######## block 1 ########
`src/rtl/lfsr_datapath.sv`:
```
// rtl/lfsr_datapath.sv - two-stage register-file/ALU datapath with result forwarding for the LFSR sequencer
module lfsr_datapath #(
    parameter int WIDTH = 32,
    parameter int NREGS = 16,
    parameter int CNTW  = 16,
    parameter int AW    = $clog2(NREGS)
) (
    input  logic             clk,
    input  logic             rst,
    input  logic [AW-1:0]    raddr1,
    input  logic [AW-1:0]    raddr2,
    input  logic             wen,
    input  logic [AW-1:0]    waddr,
    input  logic             wdsrc,
    input  logic [3:0]       func,
    input  logic [WIDTH-1:0] constant,
    output logic             isZero,
    output logic [WIDTH-1:0] result,
    output logic             result_valid,
    output logic [CNTW-1:0]  op_count,
    input  logic [AW-1:0]    dbg_addr,
    output logic [WIDTH-1:0] dbg_data
);

    typedef enum logic [3:0] {
        FN_ADD   = 4'd0,
        FN_SUB   = 4'd1,
        FN_AND   = 4'd2,
        FN_OR    = 4'd3,
        FN_XOR   = 4'd4,
        FN_SHL   = 4'd5,
        FN_SHR   = 4'd6,
        FN_SLT   = 4'd7,
        FN_PASSB = 4'd8
    } func_e;

    logic [WIDTH-1:0] rf [NREGS];

    logic             s1_valid;
    logic             s1_wen;
    logic [AW-1:0]    s1_waddr;
    logic [3:0]       s1_func;
    logic [WIDTH-1:0] s1_opa;
    logic [WIDTH-1:0] s1_opb;

    logic [WIDTH-1:0] alu_res;
    logic             commit;
    logic             fwd_a;
    logic             fwd_b;
    logic [WIDTH-1:0] opa_next;
    logic [WIDTH-1:0] opb_next;

    always_comb begin
        alu_res = '0;
        case (s1_func)
            FN_ADD:   alu_res = s1_opa + s1_opb;
            FN_SUB:   alu_res = s1_opa - s1_opb;
            FN_AND:   alu_res = s1_opa & s1_opb;
            FN_OR:    alu_res = s1_opa | s1_opb;
            FN_XOR:   alu_res = s1_opa ^ s1_opb;
            FN_SHL:   alu_res = s1_opa << s1_opb[4:0];
            FN_SHR:   alu_res = s1_opa >> s1_opb[4:0];
            FN_SLT:   alu_res = {{(WIDTH-1){1'b0}}, (s1_opa < s1_opb)};
            FN_PASSB: alu_res = s1_opb;
            default:  alu_res = '0;
        endcase
    end

    // The op in S1 commits at the same edge the next op captures operands,
    // so its ALU result is the only pending write that can be missed by a raw read.
    assign commit = s1_valid && s1_wen;
    assign fwd_a  = commit && (s1_waddr == raddr1);
    assign fwd_b  = commit && (s1_waddr == raddr2);

    always_comb begin
        opa_next = fwd_a ? alu_res : rf[raddr1];
        opb_next = constant;
        if (wdsrc) begin
            opb_next = fwd_b ? alu_res : rf[raddr2];
        end
    end

    always_ff @(posedge clk) begin
        if (rst) begin
            for (int i = 0; i < NREGS; i++) begin
                rf[i] <= '0;
            end
            s1_valid     <= 1'b0;
            s1_wen       <= 1'b0;
            s1_waddr     <= '0;
            s1_func      <= '0;
            s1_opa       <= '0;
            s1_opb       <= '0;
            isZero       <= 1'b0;
            result       <= '0;
            result_valid <= 1'b0;
            op_count     <= '0;
        end else begin
            s1_valid <= 1'b1;
            s1_wen   <= wen;
            s1_waddr <= waddr;
            s1_func  <= func;
            s1_opa   <= opa_next;
            s1_opb   <= opb_next;
            if (commit) begin
                rf[s1_waddr] <= alu_res;
                result       <= alu_res;
                isZero       <= (alu_res == '0);
                result_valid <= 1'b1;
                op_count     <= op_count + CNTW'(1);
            end else begin
                result_valid <= 1'b0;
            end
        end
    end

    assign dbg_data = rf[dbg_addr];

endmodule

```
`config.mk`:
```
export PLATFORM = sky130hd
export DESIGN_NAME = lfsr_datapath
export DESIGN_NICKNAME = d
export VERILOG_FILES = /design/src/rtl/lfsr_datapath.sv
export SDC_FILE = /design/constraint.sdc
export NUM_CORES = 2
export LEC_CHECK = 0
export ABC_CLOCK_PERIOD_IN_PS = 5450
export CAP_MARGIN = 20
export CORE_ASPECT_RATIO = 1.4
export CORE_MARGIN = 2
export CORE_UTILIZATION = 45
export CTS_CLUSTER_SIZE = 30
export DETAILED_ROUTE_END_ITERATION = 12
export SYNTH_ARGS = -nofsm -noshare
export SYNTH_HDL_FRONTEND = slang
export SYNTH_SLANG_ARGS = --single-unit
export TNS_END_PERCENT = 100
```
`constraint.sdc`:
```
create_clock -name clk -period 5.45 [get_ports clk]
set_input_delay 0.545 -clock clk [delete_from_list [all_inputs] [get_ports clk]]
set_output_delay 0.545 -clock clk [all_outputs]
set_load 0.02 [all_outputs]
```
######## block 2 ########
[src/rtl/seg_scan_display_pkg.sv]
// seg_pkg: shared definitions for the seven-segment scanner.
//   SEG_OFF    - all segments dark (active-low display)
//   state_e    - scanner FSM states
//   seg_encode - hex nibble to active-low segment pattern, bit7 (dp) = 1
package seg_pkg;

    localparam logic [7:0] SEG_OFF = 8'hFF;

    typedef enum logic [0:0] {
        SCAN  = 1'b0,
        BLANK = 1'b1
    } state_e;

    function automatic logic [7:0] seg_encode(input logic [3:0] nib);
        logic [7:0] s;
        case (nib)
            4'h0: s = 8'hC0;
            4'h1: s = 8'hF9;
            4'h2: s = 8'hA4;
            4'h3: s = 8'hB0;
            4'h4: s = 8'h99;
            4'h5: s = 8'h92;
            4'h6: s = 8'h82;
            4'h7: s = 8'hF8;
            4'h8: s = 8'h80;
            4'h9: s = 8'h98;
            4'hA: s = 8'h88;
            4'hB: s = 8'h83;
            4'hC: s = 8'hC6;
            4'hD: s = 8'hA1;
            4'hE: s = 8'h86;
            default: s = 8'h8E;
        endcase
        return s;
    endfunction

endpackage

[src/rtl/seg_scan_display_if.sv]
// seg_scan_display_if: data sources in, display pins out.
//   sel, src_data, src_ndig, lz_en, dp_mask : configuration/data from the system
//   seg, an, frame_done                     : display pins and frame pulse
//   dbg_state                               : scanner FSM state, for observation
// There is no valid/ready handshake: inputs are level-sampled every cycle,
// seg/an are registered levels, and frame_done is a single-cycle pulse.
interface seg_scan_display_if #(
    parameter int NUM_DIGITS  = 8,
    parameter int NUM_SOURCES = 4,
    parameter int SEL_W       = 2,
    parameter int NDIG_W      = 4
);
    import seg_pkg::*;

    logic [SEL_W-1:0]                  sel;
    logic [NUM_SOURCES*NUM_DIGITS*4-1:0] src_data;
    logic [NUM_SOURCES*NDIG_W-1:0]     src_ndig;
    logic                              lz_en;
    logic [NUM_DIGITS-1:0]             dp_mask;
    logic [7:0]                        seg;
    logic [NUM_DIGITS-1:0]             an;
    logic                              frame_done;
    state_e                            dbg_state;

    modport master (
        output sel, src_data, src_ndig, lz_en, dp_mask,
        input  seg, an, frame_done, dbg_state
    );

    modport slave (
        input  sel, src_data, src_ndig, lz_en, dp_mask,
        output seg, an, frame_done, dbg_state
    );

endinterface

[src/rtl/seg_scan_display_prescaler.sv]
// scan_prescaler: free-running 0..DIV-1 counter.
//   clk, rst : clock, synchronous active-high reset
//   tick_o   : high during the cycle the count equals DIV-1
module scan_prescaler #(
    parameter int DIV = 100000
) (
    input  logic clk,
    input  logic rst,
    output logic tick_o
);
    localparam int CW = $clog2(DIV);

    logic [CW-1:0] cnt_q, cnt_d;

    assign tick_o = (cnt_q == CW'(DIV - 1));

    always_comb begin
        cnt_d = tick_o ? '0 : cnt_q + CW'(1);
    end

    always_ff @(posedge clk) begin
        if (rst) cnt_q <= '0;
        else     cnt_q <= cnt_d;
    end

endmodule

[src/rtl/seg_scan_display.sv]
// seg_scan_display: time-multiplexed common-anode seven-segment scanner.
//   clk, rst : clock, synchronous active-high reset
//   bus      : slave side of seg_scan_display_if (sources in, seg/an out)
// One digit is driven per prescaler tick. The source word, digit count and
// lz_en are captured at digit 0 so a frame never mixes old and new data.
// A change of sel darkens the display at once and inserts one dark slot.
module seg_scan_display
    import seg_pkg::*;
#(
    parameter int NUM_DIGITS  = 8,
    parameter int NUM_SOURCES = 4,
    parameter int SCAN_DIV    = 100000,
    parameter int SEL_W       = 2,
    parameter int NDIG_W      = 4
) (
    input logic clk,
    input logic rst,
    seg_scan_display_if.slave bus
);
    localparam int DW    = NUM_DIGITS * 4;
    localparam int IDX_W = 3;

    state_e                state_q, state_d;
    logic [IDX_W-1:0]      idx_q, idx_d;
    logic [SEL_W-1:0]      sel_q;
    logic [DW-1:0]         snap_data_q, snap_data_d;
    logic [NDIG_W-1:0]     snap_ndig_q, snap_ndig_d;
    logic                  snap_lz_q, snap_lz_d;
    logic [7:0]            seg_q, seg_d;
    logic [NUM_DIGITS-1:0] an_q, an_d;
    logic                  fd_q, fd_d;

    logic                  tick;
    logic [DW-1:0]         src_word;
    logic [NDIG_W-1:0]     src_nd;
    logic                  load;
    logic [DW-1:0]         cur_data;
    logic [NDIG_W-1:0]     cur_ndig;
    logic                  cur_lz;
    int                    ndig_eff;
    logic [3:0]            nib;
    logic                  dp;
    logic                  nz_above;
    logic                  blank;
    logic [7:0]            enc;

    scan_prescaler #(.DIV(SCAN_DIV)) u_prescaler (
        .clk    (clk),
        .rst    (rst),
        .tick_o (tick)
    );

    // Source select; an out-of-range sel reads as all zeros.
    always_comb begin
        src_word = '0;
        src_nd   = '0;
        for (int s = 0; s < NUM_SOURCES; s++) begin
            if (int'(sel_q) == s) begin
                src_word = bus.src_data[s*DW +: DW];
                src_nd   = bus.src_ndig[s*NDIG_W +: NDIG_W];
            end
        end
    end

    // Digit 0 uses the values being captured this tick, later digits the snapshot.
    always_comb begin
        load     = (idx_q == '0);
        cur_data = load ? src_word   : snap_data_q;
        cur_ndig = load ? src_nd     : snap_ndig_q;
        cur_lz   = load ? bus.lz_en  : snap_lz_q;
        ndig_eff = (cur_ndig == '0 || int'(cur_ndig) > NUM_DIGITS) ? NUM_DIGITS : int'(cur_ndig);
        nib      = 4'h0;
        dp       = 1'b0;
        nz_above = 1'b0;
        for (int j = 0; j < NUM_DIGITS; j++) begin
            if (j == int'(idx_q)) begin
                nib = cur_data[j*4 +: 4];
                dp  = bus.dp_mask[j];
            end
            // Any non-zero nibble at or above this digit keeps it visible.
            if (j >= int'(idx_q) && j < ndig_eff && cur_data[j*4 +: 4] != 4'h0)
                nz_above = 1'b1;
        end
        blank = cur_lz && (idx_q != '0) && !nz_above;
        enc   = seg_encode(nib);
    end

    always_comb begin
        state_d     = state_q;
        idx_d       = idx_q;
        snap_data_d = snap_data_q;
        snap_ndig_d = snap_ndig_q;
        snap_lz_d   = snap_lz_q;
        seg_d       = seg_q;
        an_d        = an_q;
        fd_d        = 1'b0;

        if (bus.sel != sel_q) begin
            // Source switch wins over everything, including a coincident tick.
            seg_d   = SEG_OFF;
            an_d    = '1;
            idx_d   = '0;
            state_d = BLANK;
        end else if (tick) begin
            case (state_q)
                SCAN: begin
                    if (load) begin
                        snap_data_d = cur_data;
                        snap_ndig_d = cur_ndig;
                        snap_lz_d   = cur_lz;
                    end
                    an_d = ~(NUM_DIGITS'(1) << idx_q);
                    if (blank) seg_d = SEG_OFF;
                    else       seg_d = enc;
                    seg_d[7] = ~dp;
                    if (int'(idx_q) == ndig_eff - 1) begin
                        idx_d = '0;
                        fd_d  = 1'b1;
                    end else begin
                        idx_d = idx_q + IDX_W'(1);
                    end
                end
                BLANK:   state_d = SCAN;
                default: state_d = SCAN;
            endcase
        end
    end

    always_ff @(posedge clk) begin
        if (rst) begin
            state_q     <= SCAN;
            idx_q       <= '0;
            sel_q       <= bus.sel;
            snap_data_q <= '0;
            snap_ndig_q <= '0;
            snap_lz_q   <= 1'b0;
            seg_q       <= SEG_OFF;
            an_q        <= '1;
            fd_q        <= 1'b0;
        end else begin
            state_q     <= state_d;
            idx_q       <= idx_d;
            sel_q       <= bus.sel;
            snap_data_q <= snap_data_d;
            snap_ndig_q <= snap_ndig_d;
            snap_lz_q   <= snap_lz_d;
            seg_q       <= seg_d;
            an_q        <= an_d;
            fd_q        <= fd_d;
        end
    end

    assign bus.seg        = seg_q;
    assign bus.an         = an_q;
    assign bus.frame_done = fd_q;
    assign bus.dbg_state  = state_q;

endmodule

[src/flat_wrapper.sv]
// flat-port wrapper written by rule: the top's interface ports become plain ports
module seg_scan_display_flat import seg_pkg::*;
#(
    parameter int NUM_DIGITS  = 8,
    parameter int NUM_SOURCES = 4,
    parameter int SCAN_DIV    = 100000,
    parameter int SEL_W       = 2,
    parameter int NDIG_W      = 4
)
  (clk, rst, bus_sel, bus_src_data, bus_src_ndig, bus_lz_en, bus_dp_mask, bus_seg, bus_an, bus_frame_done, bus_dbg_state);
  seg_scan_display_if #(.NUM_DIGITS(NUM_DIGITS), .NUM_SOURCES(NUM_SOURCES), .SEL_W(SEL_W), .NDIG_W(NDIG_W)) bus_i ();
  input logic clk;
  input logic rst;
  input wire logic [$bits(bus_i.sel)-1:0] bus_sel;
  input wire logic [$bits(bus_i.src_data)-1:0] bus_src_data;
  input wire logic [$bits(bus_i.src_ndig)-1:0] bus_src_ndig;
  input wire logic [$bits(bus_i.lz_en)-1:0] bus_lz_en;
  input wire logic [$bits(bus_i.dp_mask)-1:0] bus_dp_mask;
  output wire logic [$bits(bus_i.seg)-1:0] bus_seg;
  output wire logic [$bits(bus_i.an)-1:0] bus_an;
  output wire logic [$bits(bus_i.frame_done)-1:0] bus_frame_done;
  output wire logic [$bits(bus_i.dbg_state)-1:0] bus_dbg_state;
  assign bus_i.sel = bus_sel;
  assign bus_i.src_data = bus_src_data;
  assign bus_i.src_ndig = bus_src_ndig;
  assign bus_i.lz_en = bus_lz_en;
  assign bus_i.dp_mask = bus_dp_mask;
  assign bus_seg = bus_i.seg;
  assign bus_an = bus_i.an;
  assign bus_frame_done = bus_i.frame_done;
  assign bus_dbg_state = bus_i.dbg_state;
  seg_scan_display #(.NUM_DIGITS(NUM_DIGITS), .NUM_SOURCES(NUM_SOURCES), .SCAN_DIV(SCAN_DIV), .SEL_W(SEL_W), .NDIG_W(NDIG_W)) u_core (.clk(clk), .rst(rst), .bus(bus_i));
endmodule
[config.mk]
export PLATFORM = sky130hd
export DESIGN_NAME = seg_scan_display_flat
export DESIGN_NICKNAME = d
export VERILOG_FILES = /design/src/rtl/seg_scan_display_pkg.sv /design/src/rtl/seg_scan_display_if.sv /design/src/rtl/seg_scan_display_prescaler.sv /design/src/rtl/seg_scan_display.sv /design/src/flat_wrapper.sv
export SDC_FILE = /design/constraint.sdc
export NUM_CORES = 1
export LEC_CHECK = 0
export ABC_AREA = 0
export CELL_PAD_IN_SITES_DETAIL_PLACEMENT = 1
export CELL_PAD_IN_SITES_GLOBAL_PLACEMENT = 2
export CORE_UTILIZATION = 27
export DETAILED_ROUTE_END_ITERATION = 16
export PLACE_DENSITY = 0.89
export SYNTH_ARGS = -nofsm -noshare
export SYNTH_HDL_FRONTEND = slang
export SYNTH_SLANG_ARGS = --single-unit
[constraint.sdc]
create_clock -name clk -period 4.2 [get_ports clk]
set_input_delay 0.84 -clock clk [delete_from_list [all_inputs] [get_ports clk]]
set_output_delay 0.84 -clock clk [all_outputs]
set_load 0.005 [all_outputs]

## Gallery

Pin map.
Plate I
The bar under the picture is 100 µm long. Pins as bars across the die edge, other pins in grey.
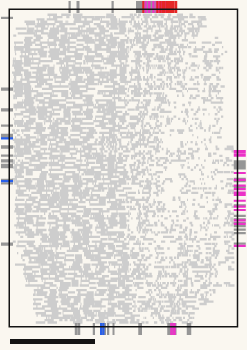
Plate II
The bar under the picture is 50 µm long. Pins as bars across the die edge, other pins in grey.
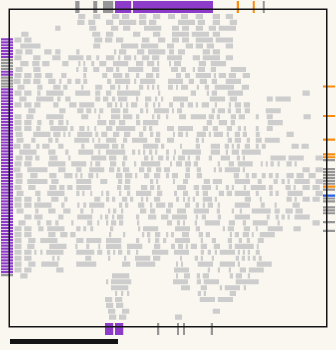
Plate I is block 1.
Plate II is block 2.

**Block 2: wire density map**

29 x 29 tiles, from white (low) to dark blue (high), scaled to the fullest tile. Values are wire area over tile area, all layers added.
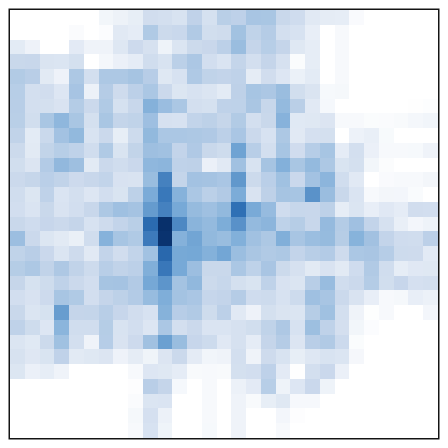
The fullest tile reaches 0.76. 22% of the tiles are nearly empty. The densest ninth of the die: centre. The emptiest ninth of the die: upper right.

==> out/metrics.csv, block 2 <==
metric,value,unit
Fillers,2363,
status,"finished, final reports clean",
Worst-Skew Late Latency,0.35,ns
Syn-to-layout area delta,43.7,%
worst hold path type,register to register,
Internal,1.54,mW
largest area contributor in the netlist,dfxtp_1,
"Cell Area, Synth",5580,µm²
crit path capture type,register,
"Seq/Total Area, Yosys",27.6,%
Largest Pwr Group,the clock network,
synth unique cells,63,
main flop type,dfxtp_1,
top area contributor share,27.6,%
maxcap violations,0,
RR Startpoint,u_core.idx_q[1],
"Design Area, Final",8020,µm²
CP Launch Type,primary input,
Final #Nets,999,
pwr/cell area,257,nW/µm²
DRT antenna net count,0,
CTS tree,built,
Comb power frac,22.0,%
Final Max Slew Viols,0,
FFs & Latches,77,
die area,21300,µm²
critical path depth,10,
"Worst Setup Slack, final",0.378,ns
top cell category,logic gates,
## block 2: flip-flops by register name (all words and copies together), names as in the netlist
name	cells
u_core.bus.an	8
u_core.bus.dbg_state	1
u_core.bus.frame_done	1
u_core.bus.seg	8
u_core.idx_q	3
u_core.sel_q	2
u_core.snap_data_q	32
u_core.snap_lz_q	1
u_core.snap_ndig_q	4
u_core.u_prescaler.cnt_q	17
## block 2: metal layers
metal  global-route usage, %  wire, µm  up-vias
li1                        -         -     2787
met1                    25.2      9360     2753
met2                    31.0      9130      169
met3                    2.70       886       31
met4                    5.89       403        0
met5                       0         0        -
**Block 1: wire density map**

27 x 37 tiles, from white (low) to dark blue (high), scaled to the fullest tile. Values are wire area over tile area, all layers added.
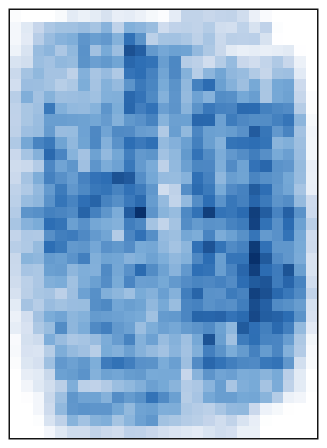
48% of the tiles are over half the peak. 5.3% of the tiles are nearly empty. The mean over all tiles is 0.34. The fullest tile reaches 0.73.

==> out/metrics.csv, block 1 <==
metric,value,unit
Non-CTS buffers,350,
GRT met2 Usage,63.5,%
synth cell count leaders,"nor2_1, mux4_2, edfxtp_1, clkbuf_1, nand2_1",
Vias,35200,
DR WL met3,18.1,mm
tool warnings,92,
Worst Setup SP,s1_opb[1],
Antenna Cells,3,
Finished Layout Cells,5056,
"Registers, synthesis",636,
WHS,0.401,ns
worst slack at placement,0.647,ns
routed length on met1,63.1,mm
hold buffer count at cts,0,
Post-Syn Nets,3882,
synth unique cells,85,
Clock-cell share,4.51,%
"Design Area, Final",49100,µm²
"top comb family, area",multiplexers,
FFs & Latches,636,
status,"finished, final reports clean",
Final #Nets,3929,
synth warn,0,
number of port buffers,137,
Syn-to-layout area delta,13.0,%
Worst slew margin,18.0,%
Crit path arrival time,5.67,ns
Final period util,92.9,%
non-clk buf share,6.34,%
sw frac,33.5,%
CP required,6.06,ns
Top cell excl fill/tap,nor2_1,
first-pass GRT wire length,266,mm
Hold Path Origin,rst,
Final Core Density,51.4,%
# H-tree levels,3,
maxcap violations,0,
Final Hold Viols,0,
most frequent cells in the layout,"nor2_1, mux4_2, edfxtp_1, buf_4",
largest area contributor in the netlist,edfxtp_1,
met1 usage,44.1,%
"Worst Setup Slack, final",0.384,ns
Mapped Avg Cell Area,11.7,µm²
Largest Pwr Group,sequential cells,
-- block 1: logic make-up (layout without fill, tap and decap cells) --
family / Yosys count / count (layout)
adders and majority gates: 101 / 101
buffers and inverters: 466 / 570
xor gates and xnor gates: 36 / 36
muxes: 600 / 600
and+or+nand+nor: 1262 / 1262
AOI/OAI and AO/OA: 624 / 624
DFF: 636 / 636
other: 0 / 3
-- block 1: state kept, by name, summed over array words and instances (netlist names) --
register / count
isZero: 1
rf: 512
s1_valid: 1
s1_waddr: 4
s1_opa: 32
op_count: 16
s1_opb: 32
result: 32
s1_wen: 1
result_valid: 1
s1_func: 4

######## block 3 ########
**Block 3: clock nets**

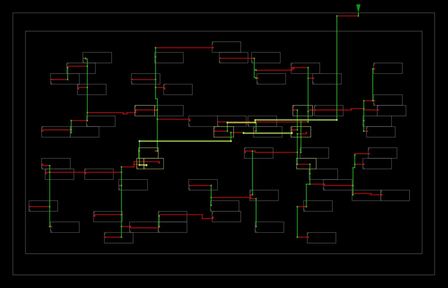

## src/rtl/axis_vid_pkg.sv

```systemverilog
// rtl/axis_vid_pkg.sv - shared state encoding and default video timing constants
package axis_vid_pkg;

    typedef enum logic [1:0] {
        WAIT_SOF = 2'd0,
        ACTIVE   = 2'd1,
        HBLANK   = 2'd2,
        VBLANK   = 2'd3
    } vid_state_t;

    localparam int DEF_DATA_WIDTH = 10;
    localparam int DEF_IMG_WIDTH  = 640;
    localparam int DEF_IMG_HEIGHT = 480;
    localparam int DEF_H_BLANK    = 160;
    localparam int DEF_V_BLANK    = 45;

endpackage

```

## src/rtl/vid_timing_cnt.sv

```systemverilog
// rtl/vid_timing_cnt.sv - x/y position counters and blanking-length counter
module vid_timing_cnt
    import axis_vid_pkg::*;
#(
    parameter int IMG_WIDTH  = DEF_IMG_WIDTH,
    parameter int IMG_HEIGHT = DEF_IMG_HEIGHT,
    parameter int H_BLANK    = DEF_H_BLANK,
    parameter int V_BLANK    = DEF_V_BLANK
) (
    input  logic clk,
    input  logic rst,
    input  logic x_inc,
    input  logic x_clr,
    input  logic y_inc,
    input  logic y_clr,
    input  logic b_inc,
    input  logic b_clr,
    output logic x_last,
    output logic y_last,
    output logic hb_done,
    output logic vb_done
);

    localparam int VB_LEN = V_BLANK * (IMG_WIDTH + H_BLANK);
    localparam int XW     = $clog2(IMG_WIDTH + 1);
    localparam int YW     = $clog2(IMG_HEIGHT + 1);
    localparam int BW     = $clog2(VB_LEN + 1);

    logic [XW-1:0] x;
    logic [YW-1:0] y;
    logic [BW-1:0] b;

    // Clear wins over increment so the controller can assert both freely.
    always_ff @(posedge clk) begin
        if (rst) begin
            x <= '0;
            y <= '0;
            b <= '0;
        end else begin
            if (x_clr)      x <= '0;
            else if (x_inc) x <= x + 1'b1;
            if (y_clr)      y <= '0;
            else if (y_inc) y <= y + 1'b1;
            if (b_clr)      b <= '0;
            else if (b_inc) b <= b + 1'b1;
        end
    end

    assign x_last  = (x == XW'(IMG_WIDTH - 1));
    assign y_last  = (y == YW'(IMG_HEIGHT - 1));
    assign hb_done = (b == BW'(H_BLANK - 1));
    assign vb_done = (b == BW'(VB_LEN - 1));

endmodule

```

## src/rtl/axis_to_vid_out.sv

```systemverilog
// rtl/axis_to_vid_out.sv - stream-to-video timing master; AXIS2VID_ERR_CNT_EN adds err_cnt
module axis_to_vid_out
    import axis_vid_pkg::*;
#(
    parameter int DATA_WIDTH = DEF_DATA_WIDTH,
    parameter int IMG_WIDTH  = DEF_IMG_WIDTH,
    parameter int IMG_HEIGHT = DEF_IMG_HEIGHT,
    parameter int H_BLANK    = DEF_H_BLANK,
    parameter int V_BLANK    = DEF_V_BLANK
) (
    input  logic                  m_axis_aclk,
    input  logic                  rst,
    input  logic [DATA_WIDTH-1:0] s_axis_tdata,
    input  logic                  s_axis_tvalid,
    input  logic                  s_axis_tuser,
    input  logic                  s_axis_tlast,
    output logic                  s_axis_tready,
    output logic [DATA_WIDTH-1:0] vid_data,
    output logic                  vid_active,
    output logic                  vid_hblank,
    output logic                  vid_vblank,
    output logic                  vid_fsync,
    output logic                  err_underflow,
`ifdef AXIS2VID_ERR_CNT_EN
    output logic [15:0]           err_cnt,
`endif
    output logic                  err_sync
);

    vid_state_t            state, nxt;
    logic                  x_inc, x_clr, y_inc, y_clr, b_inc, b_clr;
    logic                  x_last, y_last, hb_done, vb_done;
    logic                  pix_vld, fsync_d, uf, se;
    logic [DATA_WIDTH-1:0] pix_data;

    vid_timing_cnt #(
        .IMG_WIDTH (IMG_WIDTH),
        .IMG_HEIGHT(IMG_HEIGHT),
        .H_BLANK   (H_BLANK),
        .V_BLANK   (V_BLANK)
    ) u_cnt (
        .clk    (m_axis_aclk),
        .rst    (rst),
        .x_inc  (x_inc),
        .x_clr  (x_clr),
        .y_inc  (y_inc),
        .y_clr  (y_clr),
        .b_inc  (b_inc),
        .b_clr  (b_clr),
        .x_last (x_last),
        .y_last (y_last),
        .hb_done(hb_done),
        .vb_done(vb_done)
    );

    assign s_axis_tready = !rst && (state == WAIT_SOF || state == ACTIVE);

    always_comb begin
        nxt      = state;
        x_inc    = 1'b0;
        x_clr    = 1'b0;
        y_inc    = 1'b0;
        y_clr    = 1'b0;
        b_inc    = 1'b0;
        b_clr    = 1'b0;
        pix_vld  = 1'b0;
        pix_data = '0;
        fsync_d  = 1'b0;
        uf       = 1'b0;
        se       = 1'b0;
        case (state)
            WAIT_SOF: begin
                y_clr = 1'b1;
                b_clr = 1'b1;
                x_clr = 1'b1;
                // The start-of-frame beat occupies slot x=0 of the first line.
                if (s_axis_tvalid && s_axis_tuser) begin
                    pix_vld  = 1'b1;
                    pix_data = s_axis_tdata;
                    fsync_d  = 1'b1;
                    se       = (s_axis_tlast != x_last);
                    if (x_last) begin
                        nxt = HBLANK;
                    end else begin
                        nxt   = ACTIVE;
                        x_clr = 1'b0;
                        x_inc = 1'b1;
                    end
                end
            end
            ACTIVE: begin
                if (s_axis_tvalid && s_axis_tuser) begin
                    se    = 1'b1;
                    nxt   = WAIT_SOF;
                    x_clr = 1'b1;
                    y_clr = 1'b1;
                    b_clr = 1'b1;
                end else begin
                    pix_vld  = 1'b1;
                    pix_data = s_axis_tvalid ? s_axis_tdata : '0;
                    uf       = !s_axis_tvalid;
                    se       = s_axis_tvalid && (s_axis_tlast != x_last);
                    if (x_last) begin
                        nxt   = HBLANK;
                        x_clr = 1'b1;
                        b_clr = 1'b1;
                    end else begin
                        x_inc = 1'b1;
                    end
                end
            end
            HBLANK: begin
                if (hb_done) begin
                    b_clr = 1'b1;
                    if (y_last) begin
                        nxt = VBLANK;
                    end else begin
                        nxt   = ACTIVE;
                        y_inc = 1'b1;
                    end
                end else begin
                    b_inc = 1'b1;
                end
            end
            VBLANK: begin
                if (vb_done) begin
                    nxt   = WAIT_SOF;
                    b_clr = 1'b1;
                    y_clr = 1'b1;
                end else begin
                    b_inc = 1'b1;
                end
            end
            default: nxt = WAIT_SOF;
        endcase
    end

    // Blanking flags come from the current state so they line up with vid_data.
    always_ff @(posedge m_axis_aclk) begin
        if (rst) begin
            state         <= WAIT_SOF;
            vid_data      <= '0;
            vid_active    <= 1'b0;
            vid_hblank    <= 1'b0;
            vid_vblank    <= 1'b0;
            vid_fsync     <= 1'b0;
            err_underflow <= 1'b0;
            err_sync      <= 1'b0;
        end else begin
            state         <= nxt;
            vid_data      <= pix_data;
            vid_active    <= pix_vld;
            vid_hblank    <= (state == HBLANK);
            vid_vblank    <= (state == VBLANK);
            vid_fsync     <= fsync_d;
            err_underflow <= err_underflow | uf;
            err_sync      <= err_sync | se;
        end
    end

`ifdef AXIS2VID_ERR_CNT_EN
    always_ff @(posedge m_axis_aclk) begin
        if (rst)
            err_cnt <= '0;
        else if ((uf || se) && err_cnt != 16'hFFFF)
            err_cnt <= err_cnt + 16'd1;
    end
`endif

endmodule

```

## config.mk

```make
export PLATFORM = sky130hd
export DESIGN_NAME = axis_to_vid_out
export DESIGN_NICKNAME = d
export VERILOG_FILES = /design/src/rtl/axis_vid_pkg.sv /design/src/rtl/vid_timing_cnt.sv /design/src/rtl/axis_to_vid_out.sv
export SDC_FILE = /design/constraint.sdc
export NUM_CORES = 1
export LEC_CHECK = 0
export ABC_CLOCK_PERIOD_IN_PS = 2900
export CAP_MARGIN = 20
export CORE_ASPECT_RATIO = 0.6
export CORE_MARGIN = 3
export CORE_UTILIZATION = 38
export CTS_BUF_LIST = sky130_fd_sc_hd__clkbuf_8
export DETAILED_ROUTE_END_ITERATION = 8
export PLACE_DENSITY = 0.69
export SYNTH_ARGS = -nofsm -noshare
export SYNTH_HDL_FRONTEND = slang
export SYNTH_HIERARCHICAL = 1
export SYNTH_SLANG_ARGS = --single-unit
```

## constraint.sdc

```tcl
create_clock -name m_axis_aclk -period 2.9 [get_ports m_axis_aclk]
set_input_delay 0.58 -clock m_axis_aclk [delete_from_list [all_inputs] [get_ports m_axis_aclk]]
set_output_delay 0.58 -clock m_axis_aclk [all_outputs]
set_load 0.005 [all_outputs]
```

######## block 4 ########
File: config.mk
export PLATFORM = sky130hd
export DESIGN_NAME = adc_lvds_tx_serializer_14b
export DESIGN_NICKNAME = d
export VERILOG_FILES = /design/src/rtl/adc_lvds_tx_serializer_14b.sv
export SDC_FILE = /design/constraint.sdc
export NUM_CORES = 1
export LEC_CHECK = 0
export CORE_MARGIN = 2
export CORE_UTILIZATION = 52
export CTS_CLUSTER_DIAMETER = 80
export DETAILED_ROUTE_END_ITERATION = 10
export MAX_ROUTING_LAYER = met4
export PLACE_DENSITY_LB_ADDON = 0.08
export SLEW_MARGIN = 25
export SYNTH_ARGS = -nofsm -noshare
export SYNTH_HDL_FRONTEND = slang
export SYNTH_SLANG_ARGS = --single-unit
export TNS_END_PERCENT = 50
File: constraint.sdc
create_clock -name CLK -period 2.1 [get_ports CLK]
set_input_delay 0.315 -clock CLK [delete_from_list [all_inputs] [get_ports CLK]]
set_output_delay 0.315 -clock CLK [all_outputs]
set_load 0.02 [all_outputs]
File: src/rtl/adc_lvds_tx_serializer_14b.sv
// ---------------------------------------------------------------------------------------------
// adc_lvds_tx_serializer_14b
//
// Fabric-side 14:1 DDR serializer that mimics one lane of a 14-bit ADC with AD9252-style
// framing. Parallel words arrive on a valid/ready handshake. Each CLK cycle emits two serial
// bits (D_RISE first, then D_FALL) for an external ODDR, plus the matching frame-clock pair.
// One frame is 7 CLK cycles (14 bits). The frame clock is high for the first 7 bits.
//
// Ports
//   CLK        in   bit-pair clock (one cycle = 2 serial bits)
//   RSTN       in   asynchronous active-low reset
//   S_DATA     in   [13:0] parallel sample word
//   S_VALID    in   S_DATA valid
//   S_READY    out  word can be accepted this cycle (combinational)
//   TEST_MODE  in   [1:0] 0 normal, 1 deskew, 2 sync, 3 inverted sync (sampled at load)
//   D_RISE     out  serial bit for the rising half of the cycle (earlier bit)
//   D_FALL     out  serial bit for the falling half of the cycle (later bit)
//   FCO_RISE   out  frame-clock bit, rising half
//   FCO_FALL   out  frame-clock bit, falling half
//   SOF        out  high while the first bit pair of a frame is on D_RISE/D_FALL
//   UNDERRUN   out  one-cycle pulse when IDLE_WORD was loaded for lack of data
// ---------------------------------------------------------------------------------------------
module adc_lvds_tx_serializer_14b #(
    parameter bit          MSB_FIRST   = 1'b1,
    parameter logic [13:0] IDLE_WORD   = 14'h0000,
    parameter logic [13:0] DESKEW_WORD = 14'h2AAA,
    parameter logic [13:0] SYNC_WORD   = 14'h3F80
) (
    input  logic        CLK,
    input  logic        RSTN,
    input  logic [13:0] S_DATA,
    input  logic        S_VALID,
    output logic        S_READY,
    input  logic [1:0]  TEST_MODE,
    output logic        D_RISE,
    output logic        D_FALL,
    output logic        FCO_RISE,
    output logic        FCO_FALL,
    output logic        SOF,
    output logic        UNDERRUN
);

    localparam logic [2:0] PhLast = 3'd6;

    // Reverse bit order so that bit 0 ends up at the shift-out end of the register.
    function automatic logic [13:0] bit_rev(input logic [13:0] w);
        logic [13:0] r;
        for (int i = 0; i < 14; i++) begin
            r[i] = w[13 - i];
        end
        return r;
    endfunction

    logic [13:0] sr_q, sr_d;
    logic [2:0]  ph_q, ph_d;
    logic [13:0] buf_q, buf_d;
    logic        buf_v_q, buf_v_d;
    logic        fco_rise_q, fco_rise_d;
    logic        fco_fall_q, fco_fall_d;
    logic        sof_q, sof_d;
    logic        underrun_q, underrun_d;

    logic        load;
    logic        s_ready;
    logic        accept;
    logic [13:0] load_word;

    // A load edge is the last pair of the current frame; the next word enters SR on it.
    assign load    = (ph_q == PhLast);
    // The buffer frees up on a load edge, so a word can be taken even while it is full.
    assign s_ready = (TEST_MODE == 2'd0) && (!buf_v_q || load);
    assign accept  = S_VALID && s_ready;

    always_comb begin
        sr_d       = {sr_q[11:0], 2'b00};
        ph_d       = ph_q + 3'd1;
        buf_d      = buf_q;
        buf_v_d    = buf_v_q;
        sof_d      = 1'b0;
        underrun_d = 1'b0;
        load_word  = IDLE_WORD;

        if (load) begin
            ph_d  = 3'd0;
            sof_d = 1'b1;

            if (TEST_MODE != 2'd0) begin
                // Pattern modes leave the buffer alone; S_READY is low so nothing is accepted.
                unique case (TEST_MODE)
                    2'd1:    load_word = DESKEW_WORD;
                    2'd2:    load_word = SYNC_WORD;
                    default: load_word = ~SYNC_WORD;
                endcase
            end else if (buf_v_q) begin
                load_word = buf_q;
                if (accept) begin
                    buf_d = S_DATA;
                end else begin
                    buf_v_d = 1'b0;
                end
            end else if (accept) begin
                // Empty buffer: bypass straight into the shift register.
                load_word = S_DATA;
            end else begin
                load_word  = IDLE_WORD;
                underrun_d = 1'b1;
            end

            sr_d = MSB_FIRST ? load_word : bit_rev(load_word);
        end else if (accept) begin
            buf_d   = S_DATA;
            buf_v_d = 1'b1;
        end

        // Frame clock follows the phase that will be on the outputs after this edge:
        // high for bits 0..6, low for bits 7..13.
        unique case (ph_d)
            3'd0, 3'd1, 3'd2: begin
                fco_rise_d = 1'b1;
                fco_fall_d = 1'b1;
            end
            3'd3: begin
                fco_rise_d = 1'b1;
                fco_fall_d = 1'b0;
            end
            default: begin
                fco_rise_d = 1'b0;
                fco_fall_d = 1'b0;
            end
        endcase
    end

    always_ff @(posedge CLK or negedge RSTN) begin
        if (!RSTN) begin
            sr_q       <= 14'd0;
            ph_q       <= PhLast;
            buf_q      <= 14'd0;
            buf_v_q    <= 1'b0;
            fco_rise_q <= 1'b0;
            fco_fall_q <= 1'b0;
            sof_q      <= 1'b0;
            underrun_q <= 1'b0;
        end else begin
            sr_q       <= sr_d;
            ph_q       <= ph_d;
            buf_q      <= buf_d;
            buf_v_q    <= buf_v_d;
            fco_rise_q <= fco_rise_d;
            fco_fall_q <= fco_fall_d;
            sof_q      <= sof_d;
            underrun_q <= underrun_d;
        end
    end

    assign S_READY  = s_ready;
    assign D_RISE   = sr_q[13];
    assign D_FALL   = sr_q[12];
    assign FCO_RISE = fco_rise_q;
    assign FCO_FALL = fco_fall_q;
    assign SOF      = sof_q;
    assign UNDERRUN = underrun_q;

endmodule

######## block 5 ########
$ cat config.mk
export PLATFORM = sky130hd
export DESIGN_NAME = memarb2
export DESIGN_NICKNAME = d
export VERILOG_FILES = /design/src/rtl/memarb2.sv
export SDC_FILE = /design/constraint.sdc
export NUM_CORES = 1
export LEC_CHECK = 0
export CAP_MARGIN = 10
export CELL_PAD_IN_SITES_DETAIL_PLACEMENT = 1
export CELL_PAD_IN_SITES_GLOBAL_PLACEMENT = 1
export CORE_UTILIZATION = 25
export CTS_CLUSTER_SIZE = 30
export DETAILED_ROUTE_END_ITERATION = 7
export GPL_TIMING_DRIVEN = 0
export PLACE_DENSITY = 0.85
export SLEW_MARGIN = 20
export SYNTH_ARGS = -nofsm -noshare
export SYNTH_HDL_FRONTEND = slang
export SYNTH_SLANG_ARGS = --single-unit
$ cat constraint.sdc
create_clock -name i_clk -period 1.5 [get_ports i_clk]
set_input_delay 0.3 -clock i_clk [delete_from_list [all_inputs] [get_ports i_clk]]
set_output_delay 0.3 -clock i_clk [all_outputs]
set_load 0.1 [all_outputs]
$ cat src/rtl/memarb2.sv
// memarb2 -- two-port round-robin arbiter in front of a single memory port.
//
// Port 0 is the host bridge memory master, port 1 is the processor. One
// transaction at a time is forwarded to the memory. The winning request is
// registered for the whole memory cycle, so requester changes made while
// the memory is busy have no effect.
//
// Each transaction walks IDLE -> BUSY -> DONE. BUSY drives the registered
// command to memory until m_waitrequest falls. DONE releases the owner's
// waitrequest for exactly one cycle.
//
// Ports:
//   i_clk, i_reset_n        clock (rising edge), async active-low reset
//   s0_* / s1_*             Avalon-style slave ports (address, read, write,
//                           writedata, readdata, waitrequest)
//   m_*                     Avalon-style master port to the memory
module memarb2 #(
  parameter int unsigned AW = 18,
  parameter int unsigned DW = 36
) (
  input  logic          i_clk,
  input  logic          i_reset_n,
  // Port 0: host bridge
  input  logic [AW-1:0] s0_address,
  input  logic          s0_read,
  input  logic          s0_write,
  input  logic [DW-1:0] s0_writedata,
  output logic [DW-1:0] s0_readdata,
  output logic          s0_waitrequest,
  // Port 1: processor
  input  logic [AW-1:0] s1_address,
  input  logic          s1_read,
  input  logic          s1_write,
  input  logic [DW-1:0] s1_writedata,
  output logic [DW-1:0] s1_readdata,
  output logic          s1_waitrequest,
  // Memory side
  output logic [AW-1:0] m_address,
  output logic          m_read,
  output logic          m_write,
  output logic [DW-1:0] m_writedata,
  input  logic [DW-1:0] m_readdata,
  input  logic          m_waitrequest
);

  typedef enum logic [1:0] {StIdle, StBusy, StDone} state_e;

  state_e        state_q, state_d;
  logic          owner_q, owner_d;
  logic          last_q, last_d;
  logic          cmd_rd_q, cmd_rd_d;
  logic          cmd_wr_q, cmd_wr_d;
  logic [AW-1:0] addr_q, addr_d;
  logic [DW-1:0] wdata_q, wdata_d;
  logic [DW-1:0] rdata_q, rdata_d;

  logic          req0, req1, gnt;
  logic          sel_rd, sel_wr;
  logic [AW-1:0] sel_addr;
  logic [DW-1:0] sel_wdata;

  assign req0 = s0_read | s0_write;
  assign req1 = s1_read | s1_write;

  // A tie goes to the port that was not served last; a lone requester wins.
  assign gnt = (req0 & req1) ? ~last_q : req1;

  always_comb begin
    sel_rd    = gnt ? s1_read      : s0_read;
    sel_wr    = gnt ? s1_write     : s0_write;
    sel_addr  = gnt ? s1_address   : s0_address;
    sel_wdata = gnt ? s1_writedata : s0_writedata;
  end

  always_comb begin
    state_d  = state_q;
    owner_d  = owner_q;
    last_d   = last_q;
    cmd_rd_d = cmd_rd_q;
    cmd_wr_d = cmd_wr_q;
    addr_d   = addr_q;
    wdata_d  = wdata_q;
    rdata_d  = rdata_q;
    unique case (state_q)
      StIdle: begin
        if (req0 | req1) begin
          owner_d  = gnt;
          last_d   = gnt;
          addr_d   = sel_addr;
          wdata_d  = sel_wdata;
          // Read and write together on one port is treated as a write.
          cmd_wr_d = sel_wr;
          cmd_rd_d = sel_rd & ~sel_wr;
          state_d  = StBusy;
        end
      end
      StBusy: begin
        if (!m_waitrequest) begin
          if (cmd_rd_q) rdata_d = m_readdata;
          state_d = StDone;
        end
      end
      StDone:  state_d = StIdle;
      default: state_d = StIdle;
    endcase
  end

  always_ff @(posedge i_clk or negedge i_reset_n) begin
    if (!i_reset_n) begin
      state_q  <= StIdle;
      owner_q  <= 1'b0;
      last_q   <= 1'b1;
      cmd_rd_q <= 1'b0;
      cmd_wr_q <= 1'b0;
      addr_q   <= '0;
      wdata_q  <= '0;
      rdata_q  <= '0;
    end else begin
      state_q  <= state_d;
      owner_q  <= owner_d;
      last_q   <= last_d;
      cmd_rd_q <= cmd_rd_d;
      cmd_wr_q <= cmd_wr_d;
      addr_q   <= addr_d;
      wdata_q  <= wdata_d;
      rdata_q  <= rdata_d;
    end
  end

  // Strobes are gated by state so an async reset drops them immediately.
  assign m_read      = (state_q == StBusy) & cmd_rd_q;
  assign m_write     = (state_q == StBusy) & cmd_wr_q;
  assign m_address   = addr_q;
  assign m_writedata = wdata_q;

  assign s0_waitrequest = ~((state_q == StDone) & ~owner_q);
  assign s1_waitrequest = ~((state_q == StDone) & owner_q);
  assign s0_readdata    = rdata_q;
  assign s1_readdata    = rdata_q;

endmodule

######## block 6 ########
$ cat src/rtl/deca4_pkg.sv
// deca4_pkg: phase encodings shared by the deca4 sequencer and the datapath
// decoder.
//   STATE_W  - width of the phase register
//   ST_*     - raw phase encodings; the datapath decodes against these
//   phase_e  - named view of the same encodings for FSM code
package deca4_pkg;

  localparam int STATE_W = 3;

  localparam logic [STATE_W-1:0] ST_FETCH = 3'b000;
  localparam logic [STATE_W-1:0] ST_EXEC1 = 3'b001;
  localparam logic [STATE_W-1:0] ST_EXEC2 = 3'b010;
  localparam logic [STATE_W-1:0] ST_HALT  = 3'b100;

  typedef enum logic [STATE_W-1:0] {
    PH_FETCH = ST_FETCH,
    PH_EXEC1 = ST_EXEC1,
    PH_EXEC2 = ST_EXEC2,
    PH_HALT  = ST_HALT
  } phase_e;

endpackage

$ cat src/rtl/deca4_wrap_counter.sv
// deca4_wrap_counter: free-running up counter that wraps silently.
//   clk   - clock, rising edge
//   rst   - synchronous active-high clear
//   inc   - add one this cycle
//   count - current value, modulo 2^W
module deca4_wrap_counter #(
  parameter int W = 8
) (
  input  logic         clk,
  input  logic         rst,
  input  logic         inc,
  output logic [W-1:0] count
);

  always_ff @(posedge clk) begin
    if (rst) begin
      count <= '0;
    end else if (inc) begin
      count <= count + 1'b1;
    end
  end

endmodule

$ cat src/rtl/deca4_sequencer.sv
// deca4_sequencer: instruction-cycle sequencer for the deca4 CPU.
//   clk, rst     - clock and synchronous active-high reset
//   mem_ack      - instruction word returned this cycle (looked at in FETCH only)
//   extra        - instruction needs EXEC2 (looked at in EXEC1 only)
//   halt_req     - halt at the next instruction boundary (retire cycle only)
//   run          - leave HALT
//   state        - raw phase register, also serves as the FSM debug view
//   fetch/exec1/exec2/halted - one-hot phase strobes for the datapath
//   mem_req      - fetch request to instruction memory
//   retire       - pulse on the cycle an instruction completes
//   instr_count  - retired instructions modulo 2^CNT_W
//
// Memory handshake: mem_req is held high for every FETCH cycle; a fetch
// completes on the first rising edge where mem_req and mem_ack are both high.
// mem_ack while mem_req is low is ignored, and mem_req never drops before the
// ack arrives.
module deca4_sequencer
  import deca4_pkg::*;
#(
  parameter int CNT_W = 8
) (
  input  logic               clk,
  input  logic               rst,
  input  logic               mem_ack,
  input  logic               extra,
  input  logic               halt_req,
  input  logic               run,
  output logic [STATE_W-1:0] state,
  output logic               fetch,
  output logic               exec1,
  output logic               exec2,
  output logic               mem_req,
  output logic               halted,
  output logic               retire,
  output logic [CNT_W-1:0]   instr_count
);

  phase_e state_q;
  phase_e state_d;

  always_ff @(posedge clk) begin
    if (rst) begin
      state_q <= PH_FETCH;
    end else begin
      state_q <= state_d;
    end
  end

  // Strobes are a pure decode of state_q; retire additionally looks at extra
  // in EXEC1 so a single-execute instruction retires without a wasted cycle.
  // Unlisted encodings fall into the default arm: every strobe low and a
  // recovery hop to FETCH.
  always_comb begin
    state_d = PH_FETCH;
    fetch   = 1'b0;
    exec1   = 1'b0;
    exec2   = 1'b0;
    halted  = 1'b0;
    retire  = 1'b0;
    case (state_q)
      PH_FETCH: begin
        fetch   = 1'b1;
        state_d = mem_ack ? PH_EXEC1 : PH_FETCH;
      end
      PH_EXEC1: begin
        exec1 = 1'b1;
        if (extra) begin
          state_d = PH_EXEC2;
        end else begin
          retire  = 1'b1;
          state_d = halt_req ? PH_HALT : PH_FETCH;
        end
      end
      PH_EXEC2: begin
        exec2   = 1'b1;
        retire  = 1'b1;
        state_d = halt_req ? PH_HALT : PH_FETCH;
      end
      PH_HALT: begin
        halted  = 1'b1;
        state_d = run ? PH_FETCH : PH_HALT;
      end
      default: begin
        state_d = PH_FETCH;
      end
    endcase
  end

  assign mem_req = fetch;
  assign state   = state_q;

  deca4_wrap_counter #(
    .W(CNT_W)
  ) u_count (
    .clk   (clk),
    .rst   (rst),
    .inc   (retire),
    .count (instr_count)
  );

endmodule

$ cat config.mk
export PLATFORM = sky130hd
export DESIGN_NAME = deca4_sequencer
export DESIGN_NICKNAME = d
export VERILOG_FILES = /design/src/rtl/deca4_pkg.sv /design/src/rtl/deca4_wrap_counter.sv /design/src/rtl/deca4_sequencer.sv
export SDC_FILE = /design/constraint.sdc
export NUM_CORES = 1
export LEC_CHECK = 0
export CAP_MARGIN = 40
export CELL_PAD_IN_SITES_DETAIL_PLACEMENT = 1
export CELL_PAD_IN_SITES_GLOBAL_PLACEMENT = 2
export CORE_AREA = 2 2 52 54
export DETAILED_ROUTE_END_ITERATION = 10
export DIE_AREA = 0 0 54 56
export GPL_TIMING_DRIVEN = 0
export PLACE_DENSITY = 0.77
export SETUP_SLACK_MARGIN = 0.02
export SYNTH_ARGS = -nofsm -noshare
export SYNTH_HDL_FRONTEND = slang
export SYNTH_SLANG_ARGS = --single-unit
$ cat constraint.sdc
create_clock -name clk -period 2.31 [get_ports clk]
set_input_delay 0.462 -clock clk [delete_from_list [all_inputs] [get_ports clk]]
set_output_delay 0.462 -clock clk [all_outputs]
set_load 0.05 [all_outputs]
######## block 7 ########
### config.mk
export PLATFORM = sky130hd
export DESIGN_NAME = booth_multiplier
export DESIGN_NICKNAME = d
export VERILOG_FILES = /design/src/rtl/booth_pkg.sv /design/src/rtl/booth_step.sv /design/src/rtl/booth_multiplier.sv
export SDC_FILE = /design/constraint.sdc
export NUM_CORES = 1
export LEC_CHECK = 0
export ABC_AREA = 1
export CORE_UTILIZATION = 40
export CTS_CLUSTER_SIZE = 40
export DETAILED_ROUTE_END_ITERATION = 8
export PLACE_DENSITY = 0.68
export SYNTH_ARGS = -nofsm -noshare
export SYNTH_HDL_FRONTEND = slang
export SYNTH_SLANG_ARGS = --single-unit
### constraint.sdc
create_clock -name clk -period 2.9 [get_ports clk]
set_input_delay 0.58 -clock clk [delete_from_list [all_inputs] [get_ports clk]]
set_output_delay 0.58 -clock clk [all_outputs]
set_load 0.005 [all_outputs]
### src/rtl/booth_pkg.sv
// Shared constants and state type for the radix-2 Booth multiplier.
package booth_pkg;
  localparam int WIDTH = 17;
  localparam int STEPS = WIDTH;
  localparam int CNT_W = $clog2(STEPS + 1);

  typedef enum logic {
    LOAD = 1'b0,
    CALC = 1'b1
  } state_t;
endpackage

### src/rtl/booth_step.sv
// One radix-2 Booth iteration: conditional add/subtract of M, then arithmetic
// shift right of {A, Q, q_1}.
module booth_step
  import booth_pkg::*;
(
  input  logic [WIDTH:0]   a,
  input  logic [WIDTH-1:0] q,
  input  logic             q_1,
  input  logic [WIDTH-1:0] m,
  output logic [WIDTH:0]   a_next,
  output logic [WIDTH-1:0] q_next,
  output logic             q_1_next
);

  logic [WIDTH:0] m_ext;
  logic [WIDTH:0] acc;

  assign m_ext = {m[WIDTH-1], m};

  always_comb begin
    acc = a;
    case ({q[0], q_1})
      2'b01:   acc = a + m_ext;
      2'b10:   acc = a - m_ext;
      default: acc = a;
    endcase
  end

  // The sign of A is replicated into the vacated top bit.
  assign a_next   = {acc[WIDTH], acc[WIDTH:1]};
  assign q_next   = {acc[0], q[WIDTH-1:1]};
  assign q_1_next = q[0];

endmodule

### src/rtl/booth_multiplier.sv
// Free-running sequential Booth multiplier: LOAD samples operands, 17 CALC
// steps follow, then the product is published on sum with a done pulse.
//
// state | meaning
// LOAD  | capture operands, clear A, q_1 and step counter
// CALC  | one Booth step per cycle; last step writes sum and pulses done
module booth_multiplier
  import booth_pkg::*;
(
  input  logic                 clk,
  input  logic                 rst,
  input  logic [WIDTH-1:0]     multiplier,
  input  logic [WIDTH-1:0]     multiplicand,
  output logic [2*WIDTH-1:0]   sum,
  output logic                 done
);

  state_t state, state_next;

  logic [CNT_W-1:0] cnt;
  logic [WIDTH-1:0] m_r;
  logic [WIDTH-1:0] q_r;
  logic [WIDTH:0]   a_r;
  logic             q_1;

  logic [WIDTH:0]   a_nxt;
  logic [WIDTH-1:0] q_nxt;
  logic             q_1_nxt;
  logic             last_step;

  booth_step u_step (
    .a        (a_r),
    .q        (q_r),
    .q_1      (q_1),
    .m        (m_r),
    .a_next   (a_nxt),
    .q_next   (q_nxt),
    .q_1_next (q_1_nxt)
  );

  assign last_step = (cnt == CNT_W'(STEPS - 1));

  always_ff @(posedge clk or posedge rst) begin
    if (rst) state <= LOAD;
    else     state <= state_next;
  end

  always_comb begin
    state_next = state;
    case (state)
      LOAD:    state_next = CALC;
      CALC:    if (last_step) state_next = LOAD;
      default: state_next = LOAD;
    endcase
  end

  always_ff @(posedge clk or posedge rst) begin
    if (rst) begin
      cnt  <= '0;
      m_r  <= '0;
      q_r  <= '0;
      a_r  <= '0;
      q_1  <= 1'b0;
      sum  <= '0;
      done <= 1'b0;
    end else begin
      done <= 1'b0;
      if (state == LOAD) begin
        m_r <= multiplicand;
        q_r <= multiplier;
        a_r <= '0;
        q_1 <= 1'b0;
        cnt <= '0;
      end else begin
        a_r <= a_nxt;
        q_r <= q_nxt;
        q_1 <= q_1_nxt;
        cnt <= cnt + 1'b1;
        // Product is the low 2*WIDTH bits of {A, Q}; A's extra bit is guard only.
        if (last_step) begin
          sum  <= {a_nxt[WIDTH-1:0], q_nxt};
          done <= 1'b1;
        end
      end
    end
  end

endmodule


==> screenshots <==
Pin map.
panel A
The bar under the picture is 20 µm long. Pins as bars across the die edge, other pins in grey.
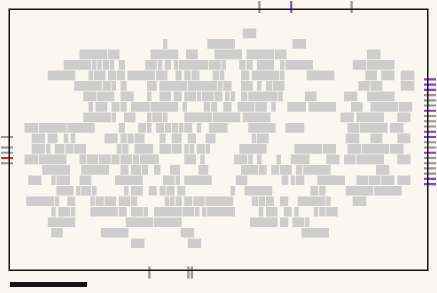
panel B
The bar under the picture is 20 µm long. Pins as bars across the die edge, other pins in grey.
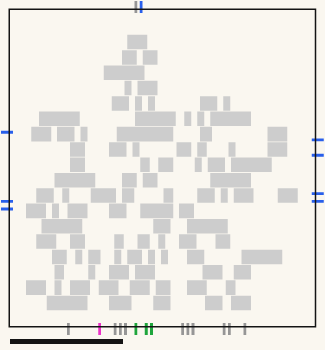
panel C
The bar under the picture is 20 µm long. Pins as bars across the die edge, other pins in grey.
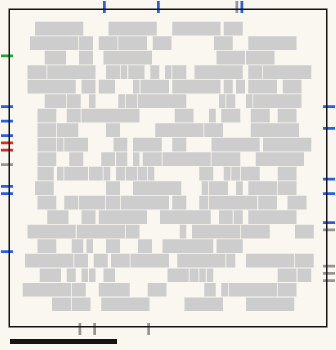
panel D
The bar under the picture is 50 µm long. Pins as bars across the die edge, other pins in grey.
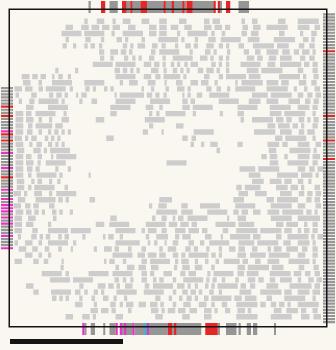
panel E
The bar under the picture is 20 µm long. Pins as bars across the die edge, other pins in grey.
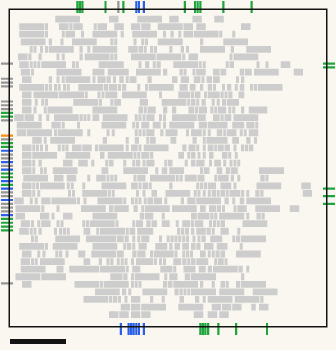
panel E -> block 7
panel B -> block 6
panel D -> block 5
panel A -> block 3
panel C -> block 4

Key to panel E:
Green is sum, pins 34, direction output, edge 11 left, 11 top, 7 bottom, 5 right. Blue is multiplicand, pins 17, direction input, edge 7 bottom, 7 left, 3 top. Orange is done, pins 1, direction output, edge left.

**Block 6: a small window of the routed layout**

The bar under the picture is 5 µm long. Region (17, 29) to (37, 49) µm. Cells in grey, sequential cells in the stronger grey; small squares are vias.
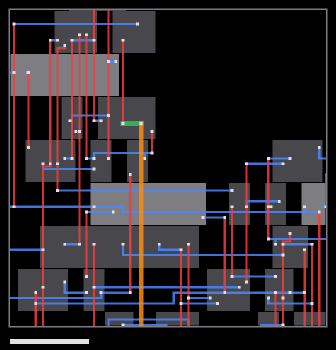
Blue is M1. Red is M2. Orange is M4. Green is M3.
Most frequent: nor2_1 (3). 18 logic cells have their middle in the window. Netlist names of flops here include u_count.count (2). Sequential cells in the window: 2.

**Block 6: gate-type map**

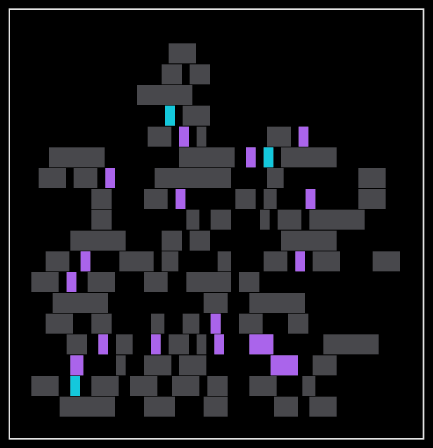
Cyan is inv cells, cells 3, most used inv_1. Purple is nor cells, cells 16, most used nor2_1.

==> out/metrics.csv, block 6 <==
metric,value,unit
status,"finished, final reports clean",
"Seq/Total Area, Yosys",39.4,%
Final period util,97.1,%
"Most Used Layer, Global Route",met2,
"EDFF count, synth",0,
Mux area share,1.79,%
Worst Reg-to-Reg Cells,7,
Finished Layout Cells,122,
worst slew pin tran,0.498,ns
Vias per Instance,4.31,
number of logic gates,45,
synth cell count leaders,"nor2_1, dfxtp_1, xnor2_1",
CP required,1.85,ns
logic share of the area,36.7,%
number of global-route vias before repair,546,
initial DRC count,3,
CTS tree,built,
Die W,54,µm
first-pass GRT wire length,2.41,mm
CP Launch Type,primary input,
Worst path slowest cell,clkdlybuf4s50_1,
CTS sink count,11,
CTS Buf Count,3,
sequential share of cell area,25.2,%
Final Max Slew Viols,0,
RSZ-0062 raised after global routing,yes,
minimum clock period,2.24,ns
largest area contributor in the netlist,dfxtp_1,
YS chip area,559,µm²
Crit path arrival time,1.78,ns
critical path endpoint,retire,
Bufs on Longest Clock Path,2,
Syn-to-layout area delta,56.2,%
"Worst Setup Slack, final",0.0681,ns
"slowest stage delay, CP",0.41,ns
crit path capture type,output pin,
block 6: layout by cell type, fill, tap and decap left out, types with 2 or more instances in the layout:
master and n:
dlygate4sd2_1 3, clkbuf_4 3, a21oi_1 3, nor2_1 13, buf_4 5, inv_1 3
nand2b_1 2, dfxtp_1 11, xnor2_1 6, clkbuf_1 3, clkdlybuf4s50_1 16, a211oi_1 3
block 6: registers in the layout, summed over array words and instances, names as in the netlist:
name,count
u_count.count,8
state,3
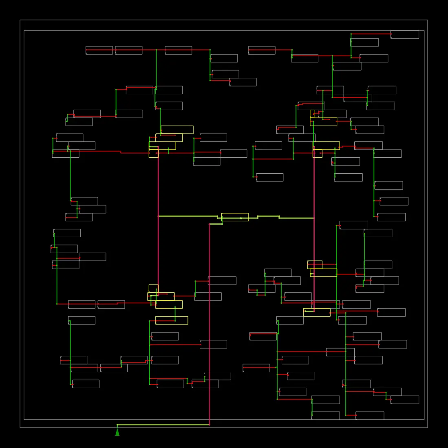
**Above:** block 5 (clock nets).
CTS Buf Count: 9
CTS sink count: 96
Clock Skew: 0.0132 ns
FFs & Latches: 96

==> out/metrics.csv, block 5 <==
metric,value,unit
"Worst Setup Slack, final",-0.158,ns
"count leader, synth",dfrtp_1,
number of logic gates,276,
initial DRC count,128,
endpoints failing setup,83,
violated checks,setup timing,
maxcap violations,0,
main flop type,dfrtp_1,
status,finished with violations,
# IOs,281,
"EDFF count, synth",0,
CP Cell Sequence,nor3b_2 > and2_4 > buf_12 > buf_12 > mux2_4,
logic share of the area,25.3,%
[block 5: repair_timing]
| action | 4_1_cts | 5_1_grt |
|---|---|---|
| endpoints found under the hold margin | 43 | 0 |
| pin swaps | 4 | 1 |
| endpoints found under the setup margin | 225 | 100 |
| buffers inserted | 5 | 3 |
| hold buffers | 1 | 0 |
| gates resized | 798 | 14 |
| gates cloned | 1 | 0 |
[block 5: through the flow]
step | cell area [µm²]
6_report | 8200
5_1_grt | 8200
4_1_cts | 8140
3_5_place_dp | 7930
3_3_place_gp | 7900
2_1_floorplan | 4810
**Block 3: a small window of the routed layout**

The bar under the picture is 5 µm long. Region (44, 37) to (64, 57) µm. Cells in grey, sequential cells in the stronger grey; small squares are vias.
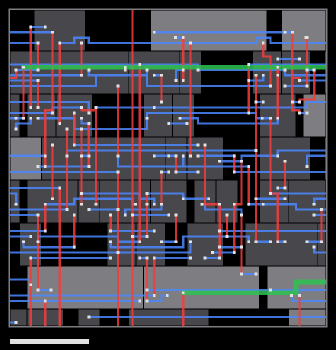
Red is M2. Green is M3. Blue is M1.
31 logic cells have their middle in the window. Netlist names of flops here include u_cnt/b (3), state (1). Sequential cells in the window: 4.

## Picture notes: 'clock nets' of block 3
# clk buffers: 7
Worst-Skew Late Latency: 0.29 ns
Clock Skew: 0.00663 ns
FFs & Latches: 53

==> out/metrics.csv, block 3 <==
metric,value,unit
status,"finished, final reports clean",
"count leader, synth",dfxtp_1,
clk root buf,clkbuf_8,
Sequential Area,1060,µm²
"top comb family, area",simple AND/OR/NAND/NOR gates,
synth unique cells,41,
tap cell count,80,
top cells by area,"dfxtp_1, nor2_1, xor2_1",
Critical Setup Path Class,register to register,
Die Ht,67.3,µm
"Worst Setup Slack, final",0.249,ns
top sig layer,met3,
Vias,1838,
Antenna Cells,0,
post-CTS setup buffers,0,
## block 3: tightest hold or removal path: stages, from the launching register on
cell     delay [ns]
dfxtp_1        0.33
o21ai_0        0.07
a21oi_1        0.06
## block 3: final timing paths
path	from	endpoint	slack, ns	cells past startpoint
max reg2reg	u_cnt/b[3]	u_cnt/y[7]	0.25	9
min	u_cnt/y[7]	u_cnt/y[7]	0.49	2
min reg2reg	u_cnt/y[7]	u_cnt/y[7]	0.49	2
max	u_cnt/b[3]	u_cnt/y[7]	0.25	9
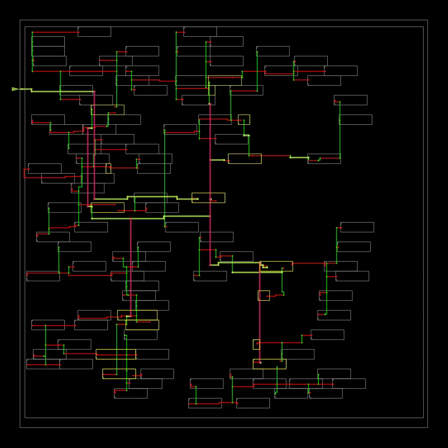
**Above:** block 7 (clock nets).
FFs & Latches: 93
CTS Buf Count: 9

==> out/metrics.csv, block 7 <==
metric,value,unit
hold endpoint,q_r[0],
status,finished with violations,
CTS sink count,93,
worst slack at placement,0.0201,ns
Worst Path Max Fanout,5,
Total Routing Usage GR,19.1,%
endpoints failing setup,2,
Crit path max-delay family,simple AND/OR/NAND/NOR gates,
violated checks,setup timing,
"Worst Setup Slack, final",-0.0331,ns
worst slew pin tran,0.879,ns
Top cell excl fill/tap,nand2_1,
setup TNS,-0.0496,ns
initial antenna violation count,0,
"slowest stage delay, CP",0.40,ns
non-clk buf share,13.1,%
worst hold path type,register to register,
fmax,341,MHz
drt drc,0,
"count leader, synth",nand2_1,
worst path buffer plus inverter count,3,
met2 wire length,5.69,mm
HPWL after DPL,8.31,mm
Worst path slowest cell,dfrtp_1,
routed length on met1,5.34,mm
Final period util,101,%
Sequential Area,2330,µm²
Critical Setup Path Class,register to register,
drt first pass iters,5,
Worst-Skew Late Latency,0.35,ns
ys cells,641,
R2R Setup Slk,-0.03,ns
core area,12100,µm²
RR Startpoint,m_r[1],
Clock Pin Slew Worst Setup and Hold Paths,0.07,ns
Cells after Synth,641,
largest area contributor in the netlist,dfrtp_1,
GRT Residual Overflow,0,
first-pass GRT wire length,19.5,mm
Die W,113,µm
-- block 7: cell families after synthesis --
group	share of synthesized area (%)
simple gates	28.4
buf+inv	7.28
fa+ha+maj	5.70
mux	0.202
flops	46.9
compound gates	7.84
xor+xnor	3.70
-- block 7: state kept, by name, indices dropped and copies added (netlist names) --
register	count
q_r	17
cnt	5
a_r	17
done	1
m_r	17
q_1	1
sum	34
state	1
**Block 4: gate-type map**

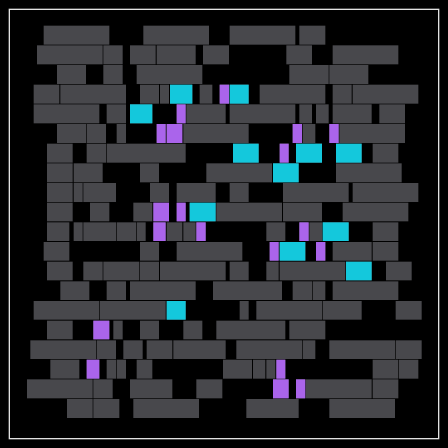
Cyan is non-inverting ao/oa cells, cells 12, most used a221o_1. Purple is nor cells, cells 19, most used nor2_1.

==> out/metrics.csv, block 4 <==
metric,value,unit
status,"finished, final reports clean",
maxcap violations,0,
placed inst area,1940,µm²
HPWL after DPL,2.11,mm
CTS tree,built,
first-pass GRT wire length,4.85,mm
"EDFF count, synth",0,
largest net degree at the start of global routing,37,
"slowest stage delay, CP",0.59,ns
Worst slew margin,38.5,%
Syn-to-layout area delta,28.3,%
Adder-Cell Fraction of Synth Area,1.58,%
top area contributor share,53.6,%
Mux area share,12.8,%
CP Launch Type,register,
largest registers,"buf_q: 14 flops, sr_q: 14 flops, ph_q: 3 flops",
largest area contributor in the netlist,dfrtp_1,
Floorplan Utilization,53.3,%
Final Max Slew Viols,0,
drt first pass iters,4,
worst slew pin tran,0.916,ns
CP Cell Sequence,nand3b_4 > a21boi_0 > dlygate4sd2_1,
WL per Instance,15.1,µm
## block 4: critical path: cells and delay by family (launching register included)
kind / cells / cell delay [ns]
compound gates: 1 / 0.21
buf+inv: 1 / 0.36
flops: 1 / 0.59
simple gates: 1 / 0.14
## block 4: per-layer routing
layer  share of wire, %  vias up  global-route usage, %
met5                  0        -                      -
met4                2.2        0                   8.77
met3                5.6        7                   7.21
met2                 47       26                   30.0
met1                 45      538                   23.8
li1                   -      525                      -

######## block 8 ########
**Block 8: clock nets**

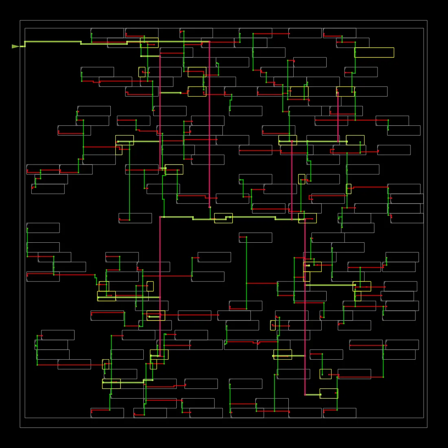

$ cat src/rtl/loader_pkg.sv
// Shared definitions for the nibble-stream loader and the frame collector.
// Latency: n/a (types and constants only).
// Backpressure: n/a.
package loader_pkg;

    // Frame assembly state.
    typedef enum logic [1:0] {
        S_IDLE  = 2'd0,
        S_RECV  = 2'd1,
        S_DRAIN = 2'd2
    } state_t;

    // Rejection cause reported on err_code.
    typedef enum logic [1:0] {
        ERR_NONE  = 2'b00,
        ERR_SHORT = 2'b01,
        ERR_LONG  = 2'b10,
        ERR_MODE  = 2'b11
    } err_t;

    // Bit-field positions inside the upstream byte.
    localparam int MODE_HI = 7;
    localparam int MODE_LO = 5;
    localparam int RDY_BIT = 4;
    localparam int NIB_HI  = 3;
    localparam int NIB_LO  = 0;

endpackage

$ cat src/rtl/frame_collector.sv
// Assembles two W-bit words from a nibble stream into a one-deep hold register.
// Latency: held frame visible 1 cycle after the first rdy=0 byte; errors pulse 1 cycle after detection.
// Backpressure: out_valid/out_ready; a good frame arriving while the hold is full and not draining is dropped with an overrun pulse.
//
// Ports:
//   clk, rst             clock (rising edge) and asynchronous active-high reset
//   in_byte[7:0]         {mode[2:0], rdy, nibble[3:0]}
//   out_ready            downstream accepts the held frame
//   out_valid/out_mode/out_word_a/out_word_b   held frame
//   frame_err, err_code  rejection pulse and sticky cause
//   overrun              pulse when a good frame is dropped
//   busy                 state is not IDLE
module frame_collector
    import loader_pkg::*;
#(
    parameter int W = 32
) (
    input  logic         clk,
    input  logic         rst,
    input  logic [7:0]   in_byte,
    input  logic         out_ready,
    output logic         out_valid,
    output logic [2:0]   out_mode,
    output logic [W-1:0] out_word_a,
    output logic [W-1:0] out_word_b,
    output logic         frame_err,
    output logic [1:0]   err_code,
    output logic         overrun,
    output logic         busy
);

    localparam int NIB = W / 4;
    localparam int CW  = $clog2(2 * NIB + 1);
    localparam logic [CW-1:0] HALF = CW'(NIB);
    localparam logic [CW-1:0] FULL = CW'(2 * NIB);

    logic [2:0] in_mode;
    logic       in_rdy;
    logic [3:0] in_nib;

    assign in_mode = in_byte[MODE_HI:MODE_LO];
    assign in_rdy  = in_byte[RDY_BIT];
    assign in_nib  = in_byte[NIB_HI:NIB_LO];

    state_t        state;
    logic [CW-1:0] count;
    logic [2:0]    mode_q;
    logic [W-1:0]  a_sr;
    logic [W-1:0]  b_sr;

    always_ff @(posedge clk or posedge rst) begin
        if (rst) begin
            state      <= S_IDLE;
            count      <= '0;
            mode_q     <= '0;
            a_sr       <= '0;
            b_sr       <= '0;
            out_valid  <= 1'b0;
            out_mode   <= '0;
            out_word_a <= '0;
            out_word_b <= '0;
            frame_err  <= 1'b0;
            err_code   <= ERR_NONE;
            overrun    <= 1'b0;
            busy       <= 1'b0;
        end else begin
            frame_err <= 1'b0;
            overrun   <= 1'b0;

            // Handshake clears the hold; a good frame loading below overrides this.
            if (out_valid && out_ready) begin
                out_valid <= 1'b0;
            end

            unique case (state)
                S_IDLE: begin
                    if (in_rdy) begin
                        mode_q <= in_mode;
                        a_sr   <= {a_sr[W-5:0], in_nib};
                        count  <= CW'(1);
                        state  <= S_RECV;
                        busy   <= 1'b1;
                    end
                end

                S_RECV: begin
                    if (in_rdy) begin
                        // A mode change outranks the length check.
                        if (in_mode != mode_q) begin
                            frame_err <= 1'b1;
                            err_code  <= ERR_MODE;
                            state     <= S_DRAIN;
                        end else if (count == FULL) begin
                            frame_err <= 1'b1;
                            err_code  <= ERR_LONG;
                            state     <= S_DRAIN;
                        end else begin
                            // count is the number of nibbles already taken.
                            if (count < HALF) begin
                                a_sr <= {a_sr[W-5:0], in_nib};
                            end else begin
                                b_sr <= {b_sr[W-5:0], in_nib};
                            end
                            count <= count + CW'(1);
                        end
                    end else begin
                        state <= S_IDLE;
                        count <= '0;
                        busy  <= 1'b0;
                        if (count == FULL) begin
                            if (!out_valid || out_ready) begin
                                out_valid  <= 1'b1;
                                out_mode   <= mode_q;
                                out_word_a <= a_sr;
                                out_word_b <= b_sr;
                            end else begin
                                overrun <= 1'b1;
                            end
                        end else begin
                            frame_err <= 1'b1;
                            err_code  <= ERR_SHORT;
                        end
                    end
                end

                S_DRAIN: begin
                    if (!in_rdy) begin
                        state <= S_IDLE;
                        count <= '0;
                        busy  <= 1'b0;
                    end
                end

                default: begin
                    state <= S_IDLE;
                    count <= '0;
                    busy  <= 1'b0;
                end
            endcase
        end
    end

endmodule

$ cat config.mk
export PLATFORM = sky130hd
export DESIGN_NAME = frame_collector
export DESIGN_NICKNAME = d
export VERILOG_FILES = /design/src/rtl/loader_pkg.sv /design/src/rtl/frame_collector.sv
export SDC_FILE = /design/constraint.sdc
export NUM_CORES = 1
export LEC_CHECK = 0
export ABC_AREA = 1
export CORE_UTILIZATION = 50
export CTS_BUF_LIST = sky130_fd_sc_hd__clkbuf_8
export DETAILED_ROUTE_END_ITERATION = 16
export DONT_BUFFER_PORTS = 1
export PLACE_DENSITY = 0.76
export RECOVER_POWER = 50
export REMOVE_ABC_BUFFERS = 1
export SETUP_SLACK_MARGIN = 0.3
export SYNTH_ARGS = -nofsm -noshare
export SYNTH_HDL_FRONTEND = slang
export SYNTH_SLANG_ARGS = --single-unit
$ cat constraint.sdc
create_clock -name clk -period 7 [get_ports clk]
set_clock_uncertainty 0.05 [all_clocks]
set_input_delay 1.4 -clock clk [delete_from_list [all_inputs] [get_ports clk]]
set_output_delay 1.4 -clock clk [all_outputs]
set_load 0.005 [all_outputs]
######## block 9 ########
`config.mk`:
```
export PLATFORM = sky130hd
export DESIGN_NAME = bms_flag_gen
export DESIGN_NICKNAME = d
export VERILOG_FILES = /design/src/rtl/bms_mon_pkg.sv /design/src/rtl/bms_hyst_flag.sv /design/src/rtl/bms_flag_gen.sv
export SDC_FILE = /design/constraint.sdc
export NUM_CORES = 1
export LEC_CHECK = 0
export CAP_MARGIN = 20
export CORE_ASPECT_RATIO = 0.5
export CORE_MARGIN = 2
export CORE_UTILIZATION = 45
export CTS_CLUSTER_DIAMETER = 60
export DETAILED_ROUTE_END_ITERATION = 12
export PLACE_DENSITY = 0.68
export SLEW_MARGIN = 15
export SYNTH_ARGS = -nofsm -noshare
export SYNTH_HDL_FRONTEND = slang
export SYNTH_SLANG_ARGS = --single-unit
```
`constraint.sdc`:
```
create_clock -name clk -period 4.17 [get_ports clk]
set_input_delay 1.0425 -clock clk [delete_from_list [all_inputs] [get_ports clk]]
set_output_delay 1.0425 -clock clk [all_outputs]
set_load 0.01 [all_outputs]
```
`src/rtl/bms_mon_pkg.sv`:
```
`timescale 1ns/1ps
`default_nettype none
// +----------------------------------------------------------------------------+
// | bms_mon_pkg : FSM states, channel map and default thresholds for the BMS   |
// |               flag generator front end.                                    |
// | Revision    : 1.0                                                          |
// +----------------------------------------------------------------------------+
package bms_mon_pkg;

  typedef enum logic [1:0] {
    IDLE = 2'd0,
    REQ  = 2'd1,
    DONE = 2'd2
  } state_t;

  typedef enum logic [1:0] {
    CH_CELL = 2'd0,
    CH_TEMP = 2'd1,
    CH_CUR  = 2'd2
  } ch_kind_t;

  localparam int DEF_N_CELLS     = 4;
  localparam int DEF_N_TEMP      = 2;
  localparam int DEF_ADC_W       = 12;
  localparam int DEF_SCAN_PERIOD = 10000;
  localparam int DEF_ACK_TMO     = 256;
  localparam int DEF_OV_SET      = 3686;
  localparam int DEF_OV_CLR      = 3563;
  localparam int DEF_UV_SET      = 2458;
  localparam int DEF_UV_CLR      = 2580;
  localparam int DEF_OT_SET      = 3000;
  localparam int DEF_OT_CLR      = 2800;
  localparam int DEF_UT_SET      = 800;
  localparam int DEF_UT_CLR      = 1000;
  localparam int DEF_OC_SET      = 1500;
  localparam int DEF_OC_CLR      = 1300;
  localparam int DEF_CHG_TH      = 50;

  // Cells first, then temperature sensors, pack current last.
  function automatic ch_kind_t chan_kind(input int idx,
                                         input int n_cells = DEF_N_CELLS,
                                         input int n_temp  = DEF_N_TEMP);
    if (idx < n_cells)
      return CH_CELL;
    else if (idx < n_cells + n_temp)
      return CH_TEMP;
    else
      return CH_CUR;
  endfunction

endpackage
`default_nettype wire

```
`src/rtl/bms_hyst_flag.sv`:
```
`timescale 1ns/1ps
`default_nettype none
// +----------------------------------------------------------------------------+
// | bms_hyst_flag : single protection flag with set/clear hysteresis, updated  |
// |                 only on the scan commit strobe.                            |
// | Revision      : 1.0                                                        |
// +----------------------------------------------------------------------------+
module bms_hyst_flag (
  input  logic clk,
  input  logic rst_n,
  input  logic commit,
  input  logic set_cond,
  input  logic clr_cond,
  output logic flag
);

  logic flag_q;
  logic flag_d;

  always_comb begin
    flag_d = flag_q;
    if (commit) begin
      if (set_cond)
        flag_d = 1'b1;
      else if (clr_cond)
        flag_d = 1'b0;
    end
  end

  always_ff @(posedge clk or negedge rst_n) begin
    if (!rst_n)
      flag_q <= 1'b0;
    else
      flag_q <= flag_d;
  end

  assign flag = flag_q;

endmodule
`default_nettype wire

```
`src/rtl/bms_flag_gen.sv`:
```
`timescale 1ns/1ps
`default_nettype none
// +----------------------------------------------------------------------------+
// | bms_flag_gen : scans cells/temps/current over an ADC req/ack handshake and |
// |                commits hysteretic ov/uv/ot/ut/oc flags at scan end.        |
// |                BMS_FLAG_MINMAX_EN adds registered per-scan min/max/I ports.|
// | Revision     : 1.0                                                         |
// +----------------------------------------------------------------------------+
module bms_flag_gen
  import bms_mon_pkg::*;
#(
  parameter int N_CELLS     = DEF_N_CELLS,
  parameter int N_TEMP      = DEF_N_TEMP,
  parameter int ADC_W       = DEF_ADC_W,
  parameter int SCAN_PERIOD = DEF_SCAN_PERIOD,
  parameter int ACK_TMO     = DEF_ACK_TMO,
  parameter int OV_SET      = DEF_OV_SET,
  parameter int OV_CLR      = DEF_OV_CLR,
  parameter int UV_SET      = DEF_UV_SET,
  parameter int UV_CLR      = DEF_UV_CLR,
  parameter int OT_SET      = DEF_OT_SET,
  parameter int OT_CLR      = DEF_OT_CLR,
  parameter int UT_SET      = DEF_UT_SET,
  parameter int UT_CLR      = DEF_UT_CLR,
  parameter int OC_SET      = DEF_OC_SET,
  parameter int OC_CLR      = DEF_OC_CLR,
  parameter int CHG_TH      = DEF_CHG_TH,
  localparam int CH_W       = $clog2(N_CELLS + N_TEMP + 1)
) (
  input  logic                    clk,
  input  logic                    rst_n,
  input  logic                    en,
  output logic                    adc_req,
  output logic [CH_W-1:0]         adc_chan,
  input  logic                    adc_ack,
  input  logic [ADC_W-1:0]        adc_data,
  output logic                    ov_raw,
  output logic                    uv_raw,
  output logic                    ot_raw,
  output logic                    ut_raw,
  output logic                    oc_raw,
  output logic                    chg_det,
  output logic                    scan_done,
  output logic                    adc_err,
  output logic                    scan_ovr
`ifdef BMS_FLAG_MINMAX_EN
  ,
  output logic [ADC_W-1:0]        vmax_o,
  output logic [ADC_W-1:0]        vmin_o,
  output logic [ADC_W-1:0]        tmax_o,
  output logic [ADC_W-1:0]        tmin_o,
  output logic signed [ADC_W-1:0] i_o
`endif
);

  localparam int TMR_W  = $clog2(SCAN_PERIOD);
  localparam int WAIT_W = $clog2(ACK_TMO + 1);

  localparam logic [TMR_W-1:0]  c_tmr_last  = TMR_W'(SCAN_PERIOD - 1);
  localparam logic [WAIT_W-1:0] c_wait_last = WAIT_W'(ACK_TMO - 1);
  localparam logic [CH_W-1:0]   c_chan_last = CH_W'(N_CELLS + N_TEMP);
  localparam logic [ADC_W-1:0]  c_ov_set    = ADC_W'(OV_SET);
  localparam logic [ADC_W-1:0]  c_ov_clr    = ADC_W'(OV_CLR);
  localparam logic [ADC_W-1:0]  c_uv_set    = ADC_W'(UV_SET);
  localparam logic [ADC_W-1:0]  c_uv_clr    = ADC_W'(UV_CLR);
  localparam logic [ADC_W-1:0]  c_ot_set    = ADC_W'(OT_SET);
  localparam logic [ADC_W-1:0]  c_ot_clr    = ADC_W'(OT_CLR);
  localparam logic [ADC_W-1:0]  c_ut_set    = ADC_W'(UT_SET);
  localparam logic [ADC_W-1:0]  c_ut_clr    = ADC_W'(UT_CLR);
  localparam logic [ADC_W-1:0]  c_oc_set    = ADC_W'(OC_SET);
  localparam logic [ADC_W-1:0]  c_oc_clr    = ADC_W'(OC_CLR);
  localparam logic signed [ADC_W-1:0] c_i_min   = {1'b1, {(ADC_W-1){1'b0}}};
  localparam logic [ADC_W-1:0]        c_i_max   = {1'b0, {(ADC_W-1){1'b1}}};
  localparam logic signed [ADC_W-1:0] c_chg_neg = ADC_W'(-CHG_TH);

  state_t                  state_q, state_d;
  logic [TMR_W-1:0]        timer_q, timer_d;
  logic                    pend_q, pend_d;
  logic                    req_q, req_d;
  logic [CH_W-1:0]         chan_q, chan_d;
  logic [WAIT_W-1:0]       wait_q, wait_d;
  logic [ADC_W-1:0]        vmax_q, vmax_d, vmin_q, vmin_d;
  logic [ADC_W-1:0]        tmax_q, tmax_d, tmin_q, tmin_d;
  logic signed [ADC_W-1:0] cur_q, cur_d;
  logic                    err_q, err_d, done_q, done_d;
  logic                    ovr_q, ovr_d, chg_q, chg_d;

  logic [ADC_W-1:0] cur_abs;
  logic             wrap, start, tmo, last_chan, commit;
  logic [4:0]       set_cond, clr_cond, flags;

  assign wrap      = (timer_q == c_tmr_last);
  assign start     = (state_q == IDLE) && pend_q && en;
  assign tmo       = req_q && !adc_ack && (wait_q == c_wait_last);
  assign last_chan = (chan_q == c_chan_last);
  assign commit    = (state_q == DONE);

  always_ff @(posedge clk or negedge rst_n) begin
    if (!rst_n)
      state_q <= IDLE;
    else
      state_q <= state_d;
  end

  always_comb begin
    state_d = state_q;
    case (state_q)
      IDLE:    if (start) state_d = REQ;
      REQ: begin
        if (req_q && adc_ack && last_chan)
          state_d = DONE;
        else if (tmo)
          state_d = IDLE;
      end
      DONE:    state_d = IDLE;
      default: state_d = IDLE;
    endcase
  end

  always_comb begin
    timer_d = wrap ? '0 : timer_q + TMR_W'(1);
    pend_d  = (pend_q && !start) || wrap;
    req_d   = req_q;
    chan_d  = chan_q;
    wait_d  = wait_q;
    vmax_d  = vmax_q;
    vmin_d  = vmin_q;
    tmax_d  = tmax_q;
    tmin_d  = tmin_q;
    cur_d   = cur_q;
    err_d   = tmo;
    done_d  = commit;
    ovr_d   = wrap && (state_q != IDLE);
    chg_d   = commit ? (cur_q < c_chg_neg) : chg_q;
    if (start) begin
      req_d  = 1'b1;
      chan_d = '0;
      wait_d = '0;
      vmax_d = '0;
      vmin_d = '1;
      tmax_d = '0;
      tmin_d = '1;
      cur_d  = '0;
    end else if (state_q == REQ) begin
      // req_q low in REQ is the one-cycle gap between channels
      if (!req_q) begin
        req_d  = 1'b1;
        wait_d = '0;
      end else if (adc_ack) begin
        req_d  = 1'b0;
        wait_d = '0;
        if (!last_chan)
          chan_d = chan_q + CH_W'(1);
        case (chan_kind(int'(chan_q), N_CELLS, N_TEMP))
          CH_CELL: begin
            if (adc_data > vmax_q) vmax_d = adc_data;
            if (adc_data < vmin_q) vmin_d = adc_data;
          end
          CH_TEMP: begin
            if (adc_data > tmax_q) tmax_d = adc_data;
            if (adc_data < tmin_q) tmin_d = adc_data;
          end
          default: cur_d = $signed(adc_data);
        endcase
      end else if (tmo) begin
        req_d = 1'b0;
      end else begin
        wait_d = wait_q + WAIT_W'(1);
      end
    end
  end

  always_ff @(posedge clk or negedge rst_n) begin
    if (!rst_n) begin
      timer_q <= '0;
      pend_q  <= 1'b1;
      req_q   <= 1'b0;
      chan_q  <= '0;
      wait_q  <= '0;
      vmax_q  <= '0;
      vmin_q  <= '0;
      tmax_q  <= '0;
      tmin_q  <= '0;
      cur_q   <= '0;
      err_q   <= 1'b0;
      done_q  <= 1'b0;
      ovr_q   <= 1'b0;
      chg_q   <= 1'b0;
    end else begin
      timer_q <= timer_d;
      pend_q  <= pend_d;
      req_q   <= req_d;
      chan_q  <= chan_d;
      wait_q  <= wait_d;
      vmax_q  <= vmax_d;
      vmin_q  <= vmin_d;
      tmax_q  <= tmax_d;
      tmin_q  <= tmin_d;
      cur_q   <= cur_d;
      err_q   <= err_d;
      done_q  <= done_d;
      ovr_q   <= ovr_d;
      chg_q   <= chg_d;
    end
  end

  // Most negative code has no positive twin; clamp it to full scale.
  always_comb begin
    if (cur_q == c_i_min)
      cur_abs = c_i_max;
    else if (cur_q[ADC_W-1])
      cur_abs = ADC_W'(-cur_q);
    else
      cur_abs = cur_q;
  end

  assign set_cond = {vmax_q >= c_ov_set, vmin_q <= c_uv_set, tmax_q >= c_ot_set,
                     tmin_q <= c_ut_set, cur_abs >= c_oc_set};
  assign clr_cond = {vmax_q <= c_ov_clr, vmin_q >= c_uv_clr, tmax_q <= c_ot_clr,
                     tmin_q >= c_ut_clr, cur_abs <= c_oc_clr};

  for (genvar g = 0; g < 5; g++) begin : g_flag
    bms_hyst_flag u_flag (
      .clk      (clk),
      .rst_n    (rst_n),
      .commit   (commit),
      .set_cond (set_cond[g]),
      .clr_cond (clr_cond[g]),
      .flag     (flags[g])
    );
  end

  assign {ov_raw, uv_raw, ot_raw, ut_raw, oc_raw} = flags;
  assign adc_req   = req_q;
  assign adc_chan  = chan_q;
  assign chg_det   = chg_q;
  assign scan_done = done_q;
  assign adc_err   = err_q;
  assign scan_ovr  = ovr_q;

`ifdef BMS_FLAG_MINMAX_EN
  logic [ADC_W-1:0]        mm_vmax_q, mm_vmax_d, mm_vmin_q, mm_vmin_d;
  logic [ADC_W-1:0]        mm_tmax_q, mm_tmax_d, mm_tmin_q, mm_tmin_d;
  logic signed [ADC_W-1:0] mm_i_q, mm_i_d;

  always_comb begin
    mm_vmax_d = commit ? vmax_q : mm_vmax_q;
    mm_vmin_d = commit ? vmin_q : mm_vmin_q;
    mm_tmax_d = commit ? tmax_q : mm_tmax_q;
    mm_tmin_d = commit ? tmin_q : mm_tmin_q;
    mm_i_d    = commit ? cur_q  : mm_i_q;
  end

  always_ff @(posedge clk or negedge rst_n) begin
    if (!rst_n) begin
      mm_vmax_q <= '0;
      mm_vmin_q <= '0;
      mm_tmax_q <= '0;
      mm_tmin_q <= '0;
      mm_i_q    <= '0;
    end else begin
      mm_vmax_q <= mm_vmax_d;
      mm_vmin_q <= mm_vmin_d;
      mm_tmax_q <= mm_tmax_d;
      mm_tmin_q <= mm_tmin_d;
      mm_i_q    <= mm_i_d;
    end
  end

  assign vmax_o = mm_vmax_q;
  assign vmin_o = mm_vmin_q;
  assign tmax_o = mm_tmax_q;
  assign tmin_o = mm_tmin_q;
  assign i_o    = mm_i_q;
`endif

endmodule
`default_nettype wire

```
######## block 10 ########
--- config.mk ---
export PLATFORM = sky130hd
export DESIGN_NAME = imem_loader
export DESIGN_NICKNAME = d
export VERILOG_FILES = /design/src/rtl/imem_loader_pkg.sv /design/src/rtl/imem_loader_byte_packer.sv /design/src/rtl/imem_loader.sv
export SDC_FILE = /design/constraint.sdc
export NUM_CORES = 1
export LEC_CHECK = 0
export ABC_AREA = 1
export ABC_CLOCK_PERIOD_IN_PS = 4680
export CORE_ASPECT_RATIO = 0.7
export CORE_MARGIN = 2
export CORE_UTILIZATION = 50
export DETAILED_ROUTE_END_ITERATION = 8
export PLACE_DENSITY = 0.72
export SLEW_MARGIN = 10
export SYNTH_ARGS = -nofsm -noshare
export SYNTH_HDL_FRONTEND = slang
export SYNTH_SLANG_ARGS = --single-unit
--- constraint.sdc ---
create_clock -name clk -period 4.68 [get_ports clk]
set_clock_uncertainty 0.1 [all_clocks]
set_input_delay 0.936 -clock clk [delete_from_list [all_inputs] [get_ports clk]]
set_output_delay 0.936 -clock clk [all_outputs]
set_load 0.05 [all_outputs]
--- src/rtl/imem_loader_pkg.sv ---
// Shared state type and framing constants for the byte-stream program loader.
package imem_loader_pkg;

    typedef enum logic [2:0] {
        S_IDLE   = 3'd0,
        S_LEN_LO = 3'd1,
        S_LEN_HI = 3'd2,
        S_DATA   = 3'd3,
        S_CSUM   = 3'd4,
        S_DONE   = 3'd5,
        S_ERR    = 3'd6
    } loader_state_t;

    localparam int LEN_BYTES      = 2;
    localparam int DEF_DATA_WIDTH = 32;
    localparam int DEF_MEM_WIDTH  = 8;
    localparam int BYTES_PER_WORD = DEF_DATA_WIDTH / DEF_MEM_WIDTH;
    localparam int CSUM_W         = 8;

endpackage

--- src/rtl/imem_loader_byte_packer.sv ---
// Assembles a little-endian word from a byte stream; word_valid_o pulses the
// cycle after the last lane is filled and word_o holds until the next word.
module byte_packer
    import imem_loader_pkg::*;
#(
    parameter int  MEM_WIDTH = DEF_MEM_WIDTH,
    parameter int  BPW       = BYTES_PER_WORD,
    localparam int WORD_W    = BPW * MEM_WIDTH,
    localparam int IDX_W     = (BPW > 1) ? $clog2(BPW) : 1
) (
    input  logic                 clk_i,
    input  logic                 rst_ni,
    input  logic                 clr_i,
    input  logic                 byte_valid_i,
    input  logic [MEM_WIDTH-1:0] byte_i,
    output logic                 lane_last_o,
    output logic                 word_valid_o,
    output logic [WORD_W-1:0]    word_o
);

    logic [IDX_W-1:0]  idx_q, idx_d;
    logic [WORD_W-1:0] shift_q, shift_d;
    logic [WORD_W-1:0] word_q, word_d;
    logic              valid_q, valid_d;
    logic [WORD_W-1:0] shifted;

    // Shifting right from the top lane leaves the first byte in the low lane.
    assign shifted     = {byte_i, shift_q[WORD_W-1:MEM_WIDTH]};
    assign lane_last_o = (idx_q == IDX_W'(BPW - 1));

    always_comb begin
        idx_d   = idx_q;
        shift_d = shift_q;
        word_d  = word_q;
        valid_d = 1'b0;
        if (clr_i) begin
            idx_d   = '0;
            shift_d = '0;
        end else if (byte_valid_i) begin
            shift_d = shifted;
            if (lane_last_o) begin
                idx_d   = '0;
                word_d  = shifted;
                valid_d = 1'b1;
            end else begin
                idx_d = idx_q + IDX_W'(1);
            end
        end
    end

    always_ff @(posedge clk_i or negedge rst_ni) begin
        if (!rst_ni) begin
            idx_q   <= '0;
            shift_q <= '0;
            word_q  <= '0;
            valid_q <= 1'b0;
        end else begin
            idx_q   <= idx_d;
            shift_q <= shift_d;
            word_q  <= word_d;
            valid_q <= valid_d;
        end
    end

    assign word_valid_o = valid_q;
    assign word_o       = word_q;

endmodule

--- src/rtl/imem_loader.sv ---
// Framed program loader: length header, payload packed into words written from
// address 0, then a mod-256 checksum byte; holds busy while loading.
module imem_loader
    import imem_loader_pkg::*;
#(
    parameter int ADDR_WIDTH = 12,
    parameter int DATA_WIDTH = DEF_DATA_WIDTH,
    parameter int MEM_WIDTH  = DEF_MEM_WIDTH
) (
    input  logic                  clk,
    input  logic                  rst,
    input  logic                  start,
    input  logic                  in_valid,
    input  logic [MEM_WIDTH-1:0]  in_data,
    output logic                  in_ready,
    output logic                  wr_en,
    output logic [ADDR_WIDTH-1:0] wr_addr,
    output logic [DATA_WIDTH-1:0] wr_data,
    output logic                  busy,
    output logic                  done,
    output logic                  err,
    output logic [ADDR_WIDTH-2:0] words_written,
    output loader_state_t         dbg_state_o
);

    localparam int          BPW        = DATA_WIDTH / MEM_WIDTH;
    localparam int          WORD_SHIFT = $clog2(BPW);
    localparam int          LEN_W      = LEN_BYTES * MEM_WIDTH;
    localparam logic [31:0] MAX_WORDS  = 32'(1) << (ADDR_WIDTH - 2);

    loader_state_t         state_q, state_d;
    logic [LEN_W-1:0]      len_q, len_d;
    logic [CSUM_W-1:0]     csum_q, csum_d;
    logic [ADDR_WIDTH-2:0] wcnt_q, wcnt_d;
    logic [ADDR_WIDTH-1:0] addr_q, addr_d;
    logic                  busy_q, busy_d;
    logic                  done_q, done_d;
    logic                  err_q, err_d;

    logic                  pack_clr, pack_valid, pack_last;
    logic                  word_valid;
    logic [DATA_WIDTH-1:0] word;
    logic [CSUM_W-1:0]     csum_sum;
    logic [LEN_W-1:0]      len_full;

    byte_packer #(
        .MEM_WIDTH (MEM_WIDTH),
        .BPW       (BPW)
    ) u_packer (
        .clk_i        (clk),
        .rst_ni       (rst),
        .clr_i        (pack_clr),
        .byte_valid_i (pack_valid),
        .byte_i       (in_data),
        .lane_last_o  (pack_last),
        .word_valid_o (word_valid),
        .word_o       (word)
    );

    assign csum_sum = csum_q + CSUM_W'(in_data);
    assign len_full = {in_data, len_q[MEM_WIDTH-1:0]};

    always_comb begin
        state_d    = state_q;
        len_d      = len_q;
        csum_d     = csum_q;
        wcnt_d     = wcnt_q;
        addr_d     = addr_q;
        busy_d     = busy_q;
        done_d     = done_q;
        err_d      = err_q;
        in_ready   = 1'b0;
        pack_clr   = 1'b0;
        pack_valid = 1'b0;
        case (state_q)
            S_IDLE, S_DONE, S_ERR: begin
                if (start) begin
                    state_d  = S_LEN_LO;
                    len_d    = '0;
                    csum_d   = '0;
                    wcnt_d   = '0;
                    addr_d   = '0;
                    busy_d   = 1'b1;
                    done_d   = 1'b0;
                    err_d    = 1'b0;
                    pack_clr = 1'b1;
                end
            end
            S_LEN_LO: begin
                in_ready = 1'b1;
                if (in_valid) begin
                    len_d   = {len_q[LEN_W-1:MEM_WIDTH], in_data};
                    state_d = S_LEN_HI;
                end
            end
            S_LEN_HI: begin
                in_ready = 1'b1;
                if (in_valid) begin
                    len_d = len_full;
                    if (len_full == '0 || 32'(len_full) > MAX_WORDS) begin
                        state_d = S_ERR;
                        busy_d  = 1'b0;
                        err_d   = 1'b1;
                    end else begin
                        state_d = S_DATA;
                    end
                end
            end
            S_DATA: begin
                in_ready = 1'b1;
                if (in_valid) begin
                    pack_valid = 1'b1;
                    csum_d     = csum_sum;
                    // Address and count step on the edge that raises wr_en.
                    if (pack_last) begin
                        wcnt_d = wcnt_q + 1'b1;
                        addr_d = ADDR_WIDTH'(wcnt_q) << WORD_SHIFT;
                        if (32'(wcnt_q) + 32'd1 == 32'(len_q)) begin
                            state_d = S_CSUM;
                        end
                    end
                end
            end
            S_CSUM: begin
                in_ready = 1'b1;
                if (in_valid) begin
                    busy_d = 1'b0;
                    if (csum_sum == '0) begin
                        state_d = S_DONE;
                        done_d  = 1'b1;
                    end else begin
                        state_d = S_ERR;
                        err_d   = 1'b1;
                    end
                end
            end
            default: state_d = S_IDLE;
        endcase
    end

    always_ff @(posedge clk or negedge rst) begin
        if (!rst) begin
            state_q <= S_IDLE;
            len_q   <= '0;
            csum_q  <= '0;
            wcnt_q  <= '0;
            addr_q  <= '0;
            busy_q  <= 1'b0;
            done_q  <= 1'b0;
            err_q   <= 1'b0;
        end else begin
            state_q <= state_d;
            len_q   <= len_d;
            csum_q  <= csum_d;
            wcnt_q  <= wcnt_d;
            addr_q  <= addr_d;
            busy_q  <= busy_d;
            done_q  <= done_d;
            err_q   <= err_d;
        end
    end

    assign wr_en         = word_valid;
    assign wr_data       = word;
    assign wr_addr       = addr_q;
    assign busy          = busy_q;
    assign done          = done_q;
    assign err           = err_q;
    assign words_written = wcnt_q;
    assign dbg_state_o   = state_q;

endmodule

**Block 9: clock nets**

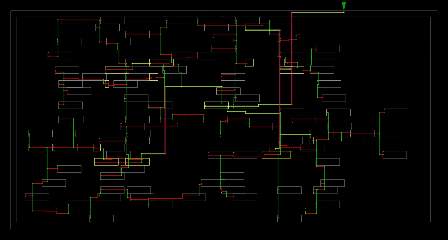
CTS Buf Count: 9
P_clk: 0.835 mW
FFs & Latches: 99
Clock Skew: 0.00908 ns

==> out/metrics.csv, block 9 <==
metric,value,unit
non-clk buf share,6.87,%
YS chip area,5750,µm²
Worst Path Max Fanout,9,
"Seq/Total Area, Yosys",43.1,%
placed insts,805,
Bufs on Longest Clock Path,2,
status,"finished, final reports clean",
Largest Pwr Group,sequential cells,
# H-tree levels,3,
synth unique cells,55,
HPWL after DPL,9.53,mm
initial antenna violation count,0,
Routability Congestion,0.882,
critical path depth,10,
Clock Pin Slew Worst Setup and Hold Paths,0.07,ns
Fillers,1172,
CP required,4.40,ns
hold buffer count at cts,0,
tool warnings,26,
Clock-cell share,4.47,%
block 9: logic make-up after synthesis:
kind of cell / count (synthesis) / share of synthesized area [%]
compound gates: 136 / 16.3
flops: 99 / 43.1
buf+inv: 78 / 5.26
mux: 27 / 4.70
simple gates: 190 / 15.7
fa+ha+maj: 51 / 11.1
xor+xnor: 25 / 3.81
block 9: metal layers:
layer	up-vias	wire [µm]	track usage (%)
li1	2238	-	-
met1	2222	6270	28.3
met2	71	6150	33.6
met3	11	605	4.27
met4	0	135	5.34
met5	-	0	0
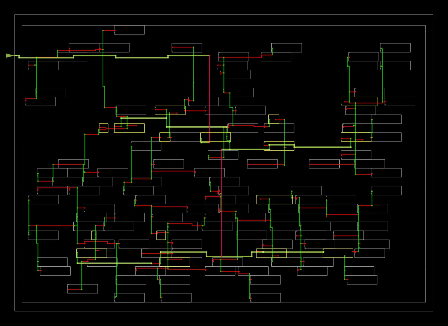
**Above:** block 10 (clock nets).
FFs & Latches: 110
CTS sink count: 110
# clk buffers: 10
CTS Buf Count: 9
P_clk: 0.822 mW

**Block 10: a small window of the routed layout**

The bar under the picture is 5 µm long. Region (54, 53) to (74, 73) µm. Cells in grey, sequential cells in the stronger grey; small squares are vias.
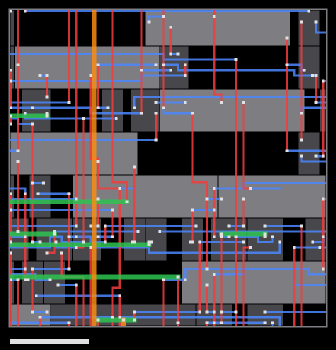
Red is M2. Orange is M4. Blue is M1. Green is M3.
Netlist names of flops here include len_q (7). Sequential cells in the window: 7. Most frequent: inv_1 (9), dfrtp_1 (7), o21ai_0 (5). 29 logic cells have their middle in the window.

==> out/metrics.csv, block 10 <==
metric,value,unit
Worst Setup SP,dbg_state_o[0],
YS chip area,5330,µm²
ys cells,617,
die area,11500,µm²
Rows,31,
Vias,4465,
ys async rst share,100,%
Compound-Gate Fraction of Synth Area,12.4,%
RR Startpoint,dbg_state_o[0],
number of global-route vias before repair,4208,
core area,10400,µm²
minimum clock period,3.67,ns
DRT antenna net count,0,
Mapped Avg Cell Area,8.63,µm²
synth warn,0,
CTS tree,built,
Total Routing Usage GR,22.8,%
status,"finished, final reports clean",
top area contributor share,51.7,%
Final period util,78.3,%
cell leakage power,3.15,nW
nonclk inv count,91,
crit path capture type,output pin,
Sequential Area,2750,µm²
worst slack at placement,1.40,ns
drt drc,0,
GRT met2 Usage,34.5,%
Critical Setup Path Class,register to output pin,
Hold Crit Depth,2,
worst path buffer plus inverter count,2,
Routability Congestion,0.939,
Largest register FFs,32,
GR Util met3,5.75,%
[block 10: placed cells by master (no fill, tap or decap), drive strengths merged, types with 3 or more instances in the layout]
cell type	count
buf	4
nor3	3
clkbuf	10
inv	93
dfrtp	110
nand3	64
a21oi	8
o21ai	63
nor2	29
nand2	163
clkdlybuf4s50	71
nand4	9
o22ai	37
ha	9
[block 10: where the power goes]
group / internal [mW] / switching [mW]
logic: 0.417 / 0.880
clock network: 0.473 / 0.349
registers: 1.14 / 0.104
**Block 8: a small window of the routed layout**

The bar under the picture is 5 µm long. Region (47, 70) to (67, 90) µm. Cells in grey, sequential cells in the stronger grey; small squares are vias.
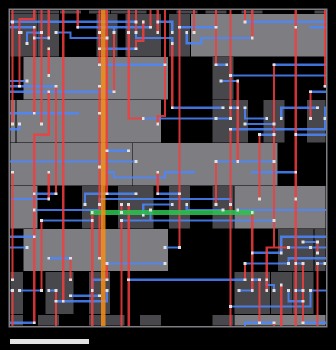
Blue is M1. Green is M3. Orange is M4. Red is M2.
Most frequent: nand2_1 (13), dfrtp_1 (7), nand4_1 (6). Sequential cells in the window: 7. 28 logic cells have their middle in the window. Netlist names of flops here include b_sr (6), out_word_b (1).

## Picture notes: 'clock nets' of block 8
CTS sink count: 147
# clk buffers: 19
FFs & Latches: 147
CTS Buf Count: 17
P_clk: 0.595 mW

==> out/metrics.csv, block 8 <==
metric,value,unit
number of port buffers,0,
maxcap violations,2,
Worst-Skew Late Latency,0.44,ns
Bufs on Longest Clock Path,2,
status,finished with violations,
initial DRC count,303,
first-pass GRT wire length,20.5,mm
ys async rst share,100,%
largest net degree at the start of global routing,81,
Routability Congestion,0.738,
R2R Setup Slk,2.90,ns
# H-tree levels,4,
xor/xnor share,0.281,%
endpoints failing setup,0,
Final #Nets,688,
main flop type,dfrtp_1,
placed insts,821,
WL per Instance,14.1,µm
"Cell Area, Synth",6240,µm²
violated checks,"capacitance limit, slew limit",
"EDFF count, synth",0,
Clock Pin Slew Worst Setup and Hold Paths,0.07,ns
Worst path slowest cell,nand3_1,
clk root buf,clkbuf_8,
Clock power frac,28.0,%
Final Max Slew Viols,153,
Seq power,1.05,mW
Internal,1.38,mW
synth warn,0,
==> block 8: cell type report <==
class	instances	area [µm²]
Clock buffer	19	262
Multi-Input combinational cell	419	1940
Tap cell	168	210
Timing Repair Buffer	2	15.0
Inverter	85	320
Clock inverter	13	93.8
Sequential cell	147	3680
Fill cell	1122	5590
==> block 8: registers in the layout, indices dropped and copies added (netlist names) <==
signal / count
a_sr: 32
b_sr: 32
out_word_a: 32
out_word_b: 32
count: 5
mode_q: 3
out_mode: 3
err_code: 2
state: 2
busy: 1
frame_err: 1
out_valid: 1
overrun: 1

## Gallery

Pin map.
shot_01.png
The bar under the picture is 50 µm long. Pins as bars across the die edge, other pins in grey.
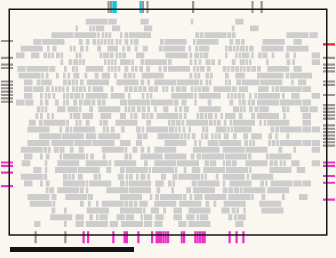
shot_02.png
The bar under the picture is 20 µm long. Pins as bars across the die edge, other pins in grey.
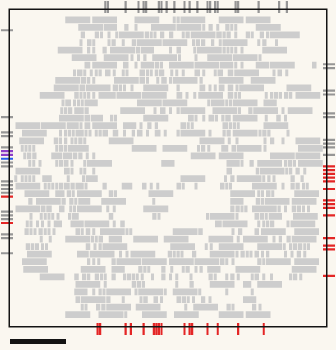
shot_03.png
The bar under the picture is 50 µm long. Pins as bars across the die edge, other pins in grey.
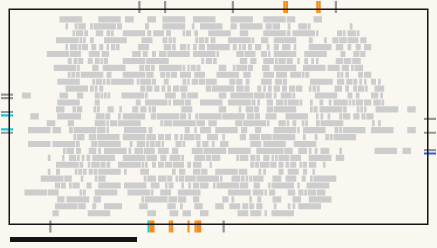
block 10 -> shot_01.png
block 9 -> shot_03.png
block 8 -> shot_02.png
- fewest pins: shot_03.png

Key to shot_03.png:
Cyan is adc_chan, pins 3, direction output, edge 2 left, 1 bottom. Blue is scan_done, pins 1, direction output, edge right. Orange is adc_data, pins 12, direction input, edge 8 bottom, 4 top.


######## block 11 ########
**Block 11: gate-type map**

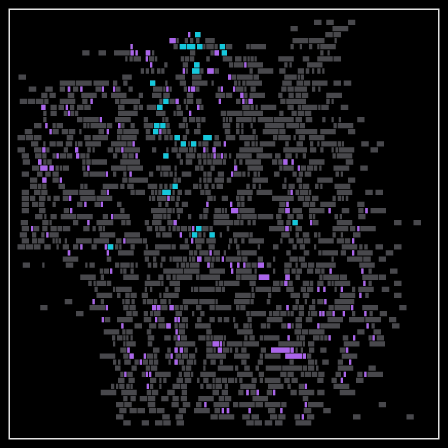

--- src/rtl/mul_32_32_64_if.sv ---
// Start/done handshake bundle between the ALU sequencer and the shift-add multiplier.
// The master issues operands and start; the slave reports busy, done and the product.
interface mul_32_32_64_if #(
    parameter int WIDTH = 32
);
    logic                 start;
    logic                 sign;
    logic [WIDTH-1:0]     a;
    logic [WIDTH-1:0]     b;
    logic                 busy;
    logic                 done;
    logic [2*WIDTH-1:0]   prod;

    modport master (
        output start, sign, a, b,
        input  busy, done, prod
    );

    modport slave (
        input  start, sign, a, b,
        output busy, done, prod
    );
endinterface

--- src/rtl/mul_32_32_64.sv ---
// Sequential radix-2 shift-add multiplier, WIDTH x WIDTH -> 2*WIDTH, signed or unsigned.
// Magnitudes are multiplied over 2^CNT_W CALC cycles; the sign is applied in a single FIX cycle.
module mul_32_32_64 #(
    parameter int WIDTH = 32,
    parameter int CNT_W = 5
) (
    input  logic          clk,
    input  logic          rst_n,
    mul_32_32_64_if.slave bus
);
    typedef enum logic [1:0] {
        IDLE,
        CALC,
        FIX
    } state_t;

    state_t               state;
    state_t               state_nxt;
    logic [CNT_W-1:0]     count;
    logic [WIDTH-1:0]     mcand;
    logic [2*WIDTH:0]     acc;
    logic                 neg;
    logic                 done_r;
    logic [2*WIDTH-1:0]   prod_r;
    logic [WIDTH-1:0]     a_mag;
    logic [WIDTH-1:0]     b_mag;
    logic [WIDTH:0]       sum;

    // acc is {carry, acc_hi, acc_lo/mplier}; the multiplier bits are shifted out as product bits shift in
    always_comb begin
        a_mag = (bus.sign && bus.a[WIDTH-1]) ? -bus.a : bus.a;
        b_mag = (bus.sign && bus.b[WIDTH-1]) ? -bus.b : bus.b;
        sum   = acc[2*WIDTH:WIDTH] + {1'b0, mcand & {WIDTH{acc[0]}}};
    end

    always_comb begin
        state_nxt = state;
        unique case (state)
            IDLE:    if (bus.start) state_nxt = CALC;
            CALC:    if (count == {CNT_W{1'b1}}) state_nxt = FIX;
            FIX:     state_nxt = IDLE;
            default: state_nxt = IDLE;
        endcase
    end

    always_ff @(posedge clk) begin
        if (!rst_n) begin
            state <= IDLE;
        end else begin
            state <= state_nxt;
        end
    end

    always_ff @(posedge clk) begin
        if (!rst_n) begin
            count  <= '0;
            mcand  <= '0;
            acc    <= '0;
            neg    <= 1'b0;
            done_r <= 1'b0;
            prod_r <= '0;
        end else begin
            done_r <= 1'b0;
            unique case (state)
                IDLE: begin
                    if (bus.start) begin
                        mcand <= a_mag;
                        acc   <= {{(WIDTH+1){1'b0}}, b_mag};
                        neg   <= bus.sign & (bus.a[WIDTH-1] ^ bus.b[WIDTH-1]);
                        count <= '0;
                    end
                end
                CALC: begin
                    acc   <= {1'b0, sum, acc[WIDTH-1:1]};
                    count <= count + CNT_W'(1);
                end
                FIX: begin
                    prod_r <= neg ? -acc[2*WIDTH-1:0] : acc[2*WIDTH-1:0];
                    done_r <= 1'b1;
                end
                default: ;
            endcase
        end
    end

    assign bus.busy = (state != IDLE);
    assign bus.done = done_r;
    assign bus.prod = prod_r;
endmodule
--- src/flat_wrapper.sv ---
// flat-port wrapper written by rule: the top's interface ports become plain ports
module mul_32_32_64_flat 
#(
    parameter int WIDTH = 32,
    parameter int CNT_W = 5
)
  (clk, rst_n, bus_start, bus_sign, bus_a, bus_b, bus_busy, bus_done, bus_prod);
  mul_32_32_64_if #(.WIDTH(WIDTH)) bus_i ();
  input  logic clk;
  input  logic rst_n;
  input wire logic [$bits(bus_i.start)-1:0] bus_start;
  input wire logic [$bits(bus_i.sign)-1:0] bus_sign;
  input wire logic [$bits(bus_i.a)-1:0] bus_a;
  input wire logic [$bits(bus_i.b)-1:0] bus_b;
  output wire logic [$bits(bus_i.busy)-1:0] bus_busy;
  output wire logic [$bits(bus_i.done)-1:0] bus_done;
  output wire logic [$bits(bus_i.prod)-1:0] bus_prod;
  assign bus_i.start = bus_start;
  assign bus_i.sign = bus_sign;
  assign bus_i.a = bus_a;
  assign bus_i.b = bus_b;
  assign bus_busy = bus_i.busy;
  assign bus_done = bus_i.done;
  assign bus_prod = bus_i.prod;
  mul_32_32_64 #(.WIDTH(WIDTH), .CNT_W(CNT_W)) u_core (.clk(clk), .rst_n(rst_n), .bus(bus_i));
endmodule
--- config.mk ---
export PLATFORM = sky130hd
export DESIGN_NAME = mul_32_32_64_flat
export DESIGN_NICKNAME = d
export VERILOG_FILES = /design/src/rtl/mul_32_32_64_if.sv /design/src/rtl/mul_32_32_64.sv /design/src/flat_wrapper.sv
export SDC_FILE = /design/constraint.sdc
export NUM_CORES = 1
export LEC_CHECK = 0
export CORE_MARGIN = 3
export CORE_UTILIZATION = 31
export DETAILED_ROUTE_END_ITERATION = 8
export HOLD_SLACK_MARGIN = 0.03
export PLACE_DENSITY = 0.59
export SYNTH_ARGS = -nofsm -noshare
export SYNTH_HDL_FRONTEND = slang
export SYNTH_SLANG_ARGS = --single-unit
--- constraint.sdc ---
create_clock -name clk -period 4.5 [get_ports clk]
set_clock_uncertainty 0.1 [all_clocks]
set_input_delay 0.9 -clock clk [delete_from_list [all_inputs] [get_ports clk]]
set_output_delay 0.9 -clock clk [all_outputs]
set_load 0.02 [all_outputs]
######## block 12 ########
File: src/rtl/sdram_init.sv
// SDRAM power-up initialisation sequencer: stable wait, PRECHARGE ALL, AREF_NUM
// auto-refreshes, MODE REGISTER SET, then init_end. All outputs are registered.
module sdram_init #(
  parameter int ADDR_W   = 13,
  parameter int WAIT_CYC = 33200,
  parameter int TRP_CYC  = 3,
  parameter int TRFC_CYC = 10,
  parameter int TMRD_CYC = 2,
  parameter int AREF_NUM = 8,
  parameter logic [ADDR_W-1:0] MODE_REG = ADDR_W'(13'h0032)
) (
  input  logic              sclk,
  input  logic              srst_n,
  input  logic              init_start,
  output logic              init_busy,
  output logic              init_end,
  output logic              sdr_cke,
  output logic [3:0]        sdr_cmd,
  output logic [1:0]        sdr_ba,
  output logic [ADDR_W-1:0] sdr_addr,
  output logic [3:0]        aref_cnt
);

  localparam int MAX_A   = (WAIT_CYC > TRP_CYC) ? WAIT_CYC : TRP_CYC;
  localparam int MAX_B   = (TRFC_CYC > TMRD_CYC) ? TRFC_CYC : TMRD_CYC;
  localparam int MAX_CYC = (MAX_A > MAX_B) ? MAX_A : MAX_B;
  localparam int CW      = (MAX_CYC < 2) ? 1 : $clog2(MAX_CYC + 1);

  localparam logic [3:0] CMD_NOP  = 4'b0111;
  localparam logic [3:0] CMD_PRE  = 4'b0010;
  localparam logic [3:0] CMD_AREF = 4'b0001;
  localparam logic [3:0] CMD_MRS  = 4'b0000;
  localparam logic [3:0] AREF_MAX = 4'(AREF_NUM);

  typedef enum logic [3:0] {
    S_IDLE, S_WAIT, S_PRE, S_TRP, S_AREF, S_TRFC, S_MRS, S_TMRD, S_DONE
  } state_t;

  state_t              state, state_n;
  logic [CW-1:0]       cnt, cnt_n;
  logic [3:0]          cmd_n;
  logic [ADDR_W-1:0]   addr_n;

  // Spacing states hold for (spacing - 1) cycles; a spacing of 1 skips the
  // wait state entirely so commands go back-to-back.
  always_comb begin
    state_n = state;
    cnt_n   = cnt;
    case (state)
      S_IDLE: if (init_start) begin
        state_n = S_WAIT;
        cnt_n   = CW'(WAIT_CYC - 1);
      end
      S_WAIT: if (cnt == '0) state_n = S_PRE; else cnt_n = cnt - 1'b1;
      S_PRE: if (TRP_CYC > 1) begin
        state_n = S_TRP;
        cnt_n   = CW'(TRP_CYC - 2);
      end else state_n = S_AREF;
      S_TRP: if (cnt == '0) state_n = S_AREF; else cnt_n = cnt - 1'b1;
      S_AREF: if (TRFC_CYC > 1) begin
        state_n = S_TRFC;
        cnt_n   = CW'(TRFC_CYC - 2);
      end else state_n = (aref_cnt < AREF_MAX) ? S_AREF : S_MRS;
      S_TRFC: if (cnt == '0) state_n = (aref_cnt < AREF_MAX) ? S_AREF : S_MRS;
              else cnt_n = cnt - 1'b1;
      S_MRS: if (TMRD_CYC > 1) begin
        state_n = S_TMRD;
        cnt_n   = CW'(TMRD_CYC - 2);
      end else state_n = S_DONE;
      S_TMRD: if (cnt == '0) state_n = S_DONE; else cnt_n = cnt - 1'b1;
      S_DONE: if (!init_start) state_n = S_IDLE;
      default: state_n = S_IDLE;
    endcase
  end

  // Outputs are decoded from the next state so the registered bus lines up
  // with the state occupying the same cycle.
  always_comb begin
    cmd_n  = CMD_NOP;
    addr_n = '0;
    case (state_n)
      S_PRE: begin
        cmd_n      = CMD_PRE;
        addr_n[10] = 1'b1;
      end
      S_AREF: cmd_n = CMD_AREF;
      S_MRS: begin
        cmd_n  = CMD_MRS;
        addr_n = MODE_REG;
      end
      default: cmd_n = CMD_NOP;
    endcase
  end

  always_ff @(posedge sclk) begin
    if (!srst_n) begin
      state     <= S_IDLE;
      cnt       <= '0;
      sdr_cmd   <= CMD_NOP;
      sdr_ba    <= '0;
      sdr_addr  <= '0;
      sdr_cke   <= 1'b0;
      init_end  <= 1'b0;
      init_busy <= 1'b0;
      aref_cnt  <= '0;
    end else begin
      state     <= state_n;
      cnt       <= cnt_n;
      sdr_cmd   <= cmd_n;
      sdr_ba    <= '0;
      sdr_addr  <= addr_n;
      sdr_cke   <= sdr_cke | (state_n == S_WAIT);
      init_end  <= (state_n == S_DONE);
      init_busy <= (state_n != S_IDLE) && (state_n != S_DONE);
      if (state == S_IDLE && state_n == S_WAIT) aref_cnt <= '0;
      else if (state_n == S_AREF && aref_cnt < AREF_MAX) aref_cnt <= aref_cnt + 1'b1;
    end
  end

endmodule

File: config.mk
export PLATFORM = sky130hd
export DESIGN_NAME = sdram_init
export DESIGN_NICKNAME = d
export VERILOG_FILES = /design/src/rtl/sdram_init.sv
export SDC_FILE = /design/constraint.sdc
export NUM_CORES = 1
export LEC_CHECK = 0
export ABC_CLOCK_PERIOD_IN_PS = 4500
export CAP_MARGIN = 20
export CORE_UTILIZATION = 30
export CTS_BUF_LIST = sky130_fd_sc_hd__clkbuf_8
export CTS_CLUSTER_SIZE = 12
export DETAILED_ROUTE_END_ITERATION = 8
export GPL_TIMING_DRIVEN = 0
export PLACE_DENSITY = 0.56
export SETUP_SLACK_MARGIN = 0.05
export SLEW_MARGIN = 30
export SYNTH_ARGS = -nofsm -noshare
export SYNTH_HDL_FRONTEND = slang
export SYNTH_SLANG_ARGS = --single-unit
File: constraint.sdc
create_clock -name sclk -period 4.5 [get_ports sclk]
set_clock_uncertainty 0.05 [all_clocks]
set_input_delay 0.9 -clock sclk [delete_from_list [all_inputs] [get_ports sclk]]
set_output_delay 0.9 -clock sclk [all_outputs]
set_load 0.005 [all_outputs]
**Block 12: a small window of the routed layout**

The bar under the picture is 5 µm long. Region (28, 44) to (48, 64) µm. Cells in grey, sequential cells in the stronger grey; small squares are vias.
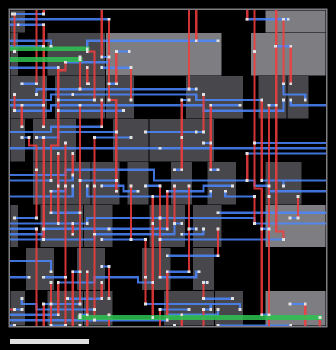
Blue is M1. Red is M2. Green is M3.
35 logic cells have their middle in the window. Netlist names of flops here include state (2). Most frequent: dfxtp_1 (5), nand3_1 (4), o21ai_0 (4). Sequential cells in the window: 5.

==> out/metrics.csv, block 12 <==
metric,value,unit
Clock-cell share,3.39,%
Final Max Slew Viols,0,
ys cells,197,
Internal,0.510,mW
CP Launch Type,primary input,
fmax,395,MHz
synth unique cells,47,
critical path depth,7,
status,"finished, final reports clean",
"Most Used Layer, Global Route",met2,
worst hold path type,register to register,
post-CTS setup buffers,0,
Largest register FFs,16,
hold endpoint,sdr_cke,
Non-CTS buffers,35,
peak supply drop,0.125,mV
RR Startpoint,cnt[0],
"slowest stage delay, CP",0.47,ns
# IOs,29,
Adder-Cell Fraction of Synth Area,2.23,%
initial antenna violation count,0,
minimum clock period,2.53,ns
Hold Path Origin,sdr_cke,
synth warn,0,
drt first pass iters,4,
met2 wire length,1.54,mm
placed insts,293,
Die Ht,76.9,µm
worst path buffer plus inverter count,2,
GR Util met3,4.29,%
Hold Crit Depth,1,
Floorplan Utilization,32.0,%
==> block 12: metrics by stage <==
stage | utilization, % | setup WS (ns) | total power, mW | hold slack (ns)
after floorplan | - | 2.32 | 0.521 | 0.401
after global placement | 37.3 | 1.70 | 0.572 | 0.405
after detailed placement | 37.3 | 1.71 | 0.574 | 0.418
after CTS | 38.6 | 1.99 | 0.774 | 0.431
after global routing | 38.6 | 1.86 | 0.818 | 0.465
final | 38.6 | 1.97 | 0.767 | 0.423
**Block 11: pin map**

The bar under the picture is 50 µm long. Pins as bars across the die edge, other pins in grey.
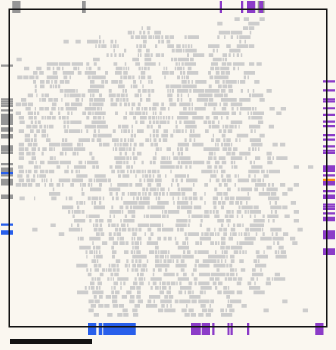
Blue is bus_b, pins 32, direction input, edge 28 bottom, 4 left. Purple is bus_prod, pins 64, direction output, edge 35 right, 20 bottom, 9 top. Orange is rst_n, pins 1, direction input, edge right.
All pins by edge: 48 bottom, 36 right, 32 left, 18 top.

## Picture notes: 'gate-type map' of block 11
Purple is nor cells, cells 179, most used nor2_1, where all over the die. Cyan is non-inverting ao/oa cells, cells 26, most used a21o_1.

==> out/metrics.csv, block 11 <==
metric,value,unit
"Most Used Layer, Global Route",met1,
ys cells,1368,
Critical Setup Path Class,register to register,
maxcap violations,0,
drt drc,0,
synth cell count leaders,"dfxtp_1, nand2_1, nor2_1, a21oi_1, o21ai_0",
Die Ht,192,µm
top area contributor share,31.6,%
DRT antenna net count,0,
CP Launch Type,register,
number of logic gates,1083,
Gate Area,6850,µm²
Floorplan Utilization,31.7,%
CTS sink count,169,
synth unique cells,68,
first-pass GRT wire length,52.0,mm
number of port buffers,133,
Non-CTS buffers,147,
main flop type,dfxtp_1,
status,"finished, final reports clean",
Post-Syn Nets,1474,
Final Max Slew Viols,0,
number of global-route vias before repair,9381,
CTS Buf Count,17,
most frequent cells in the layout,"dfxtp_1, nand2_1, nor2_1, clkdlybuf4s50_1, a21oi_1",
CP Cell Sequence,and2_1 > ha_1 > nand4_1 > or3_1 > a2111o_1 > a31oi_1 > o21ai_0 > a21o_1 > a32o_1,
Vias,10000,
WHS,0.350,ns
tool warnings,26,
"Cell Area, Synth",10700,µm²
drt first pass iters,5,
CP required,4.74,ns
Vias per Instance,5.26,
logic share of the area,52.9,%
"Registers, synthesis",169,
Clock-cell share,4.71,%
CTS tree,built,
non-clk buf share,11.3,%
"EDFF count, synth",0,
"count leader, synth",dfxtp_1,
## block 11: cell families (layout without fill, tap and decap cells)
kind of cell | count (synthesis) | count (layout) | synth area share [%]
compound gates | 398 | 398 | 23.9
xor+xnor | 141 | 141 | 11.5
fa+ha+maj | 38 | 38 | 4.51
buf+inv | 116 | 203 | 4.67
flops | 169 | 169 | 31.6
mux | 7 | 7 | 0.654
simple gates | 499 | 499 | 23.2
## block 11: power by group
group	internal (mW)	switching [mW]	total (mW)
clock	0.892	0.649	1.54
sequential	1.55	0.0754	1.62
combinational	0.236	0.338	0.574
total	2.68	1.06	3.74

## Gallery

Clock nets.
image #1
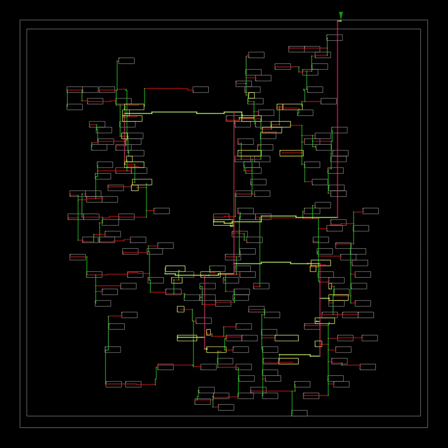
image #2
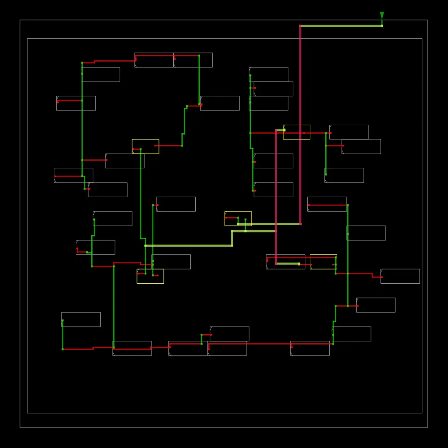
- image #1 = block 11
- image #2 = block 12
Of these, most sequential cells: image #1


######## block 13 ########
**Block 13: a small window of the routed layout**

The bar under the picture is 5 µm long. Region (36, 70) to (56, 90) µm. Cells in grey, sequential cells in the stronger grey; small squares are vias.
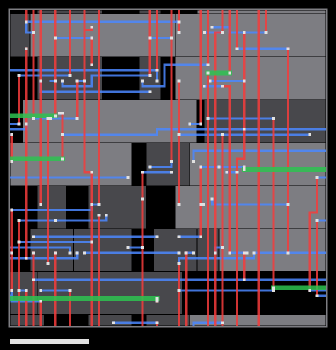

<file path="config.mk">
export PLATFORM = sky130hd
export DESIGN_NAME = imm_ext_stage
export DESIGN_NICKNAME = d
export VERILOG_FILES = /design/src/rtl/imm_ext_stage.sv
export SDC_FILE = /design/constraint.sdc
export NUM_CORES = 1
export LEC_CHECK = 0
export CORE_ASPECT_RATIO = 1.25
export CORE_MARGIN = 2
export CORE_UTILIZATION = 50
export CTS_CLUSTER_DIAMETER = 200
export DETAILED_ROUTE_END_ITERATION = 10
export GPL_TIMING_DRIVEN = 0
export PLACE_DENSITY = 0.78
export SYNTH_ARGS = -nofsm -noshare
export SYNTH_HDL_FRONTEND = slang
export SYNTH_SLANG_ARGS = --single-unit
</file>
<file path="constraint.sdc">
create_clock -name clk -period 2.9 [get_ports clk]
set_clock_uncertainty 0.1 [all_clocks]
set_input_delay 0.58 -clock clk [delete_from_list [all_inputs] [get_ports clk]]
set_output_delay 0.58 -clock clk [all_outputs]
set_load 0.005 [all_outputs]
</file>
<file path="src/rtl/imm_ext_stage.sv">
// imm_ext_stage: immediate extender (sign/zero/upper/branch) behind a 2-entry valid/ready FIFO.
// The head item is mirrored in a dedicated output register so out_data holds while empty.
module imm_ext_stage #(
    parameter int IN_W  = 16,
    parameter int OUT_W = 32,
    parameter int TAG_W = 5
) (
    input  logic             clk,
    input  logic             rst_n,
    input  logic             flush,
    input  logic             in_valid,
    output logic             in_ready,
    input  logic [IN_W-1:0]  in_imm,
    input  logic [1:0]       in_mode,
    input  logic [TAG_W-1:0] in_tag,
    output logic             out_valid,
    input  logic             out_ready,
    output logic [OUT_W-1:0] out_data,
    output logic [TAG_W-1:0] out_tag,
    output logic [1:0]       occupancy
);
    localparam int E_W = OUT_W + TAG_W;

    logic [E_W-1:0]   mem_q [2];
    logic [E_W-1:0]   out_q, out_d, new_entry;
    logic [1:0]       count_q, count_d;
    logic             head_q, head_d, tail_q, tail_d;
    logic             acc, pop;
    logic [OUT_W-1:0] sign_ext, ext;

    assign sign_ext  = {{(OUT_W-IN_W){in_imm[IN_W-1]}}, in_imm};
    assign in_ready  = count_q != 2'd2;
    assign out_valid = count_q != 2'd0;
    assign occupancy = count_q;
    assign {out_tag, out_data} = out_q;

    always_comb begin
        ext = in_mode == 2'b00 ? sign_ext :
              in_mode == 2'b01 ? OUT_W'(in_imm) :
              in_mode == 2'b10 ? OUT_W'(in_imm) << IN_W :
                                 sign_ext << 2;
        new_entry = {in_tag, ext};
        acc = in_valid && in_ready && !flush;
        pop = out_valid && out_ready && !flush;
        count_d = flush ? 2'd0 : count_q + 2'(acc) - 2'(pop);
        head_d = flush ? 1'b0 : head_q ^ pop;
        tail_d = flush ? 1'b0 : tail_q ^ acc;
        // The new item becomes head when the FIFO is empty or its only entry leaves now
        out_d = (acc && (count_q == 2'd0 || pop)) ? new_entry :
                (pop && count_q == 2'd2)          ? mem_q[~head_q] : out_q;
    end

    always_ff @(posedge clk or negedge rst_n) begin
        if (!rst_n) begin
            count_q <= '0;
            head_q  <= 1'b0;
            tail_q  <= 1'b0;
            out_q   <= '0;
        end else begin
            count_q <= count_d;
            head_q  <= head_d;
            tail_q  <= tail_d;
            out_q   <= out_d;
        end
    end

    always_ff @(posedge clk) begin
        if (acc) mem_q[tail_q] <= new_entry;
    end
endmodule

</file>
######## block 14 ########
===== src/rtl/count_bcd_pkg.sv =====
// Shared types and constants for the binary-to-BCD converter.
package count_bcd_pkg;
    typedef enum logic [1:0] {IDLE, SHIFT, DONE} state_t;

    localparam int NSHIFT = 8;
    localparam int NDIG   = 3;
    localparam int DIGW   = 4;
    localparam int BINW   = 8;
    localparam int WORKW  = NDIG * DIGW + BINW;
    localparam int CNTW   = $clog2(NSHIFT);
endpackage


===== src/rtl/bcd_adj3.sv =====
// Double-dabble digit correction: a BCD digit of 5 or more gets +3 before the shift.
module bcd_adj3
    import count_bcd_pkg::*;
(
    input  logic [DIGW-1:0] digit,
    output logic [DIGW-1:0] adjusted
);
    // 4-bit add without carry out; inputs never exceed 9 so no overflow.
    always_comb begin
        adjusted = (digit >= DIGW'(5)) ? digit + DIGW'(3) : digit;
    end
endmodule


===== src/rtl/count_bcd_conv.sv =====
// Sequential 8-bit binary to 3-digit BCD converter (shift-and-add-3) with
// start/busy/done handshake and optional auto-reconvert on input change.
module count_bcd_conv
    import count_bcd_pkg::*;
#(
    parameter bit AUTO = 1'b0
) (
    input  logic            clk,
    input  logic            rst,
    input  logic [BINW-1:0] bin,
    input  logic            start,
    output logic            busy,
    output logic            done,
    output logic [DIGW-1:0] hund,
    output logic [DIGW-1:0] tens,
    output logic [DIGW-1:0] ones
);
    state_t                 state_reg, state_next;
    logic [WORKW-1:0]       work_reg, work_next;
    logic [CNTW-1:0]        cnt_reg, cnt_next;
    logic [BINW-1:0]        last_bin_reg, last_bin_next;
    logic [NDIG*DIGW-1:0]   digits_reg, digits_next;
    logic                   done_reg, done_next;
    logic                   busy_reg;
    logic [NDIG*DIGW-1:0]   adj_digits;
    logic [WORKW-1:0]       adj_work;
    logic                   request;

    genvar gi;
    generate
        for (gi = 0; gi < NDIG; gi++) begin : g_adj
            bcd_adj3 u_adj (
                .digit    (work_reg[BINW + gi*DIGW +: DIGW]),
                .adjusted (adj_digits[gi*DIGW +: DIGW])
            );
        end
    endgenerate

    assign adj_work = {adj_digits, work_reg[BINW-1:0]};
    assign request  = start || (AUTO && (bin != last_bin_reg));

    always_comb begin
        state_next    = state_reg;
        work_next     = work_reg;
        cnt_next      = cnt_reg;
        last_bin_next = last_bin_reg;
        digits_next   = digits_reg;
        done_next     = 1'b0;
        case (state_reg)
            IDLE: begin
                if (request) begin
                    state_next    = SHIFT;
                    work_next     = {{(NDIG*DIGW){1'b0}}, bin};
                    last_bin_next = bin;
                    cnt_next      = '0;
                end
            end
            SHIFT: begin
                work_next = {adj_work[WORKW-2:0], 1'b0};
                cnt_next  = cnt_reg + CNTW'(1);
                if (cnt_reg == CNTW'(NSHIFT - 1)) begin
                    state_next = DONE;
                end
            end
            DONE: begin
                state_next  = IDLE;
                digits_next = work_reg[WORKW-1:BINW];
                done_next   = 1'b1;
            end
            default: state_next = IDLE;
        endcase
    end

    // busy is registered from the next state so it falls on the same edge as the digit update.
    always_ff @(posedge clk or posedge rst) begin
        if (rst) begin
            state_reg    <= IDLE;
            work_reg     <= '0;
            cnt_reg      <= '0;
            last_bin_reg <= '0;
            digits_reg   <= '0;
            done_reg     <= 1'b0;
            busy_reg     <= 1'b0;
        end else begin
            state_reg    <= state_next;
            work_reg     <= work_next;
            cnt_reg      <= cnt_next;
            last_bin_reg <= last_bin_next;
            digits_reg   <= digits_next;
            done_reg     <= done_next;
            busy_reg     <= (state_next != IDLE);
        end
    end

    assign busy = busy_reg;
    assign done = done_reg;
    assign hund = digits_reg[3*DIGW-1:2*DIGW];
    assign tens = digits_reg[2*DIGW-1:DIGW];
    assign ones = digits_reg[DIGW-1:0];
endmodule


===== config.mk =====
export PLATFORM = sky130hd
export DESIGN_NAME = count_bcd_conv
export DESIGN_NICKNAME = d
export VERILOG_FILES = /design/src/rtl/count_bcd_pkg.sv /design/src/rtl/bcd_adj3.sv /design/src/rtl/count_bcd_conv.sv
export SDC_FILE = /design/constraint.sdc
export NUM_CORES = 1
export LEC_CHECK = 0
export CAP_MARGIN = 20
export CORE_MARGIN = 4
export CORE_UTILIZATION = 40
export CTS_BUF_LIST = sky130_fd_sc_hd__clkbuf_4 sky130_fd_sc_hd__clkbuf_8
export DETAILED_ROUTE_END_ITERATION = 12
export PLACE_DENSITY_LB_ADDON = 0.08
export SLEW_MARGIN = 20
export SYNTH_ARGS = -nofsm -noshare
export SYNTH_HDL_FRONTEND = slang
export SYNTH_SLANG_ARGS = --single-unit

===== constraint.sdc =====
create_clock -name clk -period 3.9 [get_ports clk]
set_input_delay 0.78 -clock clk [delete_from_list [all_inputs] [get_ports clk]]
set_output_delay 0.78 -clock clk [all_outputs]
set_load 0.1 [all_outputs]

**Block 13: pin map**

The bar under the picture is 20 µm long. Pins as bars across the die edge, other pins in grey.
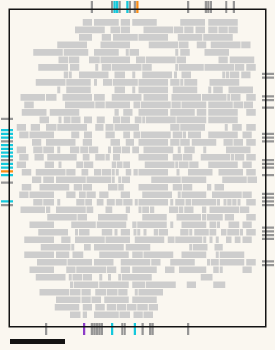
Purple is rst_n, pins 1, direction input, edge bottom. Orange is in_mode, pins 2, direction input, edge 1 top, 1 left. Cyan is in_imm, pins 16, direction input, edge 11 left, 3 top, 2 bottom.
All pins by edge: 22 right, 17 left, 15 bottom, 15 top.

## Picture notes: 'a small window of the routed layout' of block 13
Green is M3. Red is M2. Blue is M1.
Sequential cells in the window: 8. Netlist names of flops here include mem_q (6), out_q (2). Most frequent: edfxtp_1 (6). 20 logic cells have their middle in the window.

==> out/metrics.csv, block 13 <==
metric,value,unit
status,"finished, final reports clean",
"Design Area, Final",6370,µm²
Routability Congestion,0.831,
post-CTS setup buffers,0,
top sig layer,met4,
Die W,92.5,µm
Fillers,665,
Gate Area,1510,µm²
Worst Reg-to-Reg Cells,10,
worst hold path type,register to register,
Adder-Cell Fraction of Synth Area,1.02,%
CTS resizes,0,
CP required,2.91,ns
Critical Setup Path Class,primary input to register,
core area,9560,µm²
Crit path arrival time,2.44,ns
Largest register FFs,74,
CP Launch Type,primary input,
number of global-route vias before repair,3067,
Reg with most FFs,mem_q,
Reg-to-Reg End,occupancy[1],
synth cell count leaders,"edfxtp_1, mux2i_1, dfrtp_1, nand2_1, nor2_1",
Crit path max-delay family,buffers and inverters,
number of logic gates,186,
"slowest stage delay, CP",0.59,ns
Final #Nets,450,
CTS Buf Count,17,
"count leader, synth",edfxtp_1,
Floorplan Utilization,51.2,%
synth unique cells,30,
hold buffer count at cts,1,
"top comb family, area",AND-OR/OR-AND gates,
Bufs on Longest Clock Path,2,
block 13: per-stage QoR:
step           setup TNS (ns)  cells  utilization (%)  hold WS [ns]
3_5_place_dp                0    524             60.5         0.333
5_1_grt                     0    557             66.7         0.434
4_1_cts                     0    557             66.7         0.413
6_report                    0    557             66.7         0.411
3_3_place_gp           -48.33    521             59.8         0.394
2_1_floorplan               0    329                -         0.184
block 13: layer usage:
layer,vias to the layer above,GRT usage (%)
met5,-,0
met4,0,7.86
met3,9,6.32
met2,95,34.5
met1,1564,28.4
li1,1456,-
**Block 14: a small window of the routed layout**

The bar under the picture is 5 µm long. Region (28, 43) to (48, 63) µm. Cells in grey, sequential cells in the stronger grey; small squares are vias.
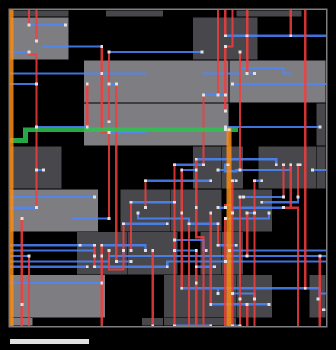
Blue is M1. Red is M2. Orange is M4. Green is M3.
Most frequent: dfrtp_1 (5), inv_1 (4). 20 logic cells have their middle in the window. Sequential cells in the window: 5. Netlist names of flops here include work_reg (3), digits_reg (2).

**Block 14: wire density map**

15 x 15 tiles, from white (low) to dark blue (high), scaled to the fullest tile. Values are wire area over tile area, all layers added.
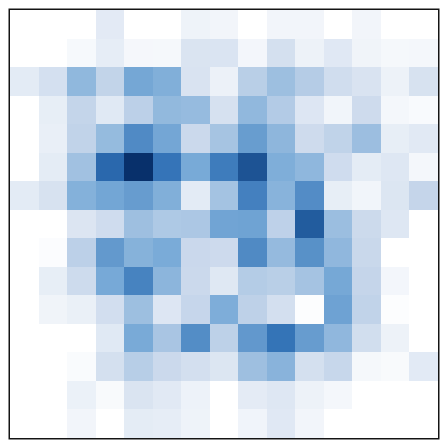
The fullest tile reaches 0.44. 12% of the tiles are over half the peak. 21% of the tiles are nearly empty. The densest ninth of the die: centre. The emptiest ninth of the die: lower left.

==> out/metrics.csv, block 14 <==
metric,value,unit
critical path depth,1,
"Seq/Total Area, Yosys",53.5,%
status,"finished, final reports clean",
Mux area share,7.41,%
Vias,1292,
synth unique cells,25,
top area contributor share,53.5,%
worst path buffer plus inverter count,1,
Basic Gates by Area,9.88,%
"EDFF count, synth",0,
Fillers,404,
CP Cell Sequence,clkdlybuf4s50_1,
Compound-Gate Fraction of Synth Area,16.7,%
GRT Residual Overflow,0,
synth warn,0,
tool warnings,29,
largest area contributor in the netlist,dfrtp_1,
Mapped Avg Cell Area,11.0,µm²
DRT antenna net count,0,
top sig layer,met4,
die area,5700,µm²
Vias per Instance,5.30,
==> block 14: routing by layer <==
layer,track usage [%],up-vias
li1,-,634
met1,17.4,638
met2,23.9,15
met3,3.03,5
met4,6.60,0
met5,0,-
==> block 14: layout make-up <==
class                   count  area share (%)
clock buffers               8            4.73
inverters                  15            2.56
multi-input cells         104            33.7
flip-flops and latches     39            44.4
well taps                  52            2.96
repair buffers             26            11.6
==> block 14: through the flow <==
step | area (µm²)
global placement | 2090
floorplan | 1820
detailed placement | 2090
global route | 2200
finish | 2200
CTS | 2190

==> notes/layouts.md <==
Pictures saved along the way, in no particular order.

Clock nets.
picture 1
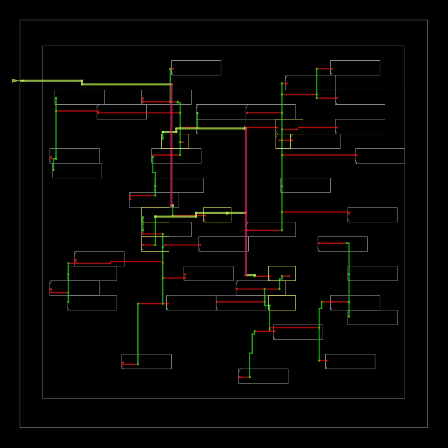
picture 2
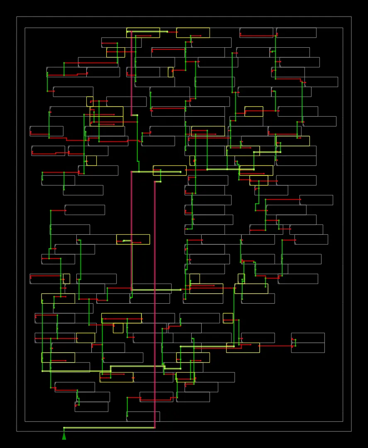
- most sequential cells: picture 2
For block 14, see picture 1.
For block 13, see picture 2.


######## block 15 ########
**Block 15: pin map**

The bar under the picture is 20 µm long. Pins as bars across the die edge, other pins in grey.
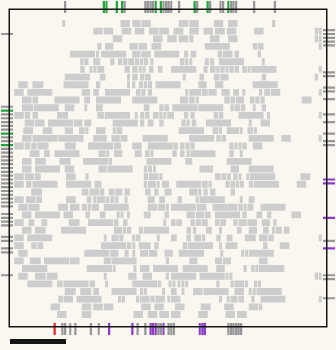

**src/rtl/ram_block_copy_master.sv**
```systemverilog
// ram_block_copy_master: word-at-a-time block copy engine for the 16-bit x 4K
// single-port RAM interface. Reads one source word, writes it to the
// destination, and repeats until LENGTH words are copied or abort is seen.
// READ_LATENCY selects a combinatorial (0) or one-cycle registered (1) RAM.
// Optional feature macro: RAM_BLOCK_COPY_CHECKSUM_EN (running sum of words written).
module ram_block_copy_master #(
  parameter int unsigned READ_LATENCY = 0
) (
  input  logic        clk,
  input  logic        reset,
  input  logic        start,
  input  logic [11:0] src_addr,
  input  logic [11:0] dst_addr,
  input  logic [12:0] length,
  input  logic        abort,
  output logic        busy,
  output logic        done,
  output logic [12:0] words_done,
  output logic [11:0] address,
  output logic        read,
  output logic        write,
  output logic [15:0] writedata,
  input  logic [15:0] readdata,
  output logic [15:0] checksum
);

  if (READ_LATENCY > 1) begin : g_bad_latency
    $fatal(1, "ram_block_copy_master: READ_LATENCY must be 0 or 1");
  end

  typedef enum logic [2:0] {StIdle, StRd, StRwait, StWr, StFin} state_e;

  state_e      state_q, state_d;
  logic [11:0] src_q, src_d;
  logic [11:0] dst_q, dst_d;
  logic [12:0] len_q, len_d;
  logic [15:0] buf_q, buf_d;
  logic [12:0] words_q, words_d;

  // State and datapath registers.
  always_ff @(posedge clk or posedge reset) begin
    if (reset) begin
      state_q <= StIdle;
      src_q   <= '0;
      dst_q   <= '0;
      len_q   <= '0;
      buf_q   <= '0;
      words_q <= '0;
    end else begin
      state_q <= state_d;
      src_q   <= src_d;
      dst_q   <= dst_d;
      len_q   <= len_d;
      buf_q   <= buf_d;
      words_q <= words_d;
    end
  end

  // Next-state and RAM-side outputs; outputs are decoded from state so an
  // asynchronous reset drops them without waiting for a clock edge.
  always_comb begin
    state_d   = state_q;
    src_d     = src_q;
    dst_d     = dst_q;
    len_d     = len_q;
    buf_d     = buf_q;
    words_d   = words_q;
    busy      = 1'b0;
    done      = 1'b0;
    address   = 12'h000;
    read      = 1'b0;
    write     = 1'b0;
    writedata = 16'h0000;

    case (state_q)
      StIdle: begin
        if (start) begin
          src_d   = src_addr;
          dst_d   = dst_addr;
          len_d   = length;
          words_d = '0;
          state_d = (length == 13'd0) ? StFin : StRd;
        end
      end
      StRd: begin
        busy    = 1'b1;
        address = src_q;
        read    = 1'b1;
        if (abort) begin
          state_d = StFin;
        end else if (READ_LATENCY == 0) begin
          buf_d   = readdata;
          state_d = StWr;
        end else begin
          state_d = StRwait;
        end
      end
      StRwait: begin
        busy    = 1'b1;
        address = src_q;
        read    = 1'b1;
        if (abort) begin
          state_d = StFin;
        end else begin
          buf_d   = readdata;
          state_d = StWr;
        end
      end
      StWr: begin
        busy = 1'b1;
        if (abort) begin
          // Write is suppressed; the word is not counted.
          state_d = StFin;
        end else begin
          address   = dst_q;
          write     = 1'b1;
          writedata = buf_q;
          src_d     = src_q + 12'd1;
          dst_d     = dst_q + 12'd1;
          words_d   = words_q + 13'd1;
          state_d   = (words_q + 13'd1 == len_q) ? StFin : StRd;
        end
      end
      StFin: begin
        done    = 1'b1;
        state_d = StIdle;
      end
      default: state_d = StIdle;
    endcase
  end

  assign words_done = words_q;

`ifdef RAM_BLOCK_COPY_CHECKSUM_EN
  logic [15:0] csum_q;

  // Wrapping sum of every word actually written; cleared on an accepted start.
  always_ff @(posedge clk or posedge reset) begin
    if (reset) begin
      csum_q <= 16'h0000;
    end else if (state_q == StIdle && start) begin
      csum_q <= 16'h0000;
    end else if (write) begin
      csum_q <= csum_q + writedata;
    end
  end

  assign checksum = csum_q;
`else
  assign checksum = 16'h0000;
`endif

endmodule

```
**config.mk**
```make
export PLATFORM = sky130hd
export DESIGN_NAME = ram_block_copy_master
export DESIGN_NICKNAME = d
export VERILOG_FILES = /design/src/rtl/ram_block_copy_master.sv
export SDC_FILE = /design/constraint.sdc
export NUM_CORES = 1
export LEC_CHECK = 0
export CORE_UTILIZATION = 34
export DETAILED_ROUTE_END_ITERATION = 8
export HOLD_SLACK_MARGIN = 0.15
export PLACE_DENSITY_LB_ADDON = 0.2
export SLEW_MARGIN = 20
export SYNTH_ARGS = -nofsm -noshare
export SYNTH_HDL_FRONTEND = slang
export SYNTH_SLANG_ARGS = --single-unit
export TNS_END_PERCENT = 100
```
**constraint.sdc**
```tcl
create_clock -name clk -period 5.3 [get_ports clk]
set_input_delay 0.795 -clock clk [delete_from_list [all_inputs] [get_ports clk]]
set_output_delay 0.795 -clock clk [all_outputs]
set_load 0.02 [all_outputs]
```
######## block 16 ########
$ cat src/rtl/rv_pkg.sv
// Shared definitions for the instruction-fetch front end.
//   XLEN          : PC / instruction width
//   NOP_INST      : instruction presented to decode when nothing is buffered
//   fetch_state_e : fetch sequencer state encoding
package rv_pkg;

    localparam int XLEN = 32;

    localparam logic [31:0] NOP_INST = 32'h00000013;

    typedef enum logic [1:0] {
        FETCH = 2'd0,   // free to issue a request
        WAIT  = 2'd1,   // one granted request outstanding, response wanted
        DRAIN = 2'd2    // one granted request outstanding, response to be discarded
    } fetch_state_e;

endpackage

$ cat src/rtl/sync_fifo_n_bit.sv
// Synchronous FIFO with a single-cycle flush.
//   clk, rst : clock, synchronous active-high reset
//   flush    : empties the FIFO at the next edge; overrides push/pop
//   push/din : write din at the tail
//   pop/dout : dout is the head (combinational read); pop advances it
//   count    : number of valid entries (0..depth)
//   empty    : count == 0
//   full     : count == depth
module sync_fifo_n_bit #(
    parameter int width = 64,
    parameter int depth = 4
) (
    input  logic                     clk,
    input  logic                     rst,
    input  logic                     flush,
    input  logic                     push,
    input  logic                     pop,
    input  logic [width-1:0]         din,
    output logic [width-1:0]         dout,
    output logic [$clog2(depth):0]   count,
    output logic                     empty,
    output logic                     full
);

    localparam int PTR_W = $clog2(depth);
    localparam logic [PTR_W-1:0] PTR_ONE   = PTR_W'(1);
    localparam logic [PTR_W:0]   CNT_ONE   = (PTR_W + 1)'(1);
    localparam logic [PTR_W:0]   DEPTH_CNT = (PTR_W + 1)'(depth);

    logic [width-1:0] mem [depth];
    logic [PTR_W-1:0] wr_ptr;
    logic [PTR_W-1:0] rd_ptr;

    // Power-of-two depth lets the pointers wrap by plain overflow.
    // NOTE: sequential state uses non-blocking assignments so every flop samples pre-edge values.
    always_ff @(posedge clk) begin
        if (rst || flush) begin
            wr_ptr <= '0;
            rd_ptr <= '0;
            count  <= '0;
        end else begin
            if (push) wr_ptr <= wr_ptr + PTR_ONE;
            if (pop)  rd_ptr <= rd_ptr + PTR_ONE;
            case ({push, pop})
                2'b10:   count <= count + CNT_ONE;
                2'b01:   count <= count - CNT_ONE;
                default: count <= count;
            endcase
        end
    end

    // NOTE: storage array has no reset; occupancy is tracked by count, so stale contents are never observed.
    always_ff @(posedge clk) begin
        if (push && !flush && !rst) mem[wr_ptr] <= din;
    end

    assign dout  = mem[rd_ptr];
    assign empty = (count == '0);
    assign full  = (count == DEPTH_CNT);

endmodule

$ cat src/rtl/fetch_prefetch_unit.sv
// Instruction-fetch front end: issues word-aligned fetches over req/gnt/rvalid,
// buffers {pc, inst} in a DEPTH-entry FIFO and presents the head to decode.
//   clk, rst                     : clock, synchronous active-high reset
//   imem_req/addr/gnt            : request channel (one outstanding request max)
//   imem_rvalid/rdata            : in-order response channel
//   redirect_valid/redirect_pc   : flush everything and restart at redirect_pc
//   dec_valid/ready              : head handshake towards decode
//   dec_inst/dec_pc/dec_pc4      : head instruction, its PC and PC+4
module fetch_prefetch_unit #(
    parameter int               DEPTH    = 4,
    parameter int               XLEN     = rv_pkg::XLEN,
    parameter logic [XLEN-1:0]  RESET_PC = '0
) (
    input  logic            clk,
    input  logic            rst,
    output logic            imem_req,
    output logic [XLEN-1:0] imem_addr,
    input  logic            imem_gnt,
    input  logic            imem_rvalid,
    input  logic [XLEN-1:0] imem_rdata,
    input  logic            redirect_valid,
    input  logic [XLEN-1:0] redirect_pc,
    output logic            dec_valid,
    input  logic            dec_ready,
    output logic [XLEN-1:0] dec_inst,
    output logic [XLEN-1:0] dec_pc,
    output logic [XLEN-1:0] dec_pc4
);

    import rv_pkg::*;

    localparam int CNT_W = $clog2(DEPTH) + 1;
    localparam logic [XLEN-1:0]  PC_STEP   = XLEN'(4);
    localparam logic [CNT_W-1:0] DEPTH_CNT = CNT_W'(DEPTH);

    fetch_state_e    state_q, state_d;
    logic [XLEN-1:0] fetch_pc_q, fetch_pc_d;
    logic [XLEN-1:0] redirect_pc_aligned;

    logic              issue;
    logic              push;
    logic              pop;
    logic              head_valid;
    logic [2*XLEN-1:0] fifo_din;
    logic [2*XLEN-1:0] fifo_dout;
    logic [CNT_W-1:0]  fifo_count;
    logic              fifo_empty;
    logic              fifo_full;
    logic              unused_redirect_lsbs;

    assign redirect_pc_aligned  = {redirect_pc[XLEN-1:2], 2'b00};
    assign unused_redirect_lsbs = ^redirect_pc[1:0];

    // NOTE: every combinational output gets a default first so no path leaves it unassigned (no latch).
    always_comb begin
        state_d    = state_q;
        fetch_pc_d = fetch_pc_q;
        issue      = 1'b0;
        push       = 1'b0;
        case (state_q)
            FETCH: begin
                // Issue only with room for the response: a push can then never hit a full FIFO.
                issue = (fifo_count < DEPTH_CNT) && !redirect_valid && !rst;
                if (issue && imem_gnt) begin
                    state_d    = WAIT;
                    fetch_pc_d = fetch_pc_q + PC_STEP;
                end
            end
            WAIT: begin
                if (imem_rvalid) begin
                    // A coincident redirect squashes this response but the bus is free again.
                    state_d = FETCH;
                    push    = !redirect_valid;
                end else if (redirect_valid) begin
                    state_d = DRAIN;
                end
            end
            DRAIN: begin
                if (imem_rvalid) state_d = FETCH;
            end
            default: state_d = FETCH;
        endcase
        // A redirect always owns the next fetch address (last one wins, also in DRAIN).
        if (redirect_valid) fetch_pc_d = redirect_pc_aligned;
    end

    always_ff @(posedge clk) begin
        if (rst) begin
            state_q    <= FETCH;
            fetch_pc_q <= RESET_PC;
        end else begin
            state_q    <= state_d;
            fetch_pc_q <= fetch_pc_d;
        end
    end

    // fetch_pc was already advanced at grant time, so the response belongs to fetch_pc - 4.
    assign fifo_din   = {fetch_pc_q - PC_STEP, imem_rdata};
    assign head_valid = !fifo_empty && !rst;
    assign pop        = head_valid && dec_ready && !redirect_valid;

    sync_fifo_n_bit #(
        .width (2 * XLEN),
        .depth (DEPTH)
    ) u_fifo (
        .clk   (clk),
        .rst   (rst),
        .flush (redirect_valid),
        .push  (push),
        .pop   (pop),
        .din   (fifo_din),
        .dout  (fifo_dout),
        .count (fifo_count),
        .empty (fifo_empty),
        .full  (fifo_full)
    );

    assign imem_req  = issue;
    assign imem_addr = fetch_pc_q;

    assign dec_valid = head_valid;
    assign dec_inst  = head_valid ? fifo_dout[XLEN-1:0] : XLEN'(NOP_INST);
    assign dec_pc    = head_valid ? fifo_dout[2*XLEN-1:XLEN] : '0;
    assign dec_pc4   = dec_pc + PC_STEP;

    a_no_overflow: assert property (@(posedge clk) disable iff (rst) !(push && fifo_full));

endmodule

$ cat config.mk
export PLATFORM = sky130hd
export DESIGN_NAME = fetch_prefetch_unit
export DESIGN_NICKNAME = d
export VERILOG_FILES = /design/src/rtl/rv_pkg.sv /design/src/rtl/sync_fifo_n_bit.sv /design/src/rtl/fetch_prefetch_unit.sv
export SDC_FILE = /design/constraint.sdc
export NUM_CORES = 1
export LEC_CHECK = 0
export CORE_MARGIN = 2
export CORE_UTILIZATION = 64
export CTS_BUF_LIST = sky130_fd_sc_hd__clkbuf_16
export DETAILED_ROUTE_END_ITERATION = 6
export DONT_BUFFER_PORTS = 1
export MAX_ROUTING_LAYER = met4
export PLACE_DENSITY = 0.81
export REMOVE_ABC_BUFFERS = 1
export SLEW_MARGIN = 40
export SYNTH_ARGS = -nofsm -noshare
export SYNTH_HDL_FRONTEND = slang
export SYNTH_SLANG_ARGS = --single-unit
$ cat constraint.sdc
create_clock -name clk -period 3.8 [get_ports clk]
set_clock_uncertainty 0.1 [all_clocks]
set_input_delay 0.38 -clock clk [delete_from_list [all_inputs] [get_ports clk]]
set_output_delay 0.38 -clock clk [all_outputs]
set_load 0.03 [all_outputs]
######## block 17 ########
File: config.mk
export PLATFORM = sky130hd
export DESIGN_NAME = mandel_job_host
export DESIGN_NICKNAME = d
export VERILOG_FILES = /design/src/rtl/mandel_pkg.sv /design/src/rtl/mandel_color_map.sv /design/src/rtl/mandel_job_host.sv
export SDC_FILE = /design/constraint.sdc
export NUM_CORES = 1
export LEC_CHECK = 0
export ABC_CLOCK_PERIOD_IN_PS = 12200
export CORE_MARGIN = 5
export CORE_UTILIZATION = 58
export DETAILED_ROUTE_END_ITERATION = 6
export MAX_ROUTING_LAYER = met4
export PLACE_DENSITY = 0.95
export SKIP_LAST_GASP = 1
export SLEW_MARGIN = 25
export SYNTH_ARGS = -nofsm -noshare
export SYNTH_HDL_FRONTEND = slang
export SYNTH_SLANG_ARGS = --single-unit
File: constraint.sdc
create_clock -name clk -period 12.2 [get_ports clk]
set_clock_uncertainty 0.1 [all_clocks]
set_input_delay 2.44 -clock clk [delete_from_list [all_inputs] [get_ports clk]]
set_output_delay 2.44 -clock clk [all_outputs]
set_load 0.01 [all_outputs]
File: src/rtl/mandel_pkg.sv
// Shared widths, frame length, FSM encoding and colour constants for the Mandelbrot job host.
// Imported by the host and its colour-map helper.
package mandel_pkg;
    localparam int N_BIT     = 16;
    localparam int BIT_FRAC  = 12;
    localparam int FRAME_LEN = 10;

    localparam logic [1:0] COLOR_INSET = 2'd0;

    typedef enum logic [2:0] {
        ST_IDLE,
        ST_SEND,
        ST_WAIT_HI,
        ST_WAIT_LO,
        ST_RECV,
        ST_DONE
    } state_t;
endpackage

File: src/rtl/mandel_color_map.sv
// Maps a returned iteration count to a 2-bit framebuffer colour.
// Purely combinational, no backpressure.
module mandel_color_map
    import mandel_pkg::*;
#(
    parameter int MAX_ITER = 100
) (
    input  logic [7:0] iter_cnt,
    output logic [1:0] color
);
    localparam logic [7:0] MAX_ITER_B = 8'(MAX_ITER);

    // In-set points are black; a zero low pair would also be black, so it is bumped to 3.
    always_comb begin
        if (iter_cnt >= MAX_ITER_B) begin
            color = COLOR_INSET;
        end else if (iter_cnt[1:0] == 2'd0) begin
            color = 2'd3;
        end else begin
            color = iter_cnt[1:0];
        end
    end
endmodule

File: src/rtl/mandel_job_host.sv
// Sends a 10-byte job frame to TX8, then turns returned counts into framebuffer writes (1 cycle after rx edge).
// Paced by tx_busy handshake; RECV waits for rx bytes, bounded only when RX_TIMEOUT_EN is defined.
module mandel_job_host #(
    parameter int N_BIT    = 16,
    parameter int MAX_ITER = 100,
    parameter int TIMEOUT  = 24000000
) (
    input  logic             clk,
    input  logic             rst,
    input  logic             start,
    input  logic [7:0]       pix_x,
    input  logic [7:0]       pix_y,
    input  logic [N_BIT-1:0] cxs,
    input  logic [N_BIT-1:0] cys,
    input  logic [N_BIT-1:0] dcx,
    input  logic [N_BIT-1:0] dcy,
    output logic             busy,
    output logic             done,
    output logic             err,
    output logic [7:0]       tx_data,
    output logic             tx_start,
    input  logic             tx_busy,
    input  logic [7:0]       rx_data,
    input  logic             rx_ready,
    output logic [7:0]       wx,
    output logic [6:0]       wy,
    output logic [1:0]       wd,
    output logic             we
);
    import mandel_pkg::*;

    state_t state_q, state_d;

    logic [0:FRAME_LEN-1][7:0] frame_q, frame_d;
    logic [3:0] idx_q, idx_d;
    logic [7:0] pix_x_q, pix_x_d, pix_y_q, pix_y_d;
    logic [7:0] rx_q, rx_d, ry_q, ry_d;
    logic       rx_prev_q;

    logic       busy_q, busy_d, done_q, done_d, err_q, err_d;
    logic       tx_start_q, tx_start_d;
    logic [7:0] tx_data_q, tx_data_d;
    logic [7:0] wx_q, wx_d;
    logic [6:0] wy_q, wy_d;
    logic [1:0] wd_q, wd_d;
    logic       we_q, we_d;

    logic [1:0] color;
    logic       accept, last_byte, pix_empty, last_ry, last_pix, tmo_hit;

    mandel_color_map #(.MAX_ITER(MAX_ITER)) u_color_map (
        .iter_cnt (rx_data),
        .color    (color)
    );

    // Accept only on a rising rx_ready seen in RECV, so a held level counts once.
    assign accept    = (state_q == ST_RECV) && rx_ready && !rx_prev_q;
    assign last_byte = (idx_q == 4'(FRAME_LEN - 1));
    assign pix_empty = (pix_x_q == 8'd0) || (pix_y_q == 8'd0);
    assign last_ry   = (ry_q == pix_y_q - 8'd1);
    assign last_pix  = last_ry && (rx_q == pix_x_q - 8'd1);

`ifdef RX_TIMEOUT_EN
    localparam int TW = $clog2(TIMEOUT + 1);
    logic [TW-1:0] tmo_q, tmo_d;

    assign tmo_hit = (state_q == ST_RECV) && !accept && (tmo_q == TW'(TIMEOUT - 1));

    always_comb begin
        tmo_d = '0;
        if (state_q == ST_RECV && !accept && !tmo_hit) begin
            tmo_d = tmo_q + 1'b1;
        end
    end

    always_ff @(posedge clk or posedge rst) begin
        if (rst) tmo_q <= '0;
        else     tmo_q <= tmo_d;
    end
`else
    assign tmo_hit = 1'b0;
`endif

    always_ff @(posedge clk or posedge rst) begin
        if (rst) state_q <= ST_IDLE;
        else     state_q <= state_d;
    end

    always_comb begin
        state_d = state_q;
        case (state_q)
            ST_IDLE:    if (start) state_d = ST_SEND;
            ST_SEND:    state_d = ST_WAIT_HI;
            ST_WAIT_HI: if (tx_busy) state_d = ST_WAIT_LO;
            ST_WAIT_LO: begin
                if (!tx_busy) begin
                    if (!last_byte)     state_d = ST_SEND;
                    else if (pix_empty) state_d = ST_DONE;
                    else                state_d = ST_RECV;
                end
            end
            ST_RECV:    if ((accept && last_pix) || tmo_hit) state_d = ST_DONE;
            ST_DONE:    state_d = ST_IDLE;
            default:    state_d = ST_IDLE;
        endcase
    end

    always_comb begin
        frame_d = frame_q;
        idx_d   = idx_q;
        pix_x_d = pix_x_q;
        pix_y_d = pix_y_q;
        rx_d    = rx_q;
        ry_d    = ry_q;
        if (state_q == ST_IDLE && start) begin
            frame_d = {pix_x, pix_y, cxs[15:8], cxs[7:0], cys[15:8], cys[7:0],
                       dcx[15:8], dcx[7:0], dcy[15:8], dcy[7:0]};
            pix_x_d = pix_x;
            pix_y_d = pix_y;
            idx_d   = 4'd0;
            rx_d    = 8'd0;
            ry_d    = 8'd0;
        end
        if (state_q == ST_WAIT_LO && !tx_busy && !last_byte) begin
            idx_d = idx_q + 4'd1;
        end
        // Column-major scan: y runs fastest, x steps when y wraps.
        if (accept) begin
            if (last_ry) begin
                ry_d = 8'd0;
                rx_d = rx_q + 8'd1;
            end else begin
                ry_d = ry_q + 8'd1;
            end
        end
    end

    always_comb begin
        busy_d     = (state_d != ST_IDLE) && (state_d != ST_DONE);
        done_d     = (state_d == ST_DONE);
        tx_start_d = (state_d == ST_SEND);
        tx_data_d  = tx_start_d ? frame_d[idx_d] : tx_data_q;
`ifdef RX_TIMEOUT_EN
        err_d = err_q;
        if (state_q == ST_IDLE && start) err_d = 1'b0;
        if (tmo_hit)                     err_d = 1'b1;
`else
        err_d = 1'b0;
`endif
        wx_d = wx_q;
        wy_d = wy_q;
        wd_d = wd_q;
        we_d = 1'b0;
        // Rows past the 128-line framebuffer still consume a byte but never write.
        if (accept) begin
            wx_d = rx_q;
            wy_d = ry_q[6:0];
            wd_d = color;
            we_d = !ry_q[7];
        end
    end

    always_ff @(posedge clk or posedge rst) begin
        if (rst) begin
            frame_q    <= '0;
            idx_q      <= 4'd0;
            pix_x_q    <= 8'd0;
            pix_y_q    <= 8'd0;
            rx_q       <= 8'd0;
            ry_q       <= 8'd0;
            rx_prev_q  <= 1'b0;
            busy_q     <= 1'b0;
            done_q     <= 1'b0;
            err_q      <= 1'b0;
            tx_start_q <= 1'b0;
            tx_data_q  <= 8'd0;
            wx_q       <= 8'd0;
            wy_q       <= 7'd0;
            wd_q       <= 2'd0;
            we_q       <= 1'b0;
        end else begin
            frame_q    <= frame_d;
            idx_q      <= idx_d;
            pix_x_q    <= pix_x_d;
            pix_y_q    <= pix_y_d;
            rx_q       <= rx_d;
            ry_q       <= ry_d;
            rx_prev_q  <= rx_ready;
            busy_q     <= busy_d;
            done_q     <= done_d;
            err_q      <= err_d;
            tx_start_q <= tx_start_d;
            tx_data_q  <= tx_data_d;
            wx_q       <= wx_d;
            wy_q       <= wy_d;
            wd_q       <= wd_d;
            we_q       <= we_d;
        end
    end

    assign busy     = busy_q;
    assign done     = done_q;
    assign err      = err_q;
    assign tx_start = tx_start_q;
    assign tx_data  = tx_data_q;
    assign wx       = wx_q;
    assign wy       = wy_q;
    assign wd       = wd_q;
    assign we       = we_q;
endmodule

**Block 15: gate-type map**

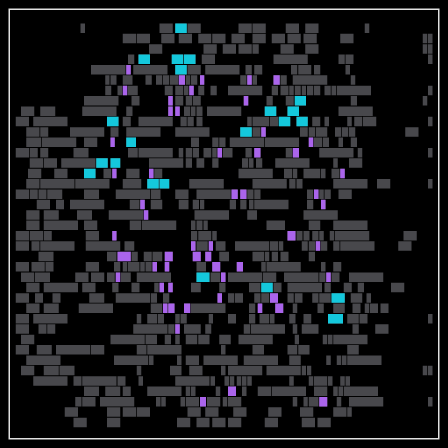
Cyan is non-inverting ao/oa cells, cells 22, most used a22o_1. Purple is nor cells, cells 55, most used nor2_1.

**Block 15: clock nets**

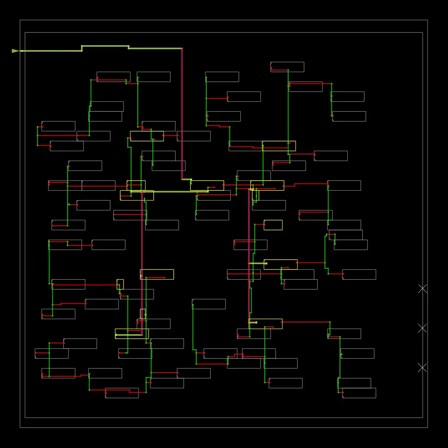
Clock Skew: 0.00701 ns
Worst-Skew Late Latency: 0.33 ns
CTS Buf Count: 9
FFs & Latches: 69
P_clk: 0.549 mW

Notes on 'pin map' of block 15 above:
Purple is words_done, pins 13, direction output, edge 9 bottom, 4 right. Green is src_addr, pins 12, direction input, edge 9 top, 3 left. Red is reset, pins 1, direction input, edge bottom.

==> out/metrics.csv, block 15 <==
metric,value,unit
status,finished with violations,
violated checks,DRC,
Cells after Synth,488,
drt total wl,11.7,mm
"Worst Setup Slack, final",1.17,ns
Antenna Cells,0,
top area contributor share,41.8,%
synth cell count leaders,"nand2_1, dfrtp_1, o21ai_0, nor2_1, a21oi_1",
core area,11600,µm²
Routability Congestion,0.858,
number of logic gates,377,
"Seq/Total Area, Yosys",41.8,%
"Cell Area, Synth",4130,µm²
WL per Instance,16.2,µm
drt drc,3,
Final #Nets,634,
Hold Path Origin,len_q[1],
Final period util,78.0,%
Critical Setup Path Class,primary input to output pin,
Finished Layout Cells,720,
layout cell share with drive strength beyond 1,7.28,%
crit path capture type,output pin,
cell leakage power,2.27,nW
initial DRC count,259,
number of global-route vias before repair,3664,
Reg-to-Reg End,state_q[2],
Floorplan Utilization,35.6,%
die area,12600,µm²
# IOs,118,
ys async rst share,100,%
"Registers, synthesis",69,
tool warnings,26,
"count leader, synth",nand2_1,
placed insts,706,
largest net degree at the start of global routing,49,
Sequential Area,1730,µm²
xor/xnor share,2.97,%
worst hold path type,register to register,
"top comb family, area",simple AND/OR/NAND/NOR gates,
worst slack at placement,1.18,ns
R2R Setup Slk,2.47,ns
block 15: routing by layer:
layer	track usage [%]	wire length, µm	up-vias
li1	-	-	1877
met4	6.49	163	0
met1	27.2	5460	1846
met2	29.8	5410	128
met5	0	0	-
met3	3.29	626	12
block 15: worst max path at each step:
stage,end,cells past startpoint
after floorplan,writedata[10],6
after global placement,address[6],7
after detailed placement,address[11],7
after CTS,address[11],7
after global routing,address[11],7
final,address[11],7
block 15: report_power, final:
part           switching [mW]  internal, mW  leakage [nW]
Sequential              0.209         0.744         0.850
Combinational           0.657         0.546          1.28
Clock                   0.213         0.335         0.134
Total                    1.08          1.63          2.27
**Block 16: pin map**

The bar under the picture is 50 µm long. Pins as bars across the die edge, other pins in grey.
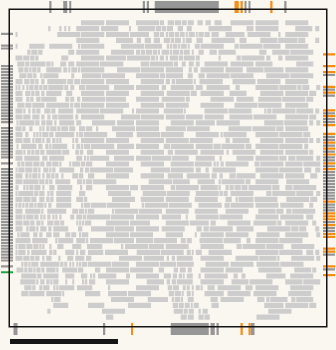
Orange is dec_inst, pins 32, direction output, edge 25 right, 4 top, 3 bottom. Green is dec_ready, pins 1, direction input, edge left.
All pins by edge: 69 left, 56 right, 45 top, 30 bottom.

==> out/metrics.csv, block 16 <==
metric,value,unit
main flop type,edfxtp_1,
HPWL after DPL,17.9,mm
Top cell excl fill/tap,edfxtp_1,
Non-CTS buffers,117,
crit path capture type,output pin,
xor/xnor share,4.82,%
met1 usage,35.1,%
CP Cell Sequence,buf_6 > mux4_1 > and4_1 > nand4_1 > or4_4 > nor3_2 > xor2_1 > buf_4,
drt drc,3,
Reg-to-Reg End,u_fifo.mem[3][61],
violated checks,DRC,
critical path endpoint,dec_pc4[31],
NetSw,1.36,mW
CP required,3.32,ns
tool warnings,31,
"Most Used Layer, Global Route",met2,
"slowest stage delay, CP",0.52,ns
WL per Instance,23.5,µm
Compound-Gate Fraction of Synth Area,3.20,%
Antenna Cells,0,
synth unique cells,57,
die area,21300,µm²
"EDFF count, synth",248,
placed inst area,13400,µm²
hold buffer count at cts,64,
status,finished with violations,
Mux area share,11.5,%
==> block 16: critical path: cells and delay by family (launching register included) <==
| kind | cells | cell delay, ns |
|---|---|---|
| simple gates | 4 | 1.23 |
| xor+xnor | 1 | 0.17 |
| flops | 1 | 0.48 |
| buf+inv | 2 | 0.39 |
| mux | 1 | 0.31 |
==> block 16: metrics by stage <==
stage	power, mW	TNS (ns)
after global placement	3.83	0
after global routing	6.77	0
after CTS	6.62	0
final	6.59	0
after floorplan	3.78	-56.89
after detailed placement	3.85	0
**Block 17: pin map**

The bar under the picture is 20 µm long. Pins as bars across the die edge, other pins in grey.
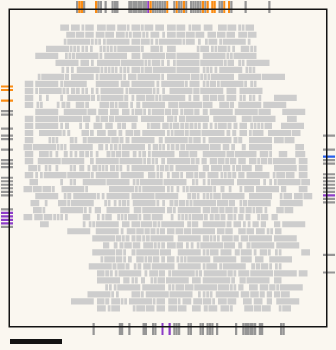
Purple is pix_y, pins 8, direction input, edge 4 left, 2 bottom, 1 right, 1 top. Blue is start, pins 1, direction input, edge right. Orange is cxs, pins 16, direction input, edge 13 top, 3 left.

==> out/metrics.csv, block 17 <==
metric,value,unit
Compound-Gate Fraction of Synth Area,10.8,%
met1 usage,36.5,%
number of port buffers,121,
DR WL met3,1.87,mm
CTS Buf Count,17,
Finished Layout Cells,1093,
Worst-Skew Late Latency,0.43,ns
Worst path slowest cell,a21oi_2,
Final Max Slew Viols,0,
crit path capture type,register,
DRT antenna net count,0,
worst slew pin tran,1.02,ns
"top comb family, area",simple AND/OR/NAND/NOR gates,
Antenna Cells,0,
setup TNS,0,ns
Worst Reg-to-Reg Cells,9,
status,"finished, final reports clean",
GR Util met3,7.60,%
hold buffer count at cts,0,
top cells by area,"dfrtp_1, nand2_1, mux2_2",
minimum clock period,5.95,ns
layout cell share with drive strength beyond 1,9.45,%
die area,15000,µm²
ys async rst share,100,%
Mux area share,4.43,%
HPWL after DPL,13.2,mm
Final Hold Viols,0,
Mapped Avg Cell Area,9.06,µm²
pwr/cell area,232,nW/µm²
"Most Used Layer, Global Route",met2,
Die W,122,µm
GRT met2 Usage,45.3,%
placed insts,1060,
critical path depth,9,
Hold Crit Depth,2,
-- block 17: report_power, final --
group / internal (mW) / switching (mW)
Clock: 0.287 / 0.220
Sequential: 0.668 / 0.113
Combinational: 0.330 / 0.502
-- block 17: cell type report --
type | instances | area share [%]
clock buffer | 18 | 4.79
sequential | 149 | 40.7
inverter | 13 | 0.587
multi-input combinational | 599 | 36.2
clock inverter | 14 | 1.39
timing repair buffer | 128 | 14.0
tap | 172 | 2.35

==> layout pictures side by side <==
Wire density map.
(a)
29 x 29 tiles, from white (low) to dark blue (high), scaled to the fullest tile. Values are wire area over tile area, all layers added.
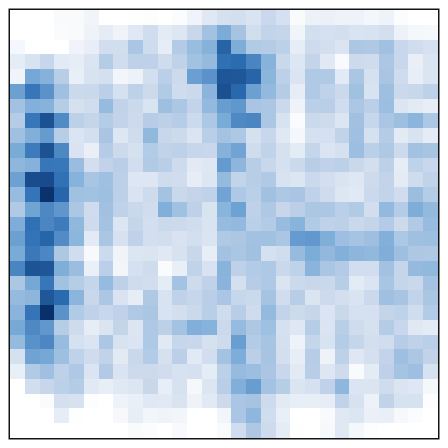
(b)
24 x 24 tiles, from white (low) to dark blue (high), scaled to the fullest tile. Values are wire area over tile area, all layers added.
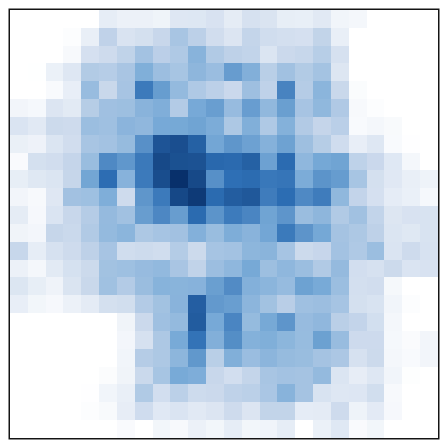
(c)
22 x 22 tiles, from white (low) to dark blue (high), scaled to the fullest tile. Values are wire area over tile area, all layers added.
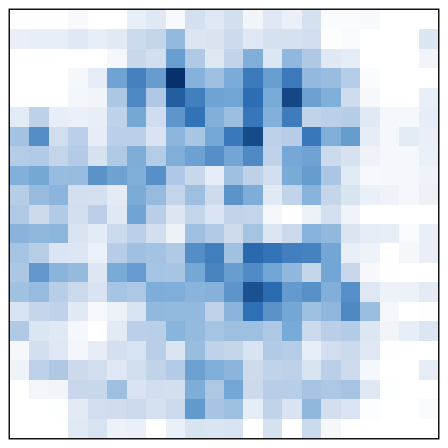
(b) comes from block 17.
(a) comes from block 16.
(c) comes from block 15.


######## block 18 ########
**Block 18: gate-type map**

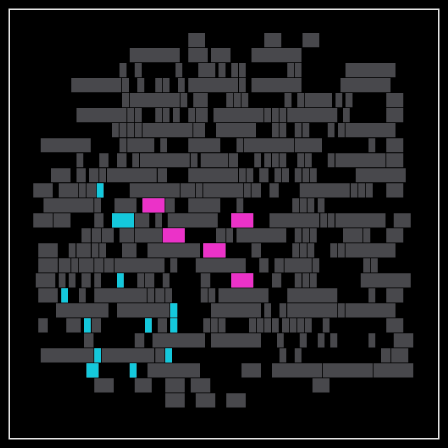

<file path="src/rtl/ulaplus_ports.sv">
// ULAplus register/data port block: palette write posting buffer, mode enable and readback.
// Optional shadow palette readback is enabled by defining ULAPLUS_READBACK_EN.
module ulaplus_ports (
    input  logic       clk,
    input  logic       rst_n,
    input  logic       port_wr,
    input  logic       port_rd,
    input  logic       port_sel,
    input  logic [7:0] din,
    output logic [7:0] dout,
    input  logic       atm_palwr,
    output logic       up_ena,
    output logic       up_palwr,
    output logic [5:0] up_paladdr,
    output logic [7:0] up_paldata
);

    typedef enum logic [0:0] {
        BUF_IDLE = 1'b0,
        BUF_PEND = 1'b1
    } buf_state_e;

    buf_state_e state_q;
    logic [7:0] reg_sel_q;
    logic       up_ena_q;
    logic       up_palwr_q;
    logic [5:0] up_paladdr_q;
    logic [7:0] up_paldata_q;
    logic [7:0] dout_q;
    logic [5:0] pend_addr_q;
    logic [7:0] pend_data_q;

    logic [1:0] group_s;
    logic [5:0] index_s;
    logic       rd_s;
    logic       pal_wr_s;
    logic       ena_wr_s;
    logic       cand_valid_s;
    logic [5:0] cand_addr_s;
    logic [7:0] cand_data_s;
    logic       issue_s;
    logic [7:0] pal_rd_s;
    logic [7:0] rd_data_s;

`ifdef ULAPLUS_READBACK_EN
    logic [7:0] shadow_q [64];
`endif

    // Decode strobes and select the entry that may be issued this clock
    always_comb begin
        group_s  = reg_sel_q[7:6];
        index_s  = reg_sel_q[5:0];
        rd_s     = port_rd & ~port_wr;
        pal_wr_s = port_wr & port_sel & (group_s == 2'b00);
        ena_wr_s = port_wr & port_sel & (group_s == 2'b01);
        // A fresh data write supersedes any entry still pending (last write wins)
        if (pal_wr_s) begin
            cand_valid_s = 1'b1;
            cand_addr_s  = index_s;
            cand_data_s  = din;
        end else if (state_q == BUF_PEND) begin
            cand_valid_s = 1'b1;
            cand_addr_s  = pend_addr_q;
            cand_data_s  = pend_data_q;
        end else begin
            cand_valid_s = 1'b0;
            cand_addr_s  = pend_addr_q;
            cand_data_s  = pend_data_q;
        end
        issue_s = cand_valid_s & ~atm_palwr;
    end

    // Palette readback value for group 00 data-port reads
    always_comb begin
`ifdef ULAPLUS_READBACK_EN
        if ((state_q == BUF_PEND) && (pend_addr_q == index_s)) begin
            pal_rd_s = pend_data_q;
        end else begin
            pal_rd_s = shadow_q[index_s];
        end
`else
        pal_rd_s = 8'hFF;
`endif
    end

    // Readback multiplexer for both ports
    always_comb begin
        if (!port_sel) begin
            rd_data_s = reg_sel_q;
        end else begin
            case (group_s)
                2'b00:   rd_data_s = pal_rd_s;
                2'b01:   rd_data_s = {7'd0, up_ena_q};
                default: rd_data_s = 8'hFF;
            endcase
        end
    end

    // Port registers, posting buffer FSM and registered outputs
    always_ff @(posedge clk or negedge rst_n) begin
        if (!rst_n) begin
            state_q      <= BUF_IDLE;
            reg_sel_q    <= 8'h00;
            up_ena_q     <= 1'b0;
            up_palwr_q   <= 1'b0;
            up_paladdr_q <= 6'd0;
            up_paldata_q <= 8'h00;
            dout_q       <= 8'hFF;
            pend_addr_q  <= 6'd0;
            pend_data_q  <= 8'h00;
        end else begin
            up_palwr_q <= issue_s;
            case (state_q)
                BUF_IDLE, BUF_PEND: begin
                    if (issue_s) begin
                        up_paladdr_q <= cand_addr_s;
                        up_paldata_q <= cand_data_s;
                        state_q      <= BUF_IDLE;
                    end else if (cand_valid_s) begin
                        pend_addr_q <= cand_addr_s;
                        pend_data_q <= cand_data_s;
                        state_q     <= BUF_PEND;
                    end else begin
                        state_q <= BUF_IDLE;
                    end
                end
                default: state_q <= BUF_IDLE;
            endcase
            if (port_wr && !port_sel) begin
                reg_sel_q <= din;
            end
            if (ena_wr_s) begin
                up_ena_q <= din[0];
            end
            if (rd_s) begin
                dout_q <= rd_data_s;
            end
        end
    end

`ifdef ULAPLUS_READBACK_EN
    // Shadow copy of the video palette; written alongside each issued entry, never reset
    always_ff @(posedge clk) begin
        if (issue_s) begin
            shadow_q[cand_addr_s] <= cand_data_s;
        end
    end
`endif

    assign dout       = dout_q;
    assign up_ena     = up_ena_q;
    assign up_palwr   = up_palwr_q;
    assign up_paladdr = up_paladdr_q;
    assign up_paldata = up_paldata_q;

endmodule

</file>
<file path="config.mk">
export PLATFORM = sky130hd
export DESIGN_NAME = ulaplus_ports
export DESIGN_NICKNAME = d
export VERILOG_FILES = /design/src/rtl/ulaplus_ports.sv
export SDC_FILE = /design/constraint.sdc
export NUM_CORES = 1
export LEC_CHECK = 0
export ABC_AREA = 1
export CAP_MARGIN = 20
export CORE_MARGIN = 4
export CORE_UTILIZATION = 43
export DETAILED_ROUTE_END_ITERATION = 7
export PLACE_DENSITY = 0.68
export SLEW_MARGIN = 15
export SYNTH_ARGS = -nofsm -noshare
export SYNTH_HDL_FRONTEND = slang
export SYNTH_SLANG_ARGS = --single-unit
</file>
<file path="constraint.sdc">
create_clock -name clk -period 1.47 [get_ports clk]
set_input_delay 0.294 -clock clk [delete_from_list [all_inputs] [get_ports clk]]
set_output_delay 0.294 -clock clk [all_outputs]
set_load 0.02 [all_outputs]
</file>
######## block 19 ########
[config.mk]
export PLATFORM = sky130hd
export DESIGN_NAME = matmat_sequencer
export DESIGN_NICKNAME = d
export VERILOG_FILES = /design/src/rtl/matmat_sequencer.sv
export SDC_FILE = /design/constraint.sdc
export NUM_CORES = 1
export LEC_CHECK = 0
export ABC_AREA = 1
export CORE_ASPECT_RATIO = 1.2
export CORE_MARGIN = 8
export CORE_UTILIZATION = 40
export DETAILED_ROUTE_END_ITERATION = 6
export PLACE_DENSITY = 0.75
export SLEW_MARGIN = 20
export SYNTH_ARGS = -nofsm -noshare
export SYNTH_HDL_FRONTEND = slang
export SYNTH_SLANG_ARGS = --single-unit
[constraint.sdc]
create_clock -name clk -period 2.5 [get_ports clk]
set_clock_uncertainty 0.1 [all_clocks]
set_input_delay 0.25 -clock clk [delete_from_list [all_inputs] [get_ports clk]]
set_output_delay 0.25 -clock clk [all_outputs]
set_load 0.01 [all_outputs]
[src/rtl/matmat_sequencer.sv]
// matmat_sequencer: streams A then B into a matmatN core, launches it, then streams the product out
// Ports:
//   clk, rst (synchronous, active-low)
//   in_valid/in_ready/in_data     : serial element input, A[0..N*N-1] then B[0..N*N-1]
//   out_valid/out_ready/out_data  : serial product output; out_last marks element N*N-1
//   out_err                       : job timed out (only with MATMAT_SEQ_TIMEOUT_EN, else 0)
//   mm_go/mm_ready/mm_complete    : matmatN start handshake and completion
//   mm_a, mm_b, mm_mul            : flat operands/product, element i at [i*DATA_WIDTH +: DATA_WIDTH]
//   busy                          : high unless idle in LOAD_A at index 0
// Optional feature: define MATMAT_SEQ_TIMEOUT_EN for a TIMEOUT_CYCLES watchdog on LAUNCH+WAIT_DONE.
module matmat_sequencer #(
    parameter int DATA_WIDTH     = 16,
    parameter int BIN_POS        = 8,
    parameter int MATRIX_SIZE    = 3,
    parameter int TIMEOUT_CYCLES = 4096
) (
    input  logic                                            clk,
    input  logic                                            rst,
    input  logic                                            in_valid,
    output logic                                            in_ready,
    input  logic [DATA_WIDTH-1:0]                           in_data,
    output logic                                            out_valid,
    input  logic                                            out_ready,
    output logic [DATA_WIDTH-1:0]                           out_data,
    output logic                                            out_last,
    output logic                                            out_err,
    output logic                                            mm_go,
    input  logic                                            mm_ready,
    input  logic                                            mm_complete,
    output logic [MATRIX_SIZE*MATRIX_SIZE*DATA_WIDTH-1:0]   mm_a,
    output logic [MATRIX_SIZE*MATRIX_SIZE*DATA_WIDTH-1:0]   mm_b,
    input  logic [MATRIX_SIZE*MATRIX_SIZE*DATA_WIDTH-1:0]   mm_mul,
    output logic                                            busy
);
    localparam int NN = MATRIX_SIZE * MATRIX_SIZE;
    localparam int IW = (NN > 1) ? $clog2(NN) : 1;
    localparam int FW = NN * DATA_WIDTH;
    localparam logic [IW-1:0] LAST = IW'(NN - 1);

    // BIN_POS belongs to the core; it is only sanity-checked here.
    if (BIN_POS < 0 || BIN_POS >= DATA_WIDTH || TIMEOUT_CYCLES < 1) begin : g_bad_cfg
        $error("matmat_sequencer: BIN_POS or TIMEOUT_CYCLES out of range");
    end

    typedef enum logic [2:0] {LOAD_A, LOAD_B, LAUNCH, WAIT_DONE, DRAIN} state_t;

    state_t                state_q, state_d;
    logic [IW-1:0]         idx_q, idx_d, idx_inc;
    logic [FW-1:0]         a_q, a_d, b_q, b_d, res_q, res_d;
    logic                  in_ready_q, in_ready_d;
    logic                  out_valid_q, out_valid_d;
    logic                  out_last_q, out_last_d;
    logic [DATA_WIDTH-1:0] out_data_q, out_data_d;
    logic                  mm_go_q, mm_go_d;
    logic                  busy_q, busy_d;
    logic                  in_hs, out_hs;
`ifdef MATMAT_SEQ_TIMEOUT_EN
    localparam int WW = $clog2(TIMEOUT_CYCLES + 1);
    localparam logic [WW-1:0] WD_MAX = WW'(TIMEOUT_CYCLES - 1);
    logic [WW-1:0] wd_q, wd_d;
    logic          err_q, err_d;
`endif

    always_comb begin
        state_d = state_q;
        idx_d   = idx_q;
        a_d     = a_q;
        b_d     = b_q;
        res_d   = res_q;
        in_hs   = in_valid && in_ready_q;
        out_hs  = out_valid_q && out_ready;
        idx_inc = idx_q + 1'b1;
`ifdef MATMAT_SEQ_TIMEOUT_EN
        err_d   = err_q;
`endif
        case (state_q)
            LOAD_A: if (in_hs) begin
                a_d[idx_q*DATA_WIDTH +: DATA_WIDTH] = in_data;
                idx_d   = (idx_q == LAST) ? '0 : idx_inc;
                state_d = (idx_q == LAST) ? LOAD_B : LOAD_A;
            end
            LOAD_B: if (in_hs) begin
                b_d[idx_q*DATA_WIDTH +: DATA_WIDTH] = in_data;
                idx_d   = (idx_q == LAST) ? '0 : idx_inc;
                state_d = (idx_q == LAST) ? LAUNCH : LOAD_B;
            end
            LAUNCH:    state_d = mm_ready ? WAIT_DONE : LAUNCH;
            // Completion is only trusted here so a leftover pulse during LAUNCH is dropped.
            WAIT_DONE: if (mm_complete) begin
                res_d   = mm_mul;
                idx_d   = '0;
                state_d = DRAIN;
            end
            DRAIN: if (out_hs) begin
                idx_d   = (idx_q == LAST) ? '0 : idx_inc;
                state_d = (idx_q == LAST) ? LOAD_A : DRAIN;
            end
            default: state_d = LOAD_A;
        endcase
`ifdef MATMAT_SEQ_TIMEOUT_EN
        // Counts from 0 on the first LAUNCH cycle; an expired job drains N*N zeros with out_err set.
        wd_d = (state_q == LAUNCH || state_q == WAIT_DONE) ? wd_q + 1'b1 : '0;
        if ((state_q == LAUNCH || state_q == WAIT_DONE) && state_d != DRAIN && wd_q == WD_MAX) begin
            state_d = DRAIN;
            res_d   = '0;
            idx_d   = '0;
            err_d   = 1'b1;
        end
        if (state_d == LOAD_A) err_d = 1'b0;
`endif
        in_ready_d  = (state_d == LOAD_A) || (state_d == LOAD_B);
        out_valid_d = state_d == DRAIN;
        out_last_d  = (state_d == DRAIN) && (idx_d == LAST);
        out_data_d  = res_d[idx_d*DATA_WIDTH +: DATA_WIDTH];
        mm_go_d     = state_d == LAUNCH;
        busy_d      = !((state_d == LOAD_A) && (idx_d == '0));
    end

    always_ff @(posedge clk) begin
        if (!rst) begin
            state_q     <= LOAD_A;
            idx_q       <= '0;
            a_q         <= '0;
            b_q         <= '0;
            res_q       <= '0;
            in_ready_q  <= 1'b1;
            out_valid_q <= 1'b0;
            out_last_q  <= 1'b0;
            out_data_q  <= '0;
            mm_go_q     <= 1'b0;
            busy_q      <= 1'b0;
`ifdef MATMAT_SEQ_TIMEOUT_EN
            wd_q        <= '0;
            err_q       <= 1'b0;
`endif
        end else begin
            state_q     <= state_d;
            idx_q       <= idx_d;
            a_q         <= a_d;
            b_q         <= b_d;
            res_q       <= res_d;
            in_ready_q  <= in_ready_d;
            out_valid_q <= out_valid_d;
            out_last_q  <= out_last_d;
            out_data_q  <= out_data_d;
            mm_go_q     <= mm_go_d;
            busy_q      <= busy_d;
`ifdef MATMAT_SEQ_TIMEOUT_EN
            wd_q        <= wd_d;
            err_q       <= err_d;
`endif
        end
    end

    assign in_ready  = in_ready_q;
    assign out_valid = out_valid_q;
    assign out_last  = out_last_q;
    assign out_data  = out_data_q;
    assign mm_go     = mm_go_q;
    assign mm_a      = a_q;
    assign mm_b      = b_q;
    assign busy      = busy_q;
`ifdef MATMAT_SEQ_TIMEOUT_EN
    assign out_err   = err_q;
`else
    assign out_err   = 1'b0;
`endif
endmodule

######## block 20 ########
### config.mk
export PLATFORM = sky130hd
export DESIGN_NAME = instr_fetch_unit_flat
export DESIGN_NICKNAME = d
export VERILOG_FILES = /design/src/rtl/fetch_pkg.sv /design/src/rtl/instr_fetch_unit_if.sv /design/src/rtl/instr_fetch_unit.sv /design/src/flat_wrapper.sv
export SDC_FILE = /design/constraint.sdc
export NUM_CORES = 1
export LEC_CHECK = 0
export CORE_MARGIN = 8
export CORE_UTILIZATION = 42
export CTS_BUF_LIST = sky130_fd_sc_hd__clkbuf_8
export DETAILED_ROUTE_END_ITERATION = 16
export GPL_ROUTABILITY_DRIVEN = 0
export PLACE_DENSITY = 0.79
export SLEW_MARGIN = 20
export SYNTH_ARGS = -nofsm -noshare
export SYNTH_HDL_FRONTEND = slang
export SYNTH_SLANG_ARGS = --single-unit
### constraint.sdc
create_clock -name clk -period 2.7 [get_ports clk]
set_input_delay 0.27 -clock clk [delete_from_list [all_inputs] [get_ports clk]]
set_output_delay 0.27 -clock clk [all_outputs]
set_load 0.01 [all_outputs]
### src/rtl/fetch_pkg.sv
// Shared fetch-side types and helpers.
// legal_pc is also used by the branch unit to vet targets.
package fetch_pkg;

  localparam int XLEN = 32;
  localparam logic [XLEN-1:0] HALT_WORD = 32'hFFFF_FFFF;
  localparam logic [XLEN-1:0] PC_STEP = 32'd4;

  typedef enum logic [1:0] {
    RUN,
    HALT,
    FAULT
  } fetch_state_t;

  // Word aligned and inside the 2**addr_w word ROM.
  function automatic logic legal_pc(
    input logic [XLEN-1:0] pc,
    input int unsigned addr_w
  );
    logic [XLEN-1:0] hi;
    hi = pc >> (addr_w + 2);
    return (pc[1:0] == 2'b00) && (hi == '0);
  endfunction

endpackage

### src/rtl/instr_fetch_unit_if.sv
// Fetch-to-decode valid/ready slot.
// master = fetch side, slave = decode side.
interface instr_fetch_unit_if #(
  parameter int XLEN = 32
);
  logic            out_valid;
  logic            out_ready;
  logic [XLEN-1:0] out_pc;
  logic [XLEN-1:0] out_instr;

  modport master (
    output out_valid,
    output out_pc,
    output out_instr,
    input  out_ready
  );

  modport slave (
    input  out_valid,
    input  out_pc,
    input  out_instr,
    output out_ready
  );
endinterface

### src/rtl/instr_fetch_unit.sv
// PC owner and ROM initiator; feeds decode via a one-entry slot.
// Stops on the halt word, takes redirects, faults on bad addresses.
module instr_fetch_unit
  import fetch_pkg::*;
#(
  parameter int ADDR_W = 5,
  parameter int XLEN = 32,
  parameter logic [31:0] HALT_WORD = 32'hFFFF_FFFF
) (
  input  logic              clk,
  input  logic              rst,
  output logic [ADDR_W-1:0] rom_addr,
  input  logic [XLEN-1:0]   rom_instr,
  input  logic              redirect_valid,
  input  logic [XLEN-1:0]   redirect_pc,
  instr_fetch_unit_if.master out,
  output logic              halted,
  output logic              fault
);

  fetch_state_t    state_q, state_d;
  logic [XLEN-1:0] pc_q, pc_d;
  logic [XLEN-1:0] opc_q, opc_d;
  logic [XLEN-1:0] oin_q, oin_d;
  logic            ov_q, ov_d;
  logic            can_load;
  logic            tgt_ok;
  logic            pc_ok;

  assign rom_addr = pc_q[ADDR_W+1:2];
  assign can_load = !ov_q || out.out_ready;
  assign tgt_ok = legal_pc(redirect_pc, ADDR_W);
  assign pc_ok = legal_pc(pc_q, ADDR_W);

  always_comb begin
    state_d = state_q;
    pc_d = pc_q;
    opc_d = opc_q;
    oin_d = oin_q;
    ov_d = ov_q;
    if (redirect_valid && state_q != FAULT) begin
      ov_d = 1'b0;
      if (tgt_ok) begin
        pc_d = redirect_pc;
        state_d = RUN;
      end else begin
        state_d = FAULT;
      end
    end else if (state_q == RUN && can_load) begin
      // pc walked off the ROM: fault rather than alias to word 0
      if (!pc_ok) begin
        state_d = FAULT;
        ov_d = 1'b0;
      end else if (rom_instr == HALT_WORD) begin
        state_d = HALT;
        ov_d = 1'b0;
      end else begin
        opc_d = pc_q;
        oin_d = rom_instr;
        ov_d = 1'b1;
        pc_d = pc_q + PC_STEP;
      end
    end else if (out.out_ready) begin
      ov_d = 1'b0;
    end
  end

  always_ff @(posedge clk or posedge rst) begin
    if (rst) begin
      state_q <= RUN;
      pc_q <= '0;
      opc_q <= '0;
      oin_q <= '0;
      ov_q <= 1'b0;
    end else begin
      state_q <= state_d;
      pc_q <= pc_d;
      opc_q <= opc_d;
      oin_q <= oin_d;
      ov_q <= ov_d;
    end
  end

  assign out.out_valid = ov_q;
  assign out.out_pc = opc_q;
  assign out.out_instr = oin_q;
  assign halted = (state_q == HALT);
  assign fault = (state_q == FAULT);

endmodule

### src/flat_wrapper.sv
// flat-port wrapper written by rule: the top's interface ports become plain ports
module instr_fetch_unit_flat import fetch_pkg::*;
#(
  parameter int ADDR_W = 5,
  parameter int XLEN = 32,
  parameter logic [31:0] HALT_WORD = 32'hFFFF_FFFF
)
  (clk, rst, rom_addr, rom_instr, redirect_valid, redirect_pc, halted, fault, out_out_valid, out_out_pc, out_out_instr, out_out_ready);
  instr_fetch_unit_if #(.XLEN(XLEN)) out_i ();
  input  logic clk;
  input  logic rst;
  output logic [ADDR_W-1:0] rom_addr;
  input  logic [XLEN-1:0] rom_instr;
  input  logic redirect_valid;
  input  logic [XLEN-1:0] redirect_pc;
  output logic halted;
  output logic fault;
  output wire logic [$bits(out_i.out_valid)-1:0] out_out_valid;
  output wire logic [$bits(out_i.out_pc)-1:0] out_out_pc;
  output wire logic [$bits(out_i.out_instr)-1:0] out_out_instr;
  input wire logic [$bits(out_i.out_ready)-1:0] out_out_ready;
  assign out_out_valid = out_i.out_valid;
  assign out_out_pc = out_i.out_pc;
  assign out_out_instr = out_i.out_instr;
  assign out_i.out_ready = out_out_ready;
  instr_fetch_unit #(.ADDR_W(ADDR_W), .XLEN(XLEN), .HALT_WORD(HALT_WORD)) u_core (.clk(clk), .rst(rst), .rom_addr(rom_addr), .rom_instr(rom_instr), .redirect_valid(redirect_valid), .redirect_pc(redirect_pc), .out(out_i), .halted(halted), .fault(fault));
endmodule
######## block 21 ########
## src/rtl/io_input_handshake.sv

```systemverilog
// IN-instruction input handshake: waits for a fresh confirm press, captures switches, pulses ack (optional INPUT_TIMEOUT_EN forces completion).
// Latency: ack and data_out one cycle after the accepted press; no backpressure, req is a level held until ack.
module io_input_handshake #(
  parameter int          DATA_W         = 16,
  parameter int unsigned TIMEOUT_CYCLES = 500_000_000
) (
  input  logic              clk,
  input  logic              reset_n,
  input  logic              req,
  input  logic              btn_db,
  input  logic [DATA_W-1:0] sw_in,
  output logic [DATA_W-1:0] data_out,
  output logic              ack,
  output logic              waiting,
  output logic              timed_out
);

  localparam logic [1:0] IDLE       = 2'd0;
  localparam logic [1:0] WAIT_REL   = 2'd1;
  localparam logic [1:0] WAIT_PRESS = 2'd2;
  localparam logic [1:0] DONE       = 2'd3;

  localparam logic [31:0] TMO_LAST = 32'(TIMEOUT_CYCLES - 1);

  logic [1:0]        state;
  logic [1:0]        state_nxt;
  logic              capture;
  logic              tmo_hit;
  logic              tmo_now;
  logic [DATA_W-1:0] sw_meta;
  logic [DATA_W-1:0] sw_sync;

  always_ff @(posedge clk or negedge reset_n) begin
    if (!reset_n) begin
      sw_meta <= '0;
      sw_sync <= '0;
    end else begin
      sw_meta <= sw_in;
      sw_sync <= sw_meta;
    end
  end

`ifdef INPUT_TIMEOUT_EN
  logic [31:0] count;

  assign tmo_now = (count == TMO_LAST);

  always_ff @(posedge clk or negedge reset_n) begin
    if (!reset_n) begin
      count     <= '0;
      timed_out <= 1'b0;
    end else begin
      if (state == IDLE) begin
        count <= '0;
      end else if (state == WAIT_REL || state == WAIT_PRESS) begin
        count <= count + 32'd1;
      end
      if (state == IDLE && req) begin
        timed_out <= 1'b0;
      end else if (tmo_hit) begin
        timed_out <= 1'b1;
      end
    end
  end
`else
  // Timeout length only matters when the counter is built in.
  logic unused_tmo_cfg;
  assign unused_tmo_cfg = ^TMO_LAST;
  assign tmo_now        = 1'b0;
  assign timed_out      = 1'b0;
`endif

  always_comb begin
    state_nxt = state;
    capture   = 1'b0;
    tmo_hit   = 1'b0;
    case (state)
      IDLE: begin
        if (req) begin
          state_nxt = btn_db ? WAIT_REL : WAIT_PRESS;
        end
      end
      WAIT_REL: begin
        if (!req) begin
          state_nxt = IDLE;
        end else if (tmo_now) begin
          state_nxt = DONE;
          tmo_hit   = 1'b1;
        end else if (!btn_db) begin
          state_nxt = WAIT_PRESS;
        end
      end
      WAIT_PRESS: begin
        // Abort beats a press; a press beats the timeout.
        if (!req) begin
          state_nxt = IDLE;
        end else if (btn_db) begin
          state_nxt = DONE;
          capture   = 1'b1;
        end else if (tmo_now) begin
          state_nxt = DONE;
          tmo_hit   = 1'b1;
        end
      end
      default: begin
        if (!req && !btn_db) begin
          state_nxt = IDLE;
        end
      end
    endcase
  end

  always_ff @(posedge clk or negedge reset_n) begin
    if (!reset_n) begin
      state    <= IDLE;
      data_out <= '0;
      ack      <= 1'b0;
      waiting  <= 1'b0;
    end else begin
      state   <= state_nxt;
      ack     <= capture | tmo_hit;
      waiting <= (state_nxt == WAIT_REL) || (state_nxt == WAIT_PRESS);
      if (capture) begin
        data_out <= sw_sync;
      end else if (tmo_hit) begin
        data_out <= '0;
      end
    end
  end

endmodule

```

## config.mk

```make
export PLATFORM = sky130hd
export DESIGN_NAME = io_input_handshake
export DESIGN_NICKNAME = d
export VERILOG_FILES = /design/src/rtl/io_input_handshake.sv
export SDC_FILE = /design/constraint.sdc
export NUM_CORES = 1
export LEC_CHECK = 0
export ABC_CLOCK_PERIOD_IN_PS = 3000
export CAP_MARGIN = 20
export CORE_MARGIN = 10
export CORE_UTILIZATION = 40
export CTS_CLUSTER_DIAMETER = 50
export DETAILED_ROUTE_END_ITERATION = 10
export GPL_ROUTABILITY_DRIVEN = 0
export HOLD_SLACK_MARGIN = 0.12
export PLACE_DENSITY = 0.67
export REMOVE_ABC_BUFFERS = 1
export SKIP_LAST_GASP = 1
export SLEW_MARGIN = 20
export SYNTH_ARGS = -nofsm -noshare
export SYNTH_HDL_FRONTEND = slang
export SYNTH_SLANG_ARGS = --single-unit
export TNS_END_PERCENT = 20
```

## constraint.sdc

```tcl
create_clock -name clk -period 3 [get_ports clk]
set_clock_uncertainty 0.05 [all_clocks]
set_input_delay 0.3 -clock clk [delete_from_list [all_inputs] [get_ports clk]]
set_output_delay 0.3 -clock clk [all_outputs]
set_load 0.05 [all_outputs]
```

**Block 20: pin map**

The bar under the picture is 20 µm long. Pins as bars across the die edge, other pins in grey.
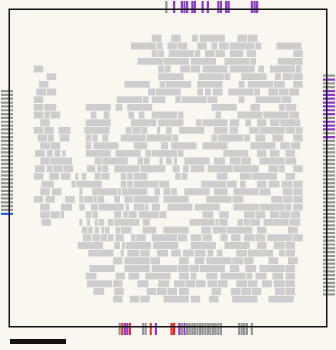
Purple is out_out_pc, pins 32, direction output, edge 15 top, 12 right, 5 bottom. Red is rom_addr, pins 5, direction output, edge bottom. Blue is fault, pins 1, direction output, edge left.
All pins by edge: 58 right, 33 left, 33 bottom, 16 top.

==> out/metrics.csv, block 20 <==
metric,value,unit
status,"finished, final reports clean",
CP required,2.94,ns
worst slew pin tran,0.498,ns
top sig layer,met4,
"slowest stage delay, CP",0.49,ns
Worst-Skew Late Latency,0.36,ns
maxcap violations,0,
Worst path slowest cell,clkdlybuf4s50_1,
Final Core Density,60.8,%
initial DRC count,129,
placed insts,525,
Crit path max-delay family,simple AND/OR/NAND/NOR gates,
RR Startpoint,u_core.state_q[0],
# H-tree levels,3,
worst slack at placement,0.146,ns
Final Max Slew Viols,0,
hold buffer count at cts,0,
Clock Pin Slew Worst Setup and Hold Paths,0.10,ns
Syn-to-layout area delta,42.9,%
Internal,1.92,mW
Final period util,78.0,%
YS chip area,3870,µm²
Adder-Cell Fraction of Synth Area,0.323,%
largest net degree at the start of global routing,100,
pwr/cell area,452,nW/µm²
critical path depth,8,
minimum clock period,2.11,ns
non-clk buf share,26.3,%
NetSw,0.581,mW
top cell category,flip-flops and latches,
Final Hold Viols,0,
CP Launch Type,primary input,
Cells after Synth,286,
Top cell excl fill/tap,clkdlybuf4s50_1,
Die W,112,µm
HPWL after DPL,6.94,mm
Crit path arrival time,2.35,ns
ys async rst share,100,%
sequential share of power,59.2,%
"Design Area, Final",5540,µm²
number of port buffers,139,
Worst Reg-to-Reg Cells,7,
Seq power,1.48,mW
Fillers,726,
[block 20: registers in the layout, indices dropped and copies added (netlist names)]
register,flops
u_core.out.out_instr,32
u_core.out.out_pc,32
u_core.pc_q,32
u_core.out.out_valid,1
u_core.state_q,2
[block 20: per-layer routing]
layer	up-vias	global-route usage, %
met4	0	5.40
met5	-	0
met2	114	23.6
met3	13	4.24
li1	1266	-
met1	1301	19.0
[block 20: worst register-to-register path: cells and delay by family, from the launching register on]
kind | cells | cell delay [ns]
buffers and inverters | 1 | 0.22
flip-flops | 1 | 0.43
multiplexers | 1 | 0.34
AND/OR/NAND/NOR | 5 | 0.98
**Block 21: pin map**

The bar under the picture is 20 µm long. Pins as bars across the die edge, other pins in grey.
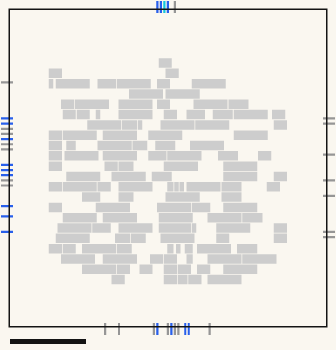
Blue is sw_in, pins 16, direction input, edge 9 left, 4 bottom, 3 top. Cyan is ack, pins 1, direction output, edge top.

==> out/metrics.csv, block 21 <==
metric,value,unit
status,"finished, final reports clean",
GRT Residual Overflow,0,
Worst Setup SP,data_out[2],
critical path depth,1,
Internal,1.18,mW
drt first pass iters,2,
Rows,22,
sw frac,32.0,%
NetSw,0.554,mW
"Seq/Total Area, Yosys",81.1,%
largest registers,"data_out: 16 flops, sw_meta: 16 flops, sw_sync: 16 flops",
routed length on met1,1.03,mm
main flop type,dfrtp_1,
Hold Crit Depth,0,
non-clk buf share,17.9,%
"count leader, synth",dfrtp_1,
Antenna Cells,0,
Worst slew margin,58.7,%
hold buffer count at cts,0,
-- block 21: cell families (layout without fill, tap and decap cells) --
logic type / count (synthesis) / after routing / synth area share, %
AOI/OAI and AO/OA: 4 / 4 / 1.40
buffers and inverters: 4 / 48 / 1.64
DFF: 52 / 52 / 81.1
muxes: 16 / 16 / 13.3
other: 1 / 1 / 0.234
and+or+nand+nor: 4 / 4 / 2.34
-- block 21: through the flow --
step	hold slack (ns)	utilization [%]
after floorplan	-0.0456	-
after global placement	0.282	53.4
after detailed placement	0.286	53.4
after CTS	0.178	55.7
after global routing	0.310	56.1
final	0.303	56.1
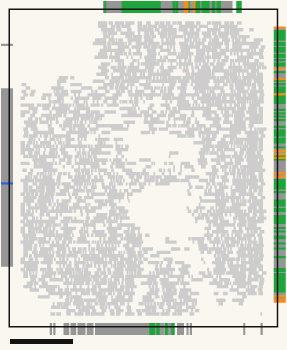
**Above:** block 19 (pin map).
The bar under the picture is 50 µm long. Pins as bars across the die edge, other pins in grey.
Blue is mm_ready, pins 1, direction input, edge left. Orange is in_data, pins 16, direction input, edge 12 right, 4 top. Green is mm_b, pins 144, direction output, edge 81 right, 53 top, 10 bottom.
All pins by edge: 161 right, 114 top, 105 left, 96 bottom.

==> out/metrics.csv, block 19 <==
metric,value,unit
CP Launch Type,register,
clk root buf,clkbuf_16,
endpoints failing setup,0,
"Most Used Layer, Global Route",met2,
CP required,2.86,ns
number of global-route vias before repair,17800,
cell leakage power,10.5,nW
post-CTS setup buffers,0,
critical path endpoint,mm_b[62],
Clock-cell share,6.23,%
setup TNS,0,ns
status,"finished, final reports clean",
critical path depth,6,
Syn-to-layout area delta,40.1,%
peak supply drop,0.447,mV
"Design Area, Final",25800,µm²
Total Routing Usage GR,24.9,%
hold buffer count at cts,1,
CTS tree,built,
Top cell excl fill/tap,clkdlybuf4s50_1,
ys async rst share,0,%
Gate Area,7640,µm²
NetSw,4.44,mW
"count leader, synth",dfxtp_1,
hold endpoint,res_q[142],
## block 19: kinds of logic after synthesis
| family | after synthesis | synth area share, % |
|---|---|---|
| AND-OR/OR-AND | 645 | 18.4 |
| XOR/XNOR | 2 | 0.0952 |
| adder cells (fa/ha/maj) | 3 | 0.204 |
| buffers and inverters | 374 | 8.81 |
| flip-flops | 460 | 50.0 |
| other | 1 | 0.0204 |
| AND/OR/NAND/NOR | 908 | 22.5 |
## block 19: registers in the layout (all words and copies together), names as in the netlist
name	cells
busy	1
out_data	16
mm_a	144
mm_go	1
idx_q	4
in_ready	1
res_q	144
out_valid	1
out_last	1
mm_b	144
state_q	3
**Block 18: clock nets**

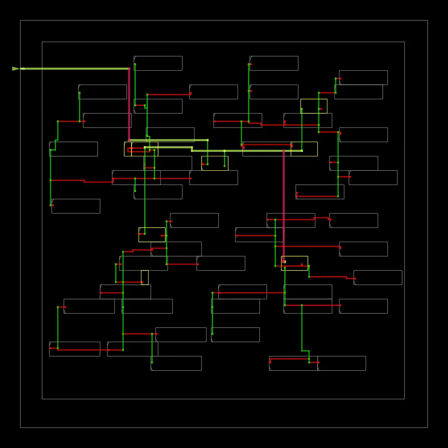
P_clk: 0.783 mW
# clk buffers: 7
CTS sink count: 47
Clock Skew: 0.00636 ns
Worst-Skew Late Latency: 0.29 ns

About 'gate-type map' of block 18:
Magenta is mux cells, cells 5, most used mux2_2, where centre. Cyan is nor cells, cells 12, most used nor2_1.

==> out/metrics.csv, block 18 <==
metric,value,unit
initial antenna violation count,0,
Cells after Synth,241,
drt drc,0,
Critical Setup Path Class,register to output pin,
ys cells,241,
tool warnings,27,
Total Routing Usage GR,16.3,%
sw frac,28.6,%
CTS Buf Count,5,
setup TNS,0,ns
peak supply drop,0.700,mV
# IOs,38,
"Registers, synthesis",47,
Gate Area,796,µm²
critical path endpoint,dout[1],
Worst Path Max Fanout,2,
top area contributor share,46.9,%
CTS resizes,25,
largest net degree at the start of global routing,48,
synth warn,0,
Seq power,1.55,mW
fmax,696,MHz
Top cell excl fill/tap,nand2_1,
GRT Residual Overflow,0,
DR WL met3,182,µm
Floorplan Utilization,44.3,%
Post-Syn Nets,255,
"slowest stage delay, CP",0.53,ns
placed inst area,2560,µm²
status,"finished, final reports clean",
## block 18: registers in the layout, summed over array words and instances, names as in the netlist
name / cells
reg_sel_q: 8
up_ena: 1
up_paladdr: 6
state_q: 1
pend_data_q: 8
pend_addr_q: 6
dout: 8
up_paldata: 8
up_palwr: 1
## block 18: cell families (layout without fill, tap and decap cells)
family                 Yosys count  in the layout  synth area share (%)
AND/OR/NAND/NOR                156            156                  30.3
AND-OR/OR-AND                   17             17                  5.17
flip-flops                      47             47                  57.0
multiplexers                     5              5                  2.71
buffers and inverters           16             65                  4.81

## Gallery

A small window of the routed layout.
Plate I
The bar under the picture is 5 µm long. Region (29, 44) to (49, 64) µm. Cells in grey, sequential cells in the stronger grey; small squares are vias.
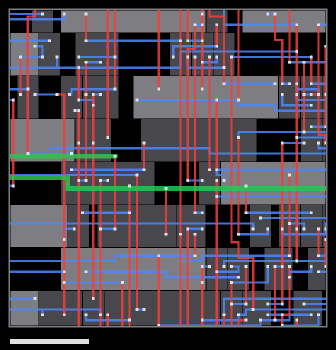
Plate II
The bar under the picture is 5 µm long. Region (32, 48) to (52, 68) µm. Cells in grey, sequential cells in the stronger grey; small squares are vias.
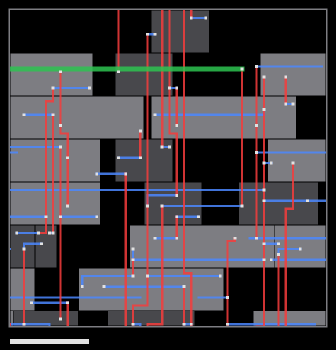
Plate III
The bar under the picture is 5 µm long. Region (46, 68) to (66, 88) µm. Cells in grey, sequential cells in the stronger grey; small squares are vias.
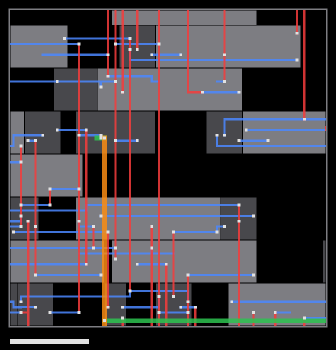
Plate IV
The bar under the picture is 5 µm long. Region (96, 166) to (116, 186) µm. Cells in grey, sequential cells in the stronger grey; small squares are vias.
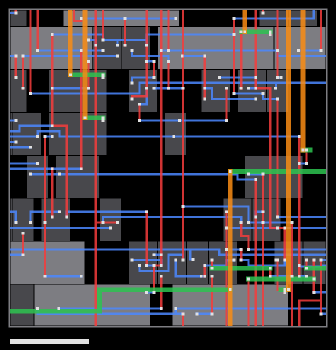
| picture | from |
|---|---|
| Plate II | block 21 |
| Plate I | block 18 |
| Plate III | block 20 |
| Plate IV | block 19 |


######## block 22 ########
**Block 22: pin map**

The bar under the picture is 20 µm long. Pins as bars across the die edge, other pins in grey.
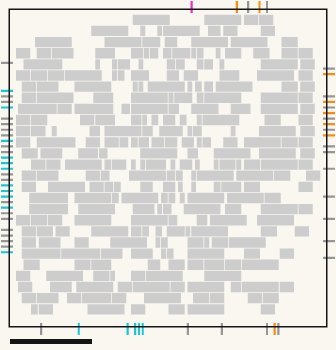

<file path="config.mk">
export PLATFORM = sky130hd
export DESIGN_NAME = oam_dma
export DESIGN_NICKNAME = d
export VERILOG_FILES = /design/src/rtl/oam_dma.sv
export SDC_FILE = /design/constraint.sdc
export NUM_CORES = 1
export LEC_CHECK = 0
export CAP_MARGIN = 20
export CORE_MARGIN = 1
export CORE_UTILIZATION = 50
export DETAILED_ROUTE_END_ITERATION = 6
export PLACE_DENSITY = 0.79
export SLEW_MARGIN = 20
export SYNTH_ARGS = -nofsm -noshare
export SYNTH_HDL_FRONTEND = slang
export SYNTH_SLANG_ARGS = --single-unit
</file>
<file path="constraint.sdc">
create_clock -name clk -period 2.55 [get_ports clk]
set_input_delay 0.255 -clock clk [delete_from_list [all_inputs] [get_ports clk]]
set_output_delay 0.255 -clock clk [all_outputs]
set_load 0.05 [all_outputs]
</file>
<file path="src/rtl/oam_dma.sv">
// Sprite-attribute DMA engine feeding the PPU's OAM.
// A write to the DMA register latches a source page. LEN bytes are then
// copied from {page, 8'h00} into OAM, one byte per M-cycle tick. Pages
// E0-FF are folded onto the C0-DF work-RAM region they echo.
module oam_dma #(
    parameter int LEN         = 160,
    parameter int SETUP_TICKS = 1
) (
    input  logic        clk,
    input  logic        rst_n,
    input  logic        tick,
    input  logic        reg_write,
    input  logic [7:0]  reg_d_wr,
    output logic [7:0]  reg_d_rd,
    output logic [15:0] dma_src_addr,
    input  logic [7:0]  dma_d_in,
    output logic        dma_active,
    output logic [7:0]  oam_addr,
    output logic [7:0]  oam_d_wr,
    output logic        oam_write
);

    localparam logic [7:0] LAST_IDX   = 8'(LEN - 1);
    localparam logic [7:0] SETUP_LAST = (SETUP_TICKS == 0) ? 8'd0 : 8'(SETUP_TICKS - 1);

    typedef enum logic [1:0] {
        IDLE  = 2'd0,
        SETUP = 2'd1,
        XFER  = 2'd2,
        DRAIN = 2'd3
    } state_t;

    state_t      state_q, state_d;
    logic [7:0]  page_q, page_d;
    logic [7:0]  idx_q, idx_d;
    logic [7:0]  setup_cnt_q, setup_cnt_d;
    logic [7:0]  wr_idx_q, wr_idx_d;
    logic        write_pend_q, write_pend_d;
    logic [15:0] src_addr_q, src_addr_d;
    logic        oam_write_q;
    logic [7:0]  oam_addr_q;
    logic [7:0]  oam_d_wr_q;

    // Echo RAM (E0-FF) aliases C0-DF; everything else reads as written.
    function automatic logic [7:0] eff_page(input logic [7:0] p);
        return (p >= 8'hE0) ? (p & 8'hDF) : p;
    endfunction

    // Next-state logic: register writes, setup pacing, transfer stepping.
    always_comb begin
        state_d      = state_q;
        page_d       = page_q;
        idx_d        = idx_q;
        setup_cnt_d  = setup_cnt_q;
        wr_idx_d     = wr_idx_q;
        write_pend_d = 1'b0;
        src_addr_d   = src_addr_q;

        // A tick in XFER always issues its write, even if a restart
        // arrives on the same clock; the restart only cancels the step.
        if (state_q == XFER && tick) begin
            write_pend_d = 1'b1;
            wr_idx_d     = idx_q;
        end

        if (reg_write) begin
            page_d      = reg_d_wr;
            idx_d       = 8'd0;
            setup_cnt_d = 8'd0;
            state_d     = SETUP;
        end else begin
            unique case (state_q)
                IDLE: begin
                end
                SETUP: begin
                    if (SETUP_TICKS == 0) begin
                        state_d = XFER;
                    end else if (tick) begin
                        setup_cnt_d = setup_cnt_q + 8'd1;
                        if (setup_cnt_q == SETUP_LAST) begin
                            state_d = XFER;
                        end
                    end
                end
                XFER: begin
                    if (tick) begin
                        idx_d = idx_q + 8'd1;
                        if (idx_q == LAST_IDX) begin
                            state_d = DRAIN;
                        end
                    end
                end
                DRAIN: begin
                    // The final write has left the pending slot once
                    // write_pend_q is clear; its strobe is on the port now.
                    if (!write_pend_q) begin
                        state_d = IDLE;
                    end
                end
                default: state_d = IDLE;
            endcase
        end

        // The read address only moves while transferring, so it is stable
        // between ticks and presented at the edge the byte is fetched.
        if (state_d == XFER) begin
            src_addr_d = {eff_page(page_d), idx_d};
        end
    end

    // Control state register and transfer bookkeeping.
    always_ff @(posedge clk or negedge rst_n) begin
        if (!rst_n) begin
            state_q      <= IDLE;
            page_q       <= 8'hFF;
            idx_q        <= 8'd0;
            setup_cnt_q  <= 8'd0;
            wr_idx_q     <= 8'd0;
            write_pend_q <= 1'b0;
            src_addr_q   <= 16'h0000;
        end else begin
            state_q      <= state_d;
            page_q       <= page_d;
            idx_q        <= idx_d;
            setup_cnt_q  <= setup_cnt_d;
            wr_idx_q     <= wr_idx_d;
            write_pend_q <= write_pend_d;
            src_addr_q   <= src_addr_d;
        end
    end

    // OAM write stage: one clk after the tick, capture the bus read data.
    always_ff @(posedge clk or negedge rst_n) begin
        if (!rst_n) begin
            oam_write_q <= 1'b0;
            oam_addr_q  <= 8'd0;
            oam_d_wr_q  <= 8'd0;
        end else begin
            oam_write_q <= write_pend_q;
            if (write_pend_q) begin
                oam_addr_q <= wr_idx_q;
                oam_d_wr_q <= dma_d_in;
            end
        end
    end

    assign reg_d_rd     = page_q;
    assign dma_src_addr = src_addr_q;
    assign dma_active   = (state_q != IDLE) || write_pend_q;
    assign oam_write    = oam_write_q;
    assign oam_addr     = oam_addr_q;
    assign oam_d_wr     = oam_d_wr_q;

endmodule
</file>
######## block 23 ########
===== src/rtl/sc_chain_ctrl_pkg.sv =====
// -----------------------------------------------------------------------------
// sc_chain_ctrl_pkg
// Shared definitions for the two-phase scan chain sequencer: the FSM state
// encoding and small helpers that classify states into the phase groups that
// drive the chain-facing strobes.
// -----------------------------------------------------------------------------
package sc_chain_ctrl_pkg;

    // One state per step of the capture / shift / latch sequence.
    typedef enum logic [3:0] {
        S_IDLE,
        S_CAP_SU,
        S_CAP_P1,
        S_CAP_G,
        S_CAP_P2,
        S_SH_SU,
        S_SH_P1,
        S_SH_G,
        S_SH_P2,
        S_LAT_SU,
        S_LAT_P,
        S_FIN
    } state_t;

    // Capture states are the only ones in which SEL is high.
    function automatic logic is_cap_state(input state_t s);
        return (s == S_CAP_SU) || (s == S_CAP_P1) ||
               (s == S_CAP_G)  || (s == S_CAP_P2);
    endfunction

    // Shift states are the only ones in which SIN carries data.
    function automatic logic is_shift_state(input state_t s);
        return (s == S_SH_SU) || (s == S_SH_P1) ||
               (s == S_SH_G)  || (s == S_SH_P2);
    endfunction

    // States that last PHASE_CYC cycles and therefore use the phase counter.
    function automatic logic is_timed_state(input state_t s);
        return (s == S_CAP_P1) || (s == S_CAP_P2) || (s == S_SH_P1) ||
               (s == S_SH_P2)  || (s == S_LAT_P);
    endfunction

endpackage


===== src/rtl/sc_chain_ctrl.sv =====
// -----------------------------------------------------------------------------
// sc_chain_ctrl
// Sequencer between a host and an N-cell two-phase scan chain. One START
// request optionally captures the chain's parallel inputs, serially shifts a
// CHAIN_LEN-bit word in (LSB first) while collecting the word shifted out,
// optionally strobes the chain's PO latch, then pulses DONE with the collected
// word on DOUT.
//
// Ports
//   i_clk      system clock, rising edge
//   i_rst_n    synchronous active-low reset
//   i_start    request pulse, honoured only in IDLE
//   i_cap_en   run the capture phase first (sampled with START)
//   i_lat_en   run the latch phase last (sampled with START)
//   i_din      word to shift into the chain (sampled with START)
//   o_dout     word shifted out of the chain, valid from DONE to next START
//   o_busy     high in every state except IDLE
//   o_done     one-cycle completion pulse
//   o_sel      chain SEL, high only during capture
//   o_sck1     chain shift clock, phase 1
//   o_sck2     chain shift clock, phase 2
//   o_lat      chain PO latch strobe
//   o_sin      serial data into the first chain cell
//   i_so       serial data from the last chain cell
// -----------------------------------------------------------------------------
module sc_chain_ctrl
    import sc_chain_ctrl_pkg::*;
#(
    parameter int CHAIN_LEN = 32,
    parameter int PHASE_CYC = 1
) (
    input  logic                 i_clk,
    input  logic                 i_rst_n,
    input  logic                 i_start,
    input  logic                 i_cap_en,
    input  logic                 i_lat_en,
    input  logic [CHAIN_LEN-1:0] i_din,
    output logic [CHAIN_LEN-1:0] o_dout,
    output logic                 o_busy,
    output logic                 o_done,
    output logic                 o_sel,
    output logic                 o_sck1,
    output logic                 o_sck2,
    output logic                 o_lat,
    output logic                 o_sin,
    input  logic                 i_so
);

    localparam int PH_W  = $clog2(PHASE_CYC + 1);
    localparam int BIT_W = $clog2(CHAIN_LEN);

    state_t               r_state;
    logic [CHAIN_LEN-1:0] r_shreg;
    logic                 r_lat_en;
    logic [BIT_W-1:0]     r_bit_cnt;
    logic [PH_W-1:0]      r_phase;
    logic                 r_so_q;
    logic [CHAIN_LEN-1:0] r_dout;
    logic                 r_busy;
    logic                 r_done;
    logic                 r_sel;
    logic                 r_sck1;
    logic                 r_sck2;
    logic                 r_lat;
    logic                 r_sin;

    state_t               w_next;
    logic [CHAIN_LEN-1:0] w_shreg_next;
    logic                 w_phase_done;
    logic                 w_bit_last;
    logic                 w_bit_inc;

    assign w_phase_done = (r_phase == '0);
    assign w_bit_last   = (r_bit_cnt == BIT_W'(CHAIN_LEN - 1));

    // Next-state and next shift-register value. The shift register's next value
    // is computed here so the registered SIN decode sees the bit that will be
    // at shreg[0] once the transition has happened.
    always_comb begin
        w_next       = r_state;
        w_shreg_next = r_shreg;
        w_bit_inc    = 1'b0;
        unique case (r_state)
            S_IDLE: begin
                if (i_start) begin
                    w_shreg_next = i_din;
                    w_next       = i_cap_en ? S_CAP_SU : S_SH_SU;
                end
            end
            S_CAP_SU: w_next = S_CAP_P1;
            S_CAP_P1: if (w_phase_done) w_next = S_CAP_G;
            S_CAP_G:  w_next = S_CAP_P2;
            S_CAP_P2: if (w_phase_done) w_next = S_SH_SU;
            S_SH_SU:  w_next = S_SH_P1;
            S_SH_P1:  if (w_phase_done) w_next = S_SH_G;
            S_SH_G:   w_next = S_SH_P2;
            S_SH_P2: begin
                if (w_phase_done) begin
                    // so_q holds the bit that left the chain before this shift
                    w_shreg_next = {r_so_q, r_shreg[CHAIN_LEN-1:1]};
                    if (w_bit_last) begin
                        w_next = r_lat_en ? S_LAT_SU : S_FIN;
                    end else begin
                        w_bit_inc = 1'b1;
                        w_next    = S_SH_SU;
                    end
                end
            end
            S_LAT_SU: w_next = S_LAT_P;
            S_LAT_P:  if (w_phase_done) w_next = S_FIN;
            S_FIN:    w_next = S_IDLE;
            default:  w_next = S_IDLE;
        endcase
    end

    // State register, shift register and latched request options.
    always_ff @(posedge i_clk) begin
        if (!i_rst_n) begin
            r_state  <= S_IDLE;
            r_shreg  <= '0;
            r_lat_en <= 1'b0;
            r_so_q   <= 1'b0;
        end else begin
            r_state <= w_next;
            r_shreg <= w_shreg_next;
            if ((r_state == S_IDLE) && i_start) begin
                r_lat_en <= i_lat_en;
            end
            if (r_state == S_SH_SU) begin
                r_so_q <= i_so;
            end
        end
    end

    // Phase counter: reloaded with P-1 on every state change and counted down
    // to zero, so a timed state lasts exactly PHASE_CYC cycles. It stops at
    // zero rather than wrapping.
    always_ff @(posedge i_clk) begin
        if (!i_rst_n) begin
            r_phase <= '0;
        end else if (w_next != r_state) begin
            r_phase <= is_timed_state(w_next) ? PH_W'(PHASE_CYC - 1) : '0;
        end else if (!w_phase_done) begin
            r_phase <= r_phase - 1'b1;
        end
    end

    // Bit counter: cleared when a request is accepted, advanced after each
    // completed shift except the last, so it never wraps.
    always_ff @(posedge i_clk) begin
        if (!i_rst_n) begin
            r_bit_cnt <= '0;
        end else if ((r_state == S_IDLE) && i_start) begin
            r_bit_cnt <= '0;
        end else if (w_bit_inc) begin
            r_bit_cnt <= r_bit_cnt + 1'b1;
        end
    end

    // Output flops decoded from the next state, so every strobe changes on
    // the same edge as the state and no output has a combinational path.
    // DOUT is loaded on entry to FIN so it is valid in the DONE cycle.
    always_ff @(posedge i_clk) begin
        if (!i_rst_n) begin
            r_dout <= '0;
            r_busy <= 1'b0;
            r_done <= 1'b0;
            r_sel  <= 1'b0;
            r_sck1 <= 1'b0;
            r_sck2 <= 1'b0;
            r_lat  <= 1'b0;
            r_sin  <= 1'b0;
        end else begin
            r_busy <= (w_next != S_IDLE);
            r_done <= (w_next == S_FIN);
            r_sel  <= is_cap_state(w_next);
            r_sck1 <= (w_next == S_CAP_P1) || (w_next == S_SH_P1);
            r_sck2 <= (w_next == S_CAP_P2) || (w_next == S_SH_P2);
            r_lat  <= (w_next == S_LAT_P);
            r_sin  <= is_shift_state(w_next) ? w_shreg_next[0] : 1'b0;
            if (w_next == S_FIN) begin
                r_dout <= w_shreg_next;
            end
        end
    end

    assign o_dout = r_dout;
    assign o_busy = r_busy;
    assign o_done = r_done;
    assign o_sel  = r_sel;
    assign o_sck1 = r_sck1;
    assign o_sck2 = r_sck2;
    assign o_lat  = r_lat;
    assign o_sin  = r_sin;

endmodule

===== config.mk =====
export PLATFORM = sky130hd
export DESIGN_NAME = sc_chain_ctrl
export DESIGN_NICKNAME = d
export VERILOG_FILES = /design/src/rtl/sc_chain_ctrl_pkg.sv /design/src/rtl/sc_chain_ctrl.sv
export SDC_FILE = /design/constraint.sdc
export NUM_CORES = 1
export LEC_CHECK = 0
export CORE_ASPECT_RATIO = 0.5
export CORE_MARGIN = 1.5
export CORE_UTILIZATION = 54
export CTS_CLUSTER_DIAMETER = 200
export CTS_CLUSTER_SIZE = 10
export DETAILED_ROUTE_END_ITERATION = 8
export GPL_ROUTABILITY_DRIVEN = 0
export GPL_TIMING_DRIVEN = 0
export HOLD_SLACK_MARGIN = 0.03
export PLACE_DENSITY = 0.92
export REMOVE_ABC_BUFFERS = 1
export SETUP_SLACK_MARGIN = 0.05
export SYNTH_ARGS = -nofsm -noshare
export SYNTH_HDL_FRONTEND = slang
export SYNTH_SLANG_ARGS = --single-unit

===== constraint.sdc =====
create_clock -name i_clk -period 6.3 [get_ports i_clk]
set_input_delay 1.26 -clock i_clk [delete_from_list [all_inputs] [get_ports i_clk]]
set_output_delay 1.26 -clock i_clk [all_outputs]
set_load 0.02 [all_outputs]

######## block 24 ########
<file path="config.mk">
export PLATFORM = sky130hd
export DESIGN_NAME = execute_stage
export DESIGN_NICKNAME = d
export VERILOG_FILES = /design/src/rtl/pipeline_pkg.sv /design/src/rtl/iterative_multiplier.sv /design/src/rtl/execute_stage.sv
export SDC_FILE = /design/constraint.sdc
export NUM_CORES = 1
export LEC_CHECK = 0
export CAP_MARGIN = 10
export CORE_MARGIN = 2
export CORE_UTILIZATION = 51
export DETAILED_ROUTE_END_ITERATION = 10
export PLACE_DENSITY = 0.79
export SYNTH_ARGS = -nofsm -noshare
export SYNTH_HDL_FRONTEND = slang
export SYNTH_SLANG_ARGS = --single-unit
</file>
<file path="constraint.sdc">
create_clock -name clk -period 7.5 [get_ports clk]
set_input_delay 1.5 -clock clk [delete_from_list [all_inputs] [get_ports clk]]
set_output_delay 1.5 -clock clk [all_outputs]
set_load 0.03 [all_outputs]
</file>
<file path="src/rtl/pipeline_pkg.sv">
// Shared definitions for the 16-bit five-stage pipeline.
// Holds ALU opcode encodings, control-word bit positions, condition-code
// register bit positions, the default multiplier iteration count and the
// multiplier FSM state type.
package pipeline_pkg;

  localparam logic [3:0] OP_NOP  = 4'd0;
  localparam logic [3:0] OP_MOV  = 4'd1;
  localparam logic [3:0] OP_ADD  = 4'd2;
  localparam logic [3:0] OP_SUB  = 4'd3;
  localparam logic [3:0] OP_AND  = 4'd4;
  localparam logic [3:0] OP_OR   = 4'd5;
  localparam logic [3:0] OP_NOT  = 4'd6;
  localparam logic [3:0] OP_INC  = 4'd7;
  localparam logic [3:0] OP_DEC  = 4'd8;
  localparam logic [3:0] OP_SHL  = 4'd9;
  localparam logic [3:0] OP_SHR  = 4'd10;
  localparam logic [3:0] OP_MUL  = 4'd11;
  localparam logic [3:0] OP_SETC = 4'd12;
  localparam logic [3:0] OP_CLRC = 4'd13;

  // Control word layout: [3:0] alu_op, then single-bit flags.
  localparam int CTRL_USE_IMM  = 4;
  localparam int CTRL_FLAGS_WE = 5;
  localparam int CTRL_JZ       = 6;
  localparam int CTRL_JMP      = 7;
  localparam int CTRL_VALID    = 8;

  // CCR is presented as {C, N, Z}.
  localparam int CCR_Z = 0;
  localparam int CCR_N = 1;
  localparam int CCR_C = 2;

  localparam int MUL_CYCLES_DEF = 16;

  typedef enum logic [1:0] {
    MUL_IDLE,
    MUL_BUSY,
    MUL_DONE
  } mul_state_t;

endpackage

</file>
<file path="src/rtl/iterative_multiplier.sv">
// Iterative 16x16 shift-add multiplier.
// Ports: clk, reset (async, active-high), start (accepted in IDLE only),
// abort (drops BUSY/DONE back to IDLE), a/b operands latched on start,
// busy (high for MUL_CYCLES cycles), done (one-cycle pulse), product[31:0]
// (valid while done is high).
module iterative_multiplier
  import pipeline_pkg::*;
#(
  parameter int MUL_CYCLES = MUL_CYCLES_DEF
) (
  input  logic        clk,
  input  logic        reset,
  input  logic        start,
  input  logic        abort,
  input  logic [15:0] a,
  input  logic [15:0] b,
  output logic        busy,
  output logic        done,
  output logic [31:0] product
);

  localparam int              CNT_W    = (MUL_CYCLES > 1) ? $clog2(MUL_CYCLES) : 1;
  localparam logic [CNT_W-1:0] CNT_LOAD = CNT_W'(MUL_CYCLES - 1);

  mul_state_t       state;
  logic [CNT_W-1:0] count;
  logic [31:0]      mcand;
  logic [15:0]      mplier;

  // Control: state, counter and registered busy/done flags.
  always_ff @(posedge clk or posedge reset) begin
    if (reset) begin
      state <= MUL_IDLE;
      count <= '0;
      busy  <= 1'b0;
      done  <= 1'b0;
    end else begin
      case (state)
        MUL_IDLE: begin
          if (start) begin
            state <= MUL_BUSY;
            count <= CNT_LOAD;
            busy  <= 1'b1;
          end
        end
        MUL_BUSY: begin
          if (abort) begin
            state <= MUL_IDLE;
            count <= '0;
            busy  <= 1'b0;
          end else if (count == '0) begin
            state <= MUL_DONE;
            busy  <= 1'b0;
            done  <= 1'b1;
          end else begin
            count <= count - 1'b1;
          end
        end
        MUL_DONE: begin
          state <= MUL_IDLE;
          done  <= 1'b0;
        end
        default: begin
          state <= MUL_IDLE;
          busy  <= 1'b0;
          done  <= 1'b0;
        end
      endcase
    end
  end

  // Datapath: one conditional add of the shifted multiplicand per BUSY cycle.
  always_ff @(posedge clk) begin
    if (state == MUL_IDLE && start) begin
      mcand   <= {16'b0, a};
      mplier  <= b;
      product <= '0;
    end else if (state == MUL_BUSY) begin
      if (mplier[0]) product <= product + mcand;
      mcand  <= mcand << 1;
      mplier <= mplier >> 1;
    end
  end

endmodule

</file>
<file path="src/rtl/execute_stage.sv">
// Execute stage of the 16-bit five-stage pipeline.
// Inputs: control word, register numbers/values and immediate from the DE
// register, EM/MW forwarding buses, flush_IN. Outputs: ALU result, CCR
// {C,N,Z}, stall toward PC/FD/DE, branch redirect, valid and pass-through
// destination/control toward the EM register. Every output reads 0 while
// reset is held.
module execute_stage
  import pipeline_pkg::*;
#(
  parameter int NUMBER_CONTROL_SIGNALS = 16,
  parameter int MUL_CYCLES             = MUL_CYCLES_DEF
) (
  input  logic                              clk,
  input  logic                              reset,
  input  logic [NUMBER_CONTROL_SIGNALS-1:0] control_sinals_IN,
  input  logic [3:0]                        reg_dst_num_IN,
  input  logic [2:0]                        reg_src_1_num_IN,
  input  logic [15:0]                       reg_src_1_value_IN,
  input  logic [3:0]                        reg_src_2_num_IN,
  input  logic [15:0]                       reg_src_2_value_IN,
  input  logic [15:0]                       address_IN,
  input  logic                              em_fwd_en,
  input  logic [3:0]                        em_fwd_num,
  input  logic [15:0]                       em_fwd_value,
  input  logic                              mw_fwd_en,
  input  logic [3:0]                        mw_fwd_num,
  input  logic [15:0]                       mw_fwd_value,
  input  logic                              flush_IN,
  output logic [15:0]                       alu_result_OUT,
  output logic [2:0]                        flags_OUT,
  output logic                              stall_OUT,
  output logic                              branch_taken_OUT,
  output logic [15:0]                       branch_target_OUT,
  output logic                              valid_OUT,
  output logic [3:0]                        reg_dst_num_OUT,
  output logic [NUMBER_CONTROL_SIGNALS-1:0] control_sinals_OUT
);

  function automatic logic shl_carry(input logic [15:0] a, input logic [3:0] n);
    return |(({16'b0, a} << n) & 32'h0001_0000);
  endfunction

  function automatic logic shr_carry(input logic [15:0] a, input logic [3:0] n);
    return |(({a, 16'b0} >> n) & 32'h0000_8000);
  endfunction

  logic [3:0]  alu_op;
  logic        valid, use_imm, flags_we, jz, jmp;
  logic [15:0] op_a, fwd_b, op_b;
  logic [3:0]  shamt;
  logic        mul_start, mul_busy, mul_done;
  logic [31:0] mul_product;
  logic        stall, flag_wr;
  logic [15:0] res;
  logic        c_next, zn_we;
  logic [2:0]  ccr;

  assign alu_op   = control_sinals_IN[3:0];
  assign use_imm  = control_sinals_IN[CTRL_USE_IMM];
  assign flags_we = control_sinals_IN[CTRL_FLAGS_WE];
  assign jz       = control_sinals_IN[CTRL_JZ];
  assign jmp      = control_sinals_IN[CTRL_JMP];
  assign valid    = control_sinals_IN[CTRL_VALID];

  // Operand select: EM beats MW beats register file. Source 1 is a 3-bit
  // number, so it can never match a forward to registers 8..15.
  always_comb begin
    op_a = reg_src_1_value_IN;
    if (em_fwd_en && em_fwd_num == {1'b0, reg_src_1_num_IN})      op_a = em_fwd_value;
    else if (mw_fwd_en && mw_fwd_num == {1'b0, reg_src_1_num_IN}) op_a = mw_fwd_value;

    fwd_b = reg_src_2_value_IN;
    if (em_fwd_en && em_fwd_num == reg_src_2_num_IN)      fwd_b = em_fwd_value;
    else if (mw_fwd_en && mw_fwd_num == reg_src_2_num_IN) fwd_b = mw_fwd_value;
  end

  assign op_b  = use_imm ? address_IN : fwd_b;
  assign shamt = op_b[3:0];

  // A MUL is only accepted from IDLE; the DE register holds it in place
  // for the whole iteration, so BUSY/DONE must not re-trigger it.
  assign mul_start = valid && (alu_op == OP_MUL) && !flush_IN && !mul_busy && !mul_done;
  assign stall     = mul_start || mul_busy;

  iterative_multiplier #(
    .MUL_CYCLES(MUL_CYCLES)
  ) u_mul (
    .clk     (clk),
    .reset   (reset),
    .start   (mul_start),
    .abort   (flush_IN),
    .a       (op_a),
    .b       (op_b),
    .busy    (mul_busy),
    .done    (mul_done),
    .product (mul_product)
  );

  always_comb begin
    res    = '0;
    c_next = ccr[CCR_C];
    zn_we  = 1'b1;
    case (alu_op)
      OP_MOV:  res = op_b;
      OP_ADD:  {c_next, res} = {1'b0, op_a} + {1'b0, op_b};
      OP_SUB:  begin res = op_a - op_b; c_next = (op_a < op_b); end
      OP_AND:  res = op_a & op_b;
      OP_OR:   res = op_a | op_b;
      OP_NOT:  res = ~op_a;
      OP_INC:  res = op_a + 16'd1;
      OP_DEC:  res = op_a - 16'd1;
      OP_SHL:  begin
        res = op_a << shamt;
        if (shamt != 4'd0) c_next = shl_carry(op_a, shamt);
      end
      OP_SHR:  begin
        res = op_a >> shamt;
        if (shamt != 4'd0) c_next = shr_carry(op_a, shamt);
      end
      OP_SETC: begin c_next = 1'b1; zn_we = 1'b0; end
      OP_CLRC: begin c_next = 1'b0; zn_we = 1'b0; end
      default: res = '0;
    endcase
    // In DONE the held MUL instruction reports the product instead.
    if (mul_done) begin
      res    = mul_product[15:0];
      c_next = |mul_product[31:16];
      zn_we  = 1'b1;
    end
  end

  assign flag_wr = valid && flags_we && !stall && !flush_IN;

  // CCR register boundary.
  always_ff @(posedge clk or posedge reset) begin
    if (reset) begin
      ccr <= 3'b000;
    end else if (flag_wr) begin
      if (zn_we) begin
        ccr[CCR_Z] <= (res == 16'h0000);
        ccr[CCR_N] <= res[15];
      end
      ccr[CCR_C] <= c_next;
    end
  end

  assign alu_result_OUT     = reset ? 16'h0000 : res;
  assign flags_OUT          = reset ? 3'b000 : ccr;
  assign stall_OUT          = !reset && stall;
  assign valid_OUT          = !reset && !flush_IN && ((valid && !stall) || mul_done);
  assign branch_taken_OUT   = !reset && valid && (jmp || (jz && ccr[CCR_Z])) && !flush_IN;
  assign branch_target_OUT  = reset ? 16'h0000 : op_a;
  assign reg_dst_num_OUT    = reset ? 4'h0 : reg_dst_num_IN;
  assign control_sinals_OUT = (reset || stall || flush_IN) ? '0 : control_sinals_IN;

endmodule

</file>
**Block 22: wire density map**

15 x 15 tiles, from white (low) to dark blue (high), scaled to the fullest tile. Values are wire area over tile area, all layers added.
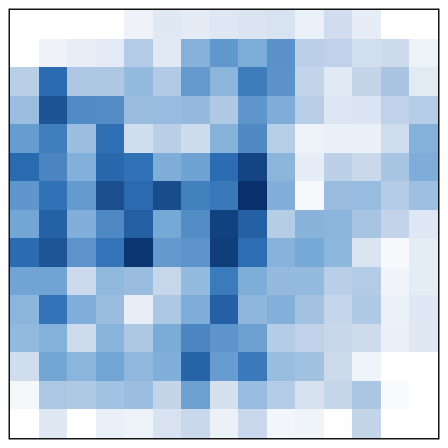
6.7% of the tiles are nearly empty. The mean over all tiles is 0.14. The fullest tile reaches 0.38. 28% of the tiles are over half the peak. The emptiest ninth of the die: lower right.

**Block 22: a small window of the routed layout**

The bar under the picture is 5 µm long. Region (29, 44) to (49, 64) µm. Cells in grey, sequential cells in the stronger grey; small squares are vias.
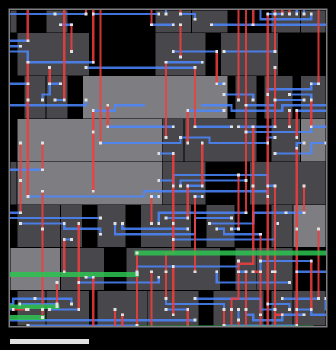
Green is M3. Blue is M1. Red is M2.
Netlist names of flops here include state_q (2), setup_cnt_q (1). 38 logic cells have their middle in the window. Sequential cells in the window: 3. Most frequent: nor2_1 (4), a21oi_1 (4).

About 'pin map' of block 22:
Orange is dma_d_in, pins 8, direction input, edge 5 right, 2 top, 1 bottom. Magenta is tick, pins 1, direction input, edge top. Cyan is dma_src_addr, pins 16, direction output, edge 11 left, 5 bottom.
All pins by edge: 29 left, 17 right, 11 bottom, 5 top.

==> out/metrics.csv, block 22 <==
metric,value,unit
Total Routing Usage GR,19.4,%
clk root buf,clkbuf_8,
"Cell Area, Synth",2830,µm²
CP Cell Sequence,or3_1 > clkdlybuf4s50_1,
Crit path arrival time,1.90,ns
DRT antenna net count,0,
CTS resizes,0,
synth cell count leaders,"dfrtp_1, mux2_2, nor2_1, nand2_1",
core area,5470,µm²
ys async rst share,100,%
number of port buffers,61,
setup TNS,0,ns
Die W,77.2,µm
sequential share of power,39.7,%
status,"finished, final reports clean",
synth warn,0,
die area,5960,µm²
tap cell count,72,
Worst path slowest cell,clkdlybuf4s50_1,
non-clk buf share,18.4,%
NetSw,1.31,mW
Cells after Synth,210,
largest net degree at the start of global routing,38,
top sig layer,met4,
Clock Pin Slew Worst Setup and Hold Paths,0.06,ns
GRT met2 Usage,29.9,%
nonclk inv count,5,
Fillers,417,
block 22: path summary, 6_finish.rpt:
| kind | from | end | slack (ns) | depth (start not counted) |
|---|---|---|---|---|
| setup reg to reg | setup_cnt_q[0] | dma_src_addr[11] | 0.65 | 8 |
| hold / removal | oam_d_wr[3] | oam_d_wr[3] | 0.50 | 1 |
| min in group asynchronous | rst_n | dma_src_addr[9] | 0.52 | 2 |
| hold reg to reg | oam_d_wr[3] | oam_d_wr[3] | 0.50 | 1 |
| setup / recovery | state_q[1] | dma_active | 0.40 | 2 |
| max in group asynchronous | rst_n | oam_d_wr[6] | 1.39 | 3 |
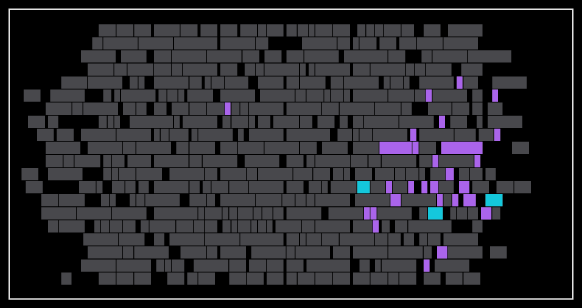
**Above:** block 23 (gate-type map).
Cyan is non-inverting ao/oa cells, cells 3. Purple is nor cells, cells 28, most used nor2_1.

**Block 23: clock nets**

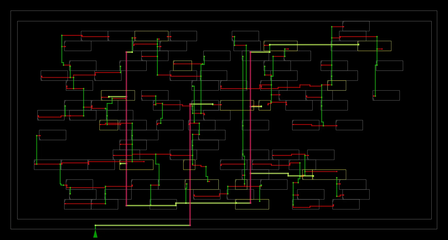
Worst-Skew Late Latency: 0.34 ns
FFs & Latches: 83
# clk buffers: 12
CTS Buf Count: 9
Clock Skew: 0.00561 ns

==> out/metrics.csv, block 23 <==
metric,value,unit
status,"finished, final reports clean",
hold endpoint,r_shreg[20],
worst slack at placement,2.18,ns
layout cell share with drive strength beyond 1,13.1,%
"EDFF count, synth",0,
Worst slew margin,9.92,%
CP Cell Sequence,clkdlybuf4s50_1 > inv_1 > a21oi_1 > mux2_1,
"Most Used Layer, Global Route",met2,
placed insts,484,
pwr/cell area,288,nW/µm²
synth warn,0,
Vias,2806,
met2 wire length,4.36,mm
Sequential Area,1660,µm²
Crit path arrival time,4.12,ns
RSZ-0062 raised after global routing,no,
met1 usage,29.8,%
Gate Area,1670,µm²
CTS sink count,83,
Rows,20,
core area,6180,µm²
tap cell count,88,
worst slew pin tran,1.35,ns
Finished Layout Cells,500,
Adder-Cell Fraction of Synth Area,0.713,%
## block 23: cell usage in the layout, fill, tap and decap left out, types with 3 or more instances in the layout
cell and n:
clkinv_4 3, mux2i_1 5, mux2_1 3, nor2_1 19, and3_1 3, clkdlybuf4s50_1 76
nand2_1 35, mux2_4 28, a22oi_1 31, clkbuf_16 9, a21oi_1 34, clkbuf_8 3
and2_1 33, dfxtp_1 83, nor2b_1 3
## block 23: power by group
group          internal [mW]  switching, mW  total (mW)
Clock                  0.301          0.216       0.517
Combinational         0.0910          0.118       0.209
Sequential             0.561         0.0274       0.589
**Block 24: gate-type map**

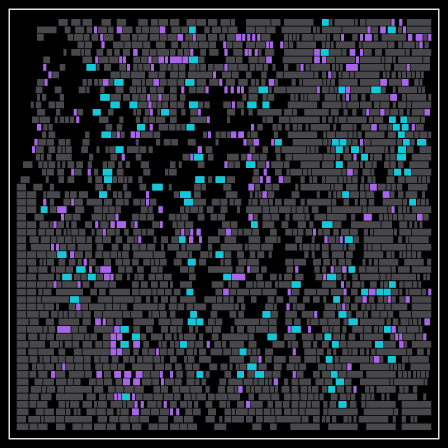
Purple is nor cells, cells 230, most used nor2_1, where all over the die. Cyan is non-inverting ao/oa cells, cells 103, most used a21o_1, where all over the die.

==> out/metrics.csv, block 24 <==
metric,value,unit
RR Startpoint,u_mul.done,
WL per Instance,24.6,µm
CP Launch Type,primary input,
largest net degree at the start of global routing,65,
Worst slew margin,25.6,%
critical path endpoint,ccr[0],
Vias per Instance,6.67,
tool warnings,64,
Seq power,0.594,mW
R2R Setup Slk,2.87,ns
GRT Residual Overflow,0,
P_clk,0.461,mW
largest area contributor in the netlist,ha_1,
Internal,1.41,mW
status,"finished, final reports clean",
"Seq/Total Area, Yosys",18.8,%
worst path buffer plus inverter count,22,
initial antenna violation count,1,
sw frac,42.9,%
first-pass GRT wire length,82.3,mm
-- block 24: layer usage --
metal	up-vias	track usage (%)	wire length, µm
met5	-	0	13
met4	2	24.4	4340
met3	311	9.44	6420
met2	1136	71.9	24800
met1	7105	54.4	21000
li1	6818	-	-
-- block 24: cell type report --
cell class                 count  share of cell area, %
clock inverter                 7                  0.456
timing repair buffer         504                   25.6
sequential                    91                   13.1
tap                          285                   2.13
clock buffer                   9                   1.35
multi-input combinational   1338                   55.8
inverter                      69                   1.56

######## block 25 ########
**Block 25: a small window of the routed layout**

The bar under the picture is 5 µm long. Region (57, 84) to (77, 104) µm. Cells in grey, sequential cells in the stronger grey; small squares are vias.
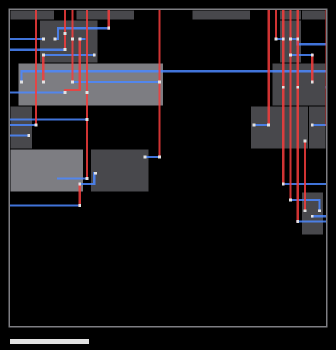

--- config.mk ---
export PLATFORM = sky130hd
export DESIGN_NAME = mem_port_arbiter
export DESIGN_NICKNAME = d
export VERILOG_FILES = /design/src/rtl/mem_port_arbiter_pkg.sv /design/src/rtl/mem_port_arbiter_rr_pick2.sv /design/src/rtl/mem_port_arbiter.sv
export SDC_FILE = /design/constraint.sdc
export NUM_CORES = 1
export LEC_CHECK = 0
export CORE_MARGIN = 3
export CORE_UTILIZATION = 30
export DETAILED_ROUTE_END_ITERATION = 10
export SLEW_MARGIN = 10
export SYNTH_ARGS = -nofsm -noshare
export SYNTH_HDL_FRONTEND = slang
export SYNTH_SLANG_ARGS = --single-unit
--- constraint.sdc ---
create_clock -name clk -period 7.3 [get_ports clk]
set_clock_uncertainty 0.15 [all_clocks]
set_input_delay 1.095 -clock clk [delete_from_list [all_inputs] [get_ports clk]]
set_output_delay 1.095 -clock clk [all_outputs]
set_load 0.01 [all_outputs]
--- src/rtl/mem_port_arbiter_pkg.sv ---
// Shared types for the two-port memory arbiter.
// State encoding, port identifiers and counter sizing.
package mem_port_arbiter_pkg;

    typedef enum logic [1:0] {
        IDLE  = 2'd0,
        ISSUE = 2'd1,
        WAIT  = 2'd2
    } arb_state_t;

    localparam logic PORT_IF = 1'b0;
    localparam logic PORT_LS = 1'b1;

    function automatic int cnt_width(input int timeout);
        return (timeout > 0) ? $clog2(timeout + 1) : 1;
    endfunction

endpackage

--- src/rtl/mem_port_arbiter_rr_pick2.sv ---
// Two-way round-robin winner selection.
// A lone request always wins; on a tie the port not granted last wins.
module rr_pick2
    import mem_port_arbiter_pkg::*;
(
    input  logic req_0,
    input  logic req_1,
    input  logic last_gnt,
    output logic valid,
    output logic winner
);

    always_comb begin
        valid  = req_0 | req_1;
        winner = PORT_IF;
        if (req_0 && req_1) begin
            winner = ~last_gnt;
        end else if (req_1) begin
            winner = PORT_LS;
        end
    end

endmodule

--- src/rtl/mem_port_arbiter.sv ---
// Shares one memory port between fetch (port 0) and load/store (port 1).
// One outstanding transaction; command latched until accepted; response timeout.
module mem_port_arbiter
    import mem_port_arbiter_pkg::*;
#(
    parameter int AW      = 32,
    parameter int DW      = 32,
    parameter int TIMEOUT = 16
) (
    input  logic          clk,
    input  logic          reset,
    input  logic          req_0,
    input  logic [AW-1:0] addr_0,
    input  logic [DW-1:0] wdata_0,
    input  logic          we_0,
    input  logic          req_1,
    input  logic [AW-1:0] addr_1,
    input  logic [DW-1:0] wdata_1,
    input  logic          we_1,
    output logic          gnt_0,
    output logic          gnt_1,
    output logic          done_0,
    output logic          done_1,
    output logic [DW-1:0] rdata,
    output logic          err,
    output logic          sel,
    output logic          mem_valid,
    output logic [AW-1:0] mem_addr,
    output logic [DW-1:0] mem_wdata,
    output logic          mem_we,
    input  logic          mem_ready,
    input  logic          mem_rvalid,
    input  logic [DW-1:0] mem_rdata
);

    localparam int CW = cnt_width(TIMEOUT);
    localparam logic [CW-1:0] CNT_LAST = CW'((TIMEOUT > 0) ? TIMEOUT - 1 : 0);

    arb_state_t    state;
    arb_state_t    state_nxt;
    logic          last_gnt;
    logic          pick_valid;
    logic          pick_win;
    logic [CW-1:0] cnt;
    logic          grant;
    logic          accept;
    logic          resp;
    logic          abort;

    rr_pick2 u_pick (
        .req_0    (req_0),
        .req_1    (req_1),
        .last_gnt (last_gnt),
        .valid    (pick_valid),
        .winner   (pick_win)
    );

    always_ff @(posedge clk or posedge reset) begin
        if (reset) begin
            state <= IDLE;
        end else begin
            state <= state_nxt;
        end
    end

    always_comb begin
        state_nxt = state;
        grant     = 1'b0;
        accept    = 1'b0;
        resp      = 1'b0;
        abort     = 1'b0;
        mem_valid = 1'b0;
        unique case (state)
            IDLE: begin
                if (pick_valid && !reset) begin
                    grant     = 1'b1;
                    state_nxt = ISSUE;
                end
            end
            ISSUE: begin
                mem_valid = 1'b1;
                if (mem_ready) begin
                    accept    = 1'b1;
                    state_nxt = WAIT;
                end
            end
            WAIT: begin
                if (mem_rvalid) begin
                    resp      = 1'b1;
                    state_nxt = IDLE;
                end else if (TIMEOUT != 0 && cnt == CNT_LAST) begin
                    abort     = 1'b1;
                    state_nxt = IDLE;
                end
            end
            default: state_nxt = IDLE;
        endcase
    end

    assign gnt_0 = grant & (pick_win == PORT_IF);
    assign gnt_1 = grant & (pick_win == PORT_LS);

    // Command, owner and response registers
    always_ff @(posedge clk or posedge reset) begin
        if (reset) begin
            last_gnt  <= PORT_LS;
            sel       <= PORT_IF;
            mem_addr  <= '0;
            mem_wdata <= '0;
            mem_we    <= 1'b0;
            cnt       <= '0;
            rdata     <= '0;
            err       <= 1'b0;
            done_0    <= 1'b0;
            done_1    <= 1'b0;
        end else begin
            done_0 <= 1'b0;
            done_1 <= 1'b0;
            if (grant) begin
                sel       <= pick_win;
                last_gnt  <= pick_win;
                mem_addr  <= pick_win ? addr_1  : addr_0;
                mem_wdata <= pick_win ? wdata_1 : wdata_0;
                mem_we    <= pick_win ? we_1    : we_0;
            end
            if (accept) begin
                cnt <= '0;
            end else if (state == WAIT) begin
                cnt <= cnt + CW'(1);
            end
            if (resp || abort) begin
                rdata  <= resp ? mem_rdata : '0;
                err    <= abort;
                done_0 <= (sel == PORT_IF);
                done_1 <= (sel == PORT_LS);
            end
        end
    end

endmodule
######## block 26 ########
## src/rtl/fp_fmt_pkg.sv

```systemverilog
// ============================================================================
//  Module      : fp_fmt_pkg
//  Description : FP16 / FP8-E4M3 format constants and the converter result type.
//  Revision    : 1.0  initial release
// ============================================================================
`default_nettype none

package fp_fmt_pkg;

    localparam int FP16_EXP_W = 5;
    localparam int FP16_MAN_W = 10;
    localparam int FP16_BIAS  = 15;

    localparam int FP8_EXP_W  = 4;
    localparam int FP8_MAN_W  = 3;
    localparam int FP8_BIAS   = 7;

    localparam logic [6:0] FP8_MAXPOS = 7'h7E;
    localparam logic [6:0] FP8_NAN    = 7'h7F;

    typedef struct packed {
        logic [7:0] data;
        logic       ovf;
        logic       unf;
    } conv_result_t;

endpackage

`default_nettype wire

```

## src/rtl/fp16_to_fp8_conv.sv

```systemverilog
// ============================================================================
//  Module      : fp16_to_fp8_conv
//  Description : Combinational FP16 -> FP8 E4M3 conversion (RNE, saturate, FTZ).
//  Revision    : 1.0  initial release
// ============================================================================
`default_nettype none

module fp16_to_fp8_conv
    import fp_fmt_pkg::*;
(
    input  logic [15:0]  data_i,
    output conv_result_t result_o
);

    logic                  w_sign;
    logic [FP16_EXP_W-1:0] w_exp;
    logic [FP16_MAN_W-1:0] w_man;
    logic                  w_round_up;
    logic [3:0]            w_man_r;
    logic [5:0]            w_exp_r;

    assign w_sign = data_i[15];
    assign w_exp  = data_i[14:10];
    assign w_man  = data_i[9:0];

    always_comb begin
        w_round_up = w_man[6] & ((|w_man[5:0]) | w_man[7]);
        // Bit 3 of the rounded mantissa is the carry into the exponent.
        w_man_r    = {1'b0, w_man[9:7]} + {3'b000, w_round_up};
        w_exp_r    = {1'b0, w_exp} - 6'd8 + {5'd0, w_man_r[3]};

        result_o.data = {w_sign, 7'h00};
        result_o.ovf  = 1'b0;
        result_o.unf  = 1'b0;

        if (w_exp == '1) begin
            if (w_man != '0) begin
                result_o.data = {w_sign, FP8_NAN};
            end else begin
                result_o.data = {w_sign, FP8_MAXPOS};
                result_o.ovf  = 1'b1;
            end
        end else if (w_exp == '0) begin
            result_o.data = {w_sign, 7'h00};
        end else if (w_exp <= 5'd8) begin
            result_o.unf  = 1'b1;
        end else if ((w_exp_r > 6'd15) || ((w_exp_r == 6'd15) && (w_man_r[2:0] == 3'b111))) begin
            result_o.data = {w_sign, FP8_MAXPOS};
            result_o.ovf  = 1'b1;
        end else begin
            result_o.data = {w_sign, w_exp_r[3:0], w_man_r[2:0]};
        end
    end

endmodule

`default_nettype wire

```

## src/rtl/fp8_result_packer.sv

```systemverilog
// ============================================================================
//  Module      : fp8_result_packer
//  Description : FP16 -> FP8 packer with 2-entry output FIFO, sticky flags, counter.
//  Revision    : 1.0  initial release
// ============================================================================
`default_nettype none

module fp8_result_packer
    import fp_fmt_pkg::*;
#(
    parameter int FIFO_DEPTH = 2,
    parameter int CNT_W      = 8
) (
    input  logic             clk,
    input  logic             rst_n,
    input  logic             ena,
    input  logic             in_valid,
    output logic             in_ready,
    input  logic [15:0]      in_data,
    output logic             out_valid,
    input  logic             out_ready,
    output logic [7:0]       out_byte,
    output logic             ovf_flag,
    output logic             unf_flag,
    output logic [CNT_W-1:0] conv_count,
    input  logic             clr_flags
);

    conv_result_t     w_conv;
    logic             w_push;
    logic             w_pop;

    logic [7:0]       mem_q [FIFO_DEPTH];
    logic             head_q, head_d;
    logic             tail_q, tail_d;
    logic [1:0]       count_q, count_d;
    logic             ovf_q, ovf_d;
    logic             unf_q, unf_d;
    logic [CNT_W-1:0] cnt_q, cnt_d;

    fp16_to_fp8_conv u_conv (
        .data_i   (in_data),
        .result_o (w_conv)
    );

    assign in_ready   = rst_n & ena & (count_q != 2'd2);
    assign out_valid  = (count_q != 2'd0);
    assign out_byte   = mem_q[head_q];
    assign ovf_flag   = ovf_q;
    assign unf_flag   = unf_q;
    assign conv_count = cnt_q;

    assign w_push = in_valid & in_ready;
    assign w_pop  = out_valid & out_ready & ena;

    always_comb begin
        head_d  = head_q ^ w_pop;
        tail_d  = tail_q ^ w_push;
        count_d = count_q;
        if (w_push && !w_pop) begin
            count_d = count_q + 2'd1;
        end else if (!w_push && w_pop) begin
            count_d = count_q - 2'd1;
        end

        ovf_d = ovf_q;
        unf_d = unf_q;
        cnt_d = cnt_q;
        // Clear outranks a coincident accept; the word still enters the FIFO.
        if (ena && clr_flags) begin
            ovf_d = 1'b0;
            unf_d = 1'b0;
            cnt_d = '0;
        end else if (w_push) begin
            ovf_d = ovf_q | w_conv.ovf;
            unf_d = unf_q | w_conv.unf;
            if (cnt_q != '1) begin
                cnt_d = cnt_q + 1'b1;
            end
        end
    end

    always_ff @(posedge clk) begin
        if (!rst_n) begin
            head_q  <= 1'b0;
            tail_q  <= 1'b0;
            count_q <= 2'd0;
            ovf_q   <= 1'b0;
            unf_q   <= 1'b0;
            cnt_q   <= '0;
            for (int i = 0; i < FIFO_DEPTH; i++) begin
                mem_q[i] <= 8'h00;
            end
        end else begin
            head_q  <= head_d;
            tail_q  <= tail_d;
            count_q <= count_d;
            ovf_q   <= ovf_d;
            unf_q   <= unf_d;
            cnt_q   <= cnt_d;
            if (w_push) begin
                mem_q[tail_q] <= w_conv.data;
            end
        end
    end

endmodule

`default_nettype wire

```

## config.mk

```make
export PLATFORM = sky130hd
export DESIGN_NAME = fp8_result_packer
export DESIGN_NICKNAME = d
export VERILOG_FILES = /design/src/rtl/fp_fmt_pkg.sv /design/src/rtl/fp16_to_fp8_conv.sv /design/src/rtl/fp8_result_packer.sv
export SDC_FILE = /design/constraint.sdc
export NUM_CORES = 1
export LEC_CHECK = 0
export CAP_MARGIN = 20
export CORE_MARGIN = 5
export CORE_UTILIZATION = 48
export CTS_BUF_LIST = sky130_fd_sc_hd__clkbuf_16
export CTS_CLUSTER_SIZE = 24
export DETAILED_ROUTE_END_ITERATION = 10
export HOLD_SLACK_MARGIN = 0.02
export PLACE_DENSITY = 0.79
export SLEW_MARGIN = 20
export SYNTH_ARGS = -nofsm -noshare
export SYNTH_HDL_FRONTEND = slang
export SYNTH_SLANG_ARGS = --single-unit
```

## constraint.sdc

```tcl
create_clock -name clk -period 2.6 [get_ports clk]
set_clock_uncertainty 0.2 [all_clocks]
set_input_delay 0.52 -clock clk [delete_from_list [all_inputs] [get_ports clk]]
set_output_delay 0.52 -clock clk [all_outputs]
set_load 0.005 [all_outputs]
```

**Block 26: gate-type map**

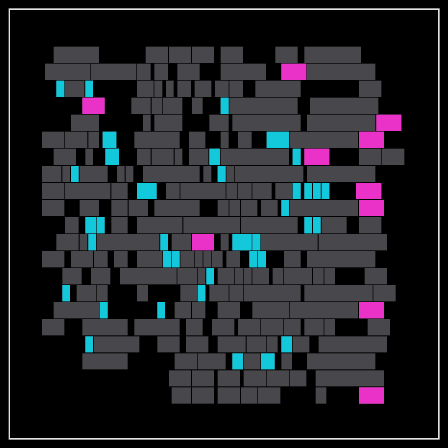
Cyan is nor cells, cells 37, most used nor2_1. Magenta is mux cells, cells 10, most used mux2_2.

**Block 26: clock nets**

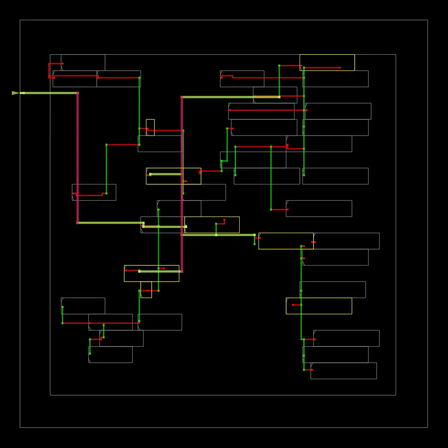
P_clk: 0.636 mW
CTS sink count: 31
CTS Buf Count: 5
# clk buffers: 5

==> out/metrics.csv, block 26 <==
metric,value,unit
status,"finished, final reports clean",
met1 usage,18.2,%
top sig layer,met4,
Basic Gates by Area,24.4,%
"Most Used Layer, Global Route",met2,
initial antenna violation count,0,
GRT Residual Overflow,0,
main flop type,edfxtp_1,
worst path buffer plus inverter count,1,
P_comb,0.209,mW
WL per Instance,15.2,µm
drt first pass iters,5,
HPWL after DPL,3.02,mm
Seq power,0.554,mW
worst hold path type,register to register,
WHS,0.281,ns
layout cell share with drive strength beyond 1,18.9,%
tool warnings,26,
Vias per Instance,5.35,
CP Cell Sequence,clkdlybuf4s50_1 > and3_4 > ha_4 > ha_4 > xnor2_1 > nor3_2 > nand2_1 > a32oi_2 > nor2_1,
CTS resizes,7,
"Registers, synthesis",31,
Critical Setup Path Class,primary input to register,
Comb power frac,14.9,%
cell leakage power,0.938,nW
Worst Reg-to-Reg Cells,7,
placed inst area,2180,µm²
Internal,1.10,mW
Clock power frac,45.5,%
Adder-Cell Fraction of Synth Area,3.83,%
post-CTS setup buffers,0,
Post-Syn Nets,191,
Final period util,97.5,%
Final Max Slew Viols,0,
Antenna Cells,0,
Worst Path Max Fanout,3,
Clock Pin Slew Worst Setup and Hold Paths,0.05,ns
CTS tree,built,
maxcap violations,0,
Worst path slowest cell,clkdlybuf4s50_1,
pwr/cell area,583,nW/µm²
"Design Area, Final",2400,µm²
-- block 26: area by class of cell --
class                      count  area (µm²)
inverter                       3        11.3
tap                           46        57.6
timing repair buffer          55         523
fill                         252         912
clock buffer                   5         125
multi-input combinational    125         862
sequential                    31         781
clock inverter                 3        38.8
-- block 26: per-stage QoR --
stage | total power, mW | cells
after floorplan | 0.655 | 164
after global placement | 0.754 | 260
after detailed placement | 0.763 | 260
after CTS | 1.41 | 268
after global routing | 1.46 | 268
final | 1.40 | 268
**Block 25: wire density map**

27 x 27 tiles, from white (low) to dark blue (high), scaled to the fullest tile. Values are wire area over tile area, all layers added.
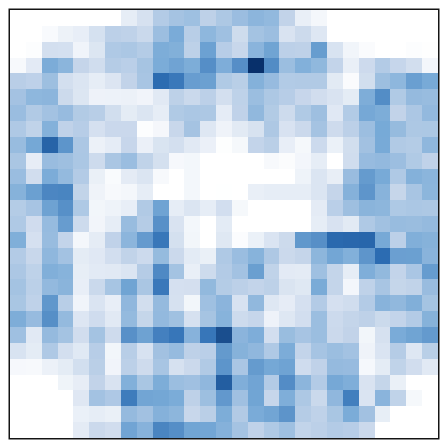
11% of the tiles are over half the peak. The emptiest ninth of the die: centre. The fullest tile reaches 0.54. 12% of the tiles are nearly empty. The mean over all tiles is 0.15.

Notes on 'a small window of the routed layout' of block 25 above:
Red is M2. Blue is M1.
Netlist names of flops here include mem_addr (1), mem_we (1). Sequential cells in the window: 2. 8 logic cells have their middle in the window. Most frequent: nand2_1 (2), clkdlybuf4s50_1 (2), dfrtp_1 (2).

==> out/metrics.csv, block 25 <==
metric,value,unit
FFs & Latches,109,
DR WL met3,1.05,mm
Top cell excl fill/tap,clkdlybuf4s50_1,
Antenna Cells,0,
R2R Setup Slk,5.02,ns
DRT antenna net count,0,
Critical Setup Path Class,primary input to output pin,
Floorplan Utilization,30.9,%
# clk buffers,10,
status,"finished, final reports clean",
tool warnings,26,
"Cell Area, Synth",4960,µm²
Final Max Slew Viols,0,
RR Startpoint,state[1],
drt total wl,17.0,mm
met2 wire length,8.49,mm
CP Launch Type,primary input,
Compound-Gate Fraction of Synth Area,21.0,%
CTS resizes,0,
"top comb family, area",AND-OR/OR-AND gates,
worst hold path type,register to register,
largest net degree at the start of global routing,69,
Seq power,1.04,mW
"count leader, synth",dfrtp_1,
top sig layer,met4,
logic share of the area,24.5,%
"Most Used Layer, Global Route",met2,
peak supply drop,0.170,mV
GRT met2 Usage,31.1,%
-- block 25: metrics by stage --
| stage | hold WS (ns) | utilization (%) | total power [mW] | setup slack, ns |
|---|---|---|---|---|
| after floorplan | 0.299 | - | 1.67 | 3.18 |
| after CTS | 0.328 | 50.4 | 2.99 | 2.73 |
| after global routing | 0.338 | 50.4 | 3.11 | 2.69 |
| after detailed placement | 0.332 | 48.3 | 2.41 | 2.74 |
| final | 0.314 | 50.4 | 2.95 | 2.80 |
| after global placement | 0.307 | 48.3 | 2.39 | 2.79 |


==> notes/layouts.md <==
Pictures saved along the way, in no particular order.

A small window of the routed layout.
image #1
The bar under the picture is 5 µm long. Region (63, 92) to (83, 112) µm. Cells in grey, sequential cells in the stronger grey; small squares are vias.
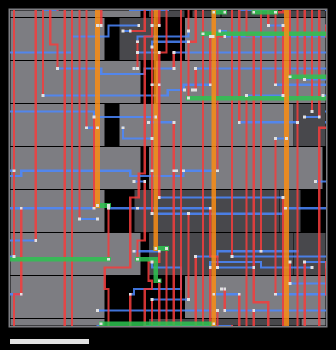
image #2
The bar under the picture is 5 µm long. Region (46, 69) to (66, 89) µm. Cells in grey, sequential cells in the stronger grey; small squares are vias.
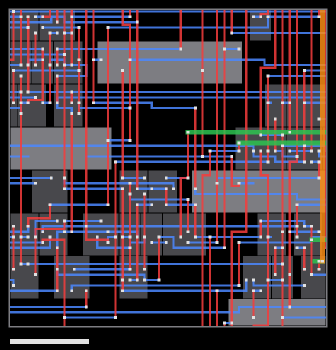
image #3
The bar under the picture is 5 µm long. Region (60, 88) to (80, 108) µm. Cells in grey, sequential cells in the stronger grey; small squares are vias.
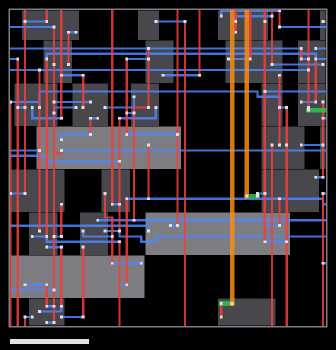
image #4
The bar under the picture is 5 µm long. Region (24, 38) to (44, 58) µm. Cells in grey, sequential cells in the stronger grey; small squares are vias.
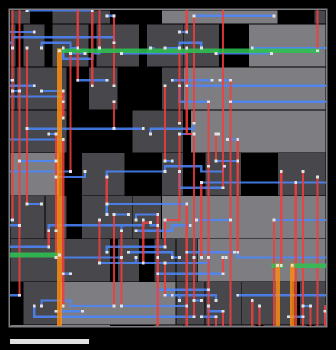
image #5
The bar under the picture is 5 µm long. Region (48, 32) to (68, 52) µm. Cells in grey, sequential cells in the stronger grey; small squares are vias.
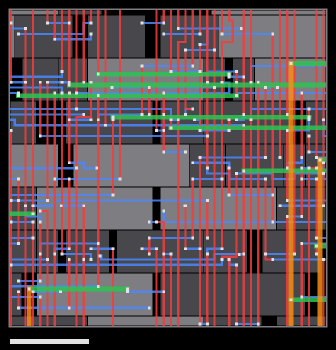
image #6
The bar under the picture is 5 µm long. Region (20, 31) to (40, 51) µm. Cells in grey, sequential cells in the stronger grey; small squares are vias.
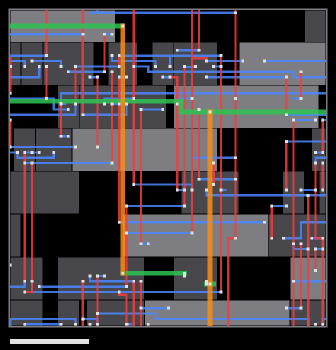
image #1 -> block 16
image #5 -> block 23
image #4 -> block 26
image #2 -> block 15
image #3 -> block 5
image #6 -> block 4

Key to image #1:
Orange is M4. Green is M3. Blue is M1. Red is M2.
Netlist names of flops here include u_fifo.mem (12). Most frequent: edfxtp_1 (12), clkbuf_16 (2). Sequential cells in the window: 12. 17 logic cells have their middle in the window.


==> screenshots <==
Gate-type map.
shot_01.png
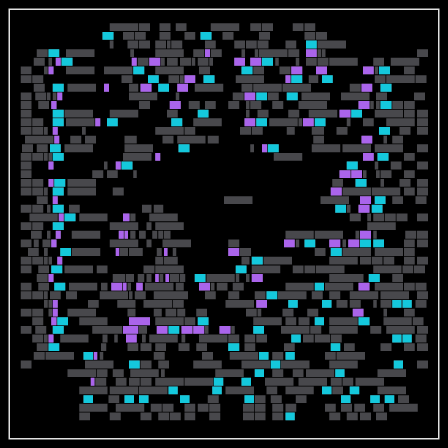
shot_02.png
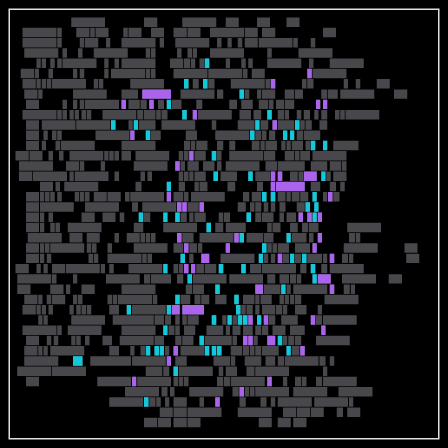
shot_03.png
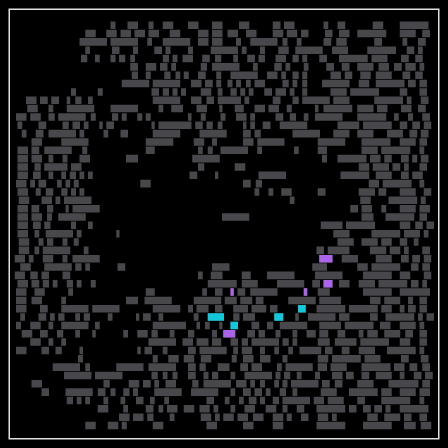
shot_04.png
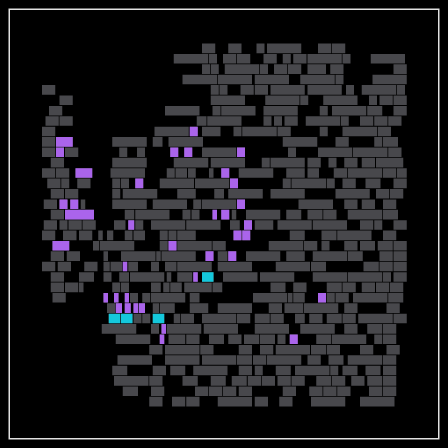
shot_05.png
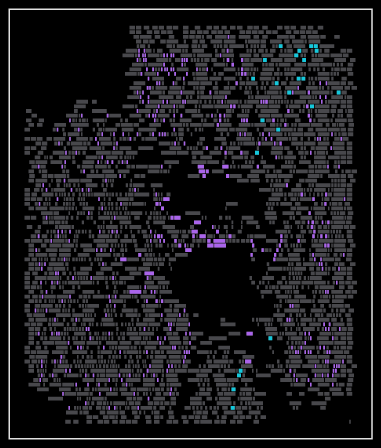
shot_06.png
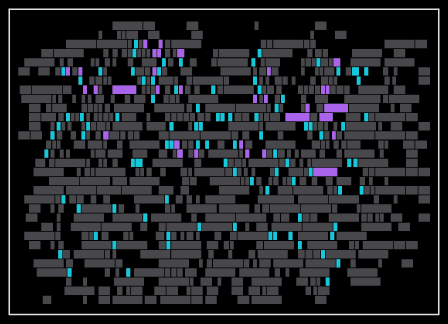
Block 5 is shot_03.png.
Block 7 is shot_02.png.
Block 20 is shot_04.png.
Block 10 is shot_06.png.
Block 19 is shot_05.png.
Block 25 is shot_01.png.

Key to shot_01.png:
Purple is nor cells, cells 79, most used nor3_2, where all over the die. Cyan is non-inverting ao/oa cells, cells 97, most used a221o_1, where all over the die.

No activity file was given, so power comes from the tool's default toggle rates.
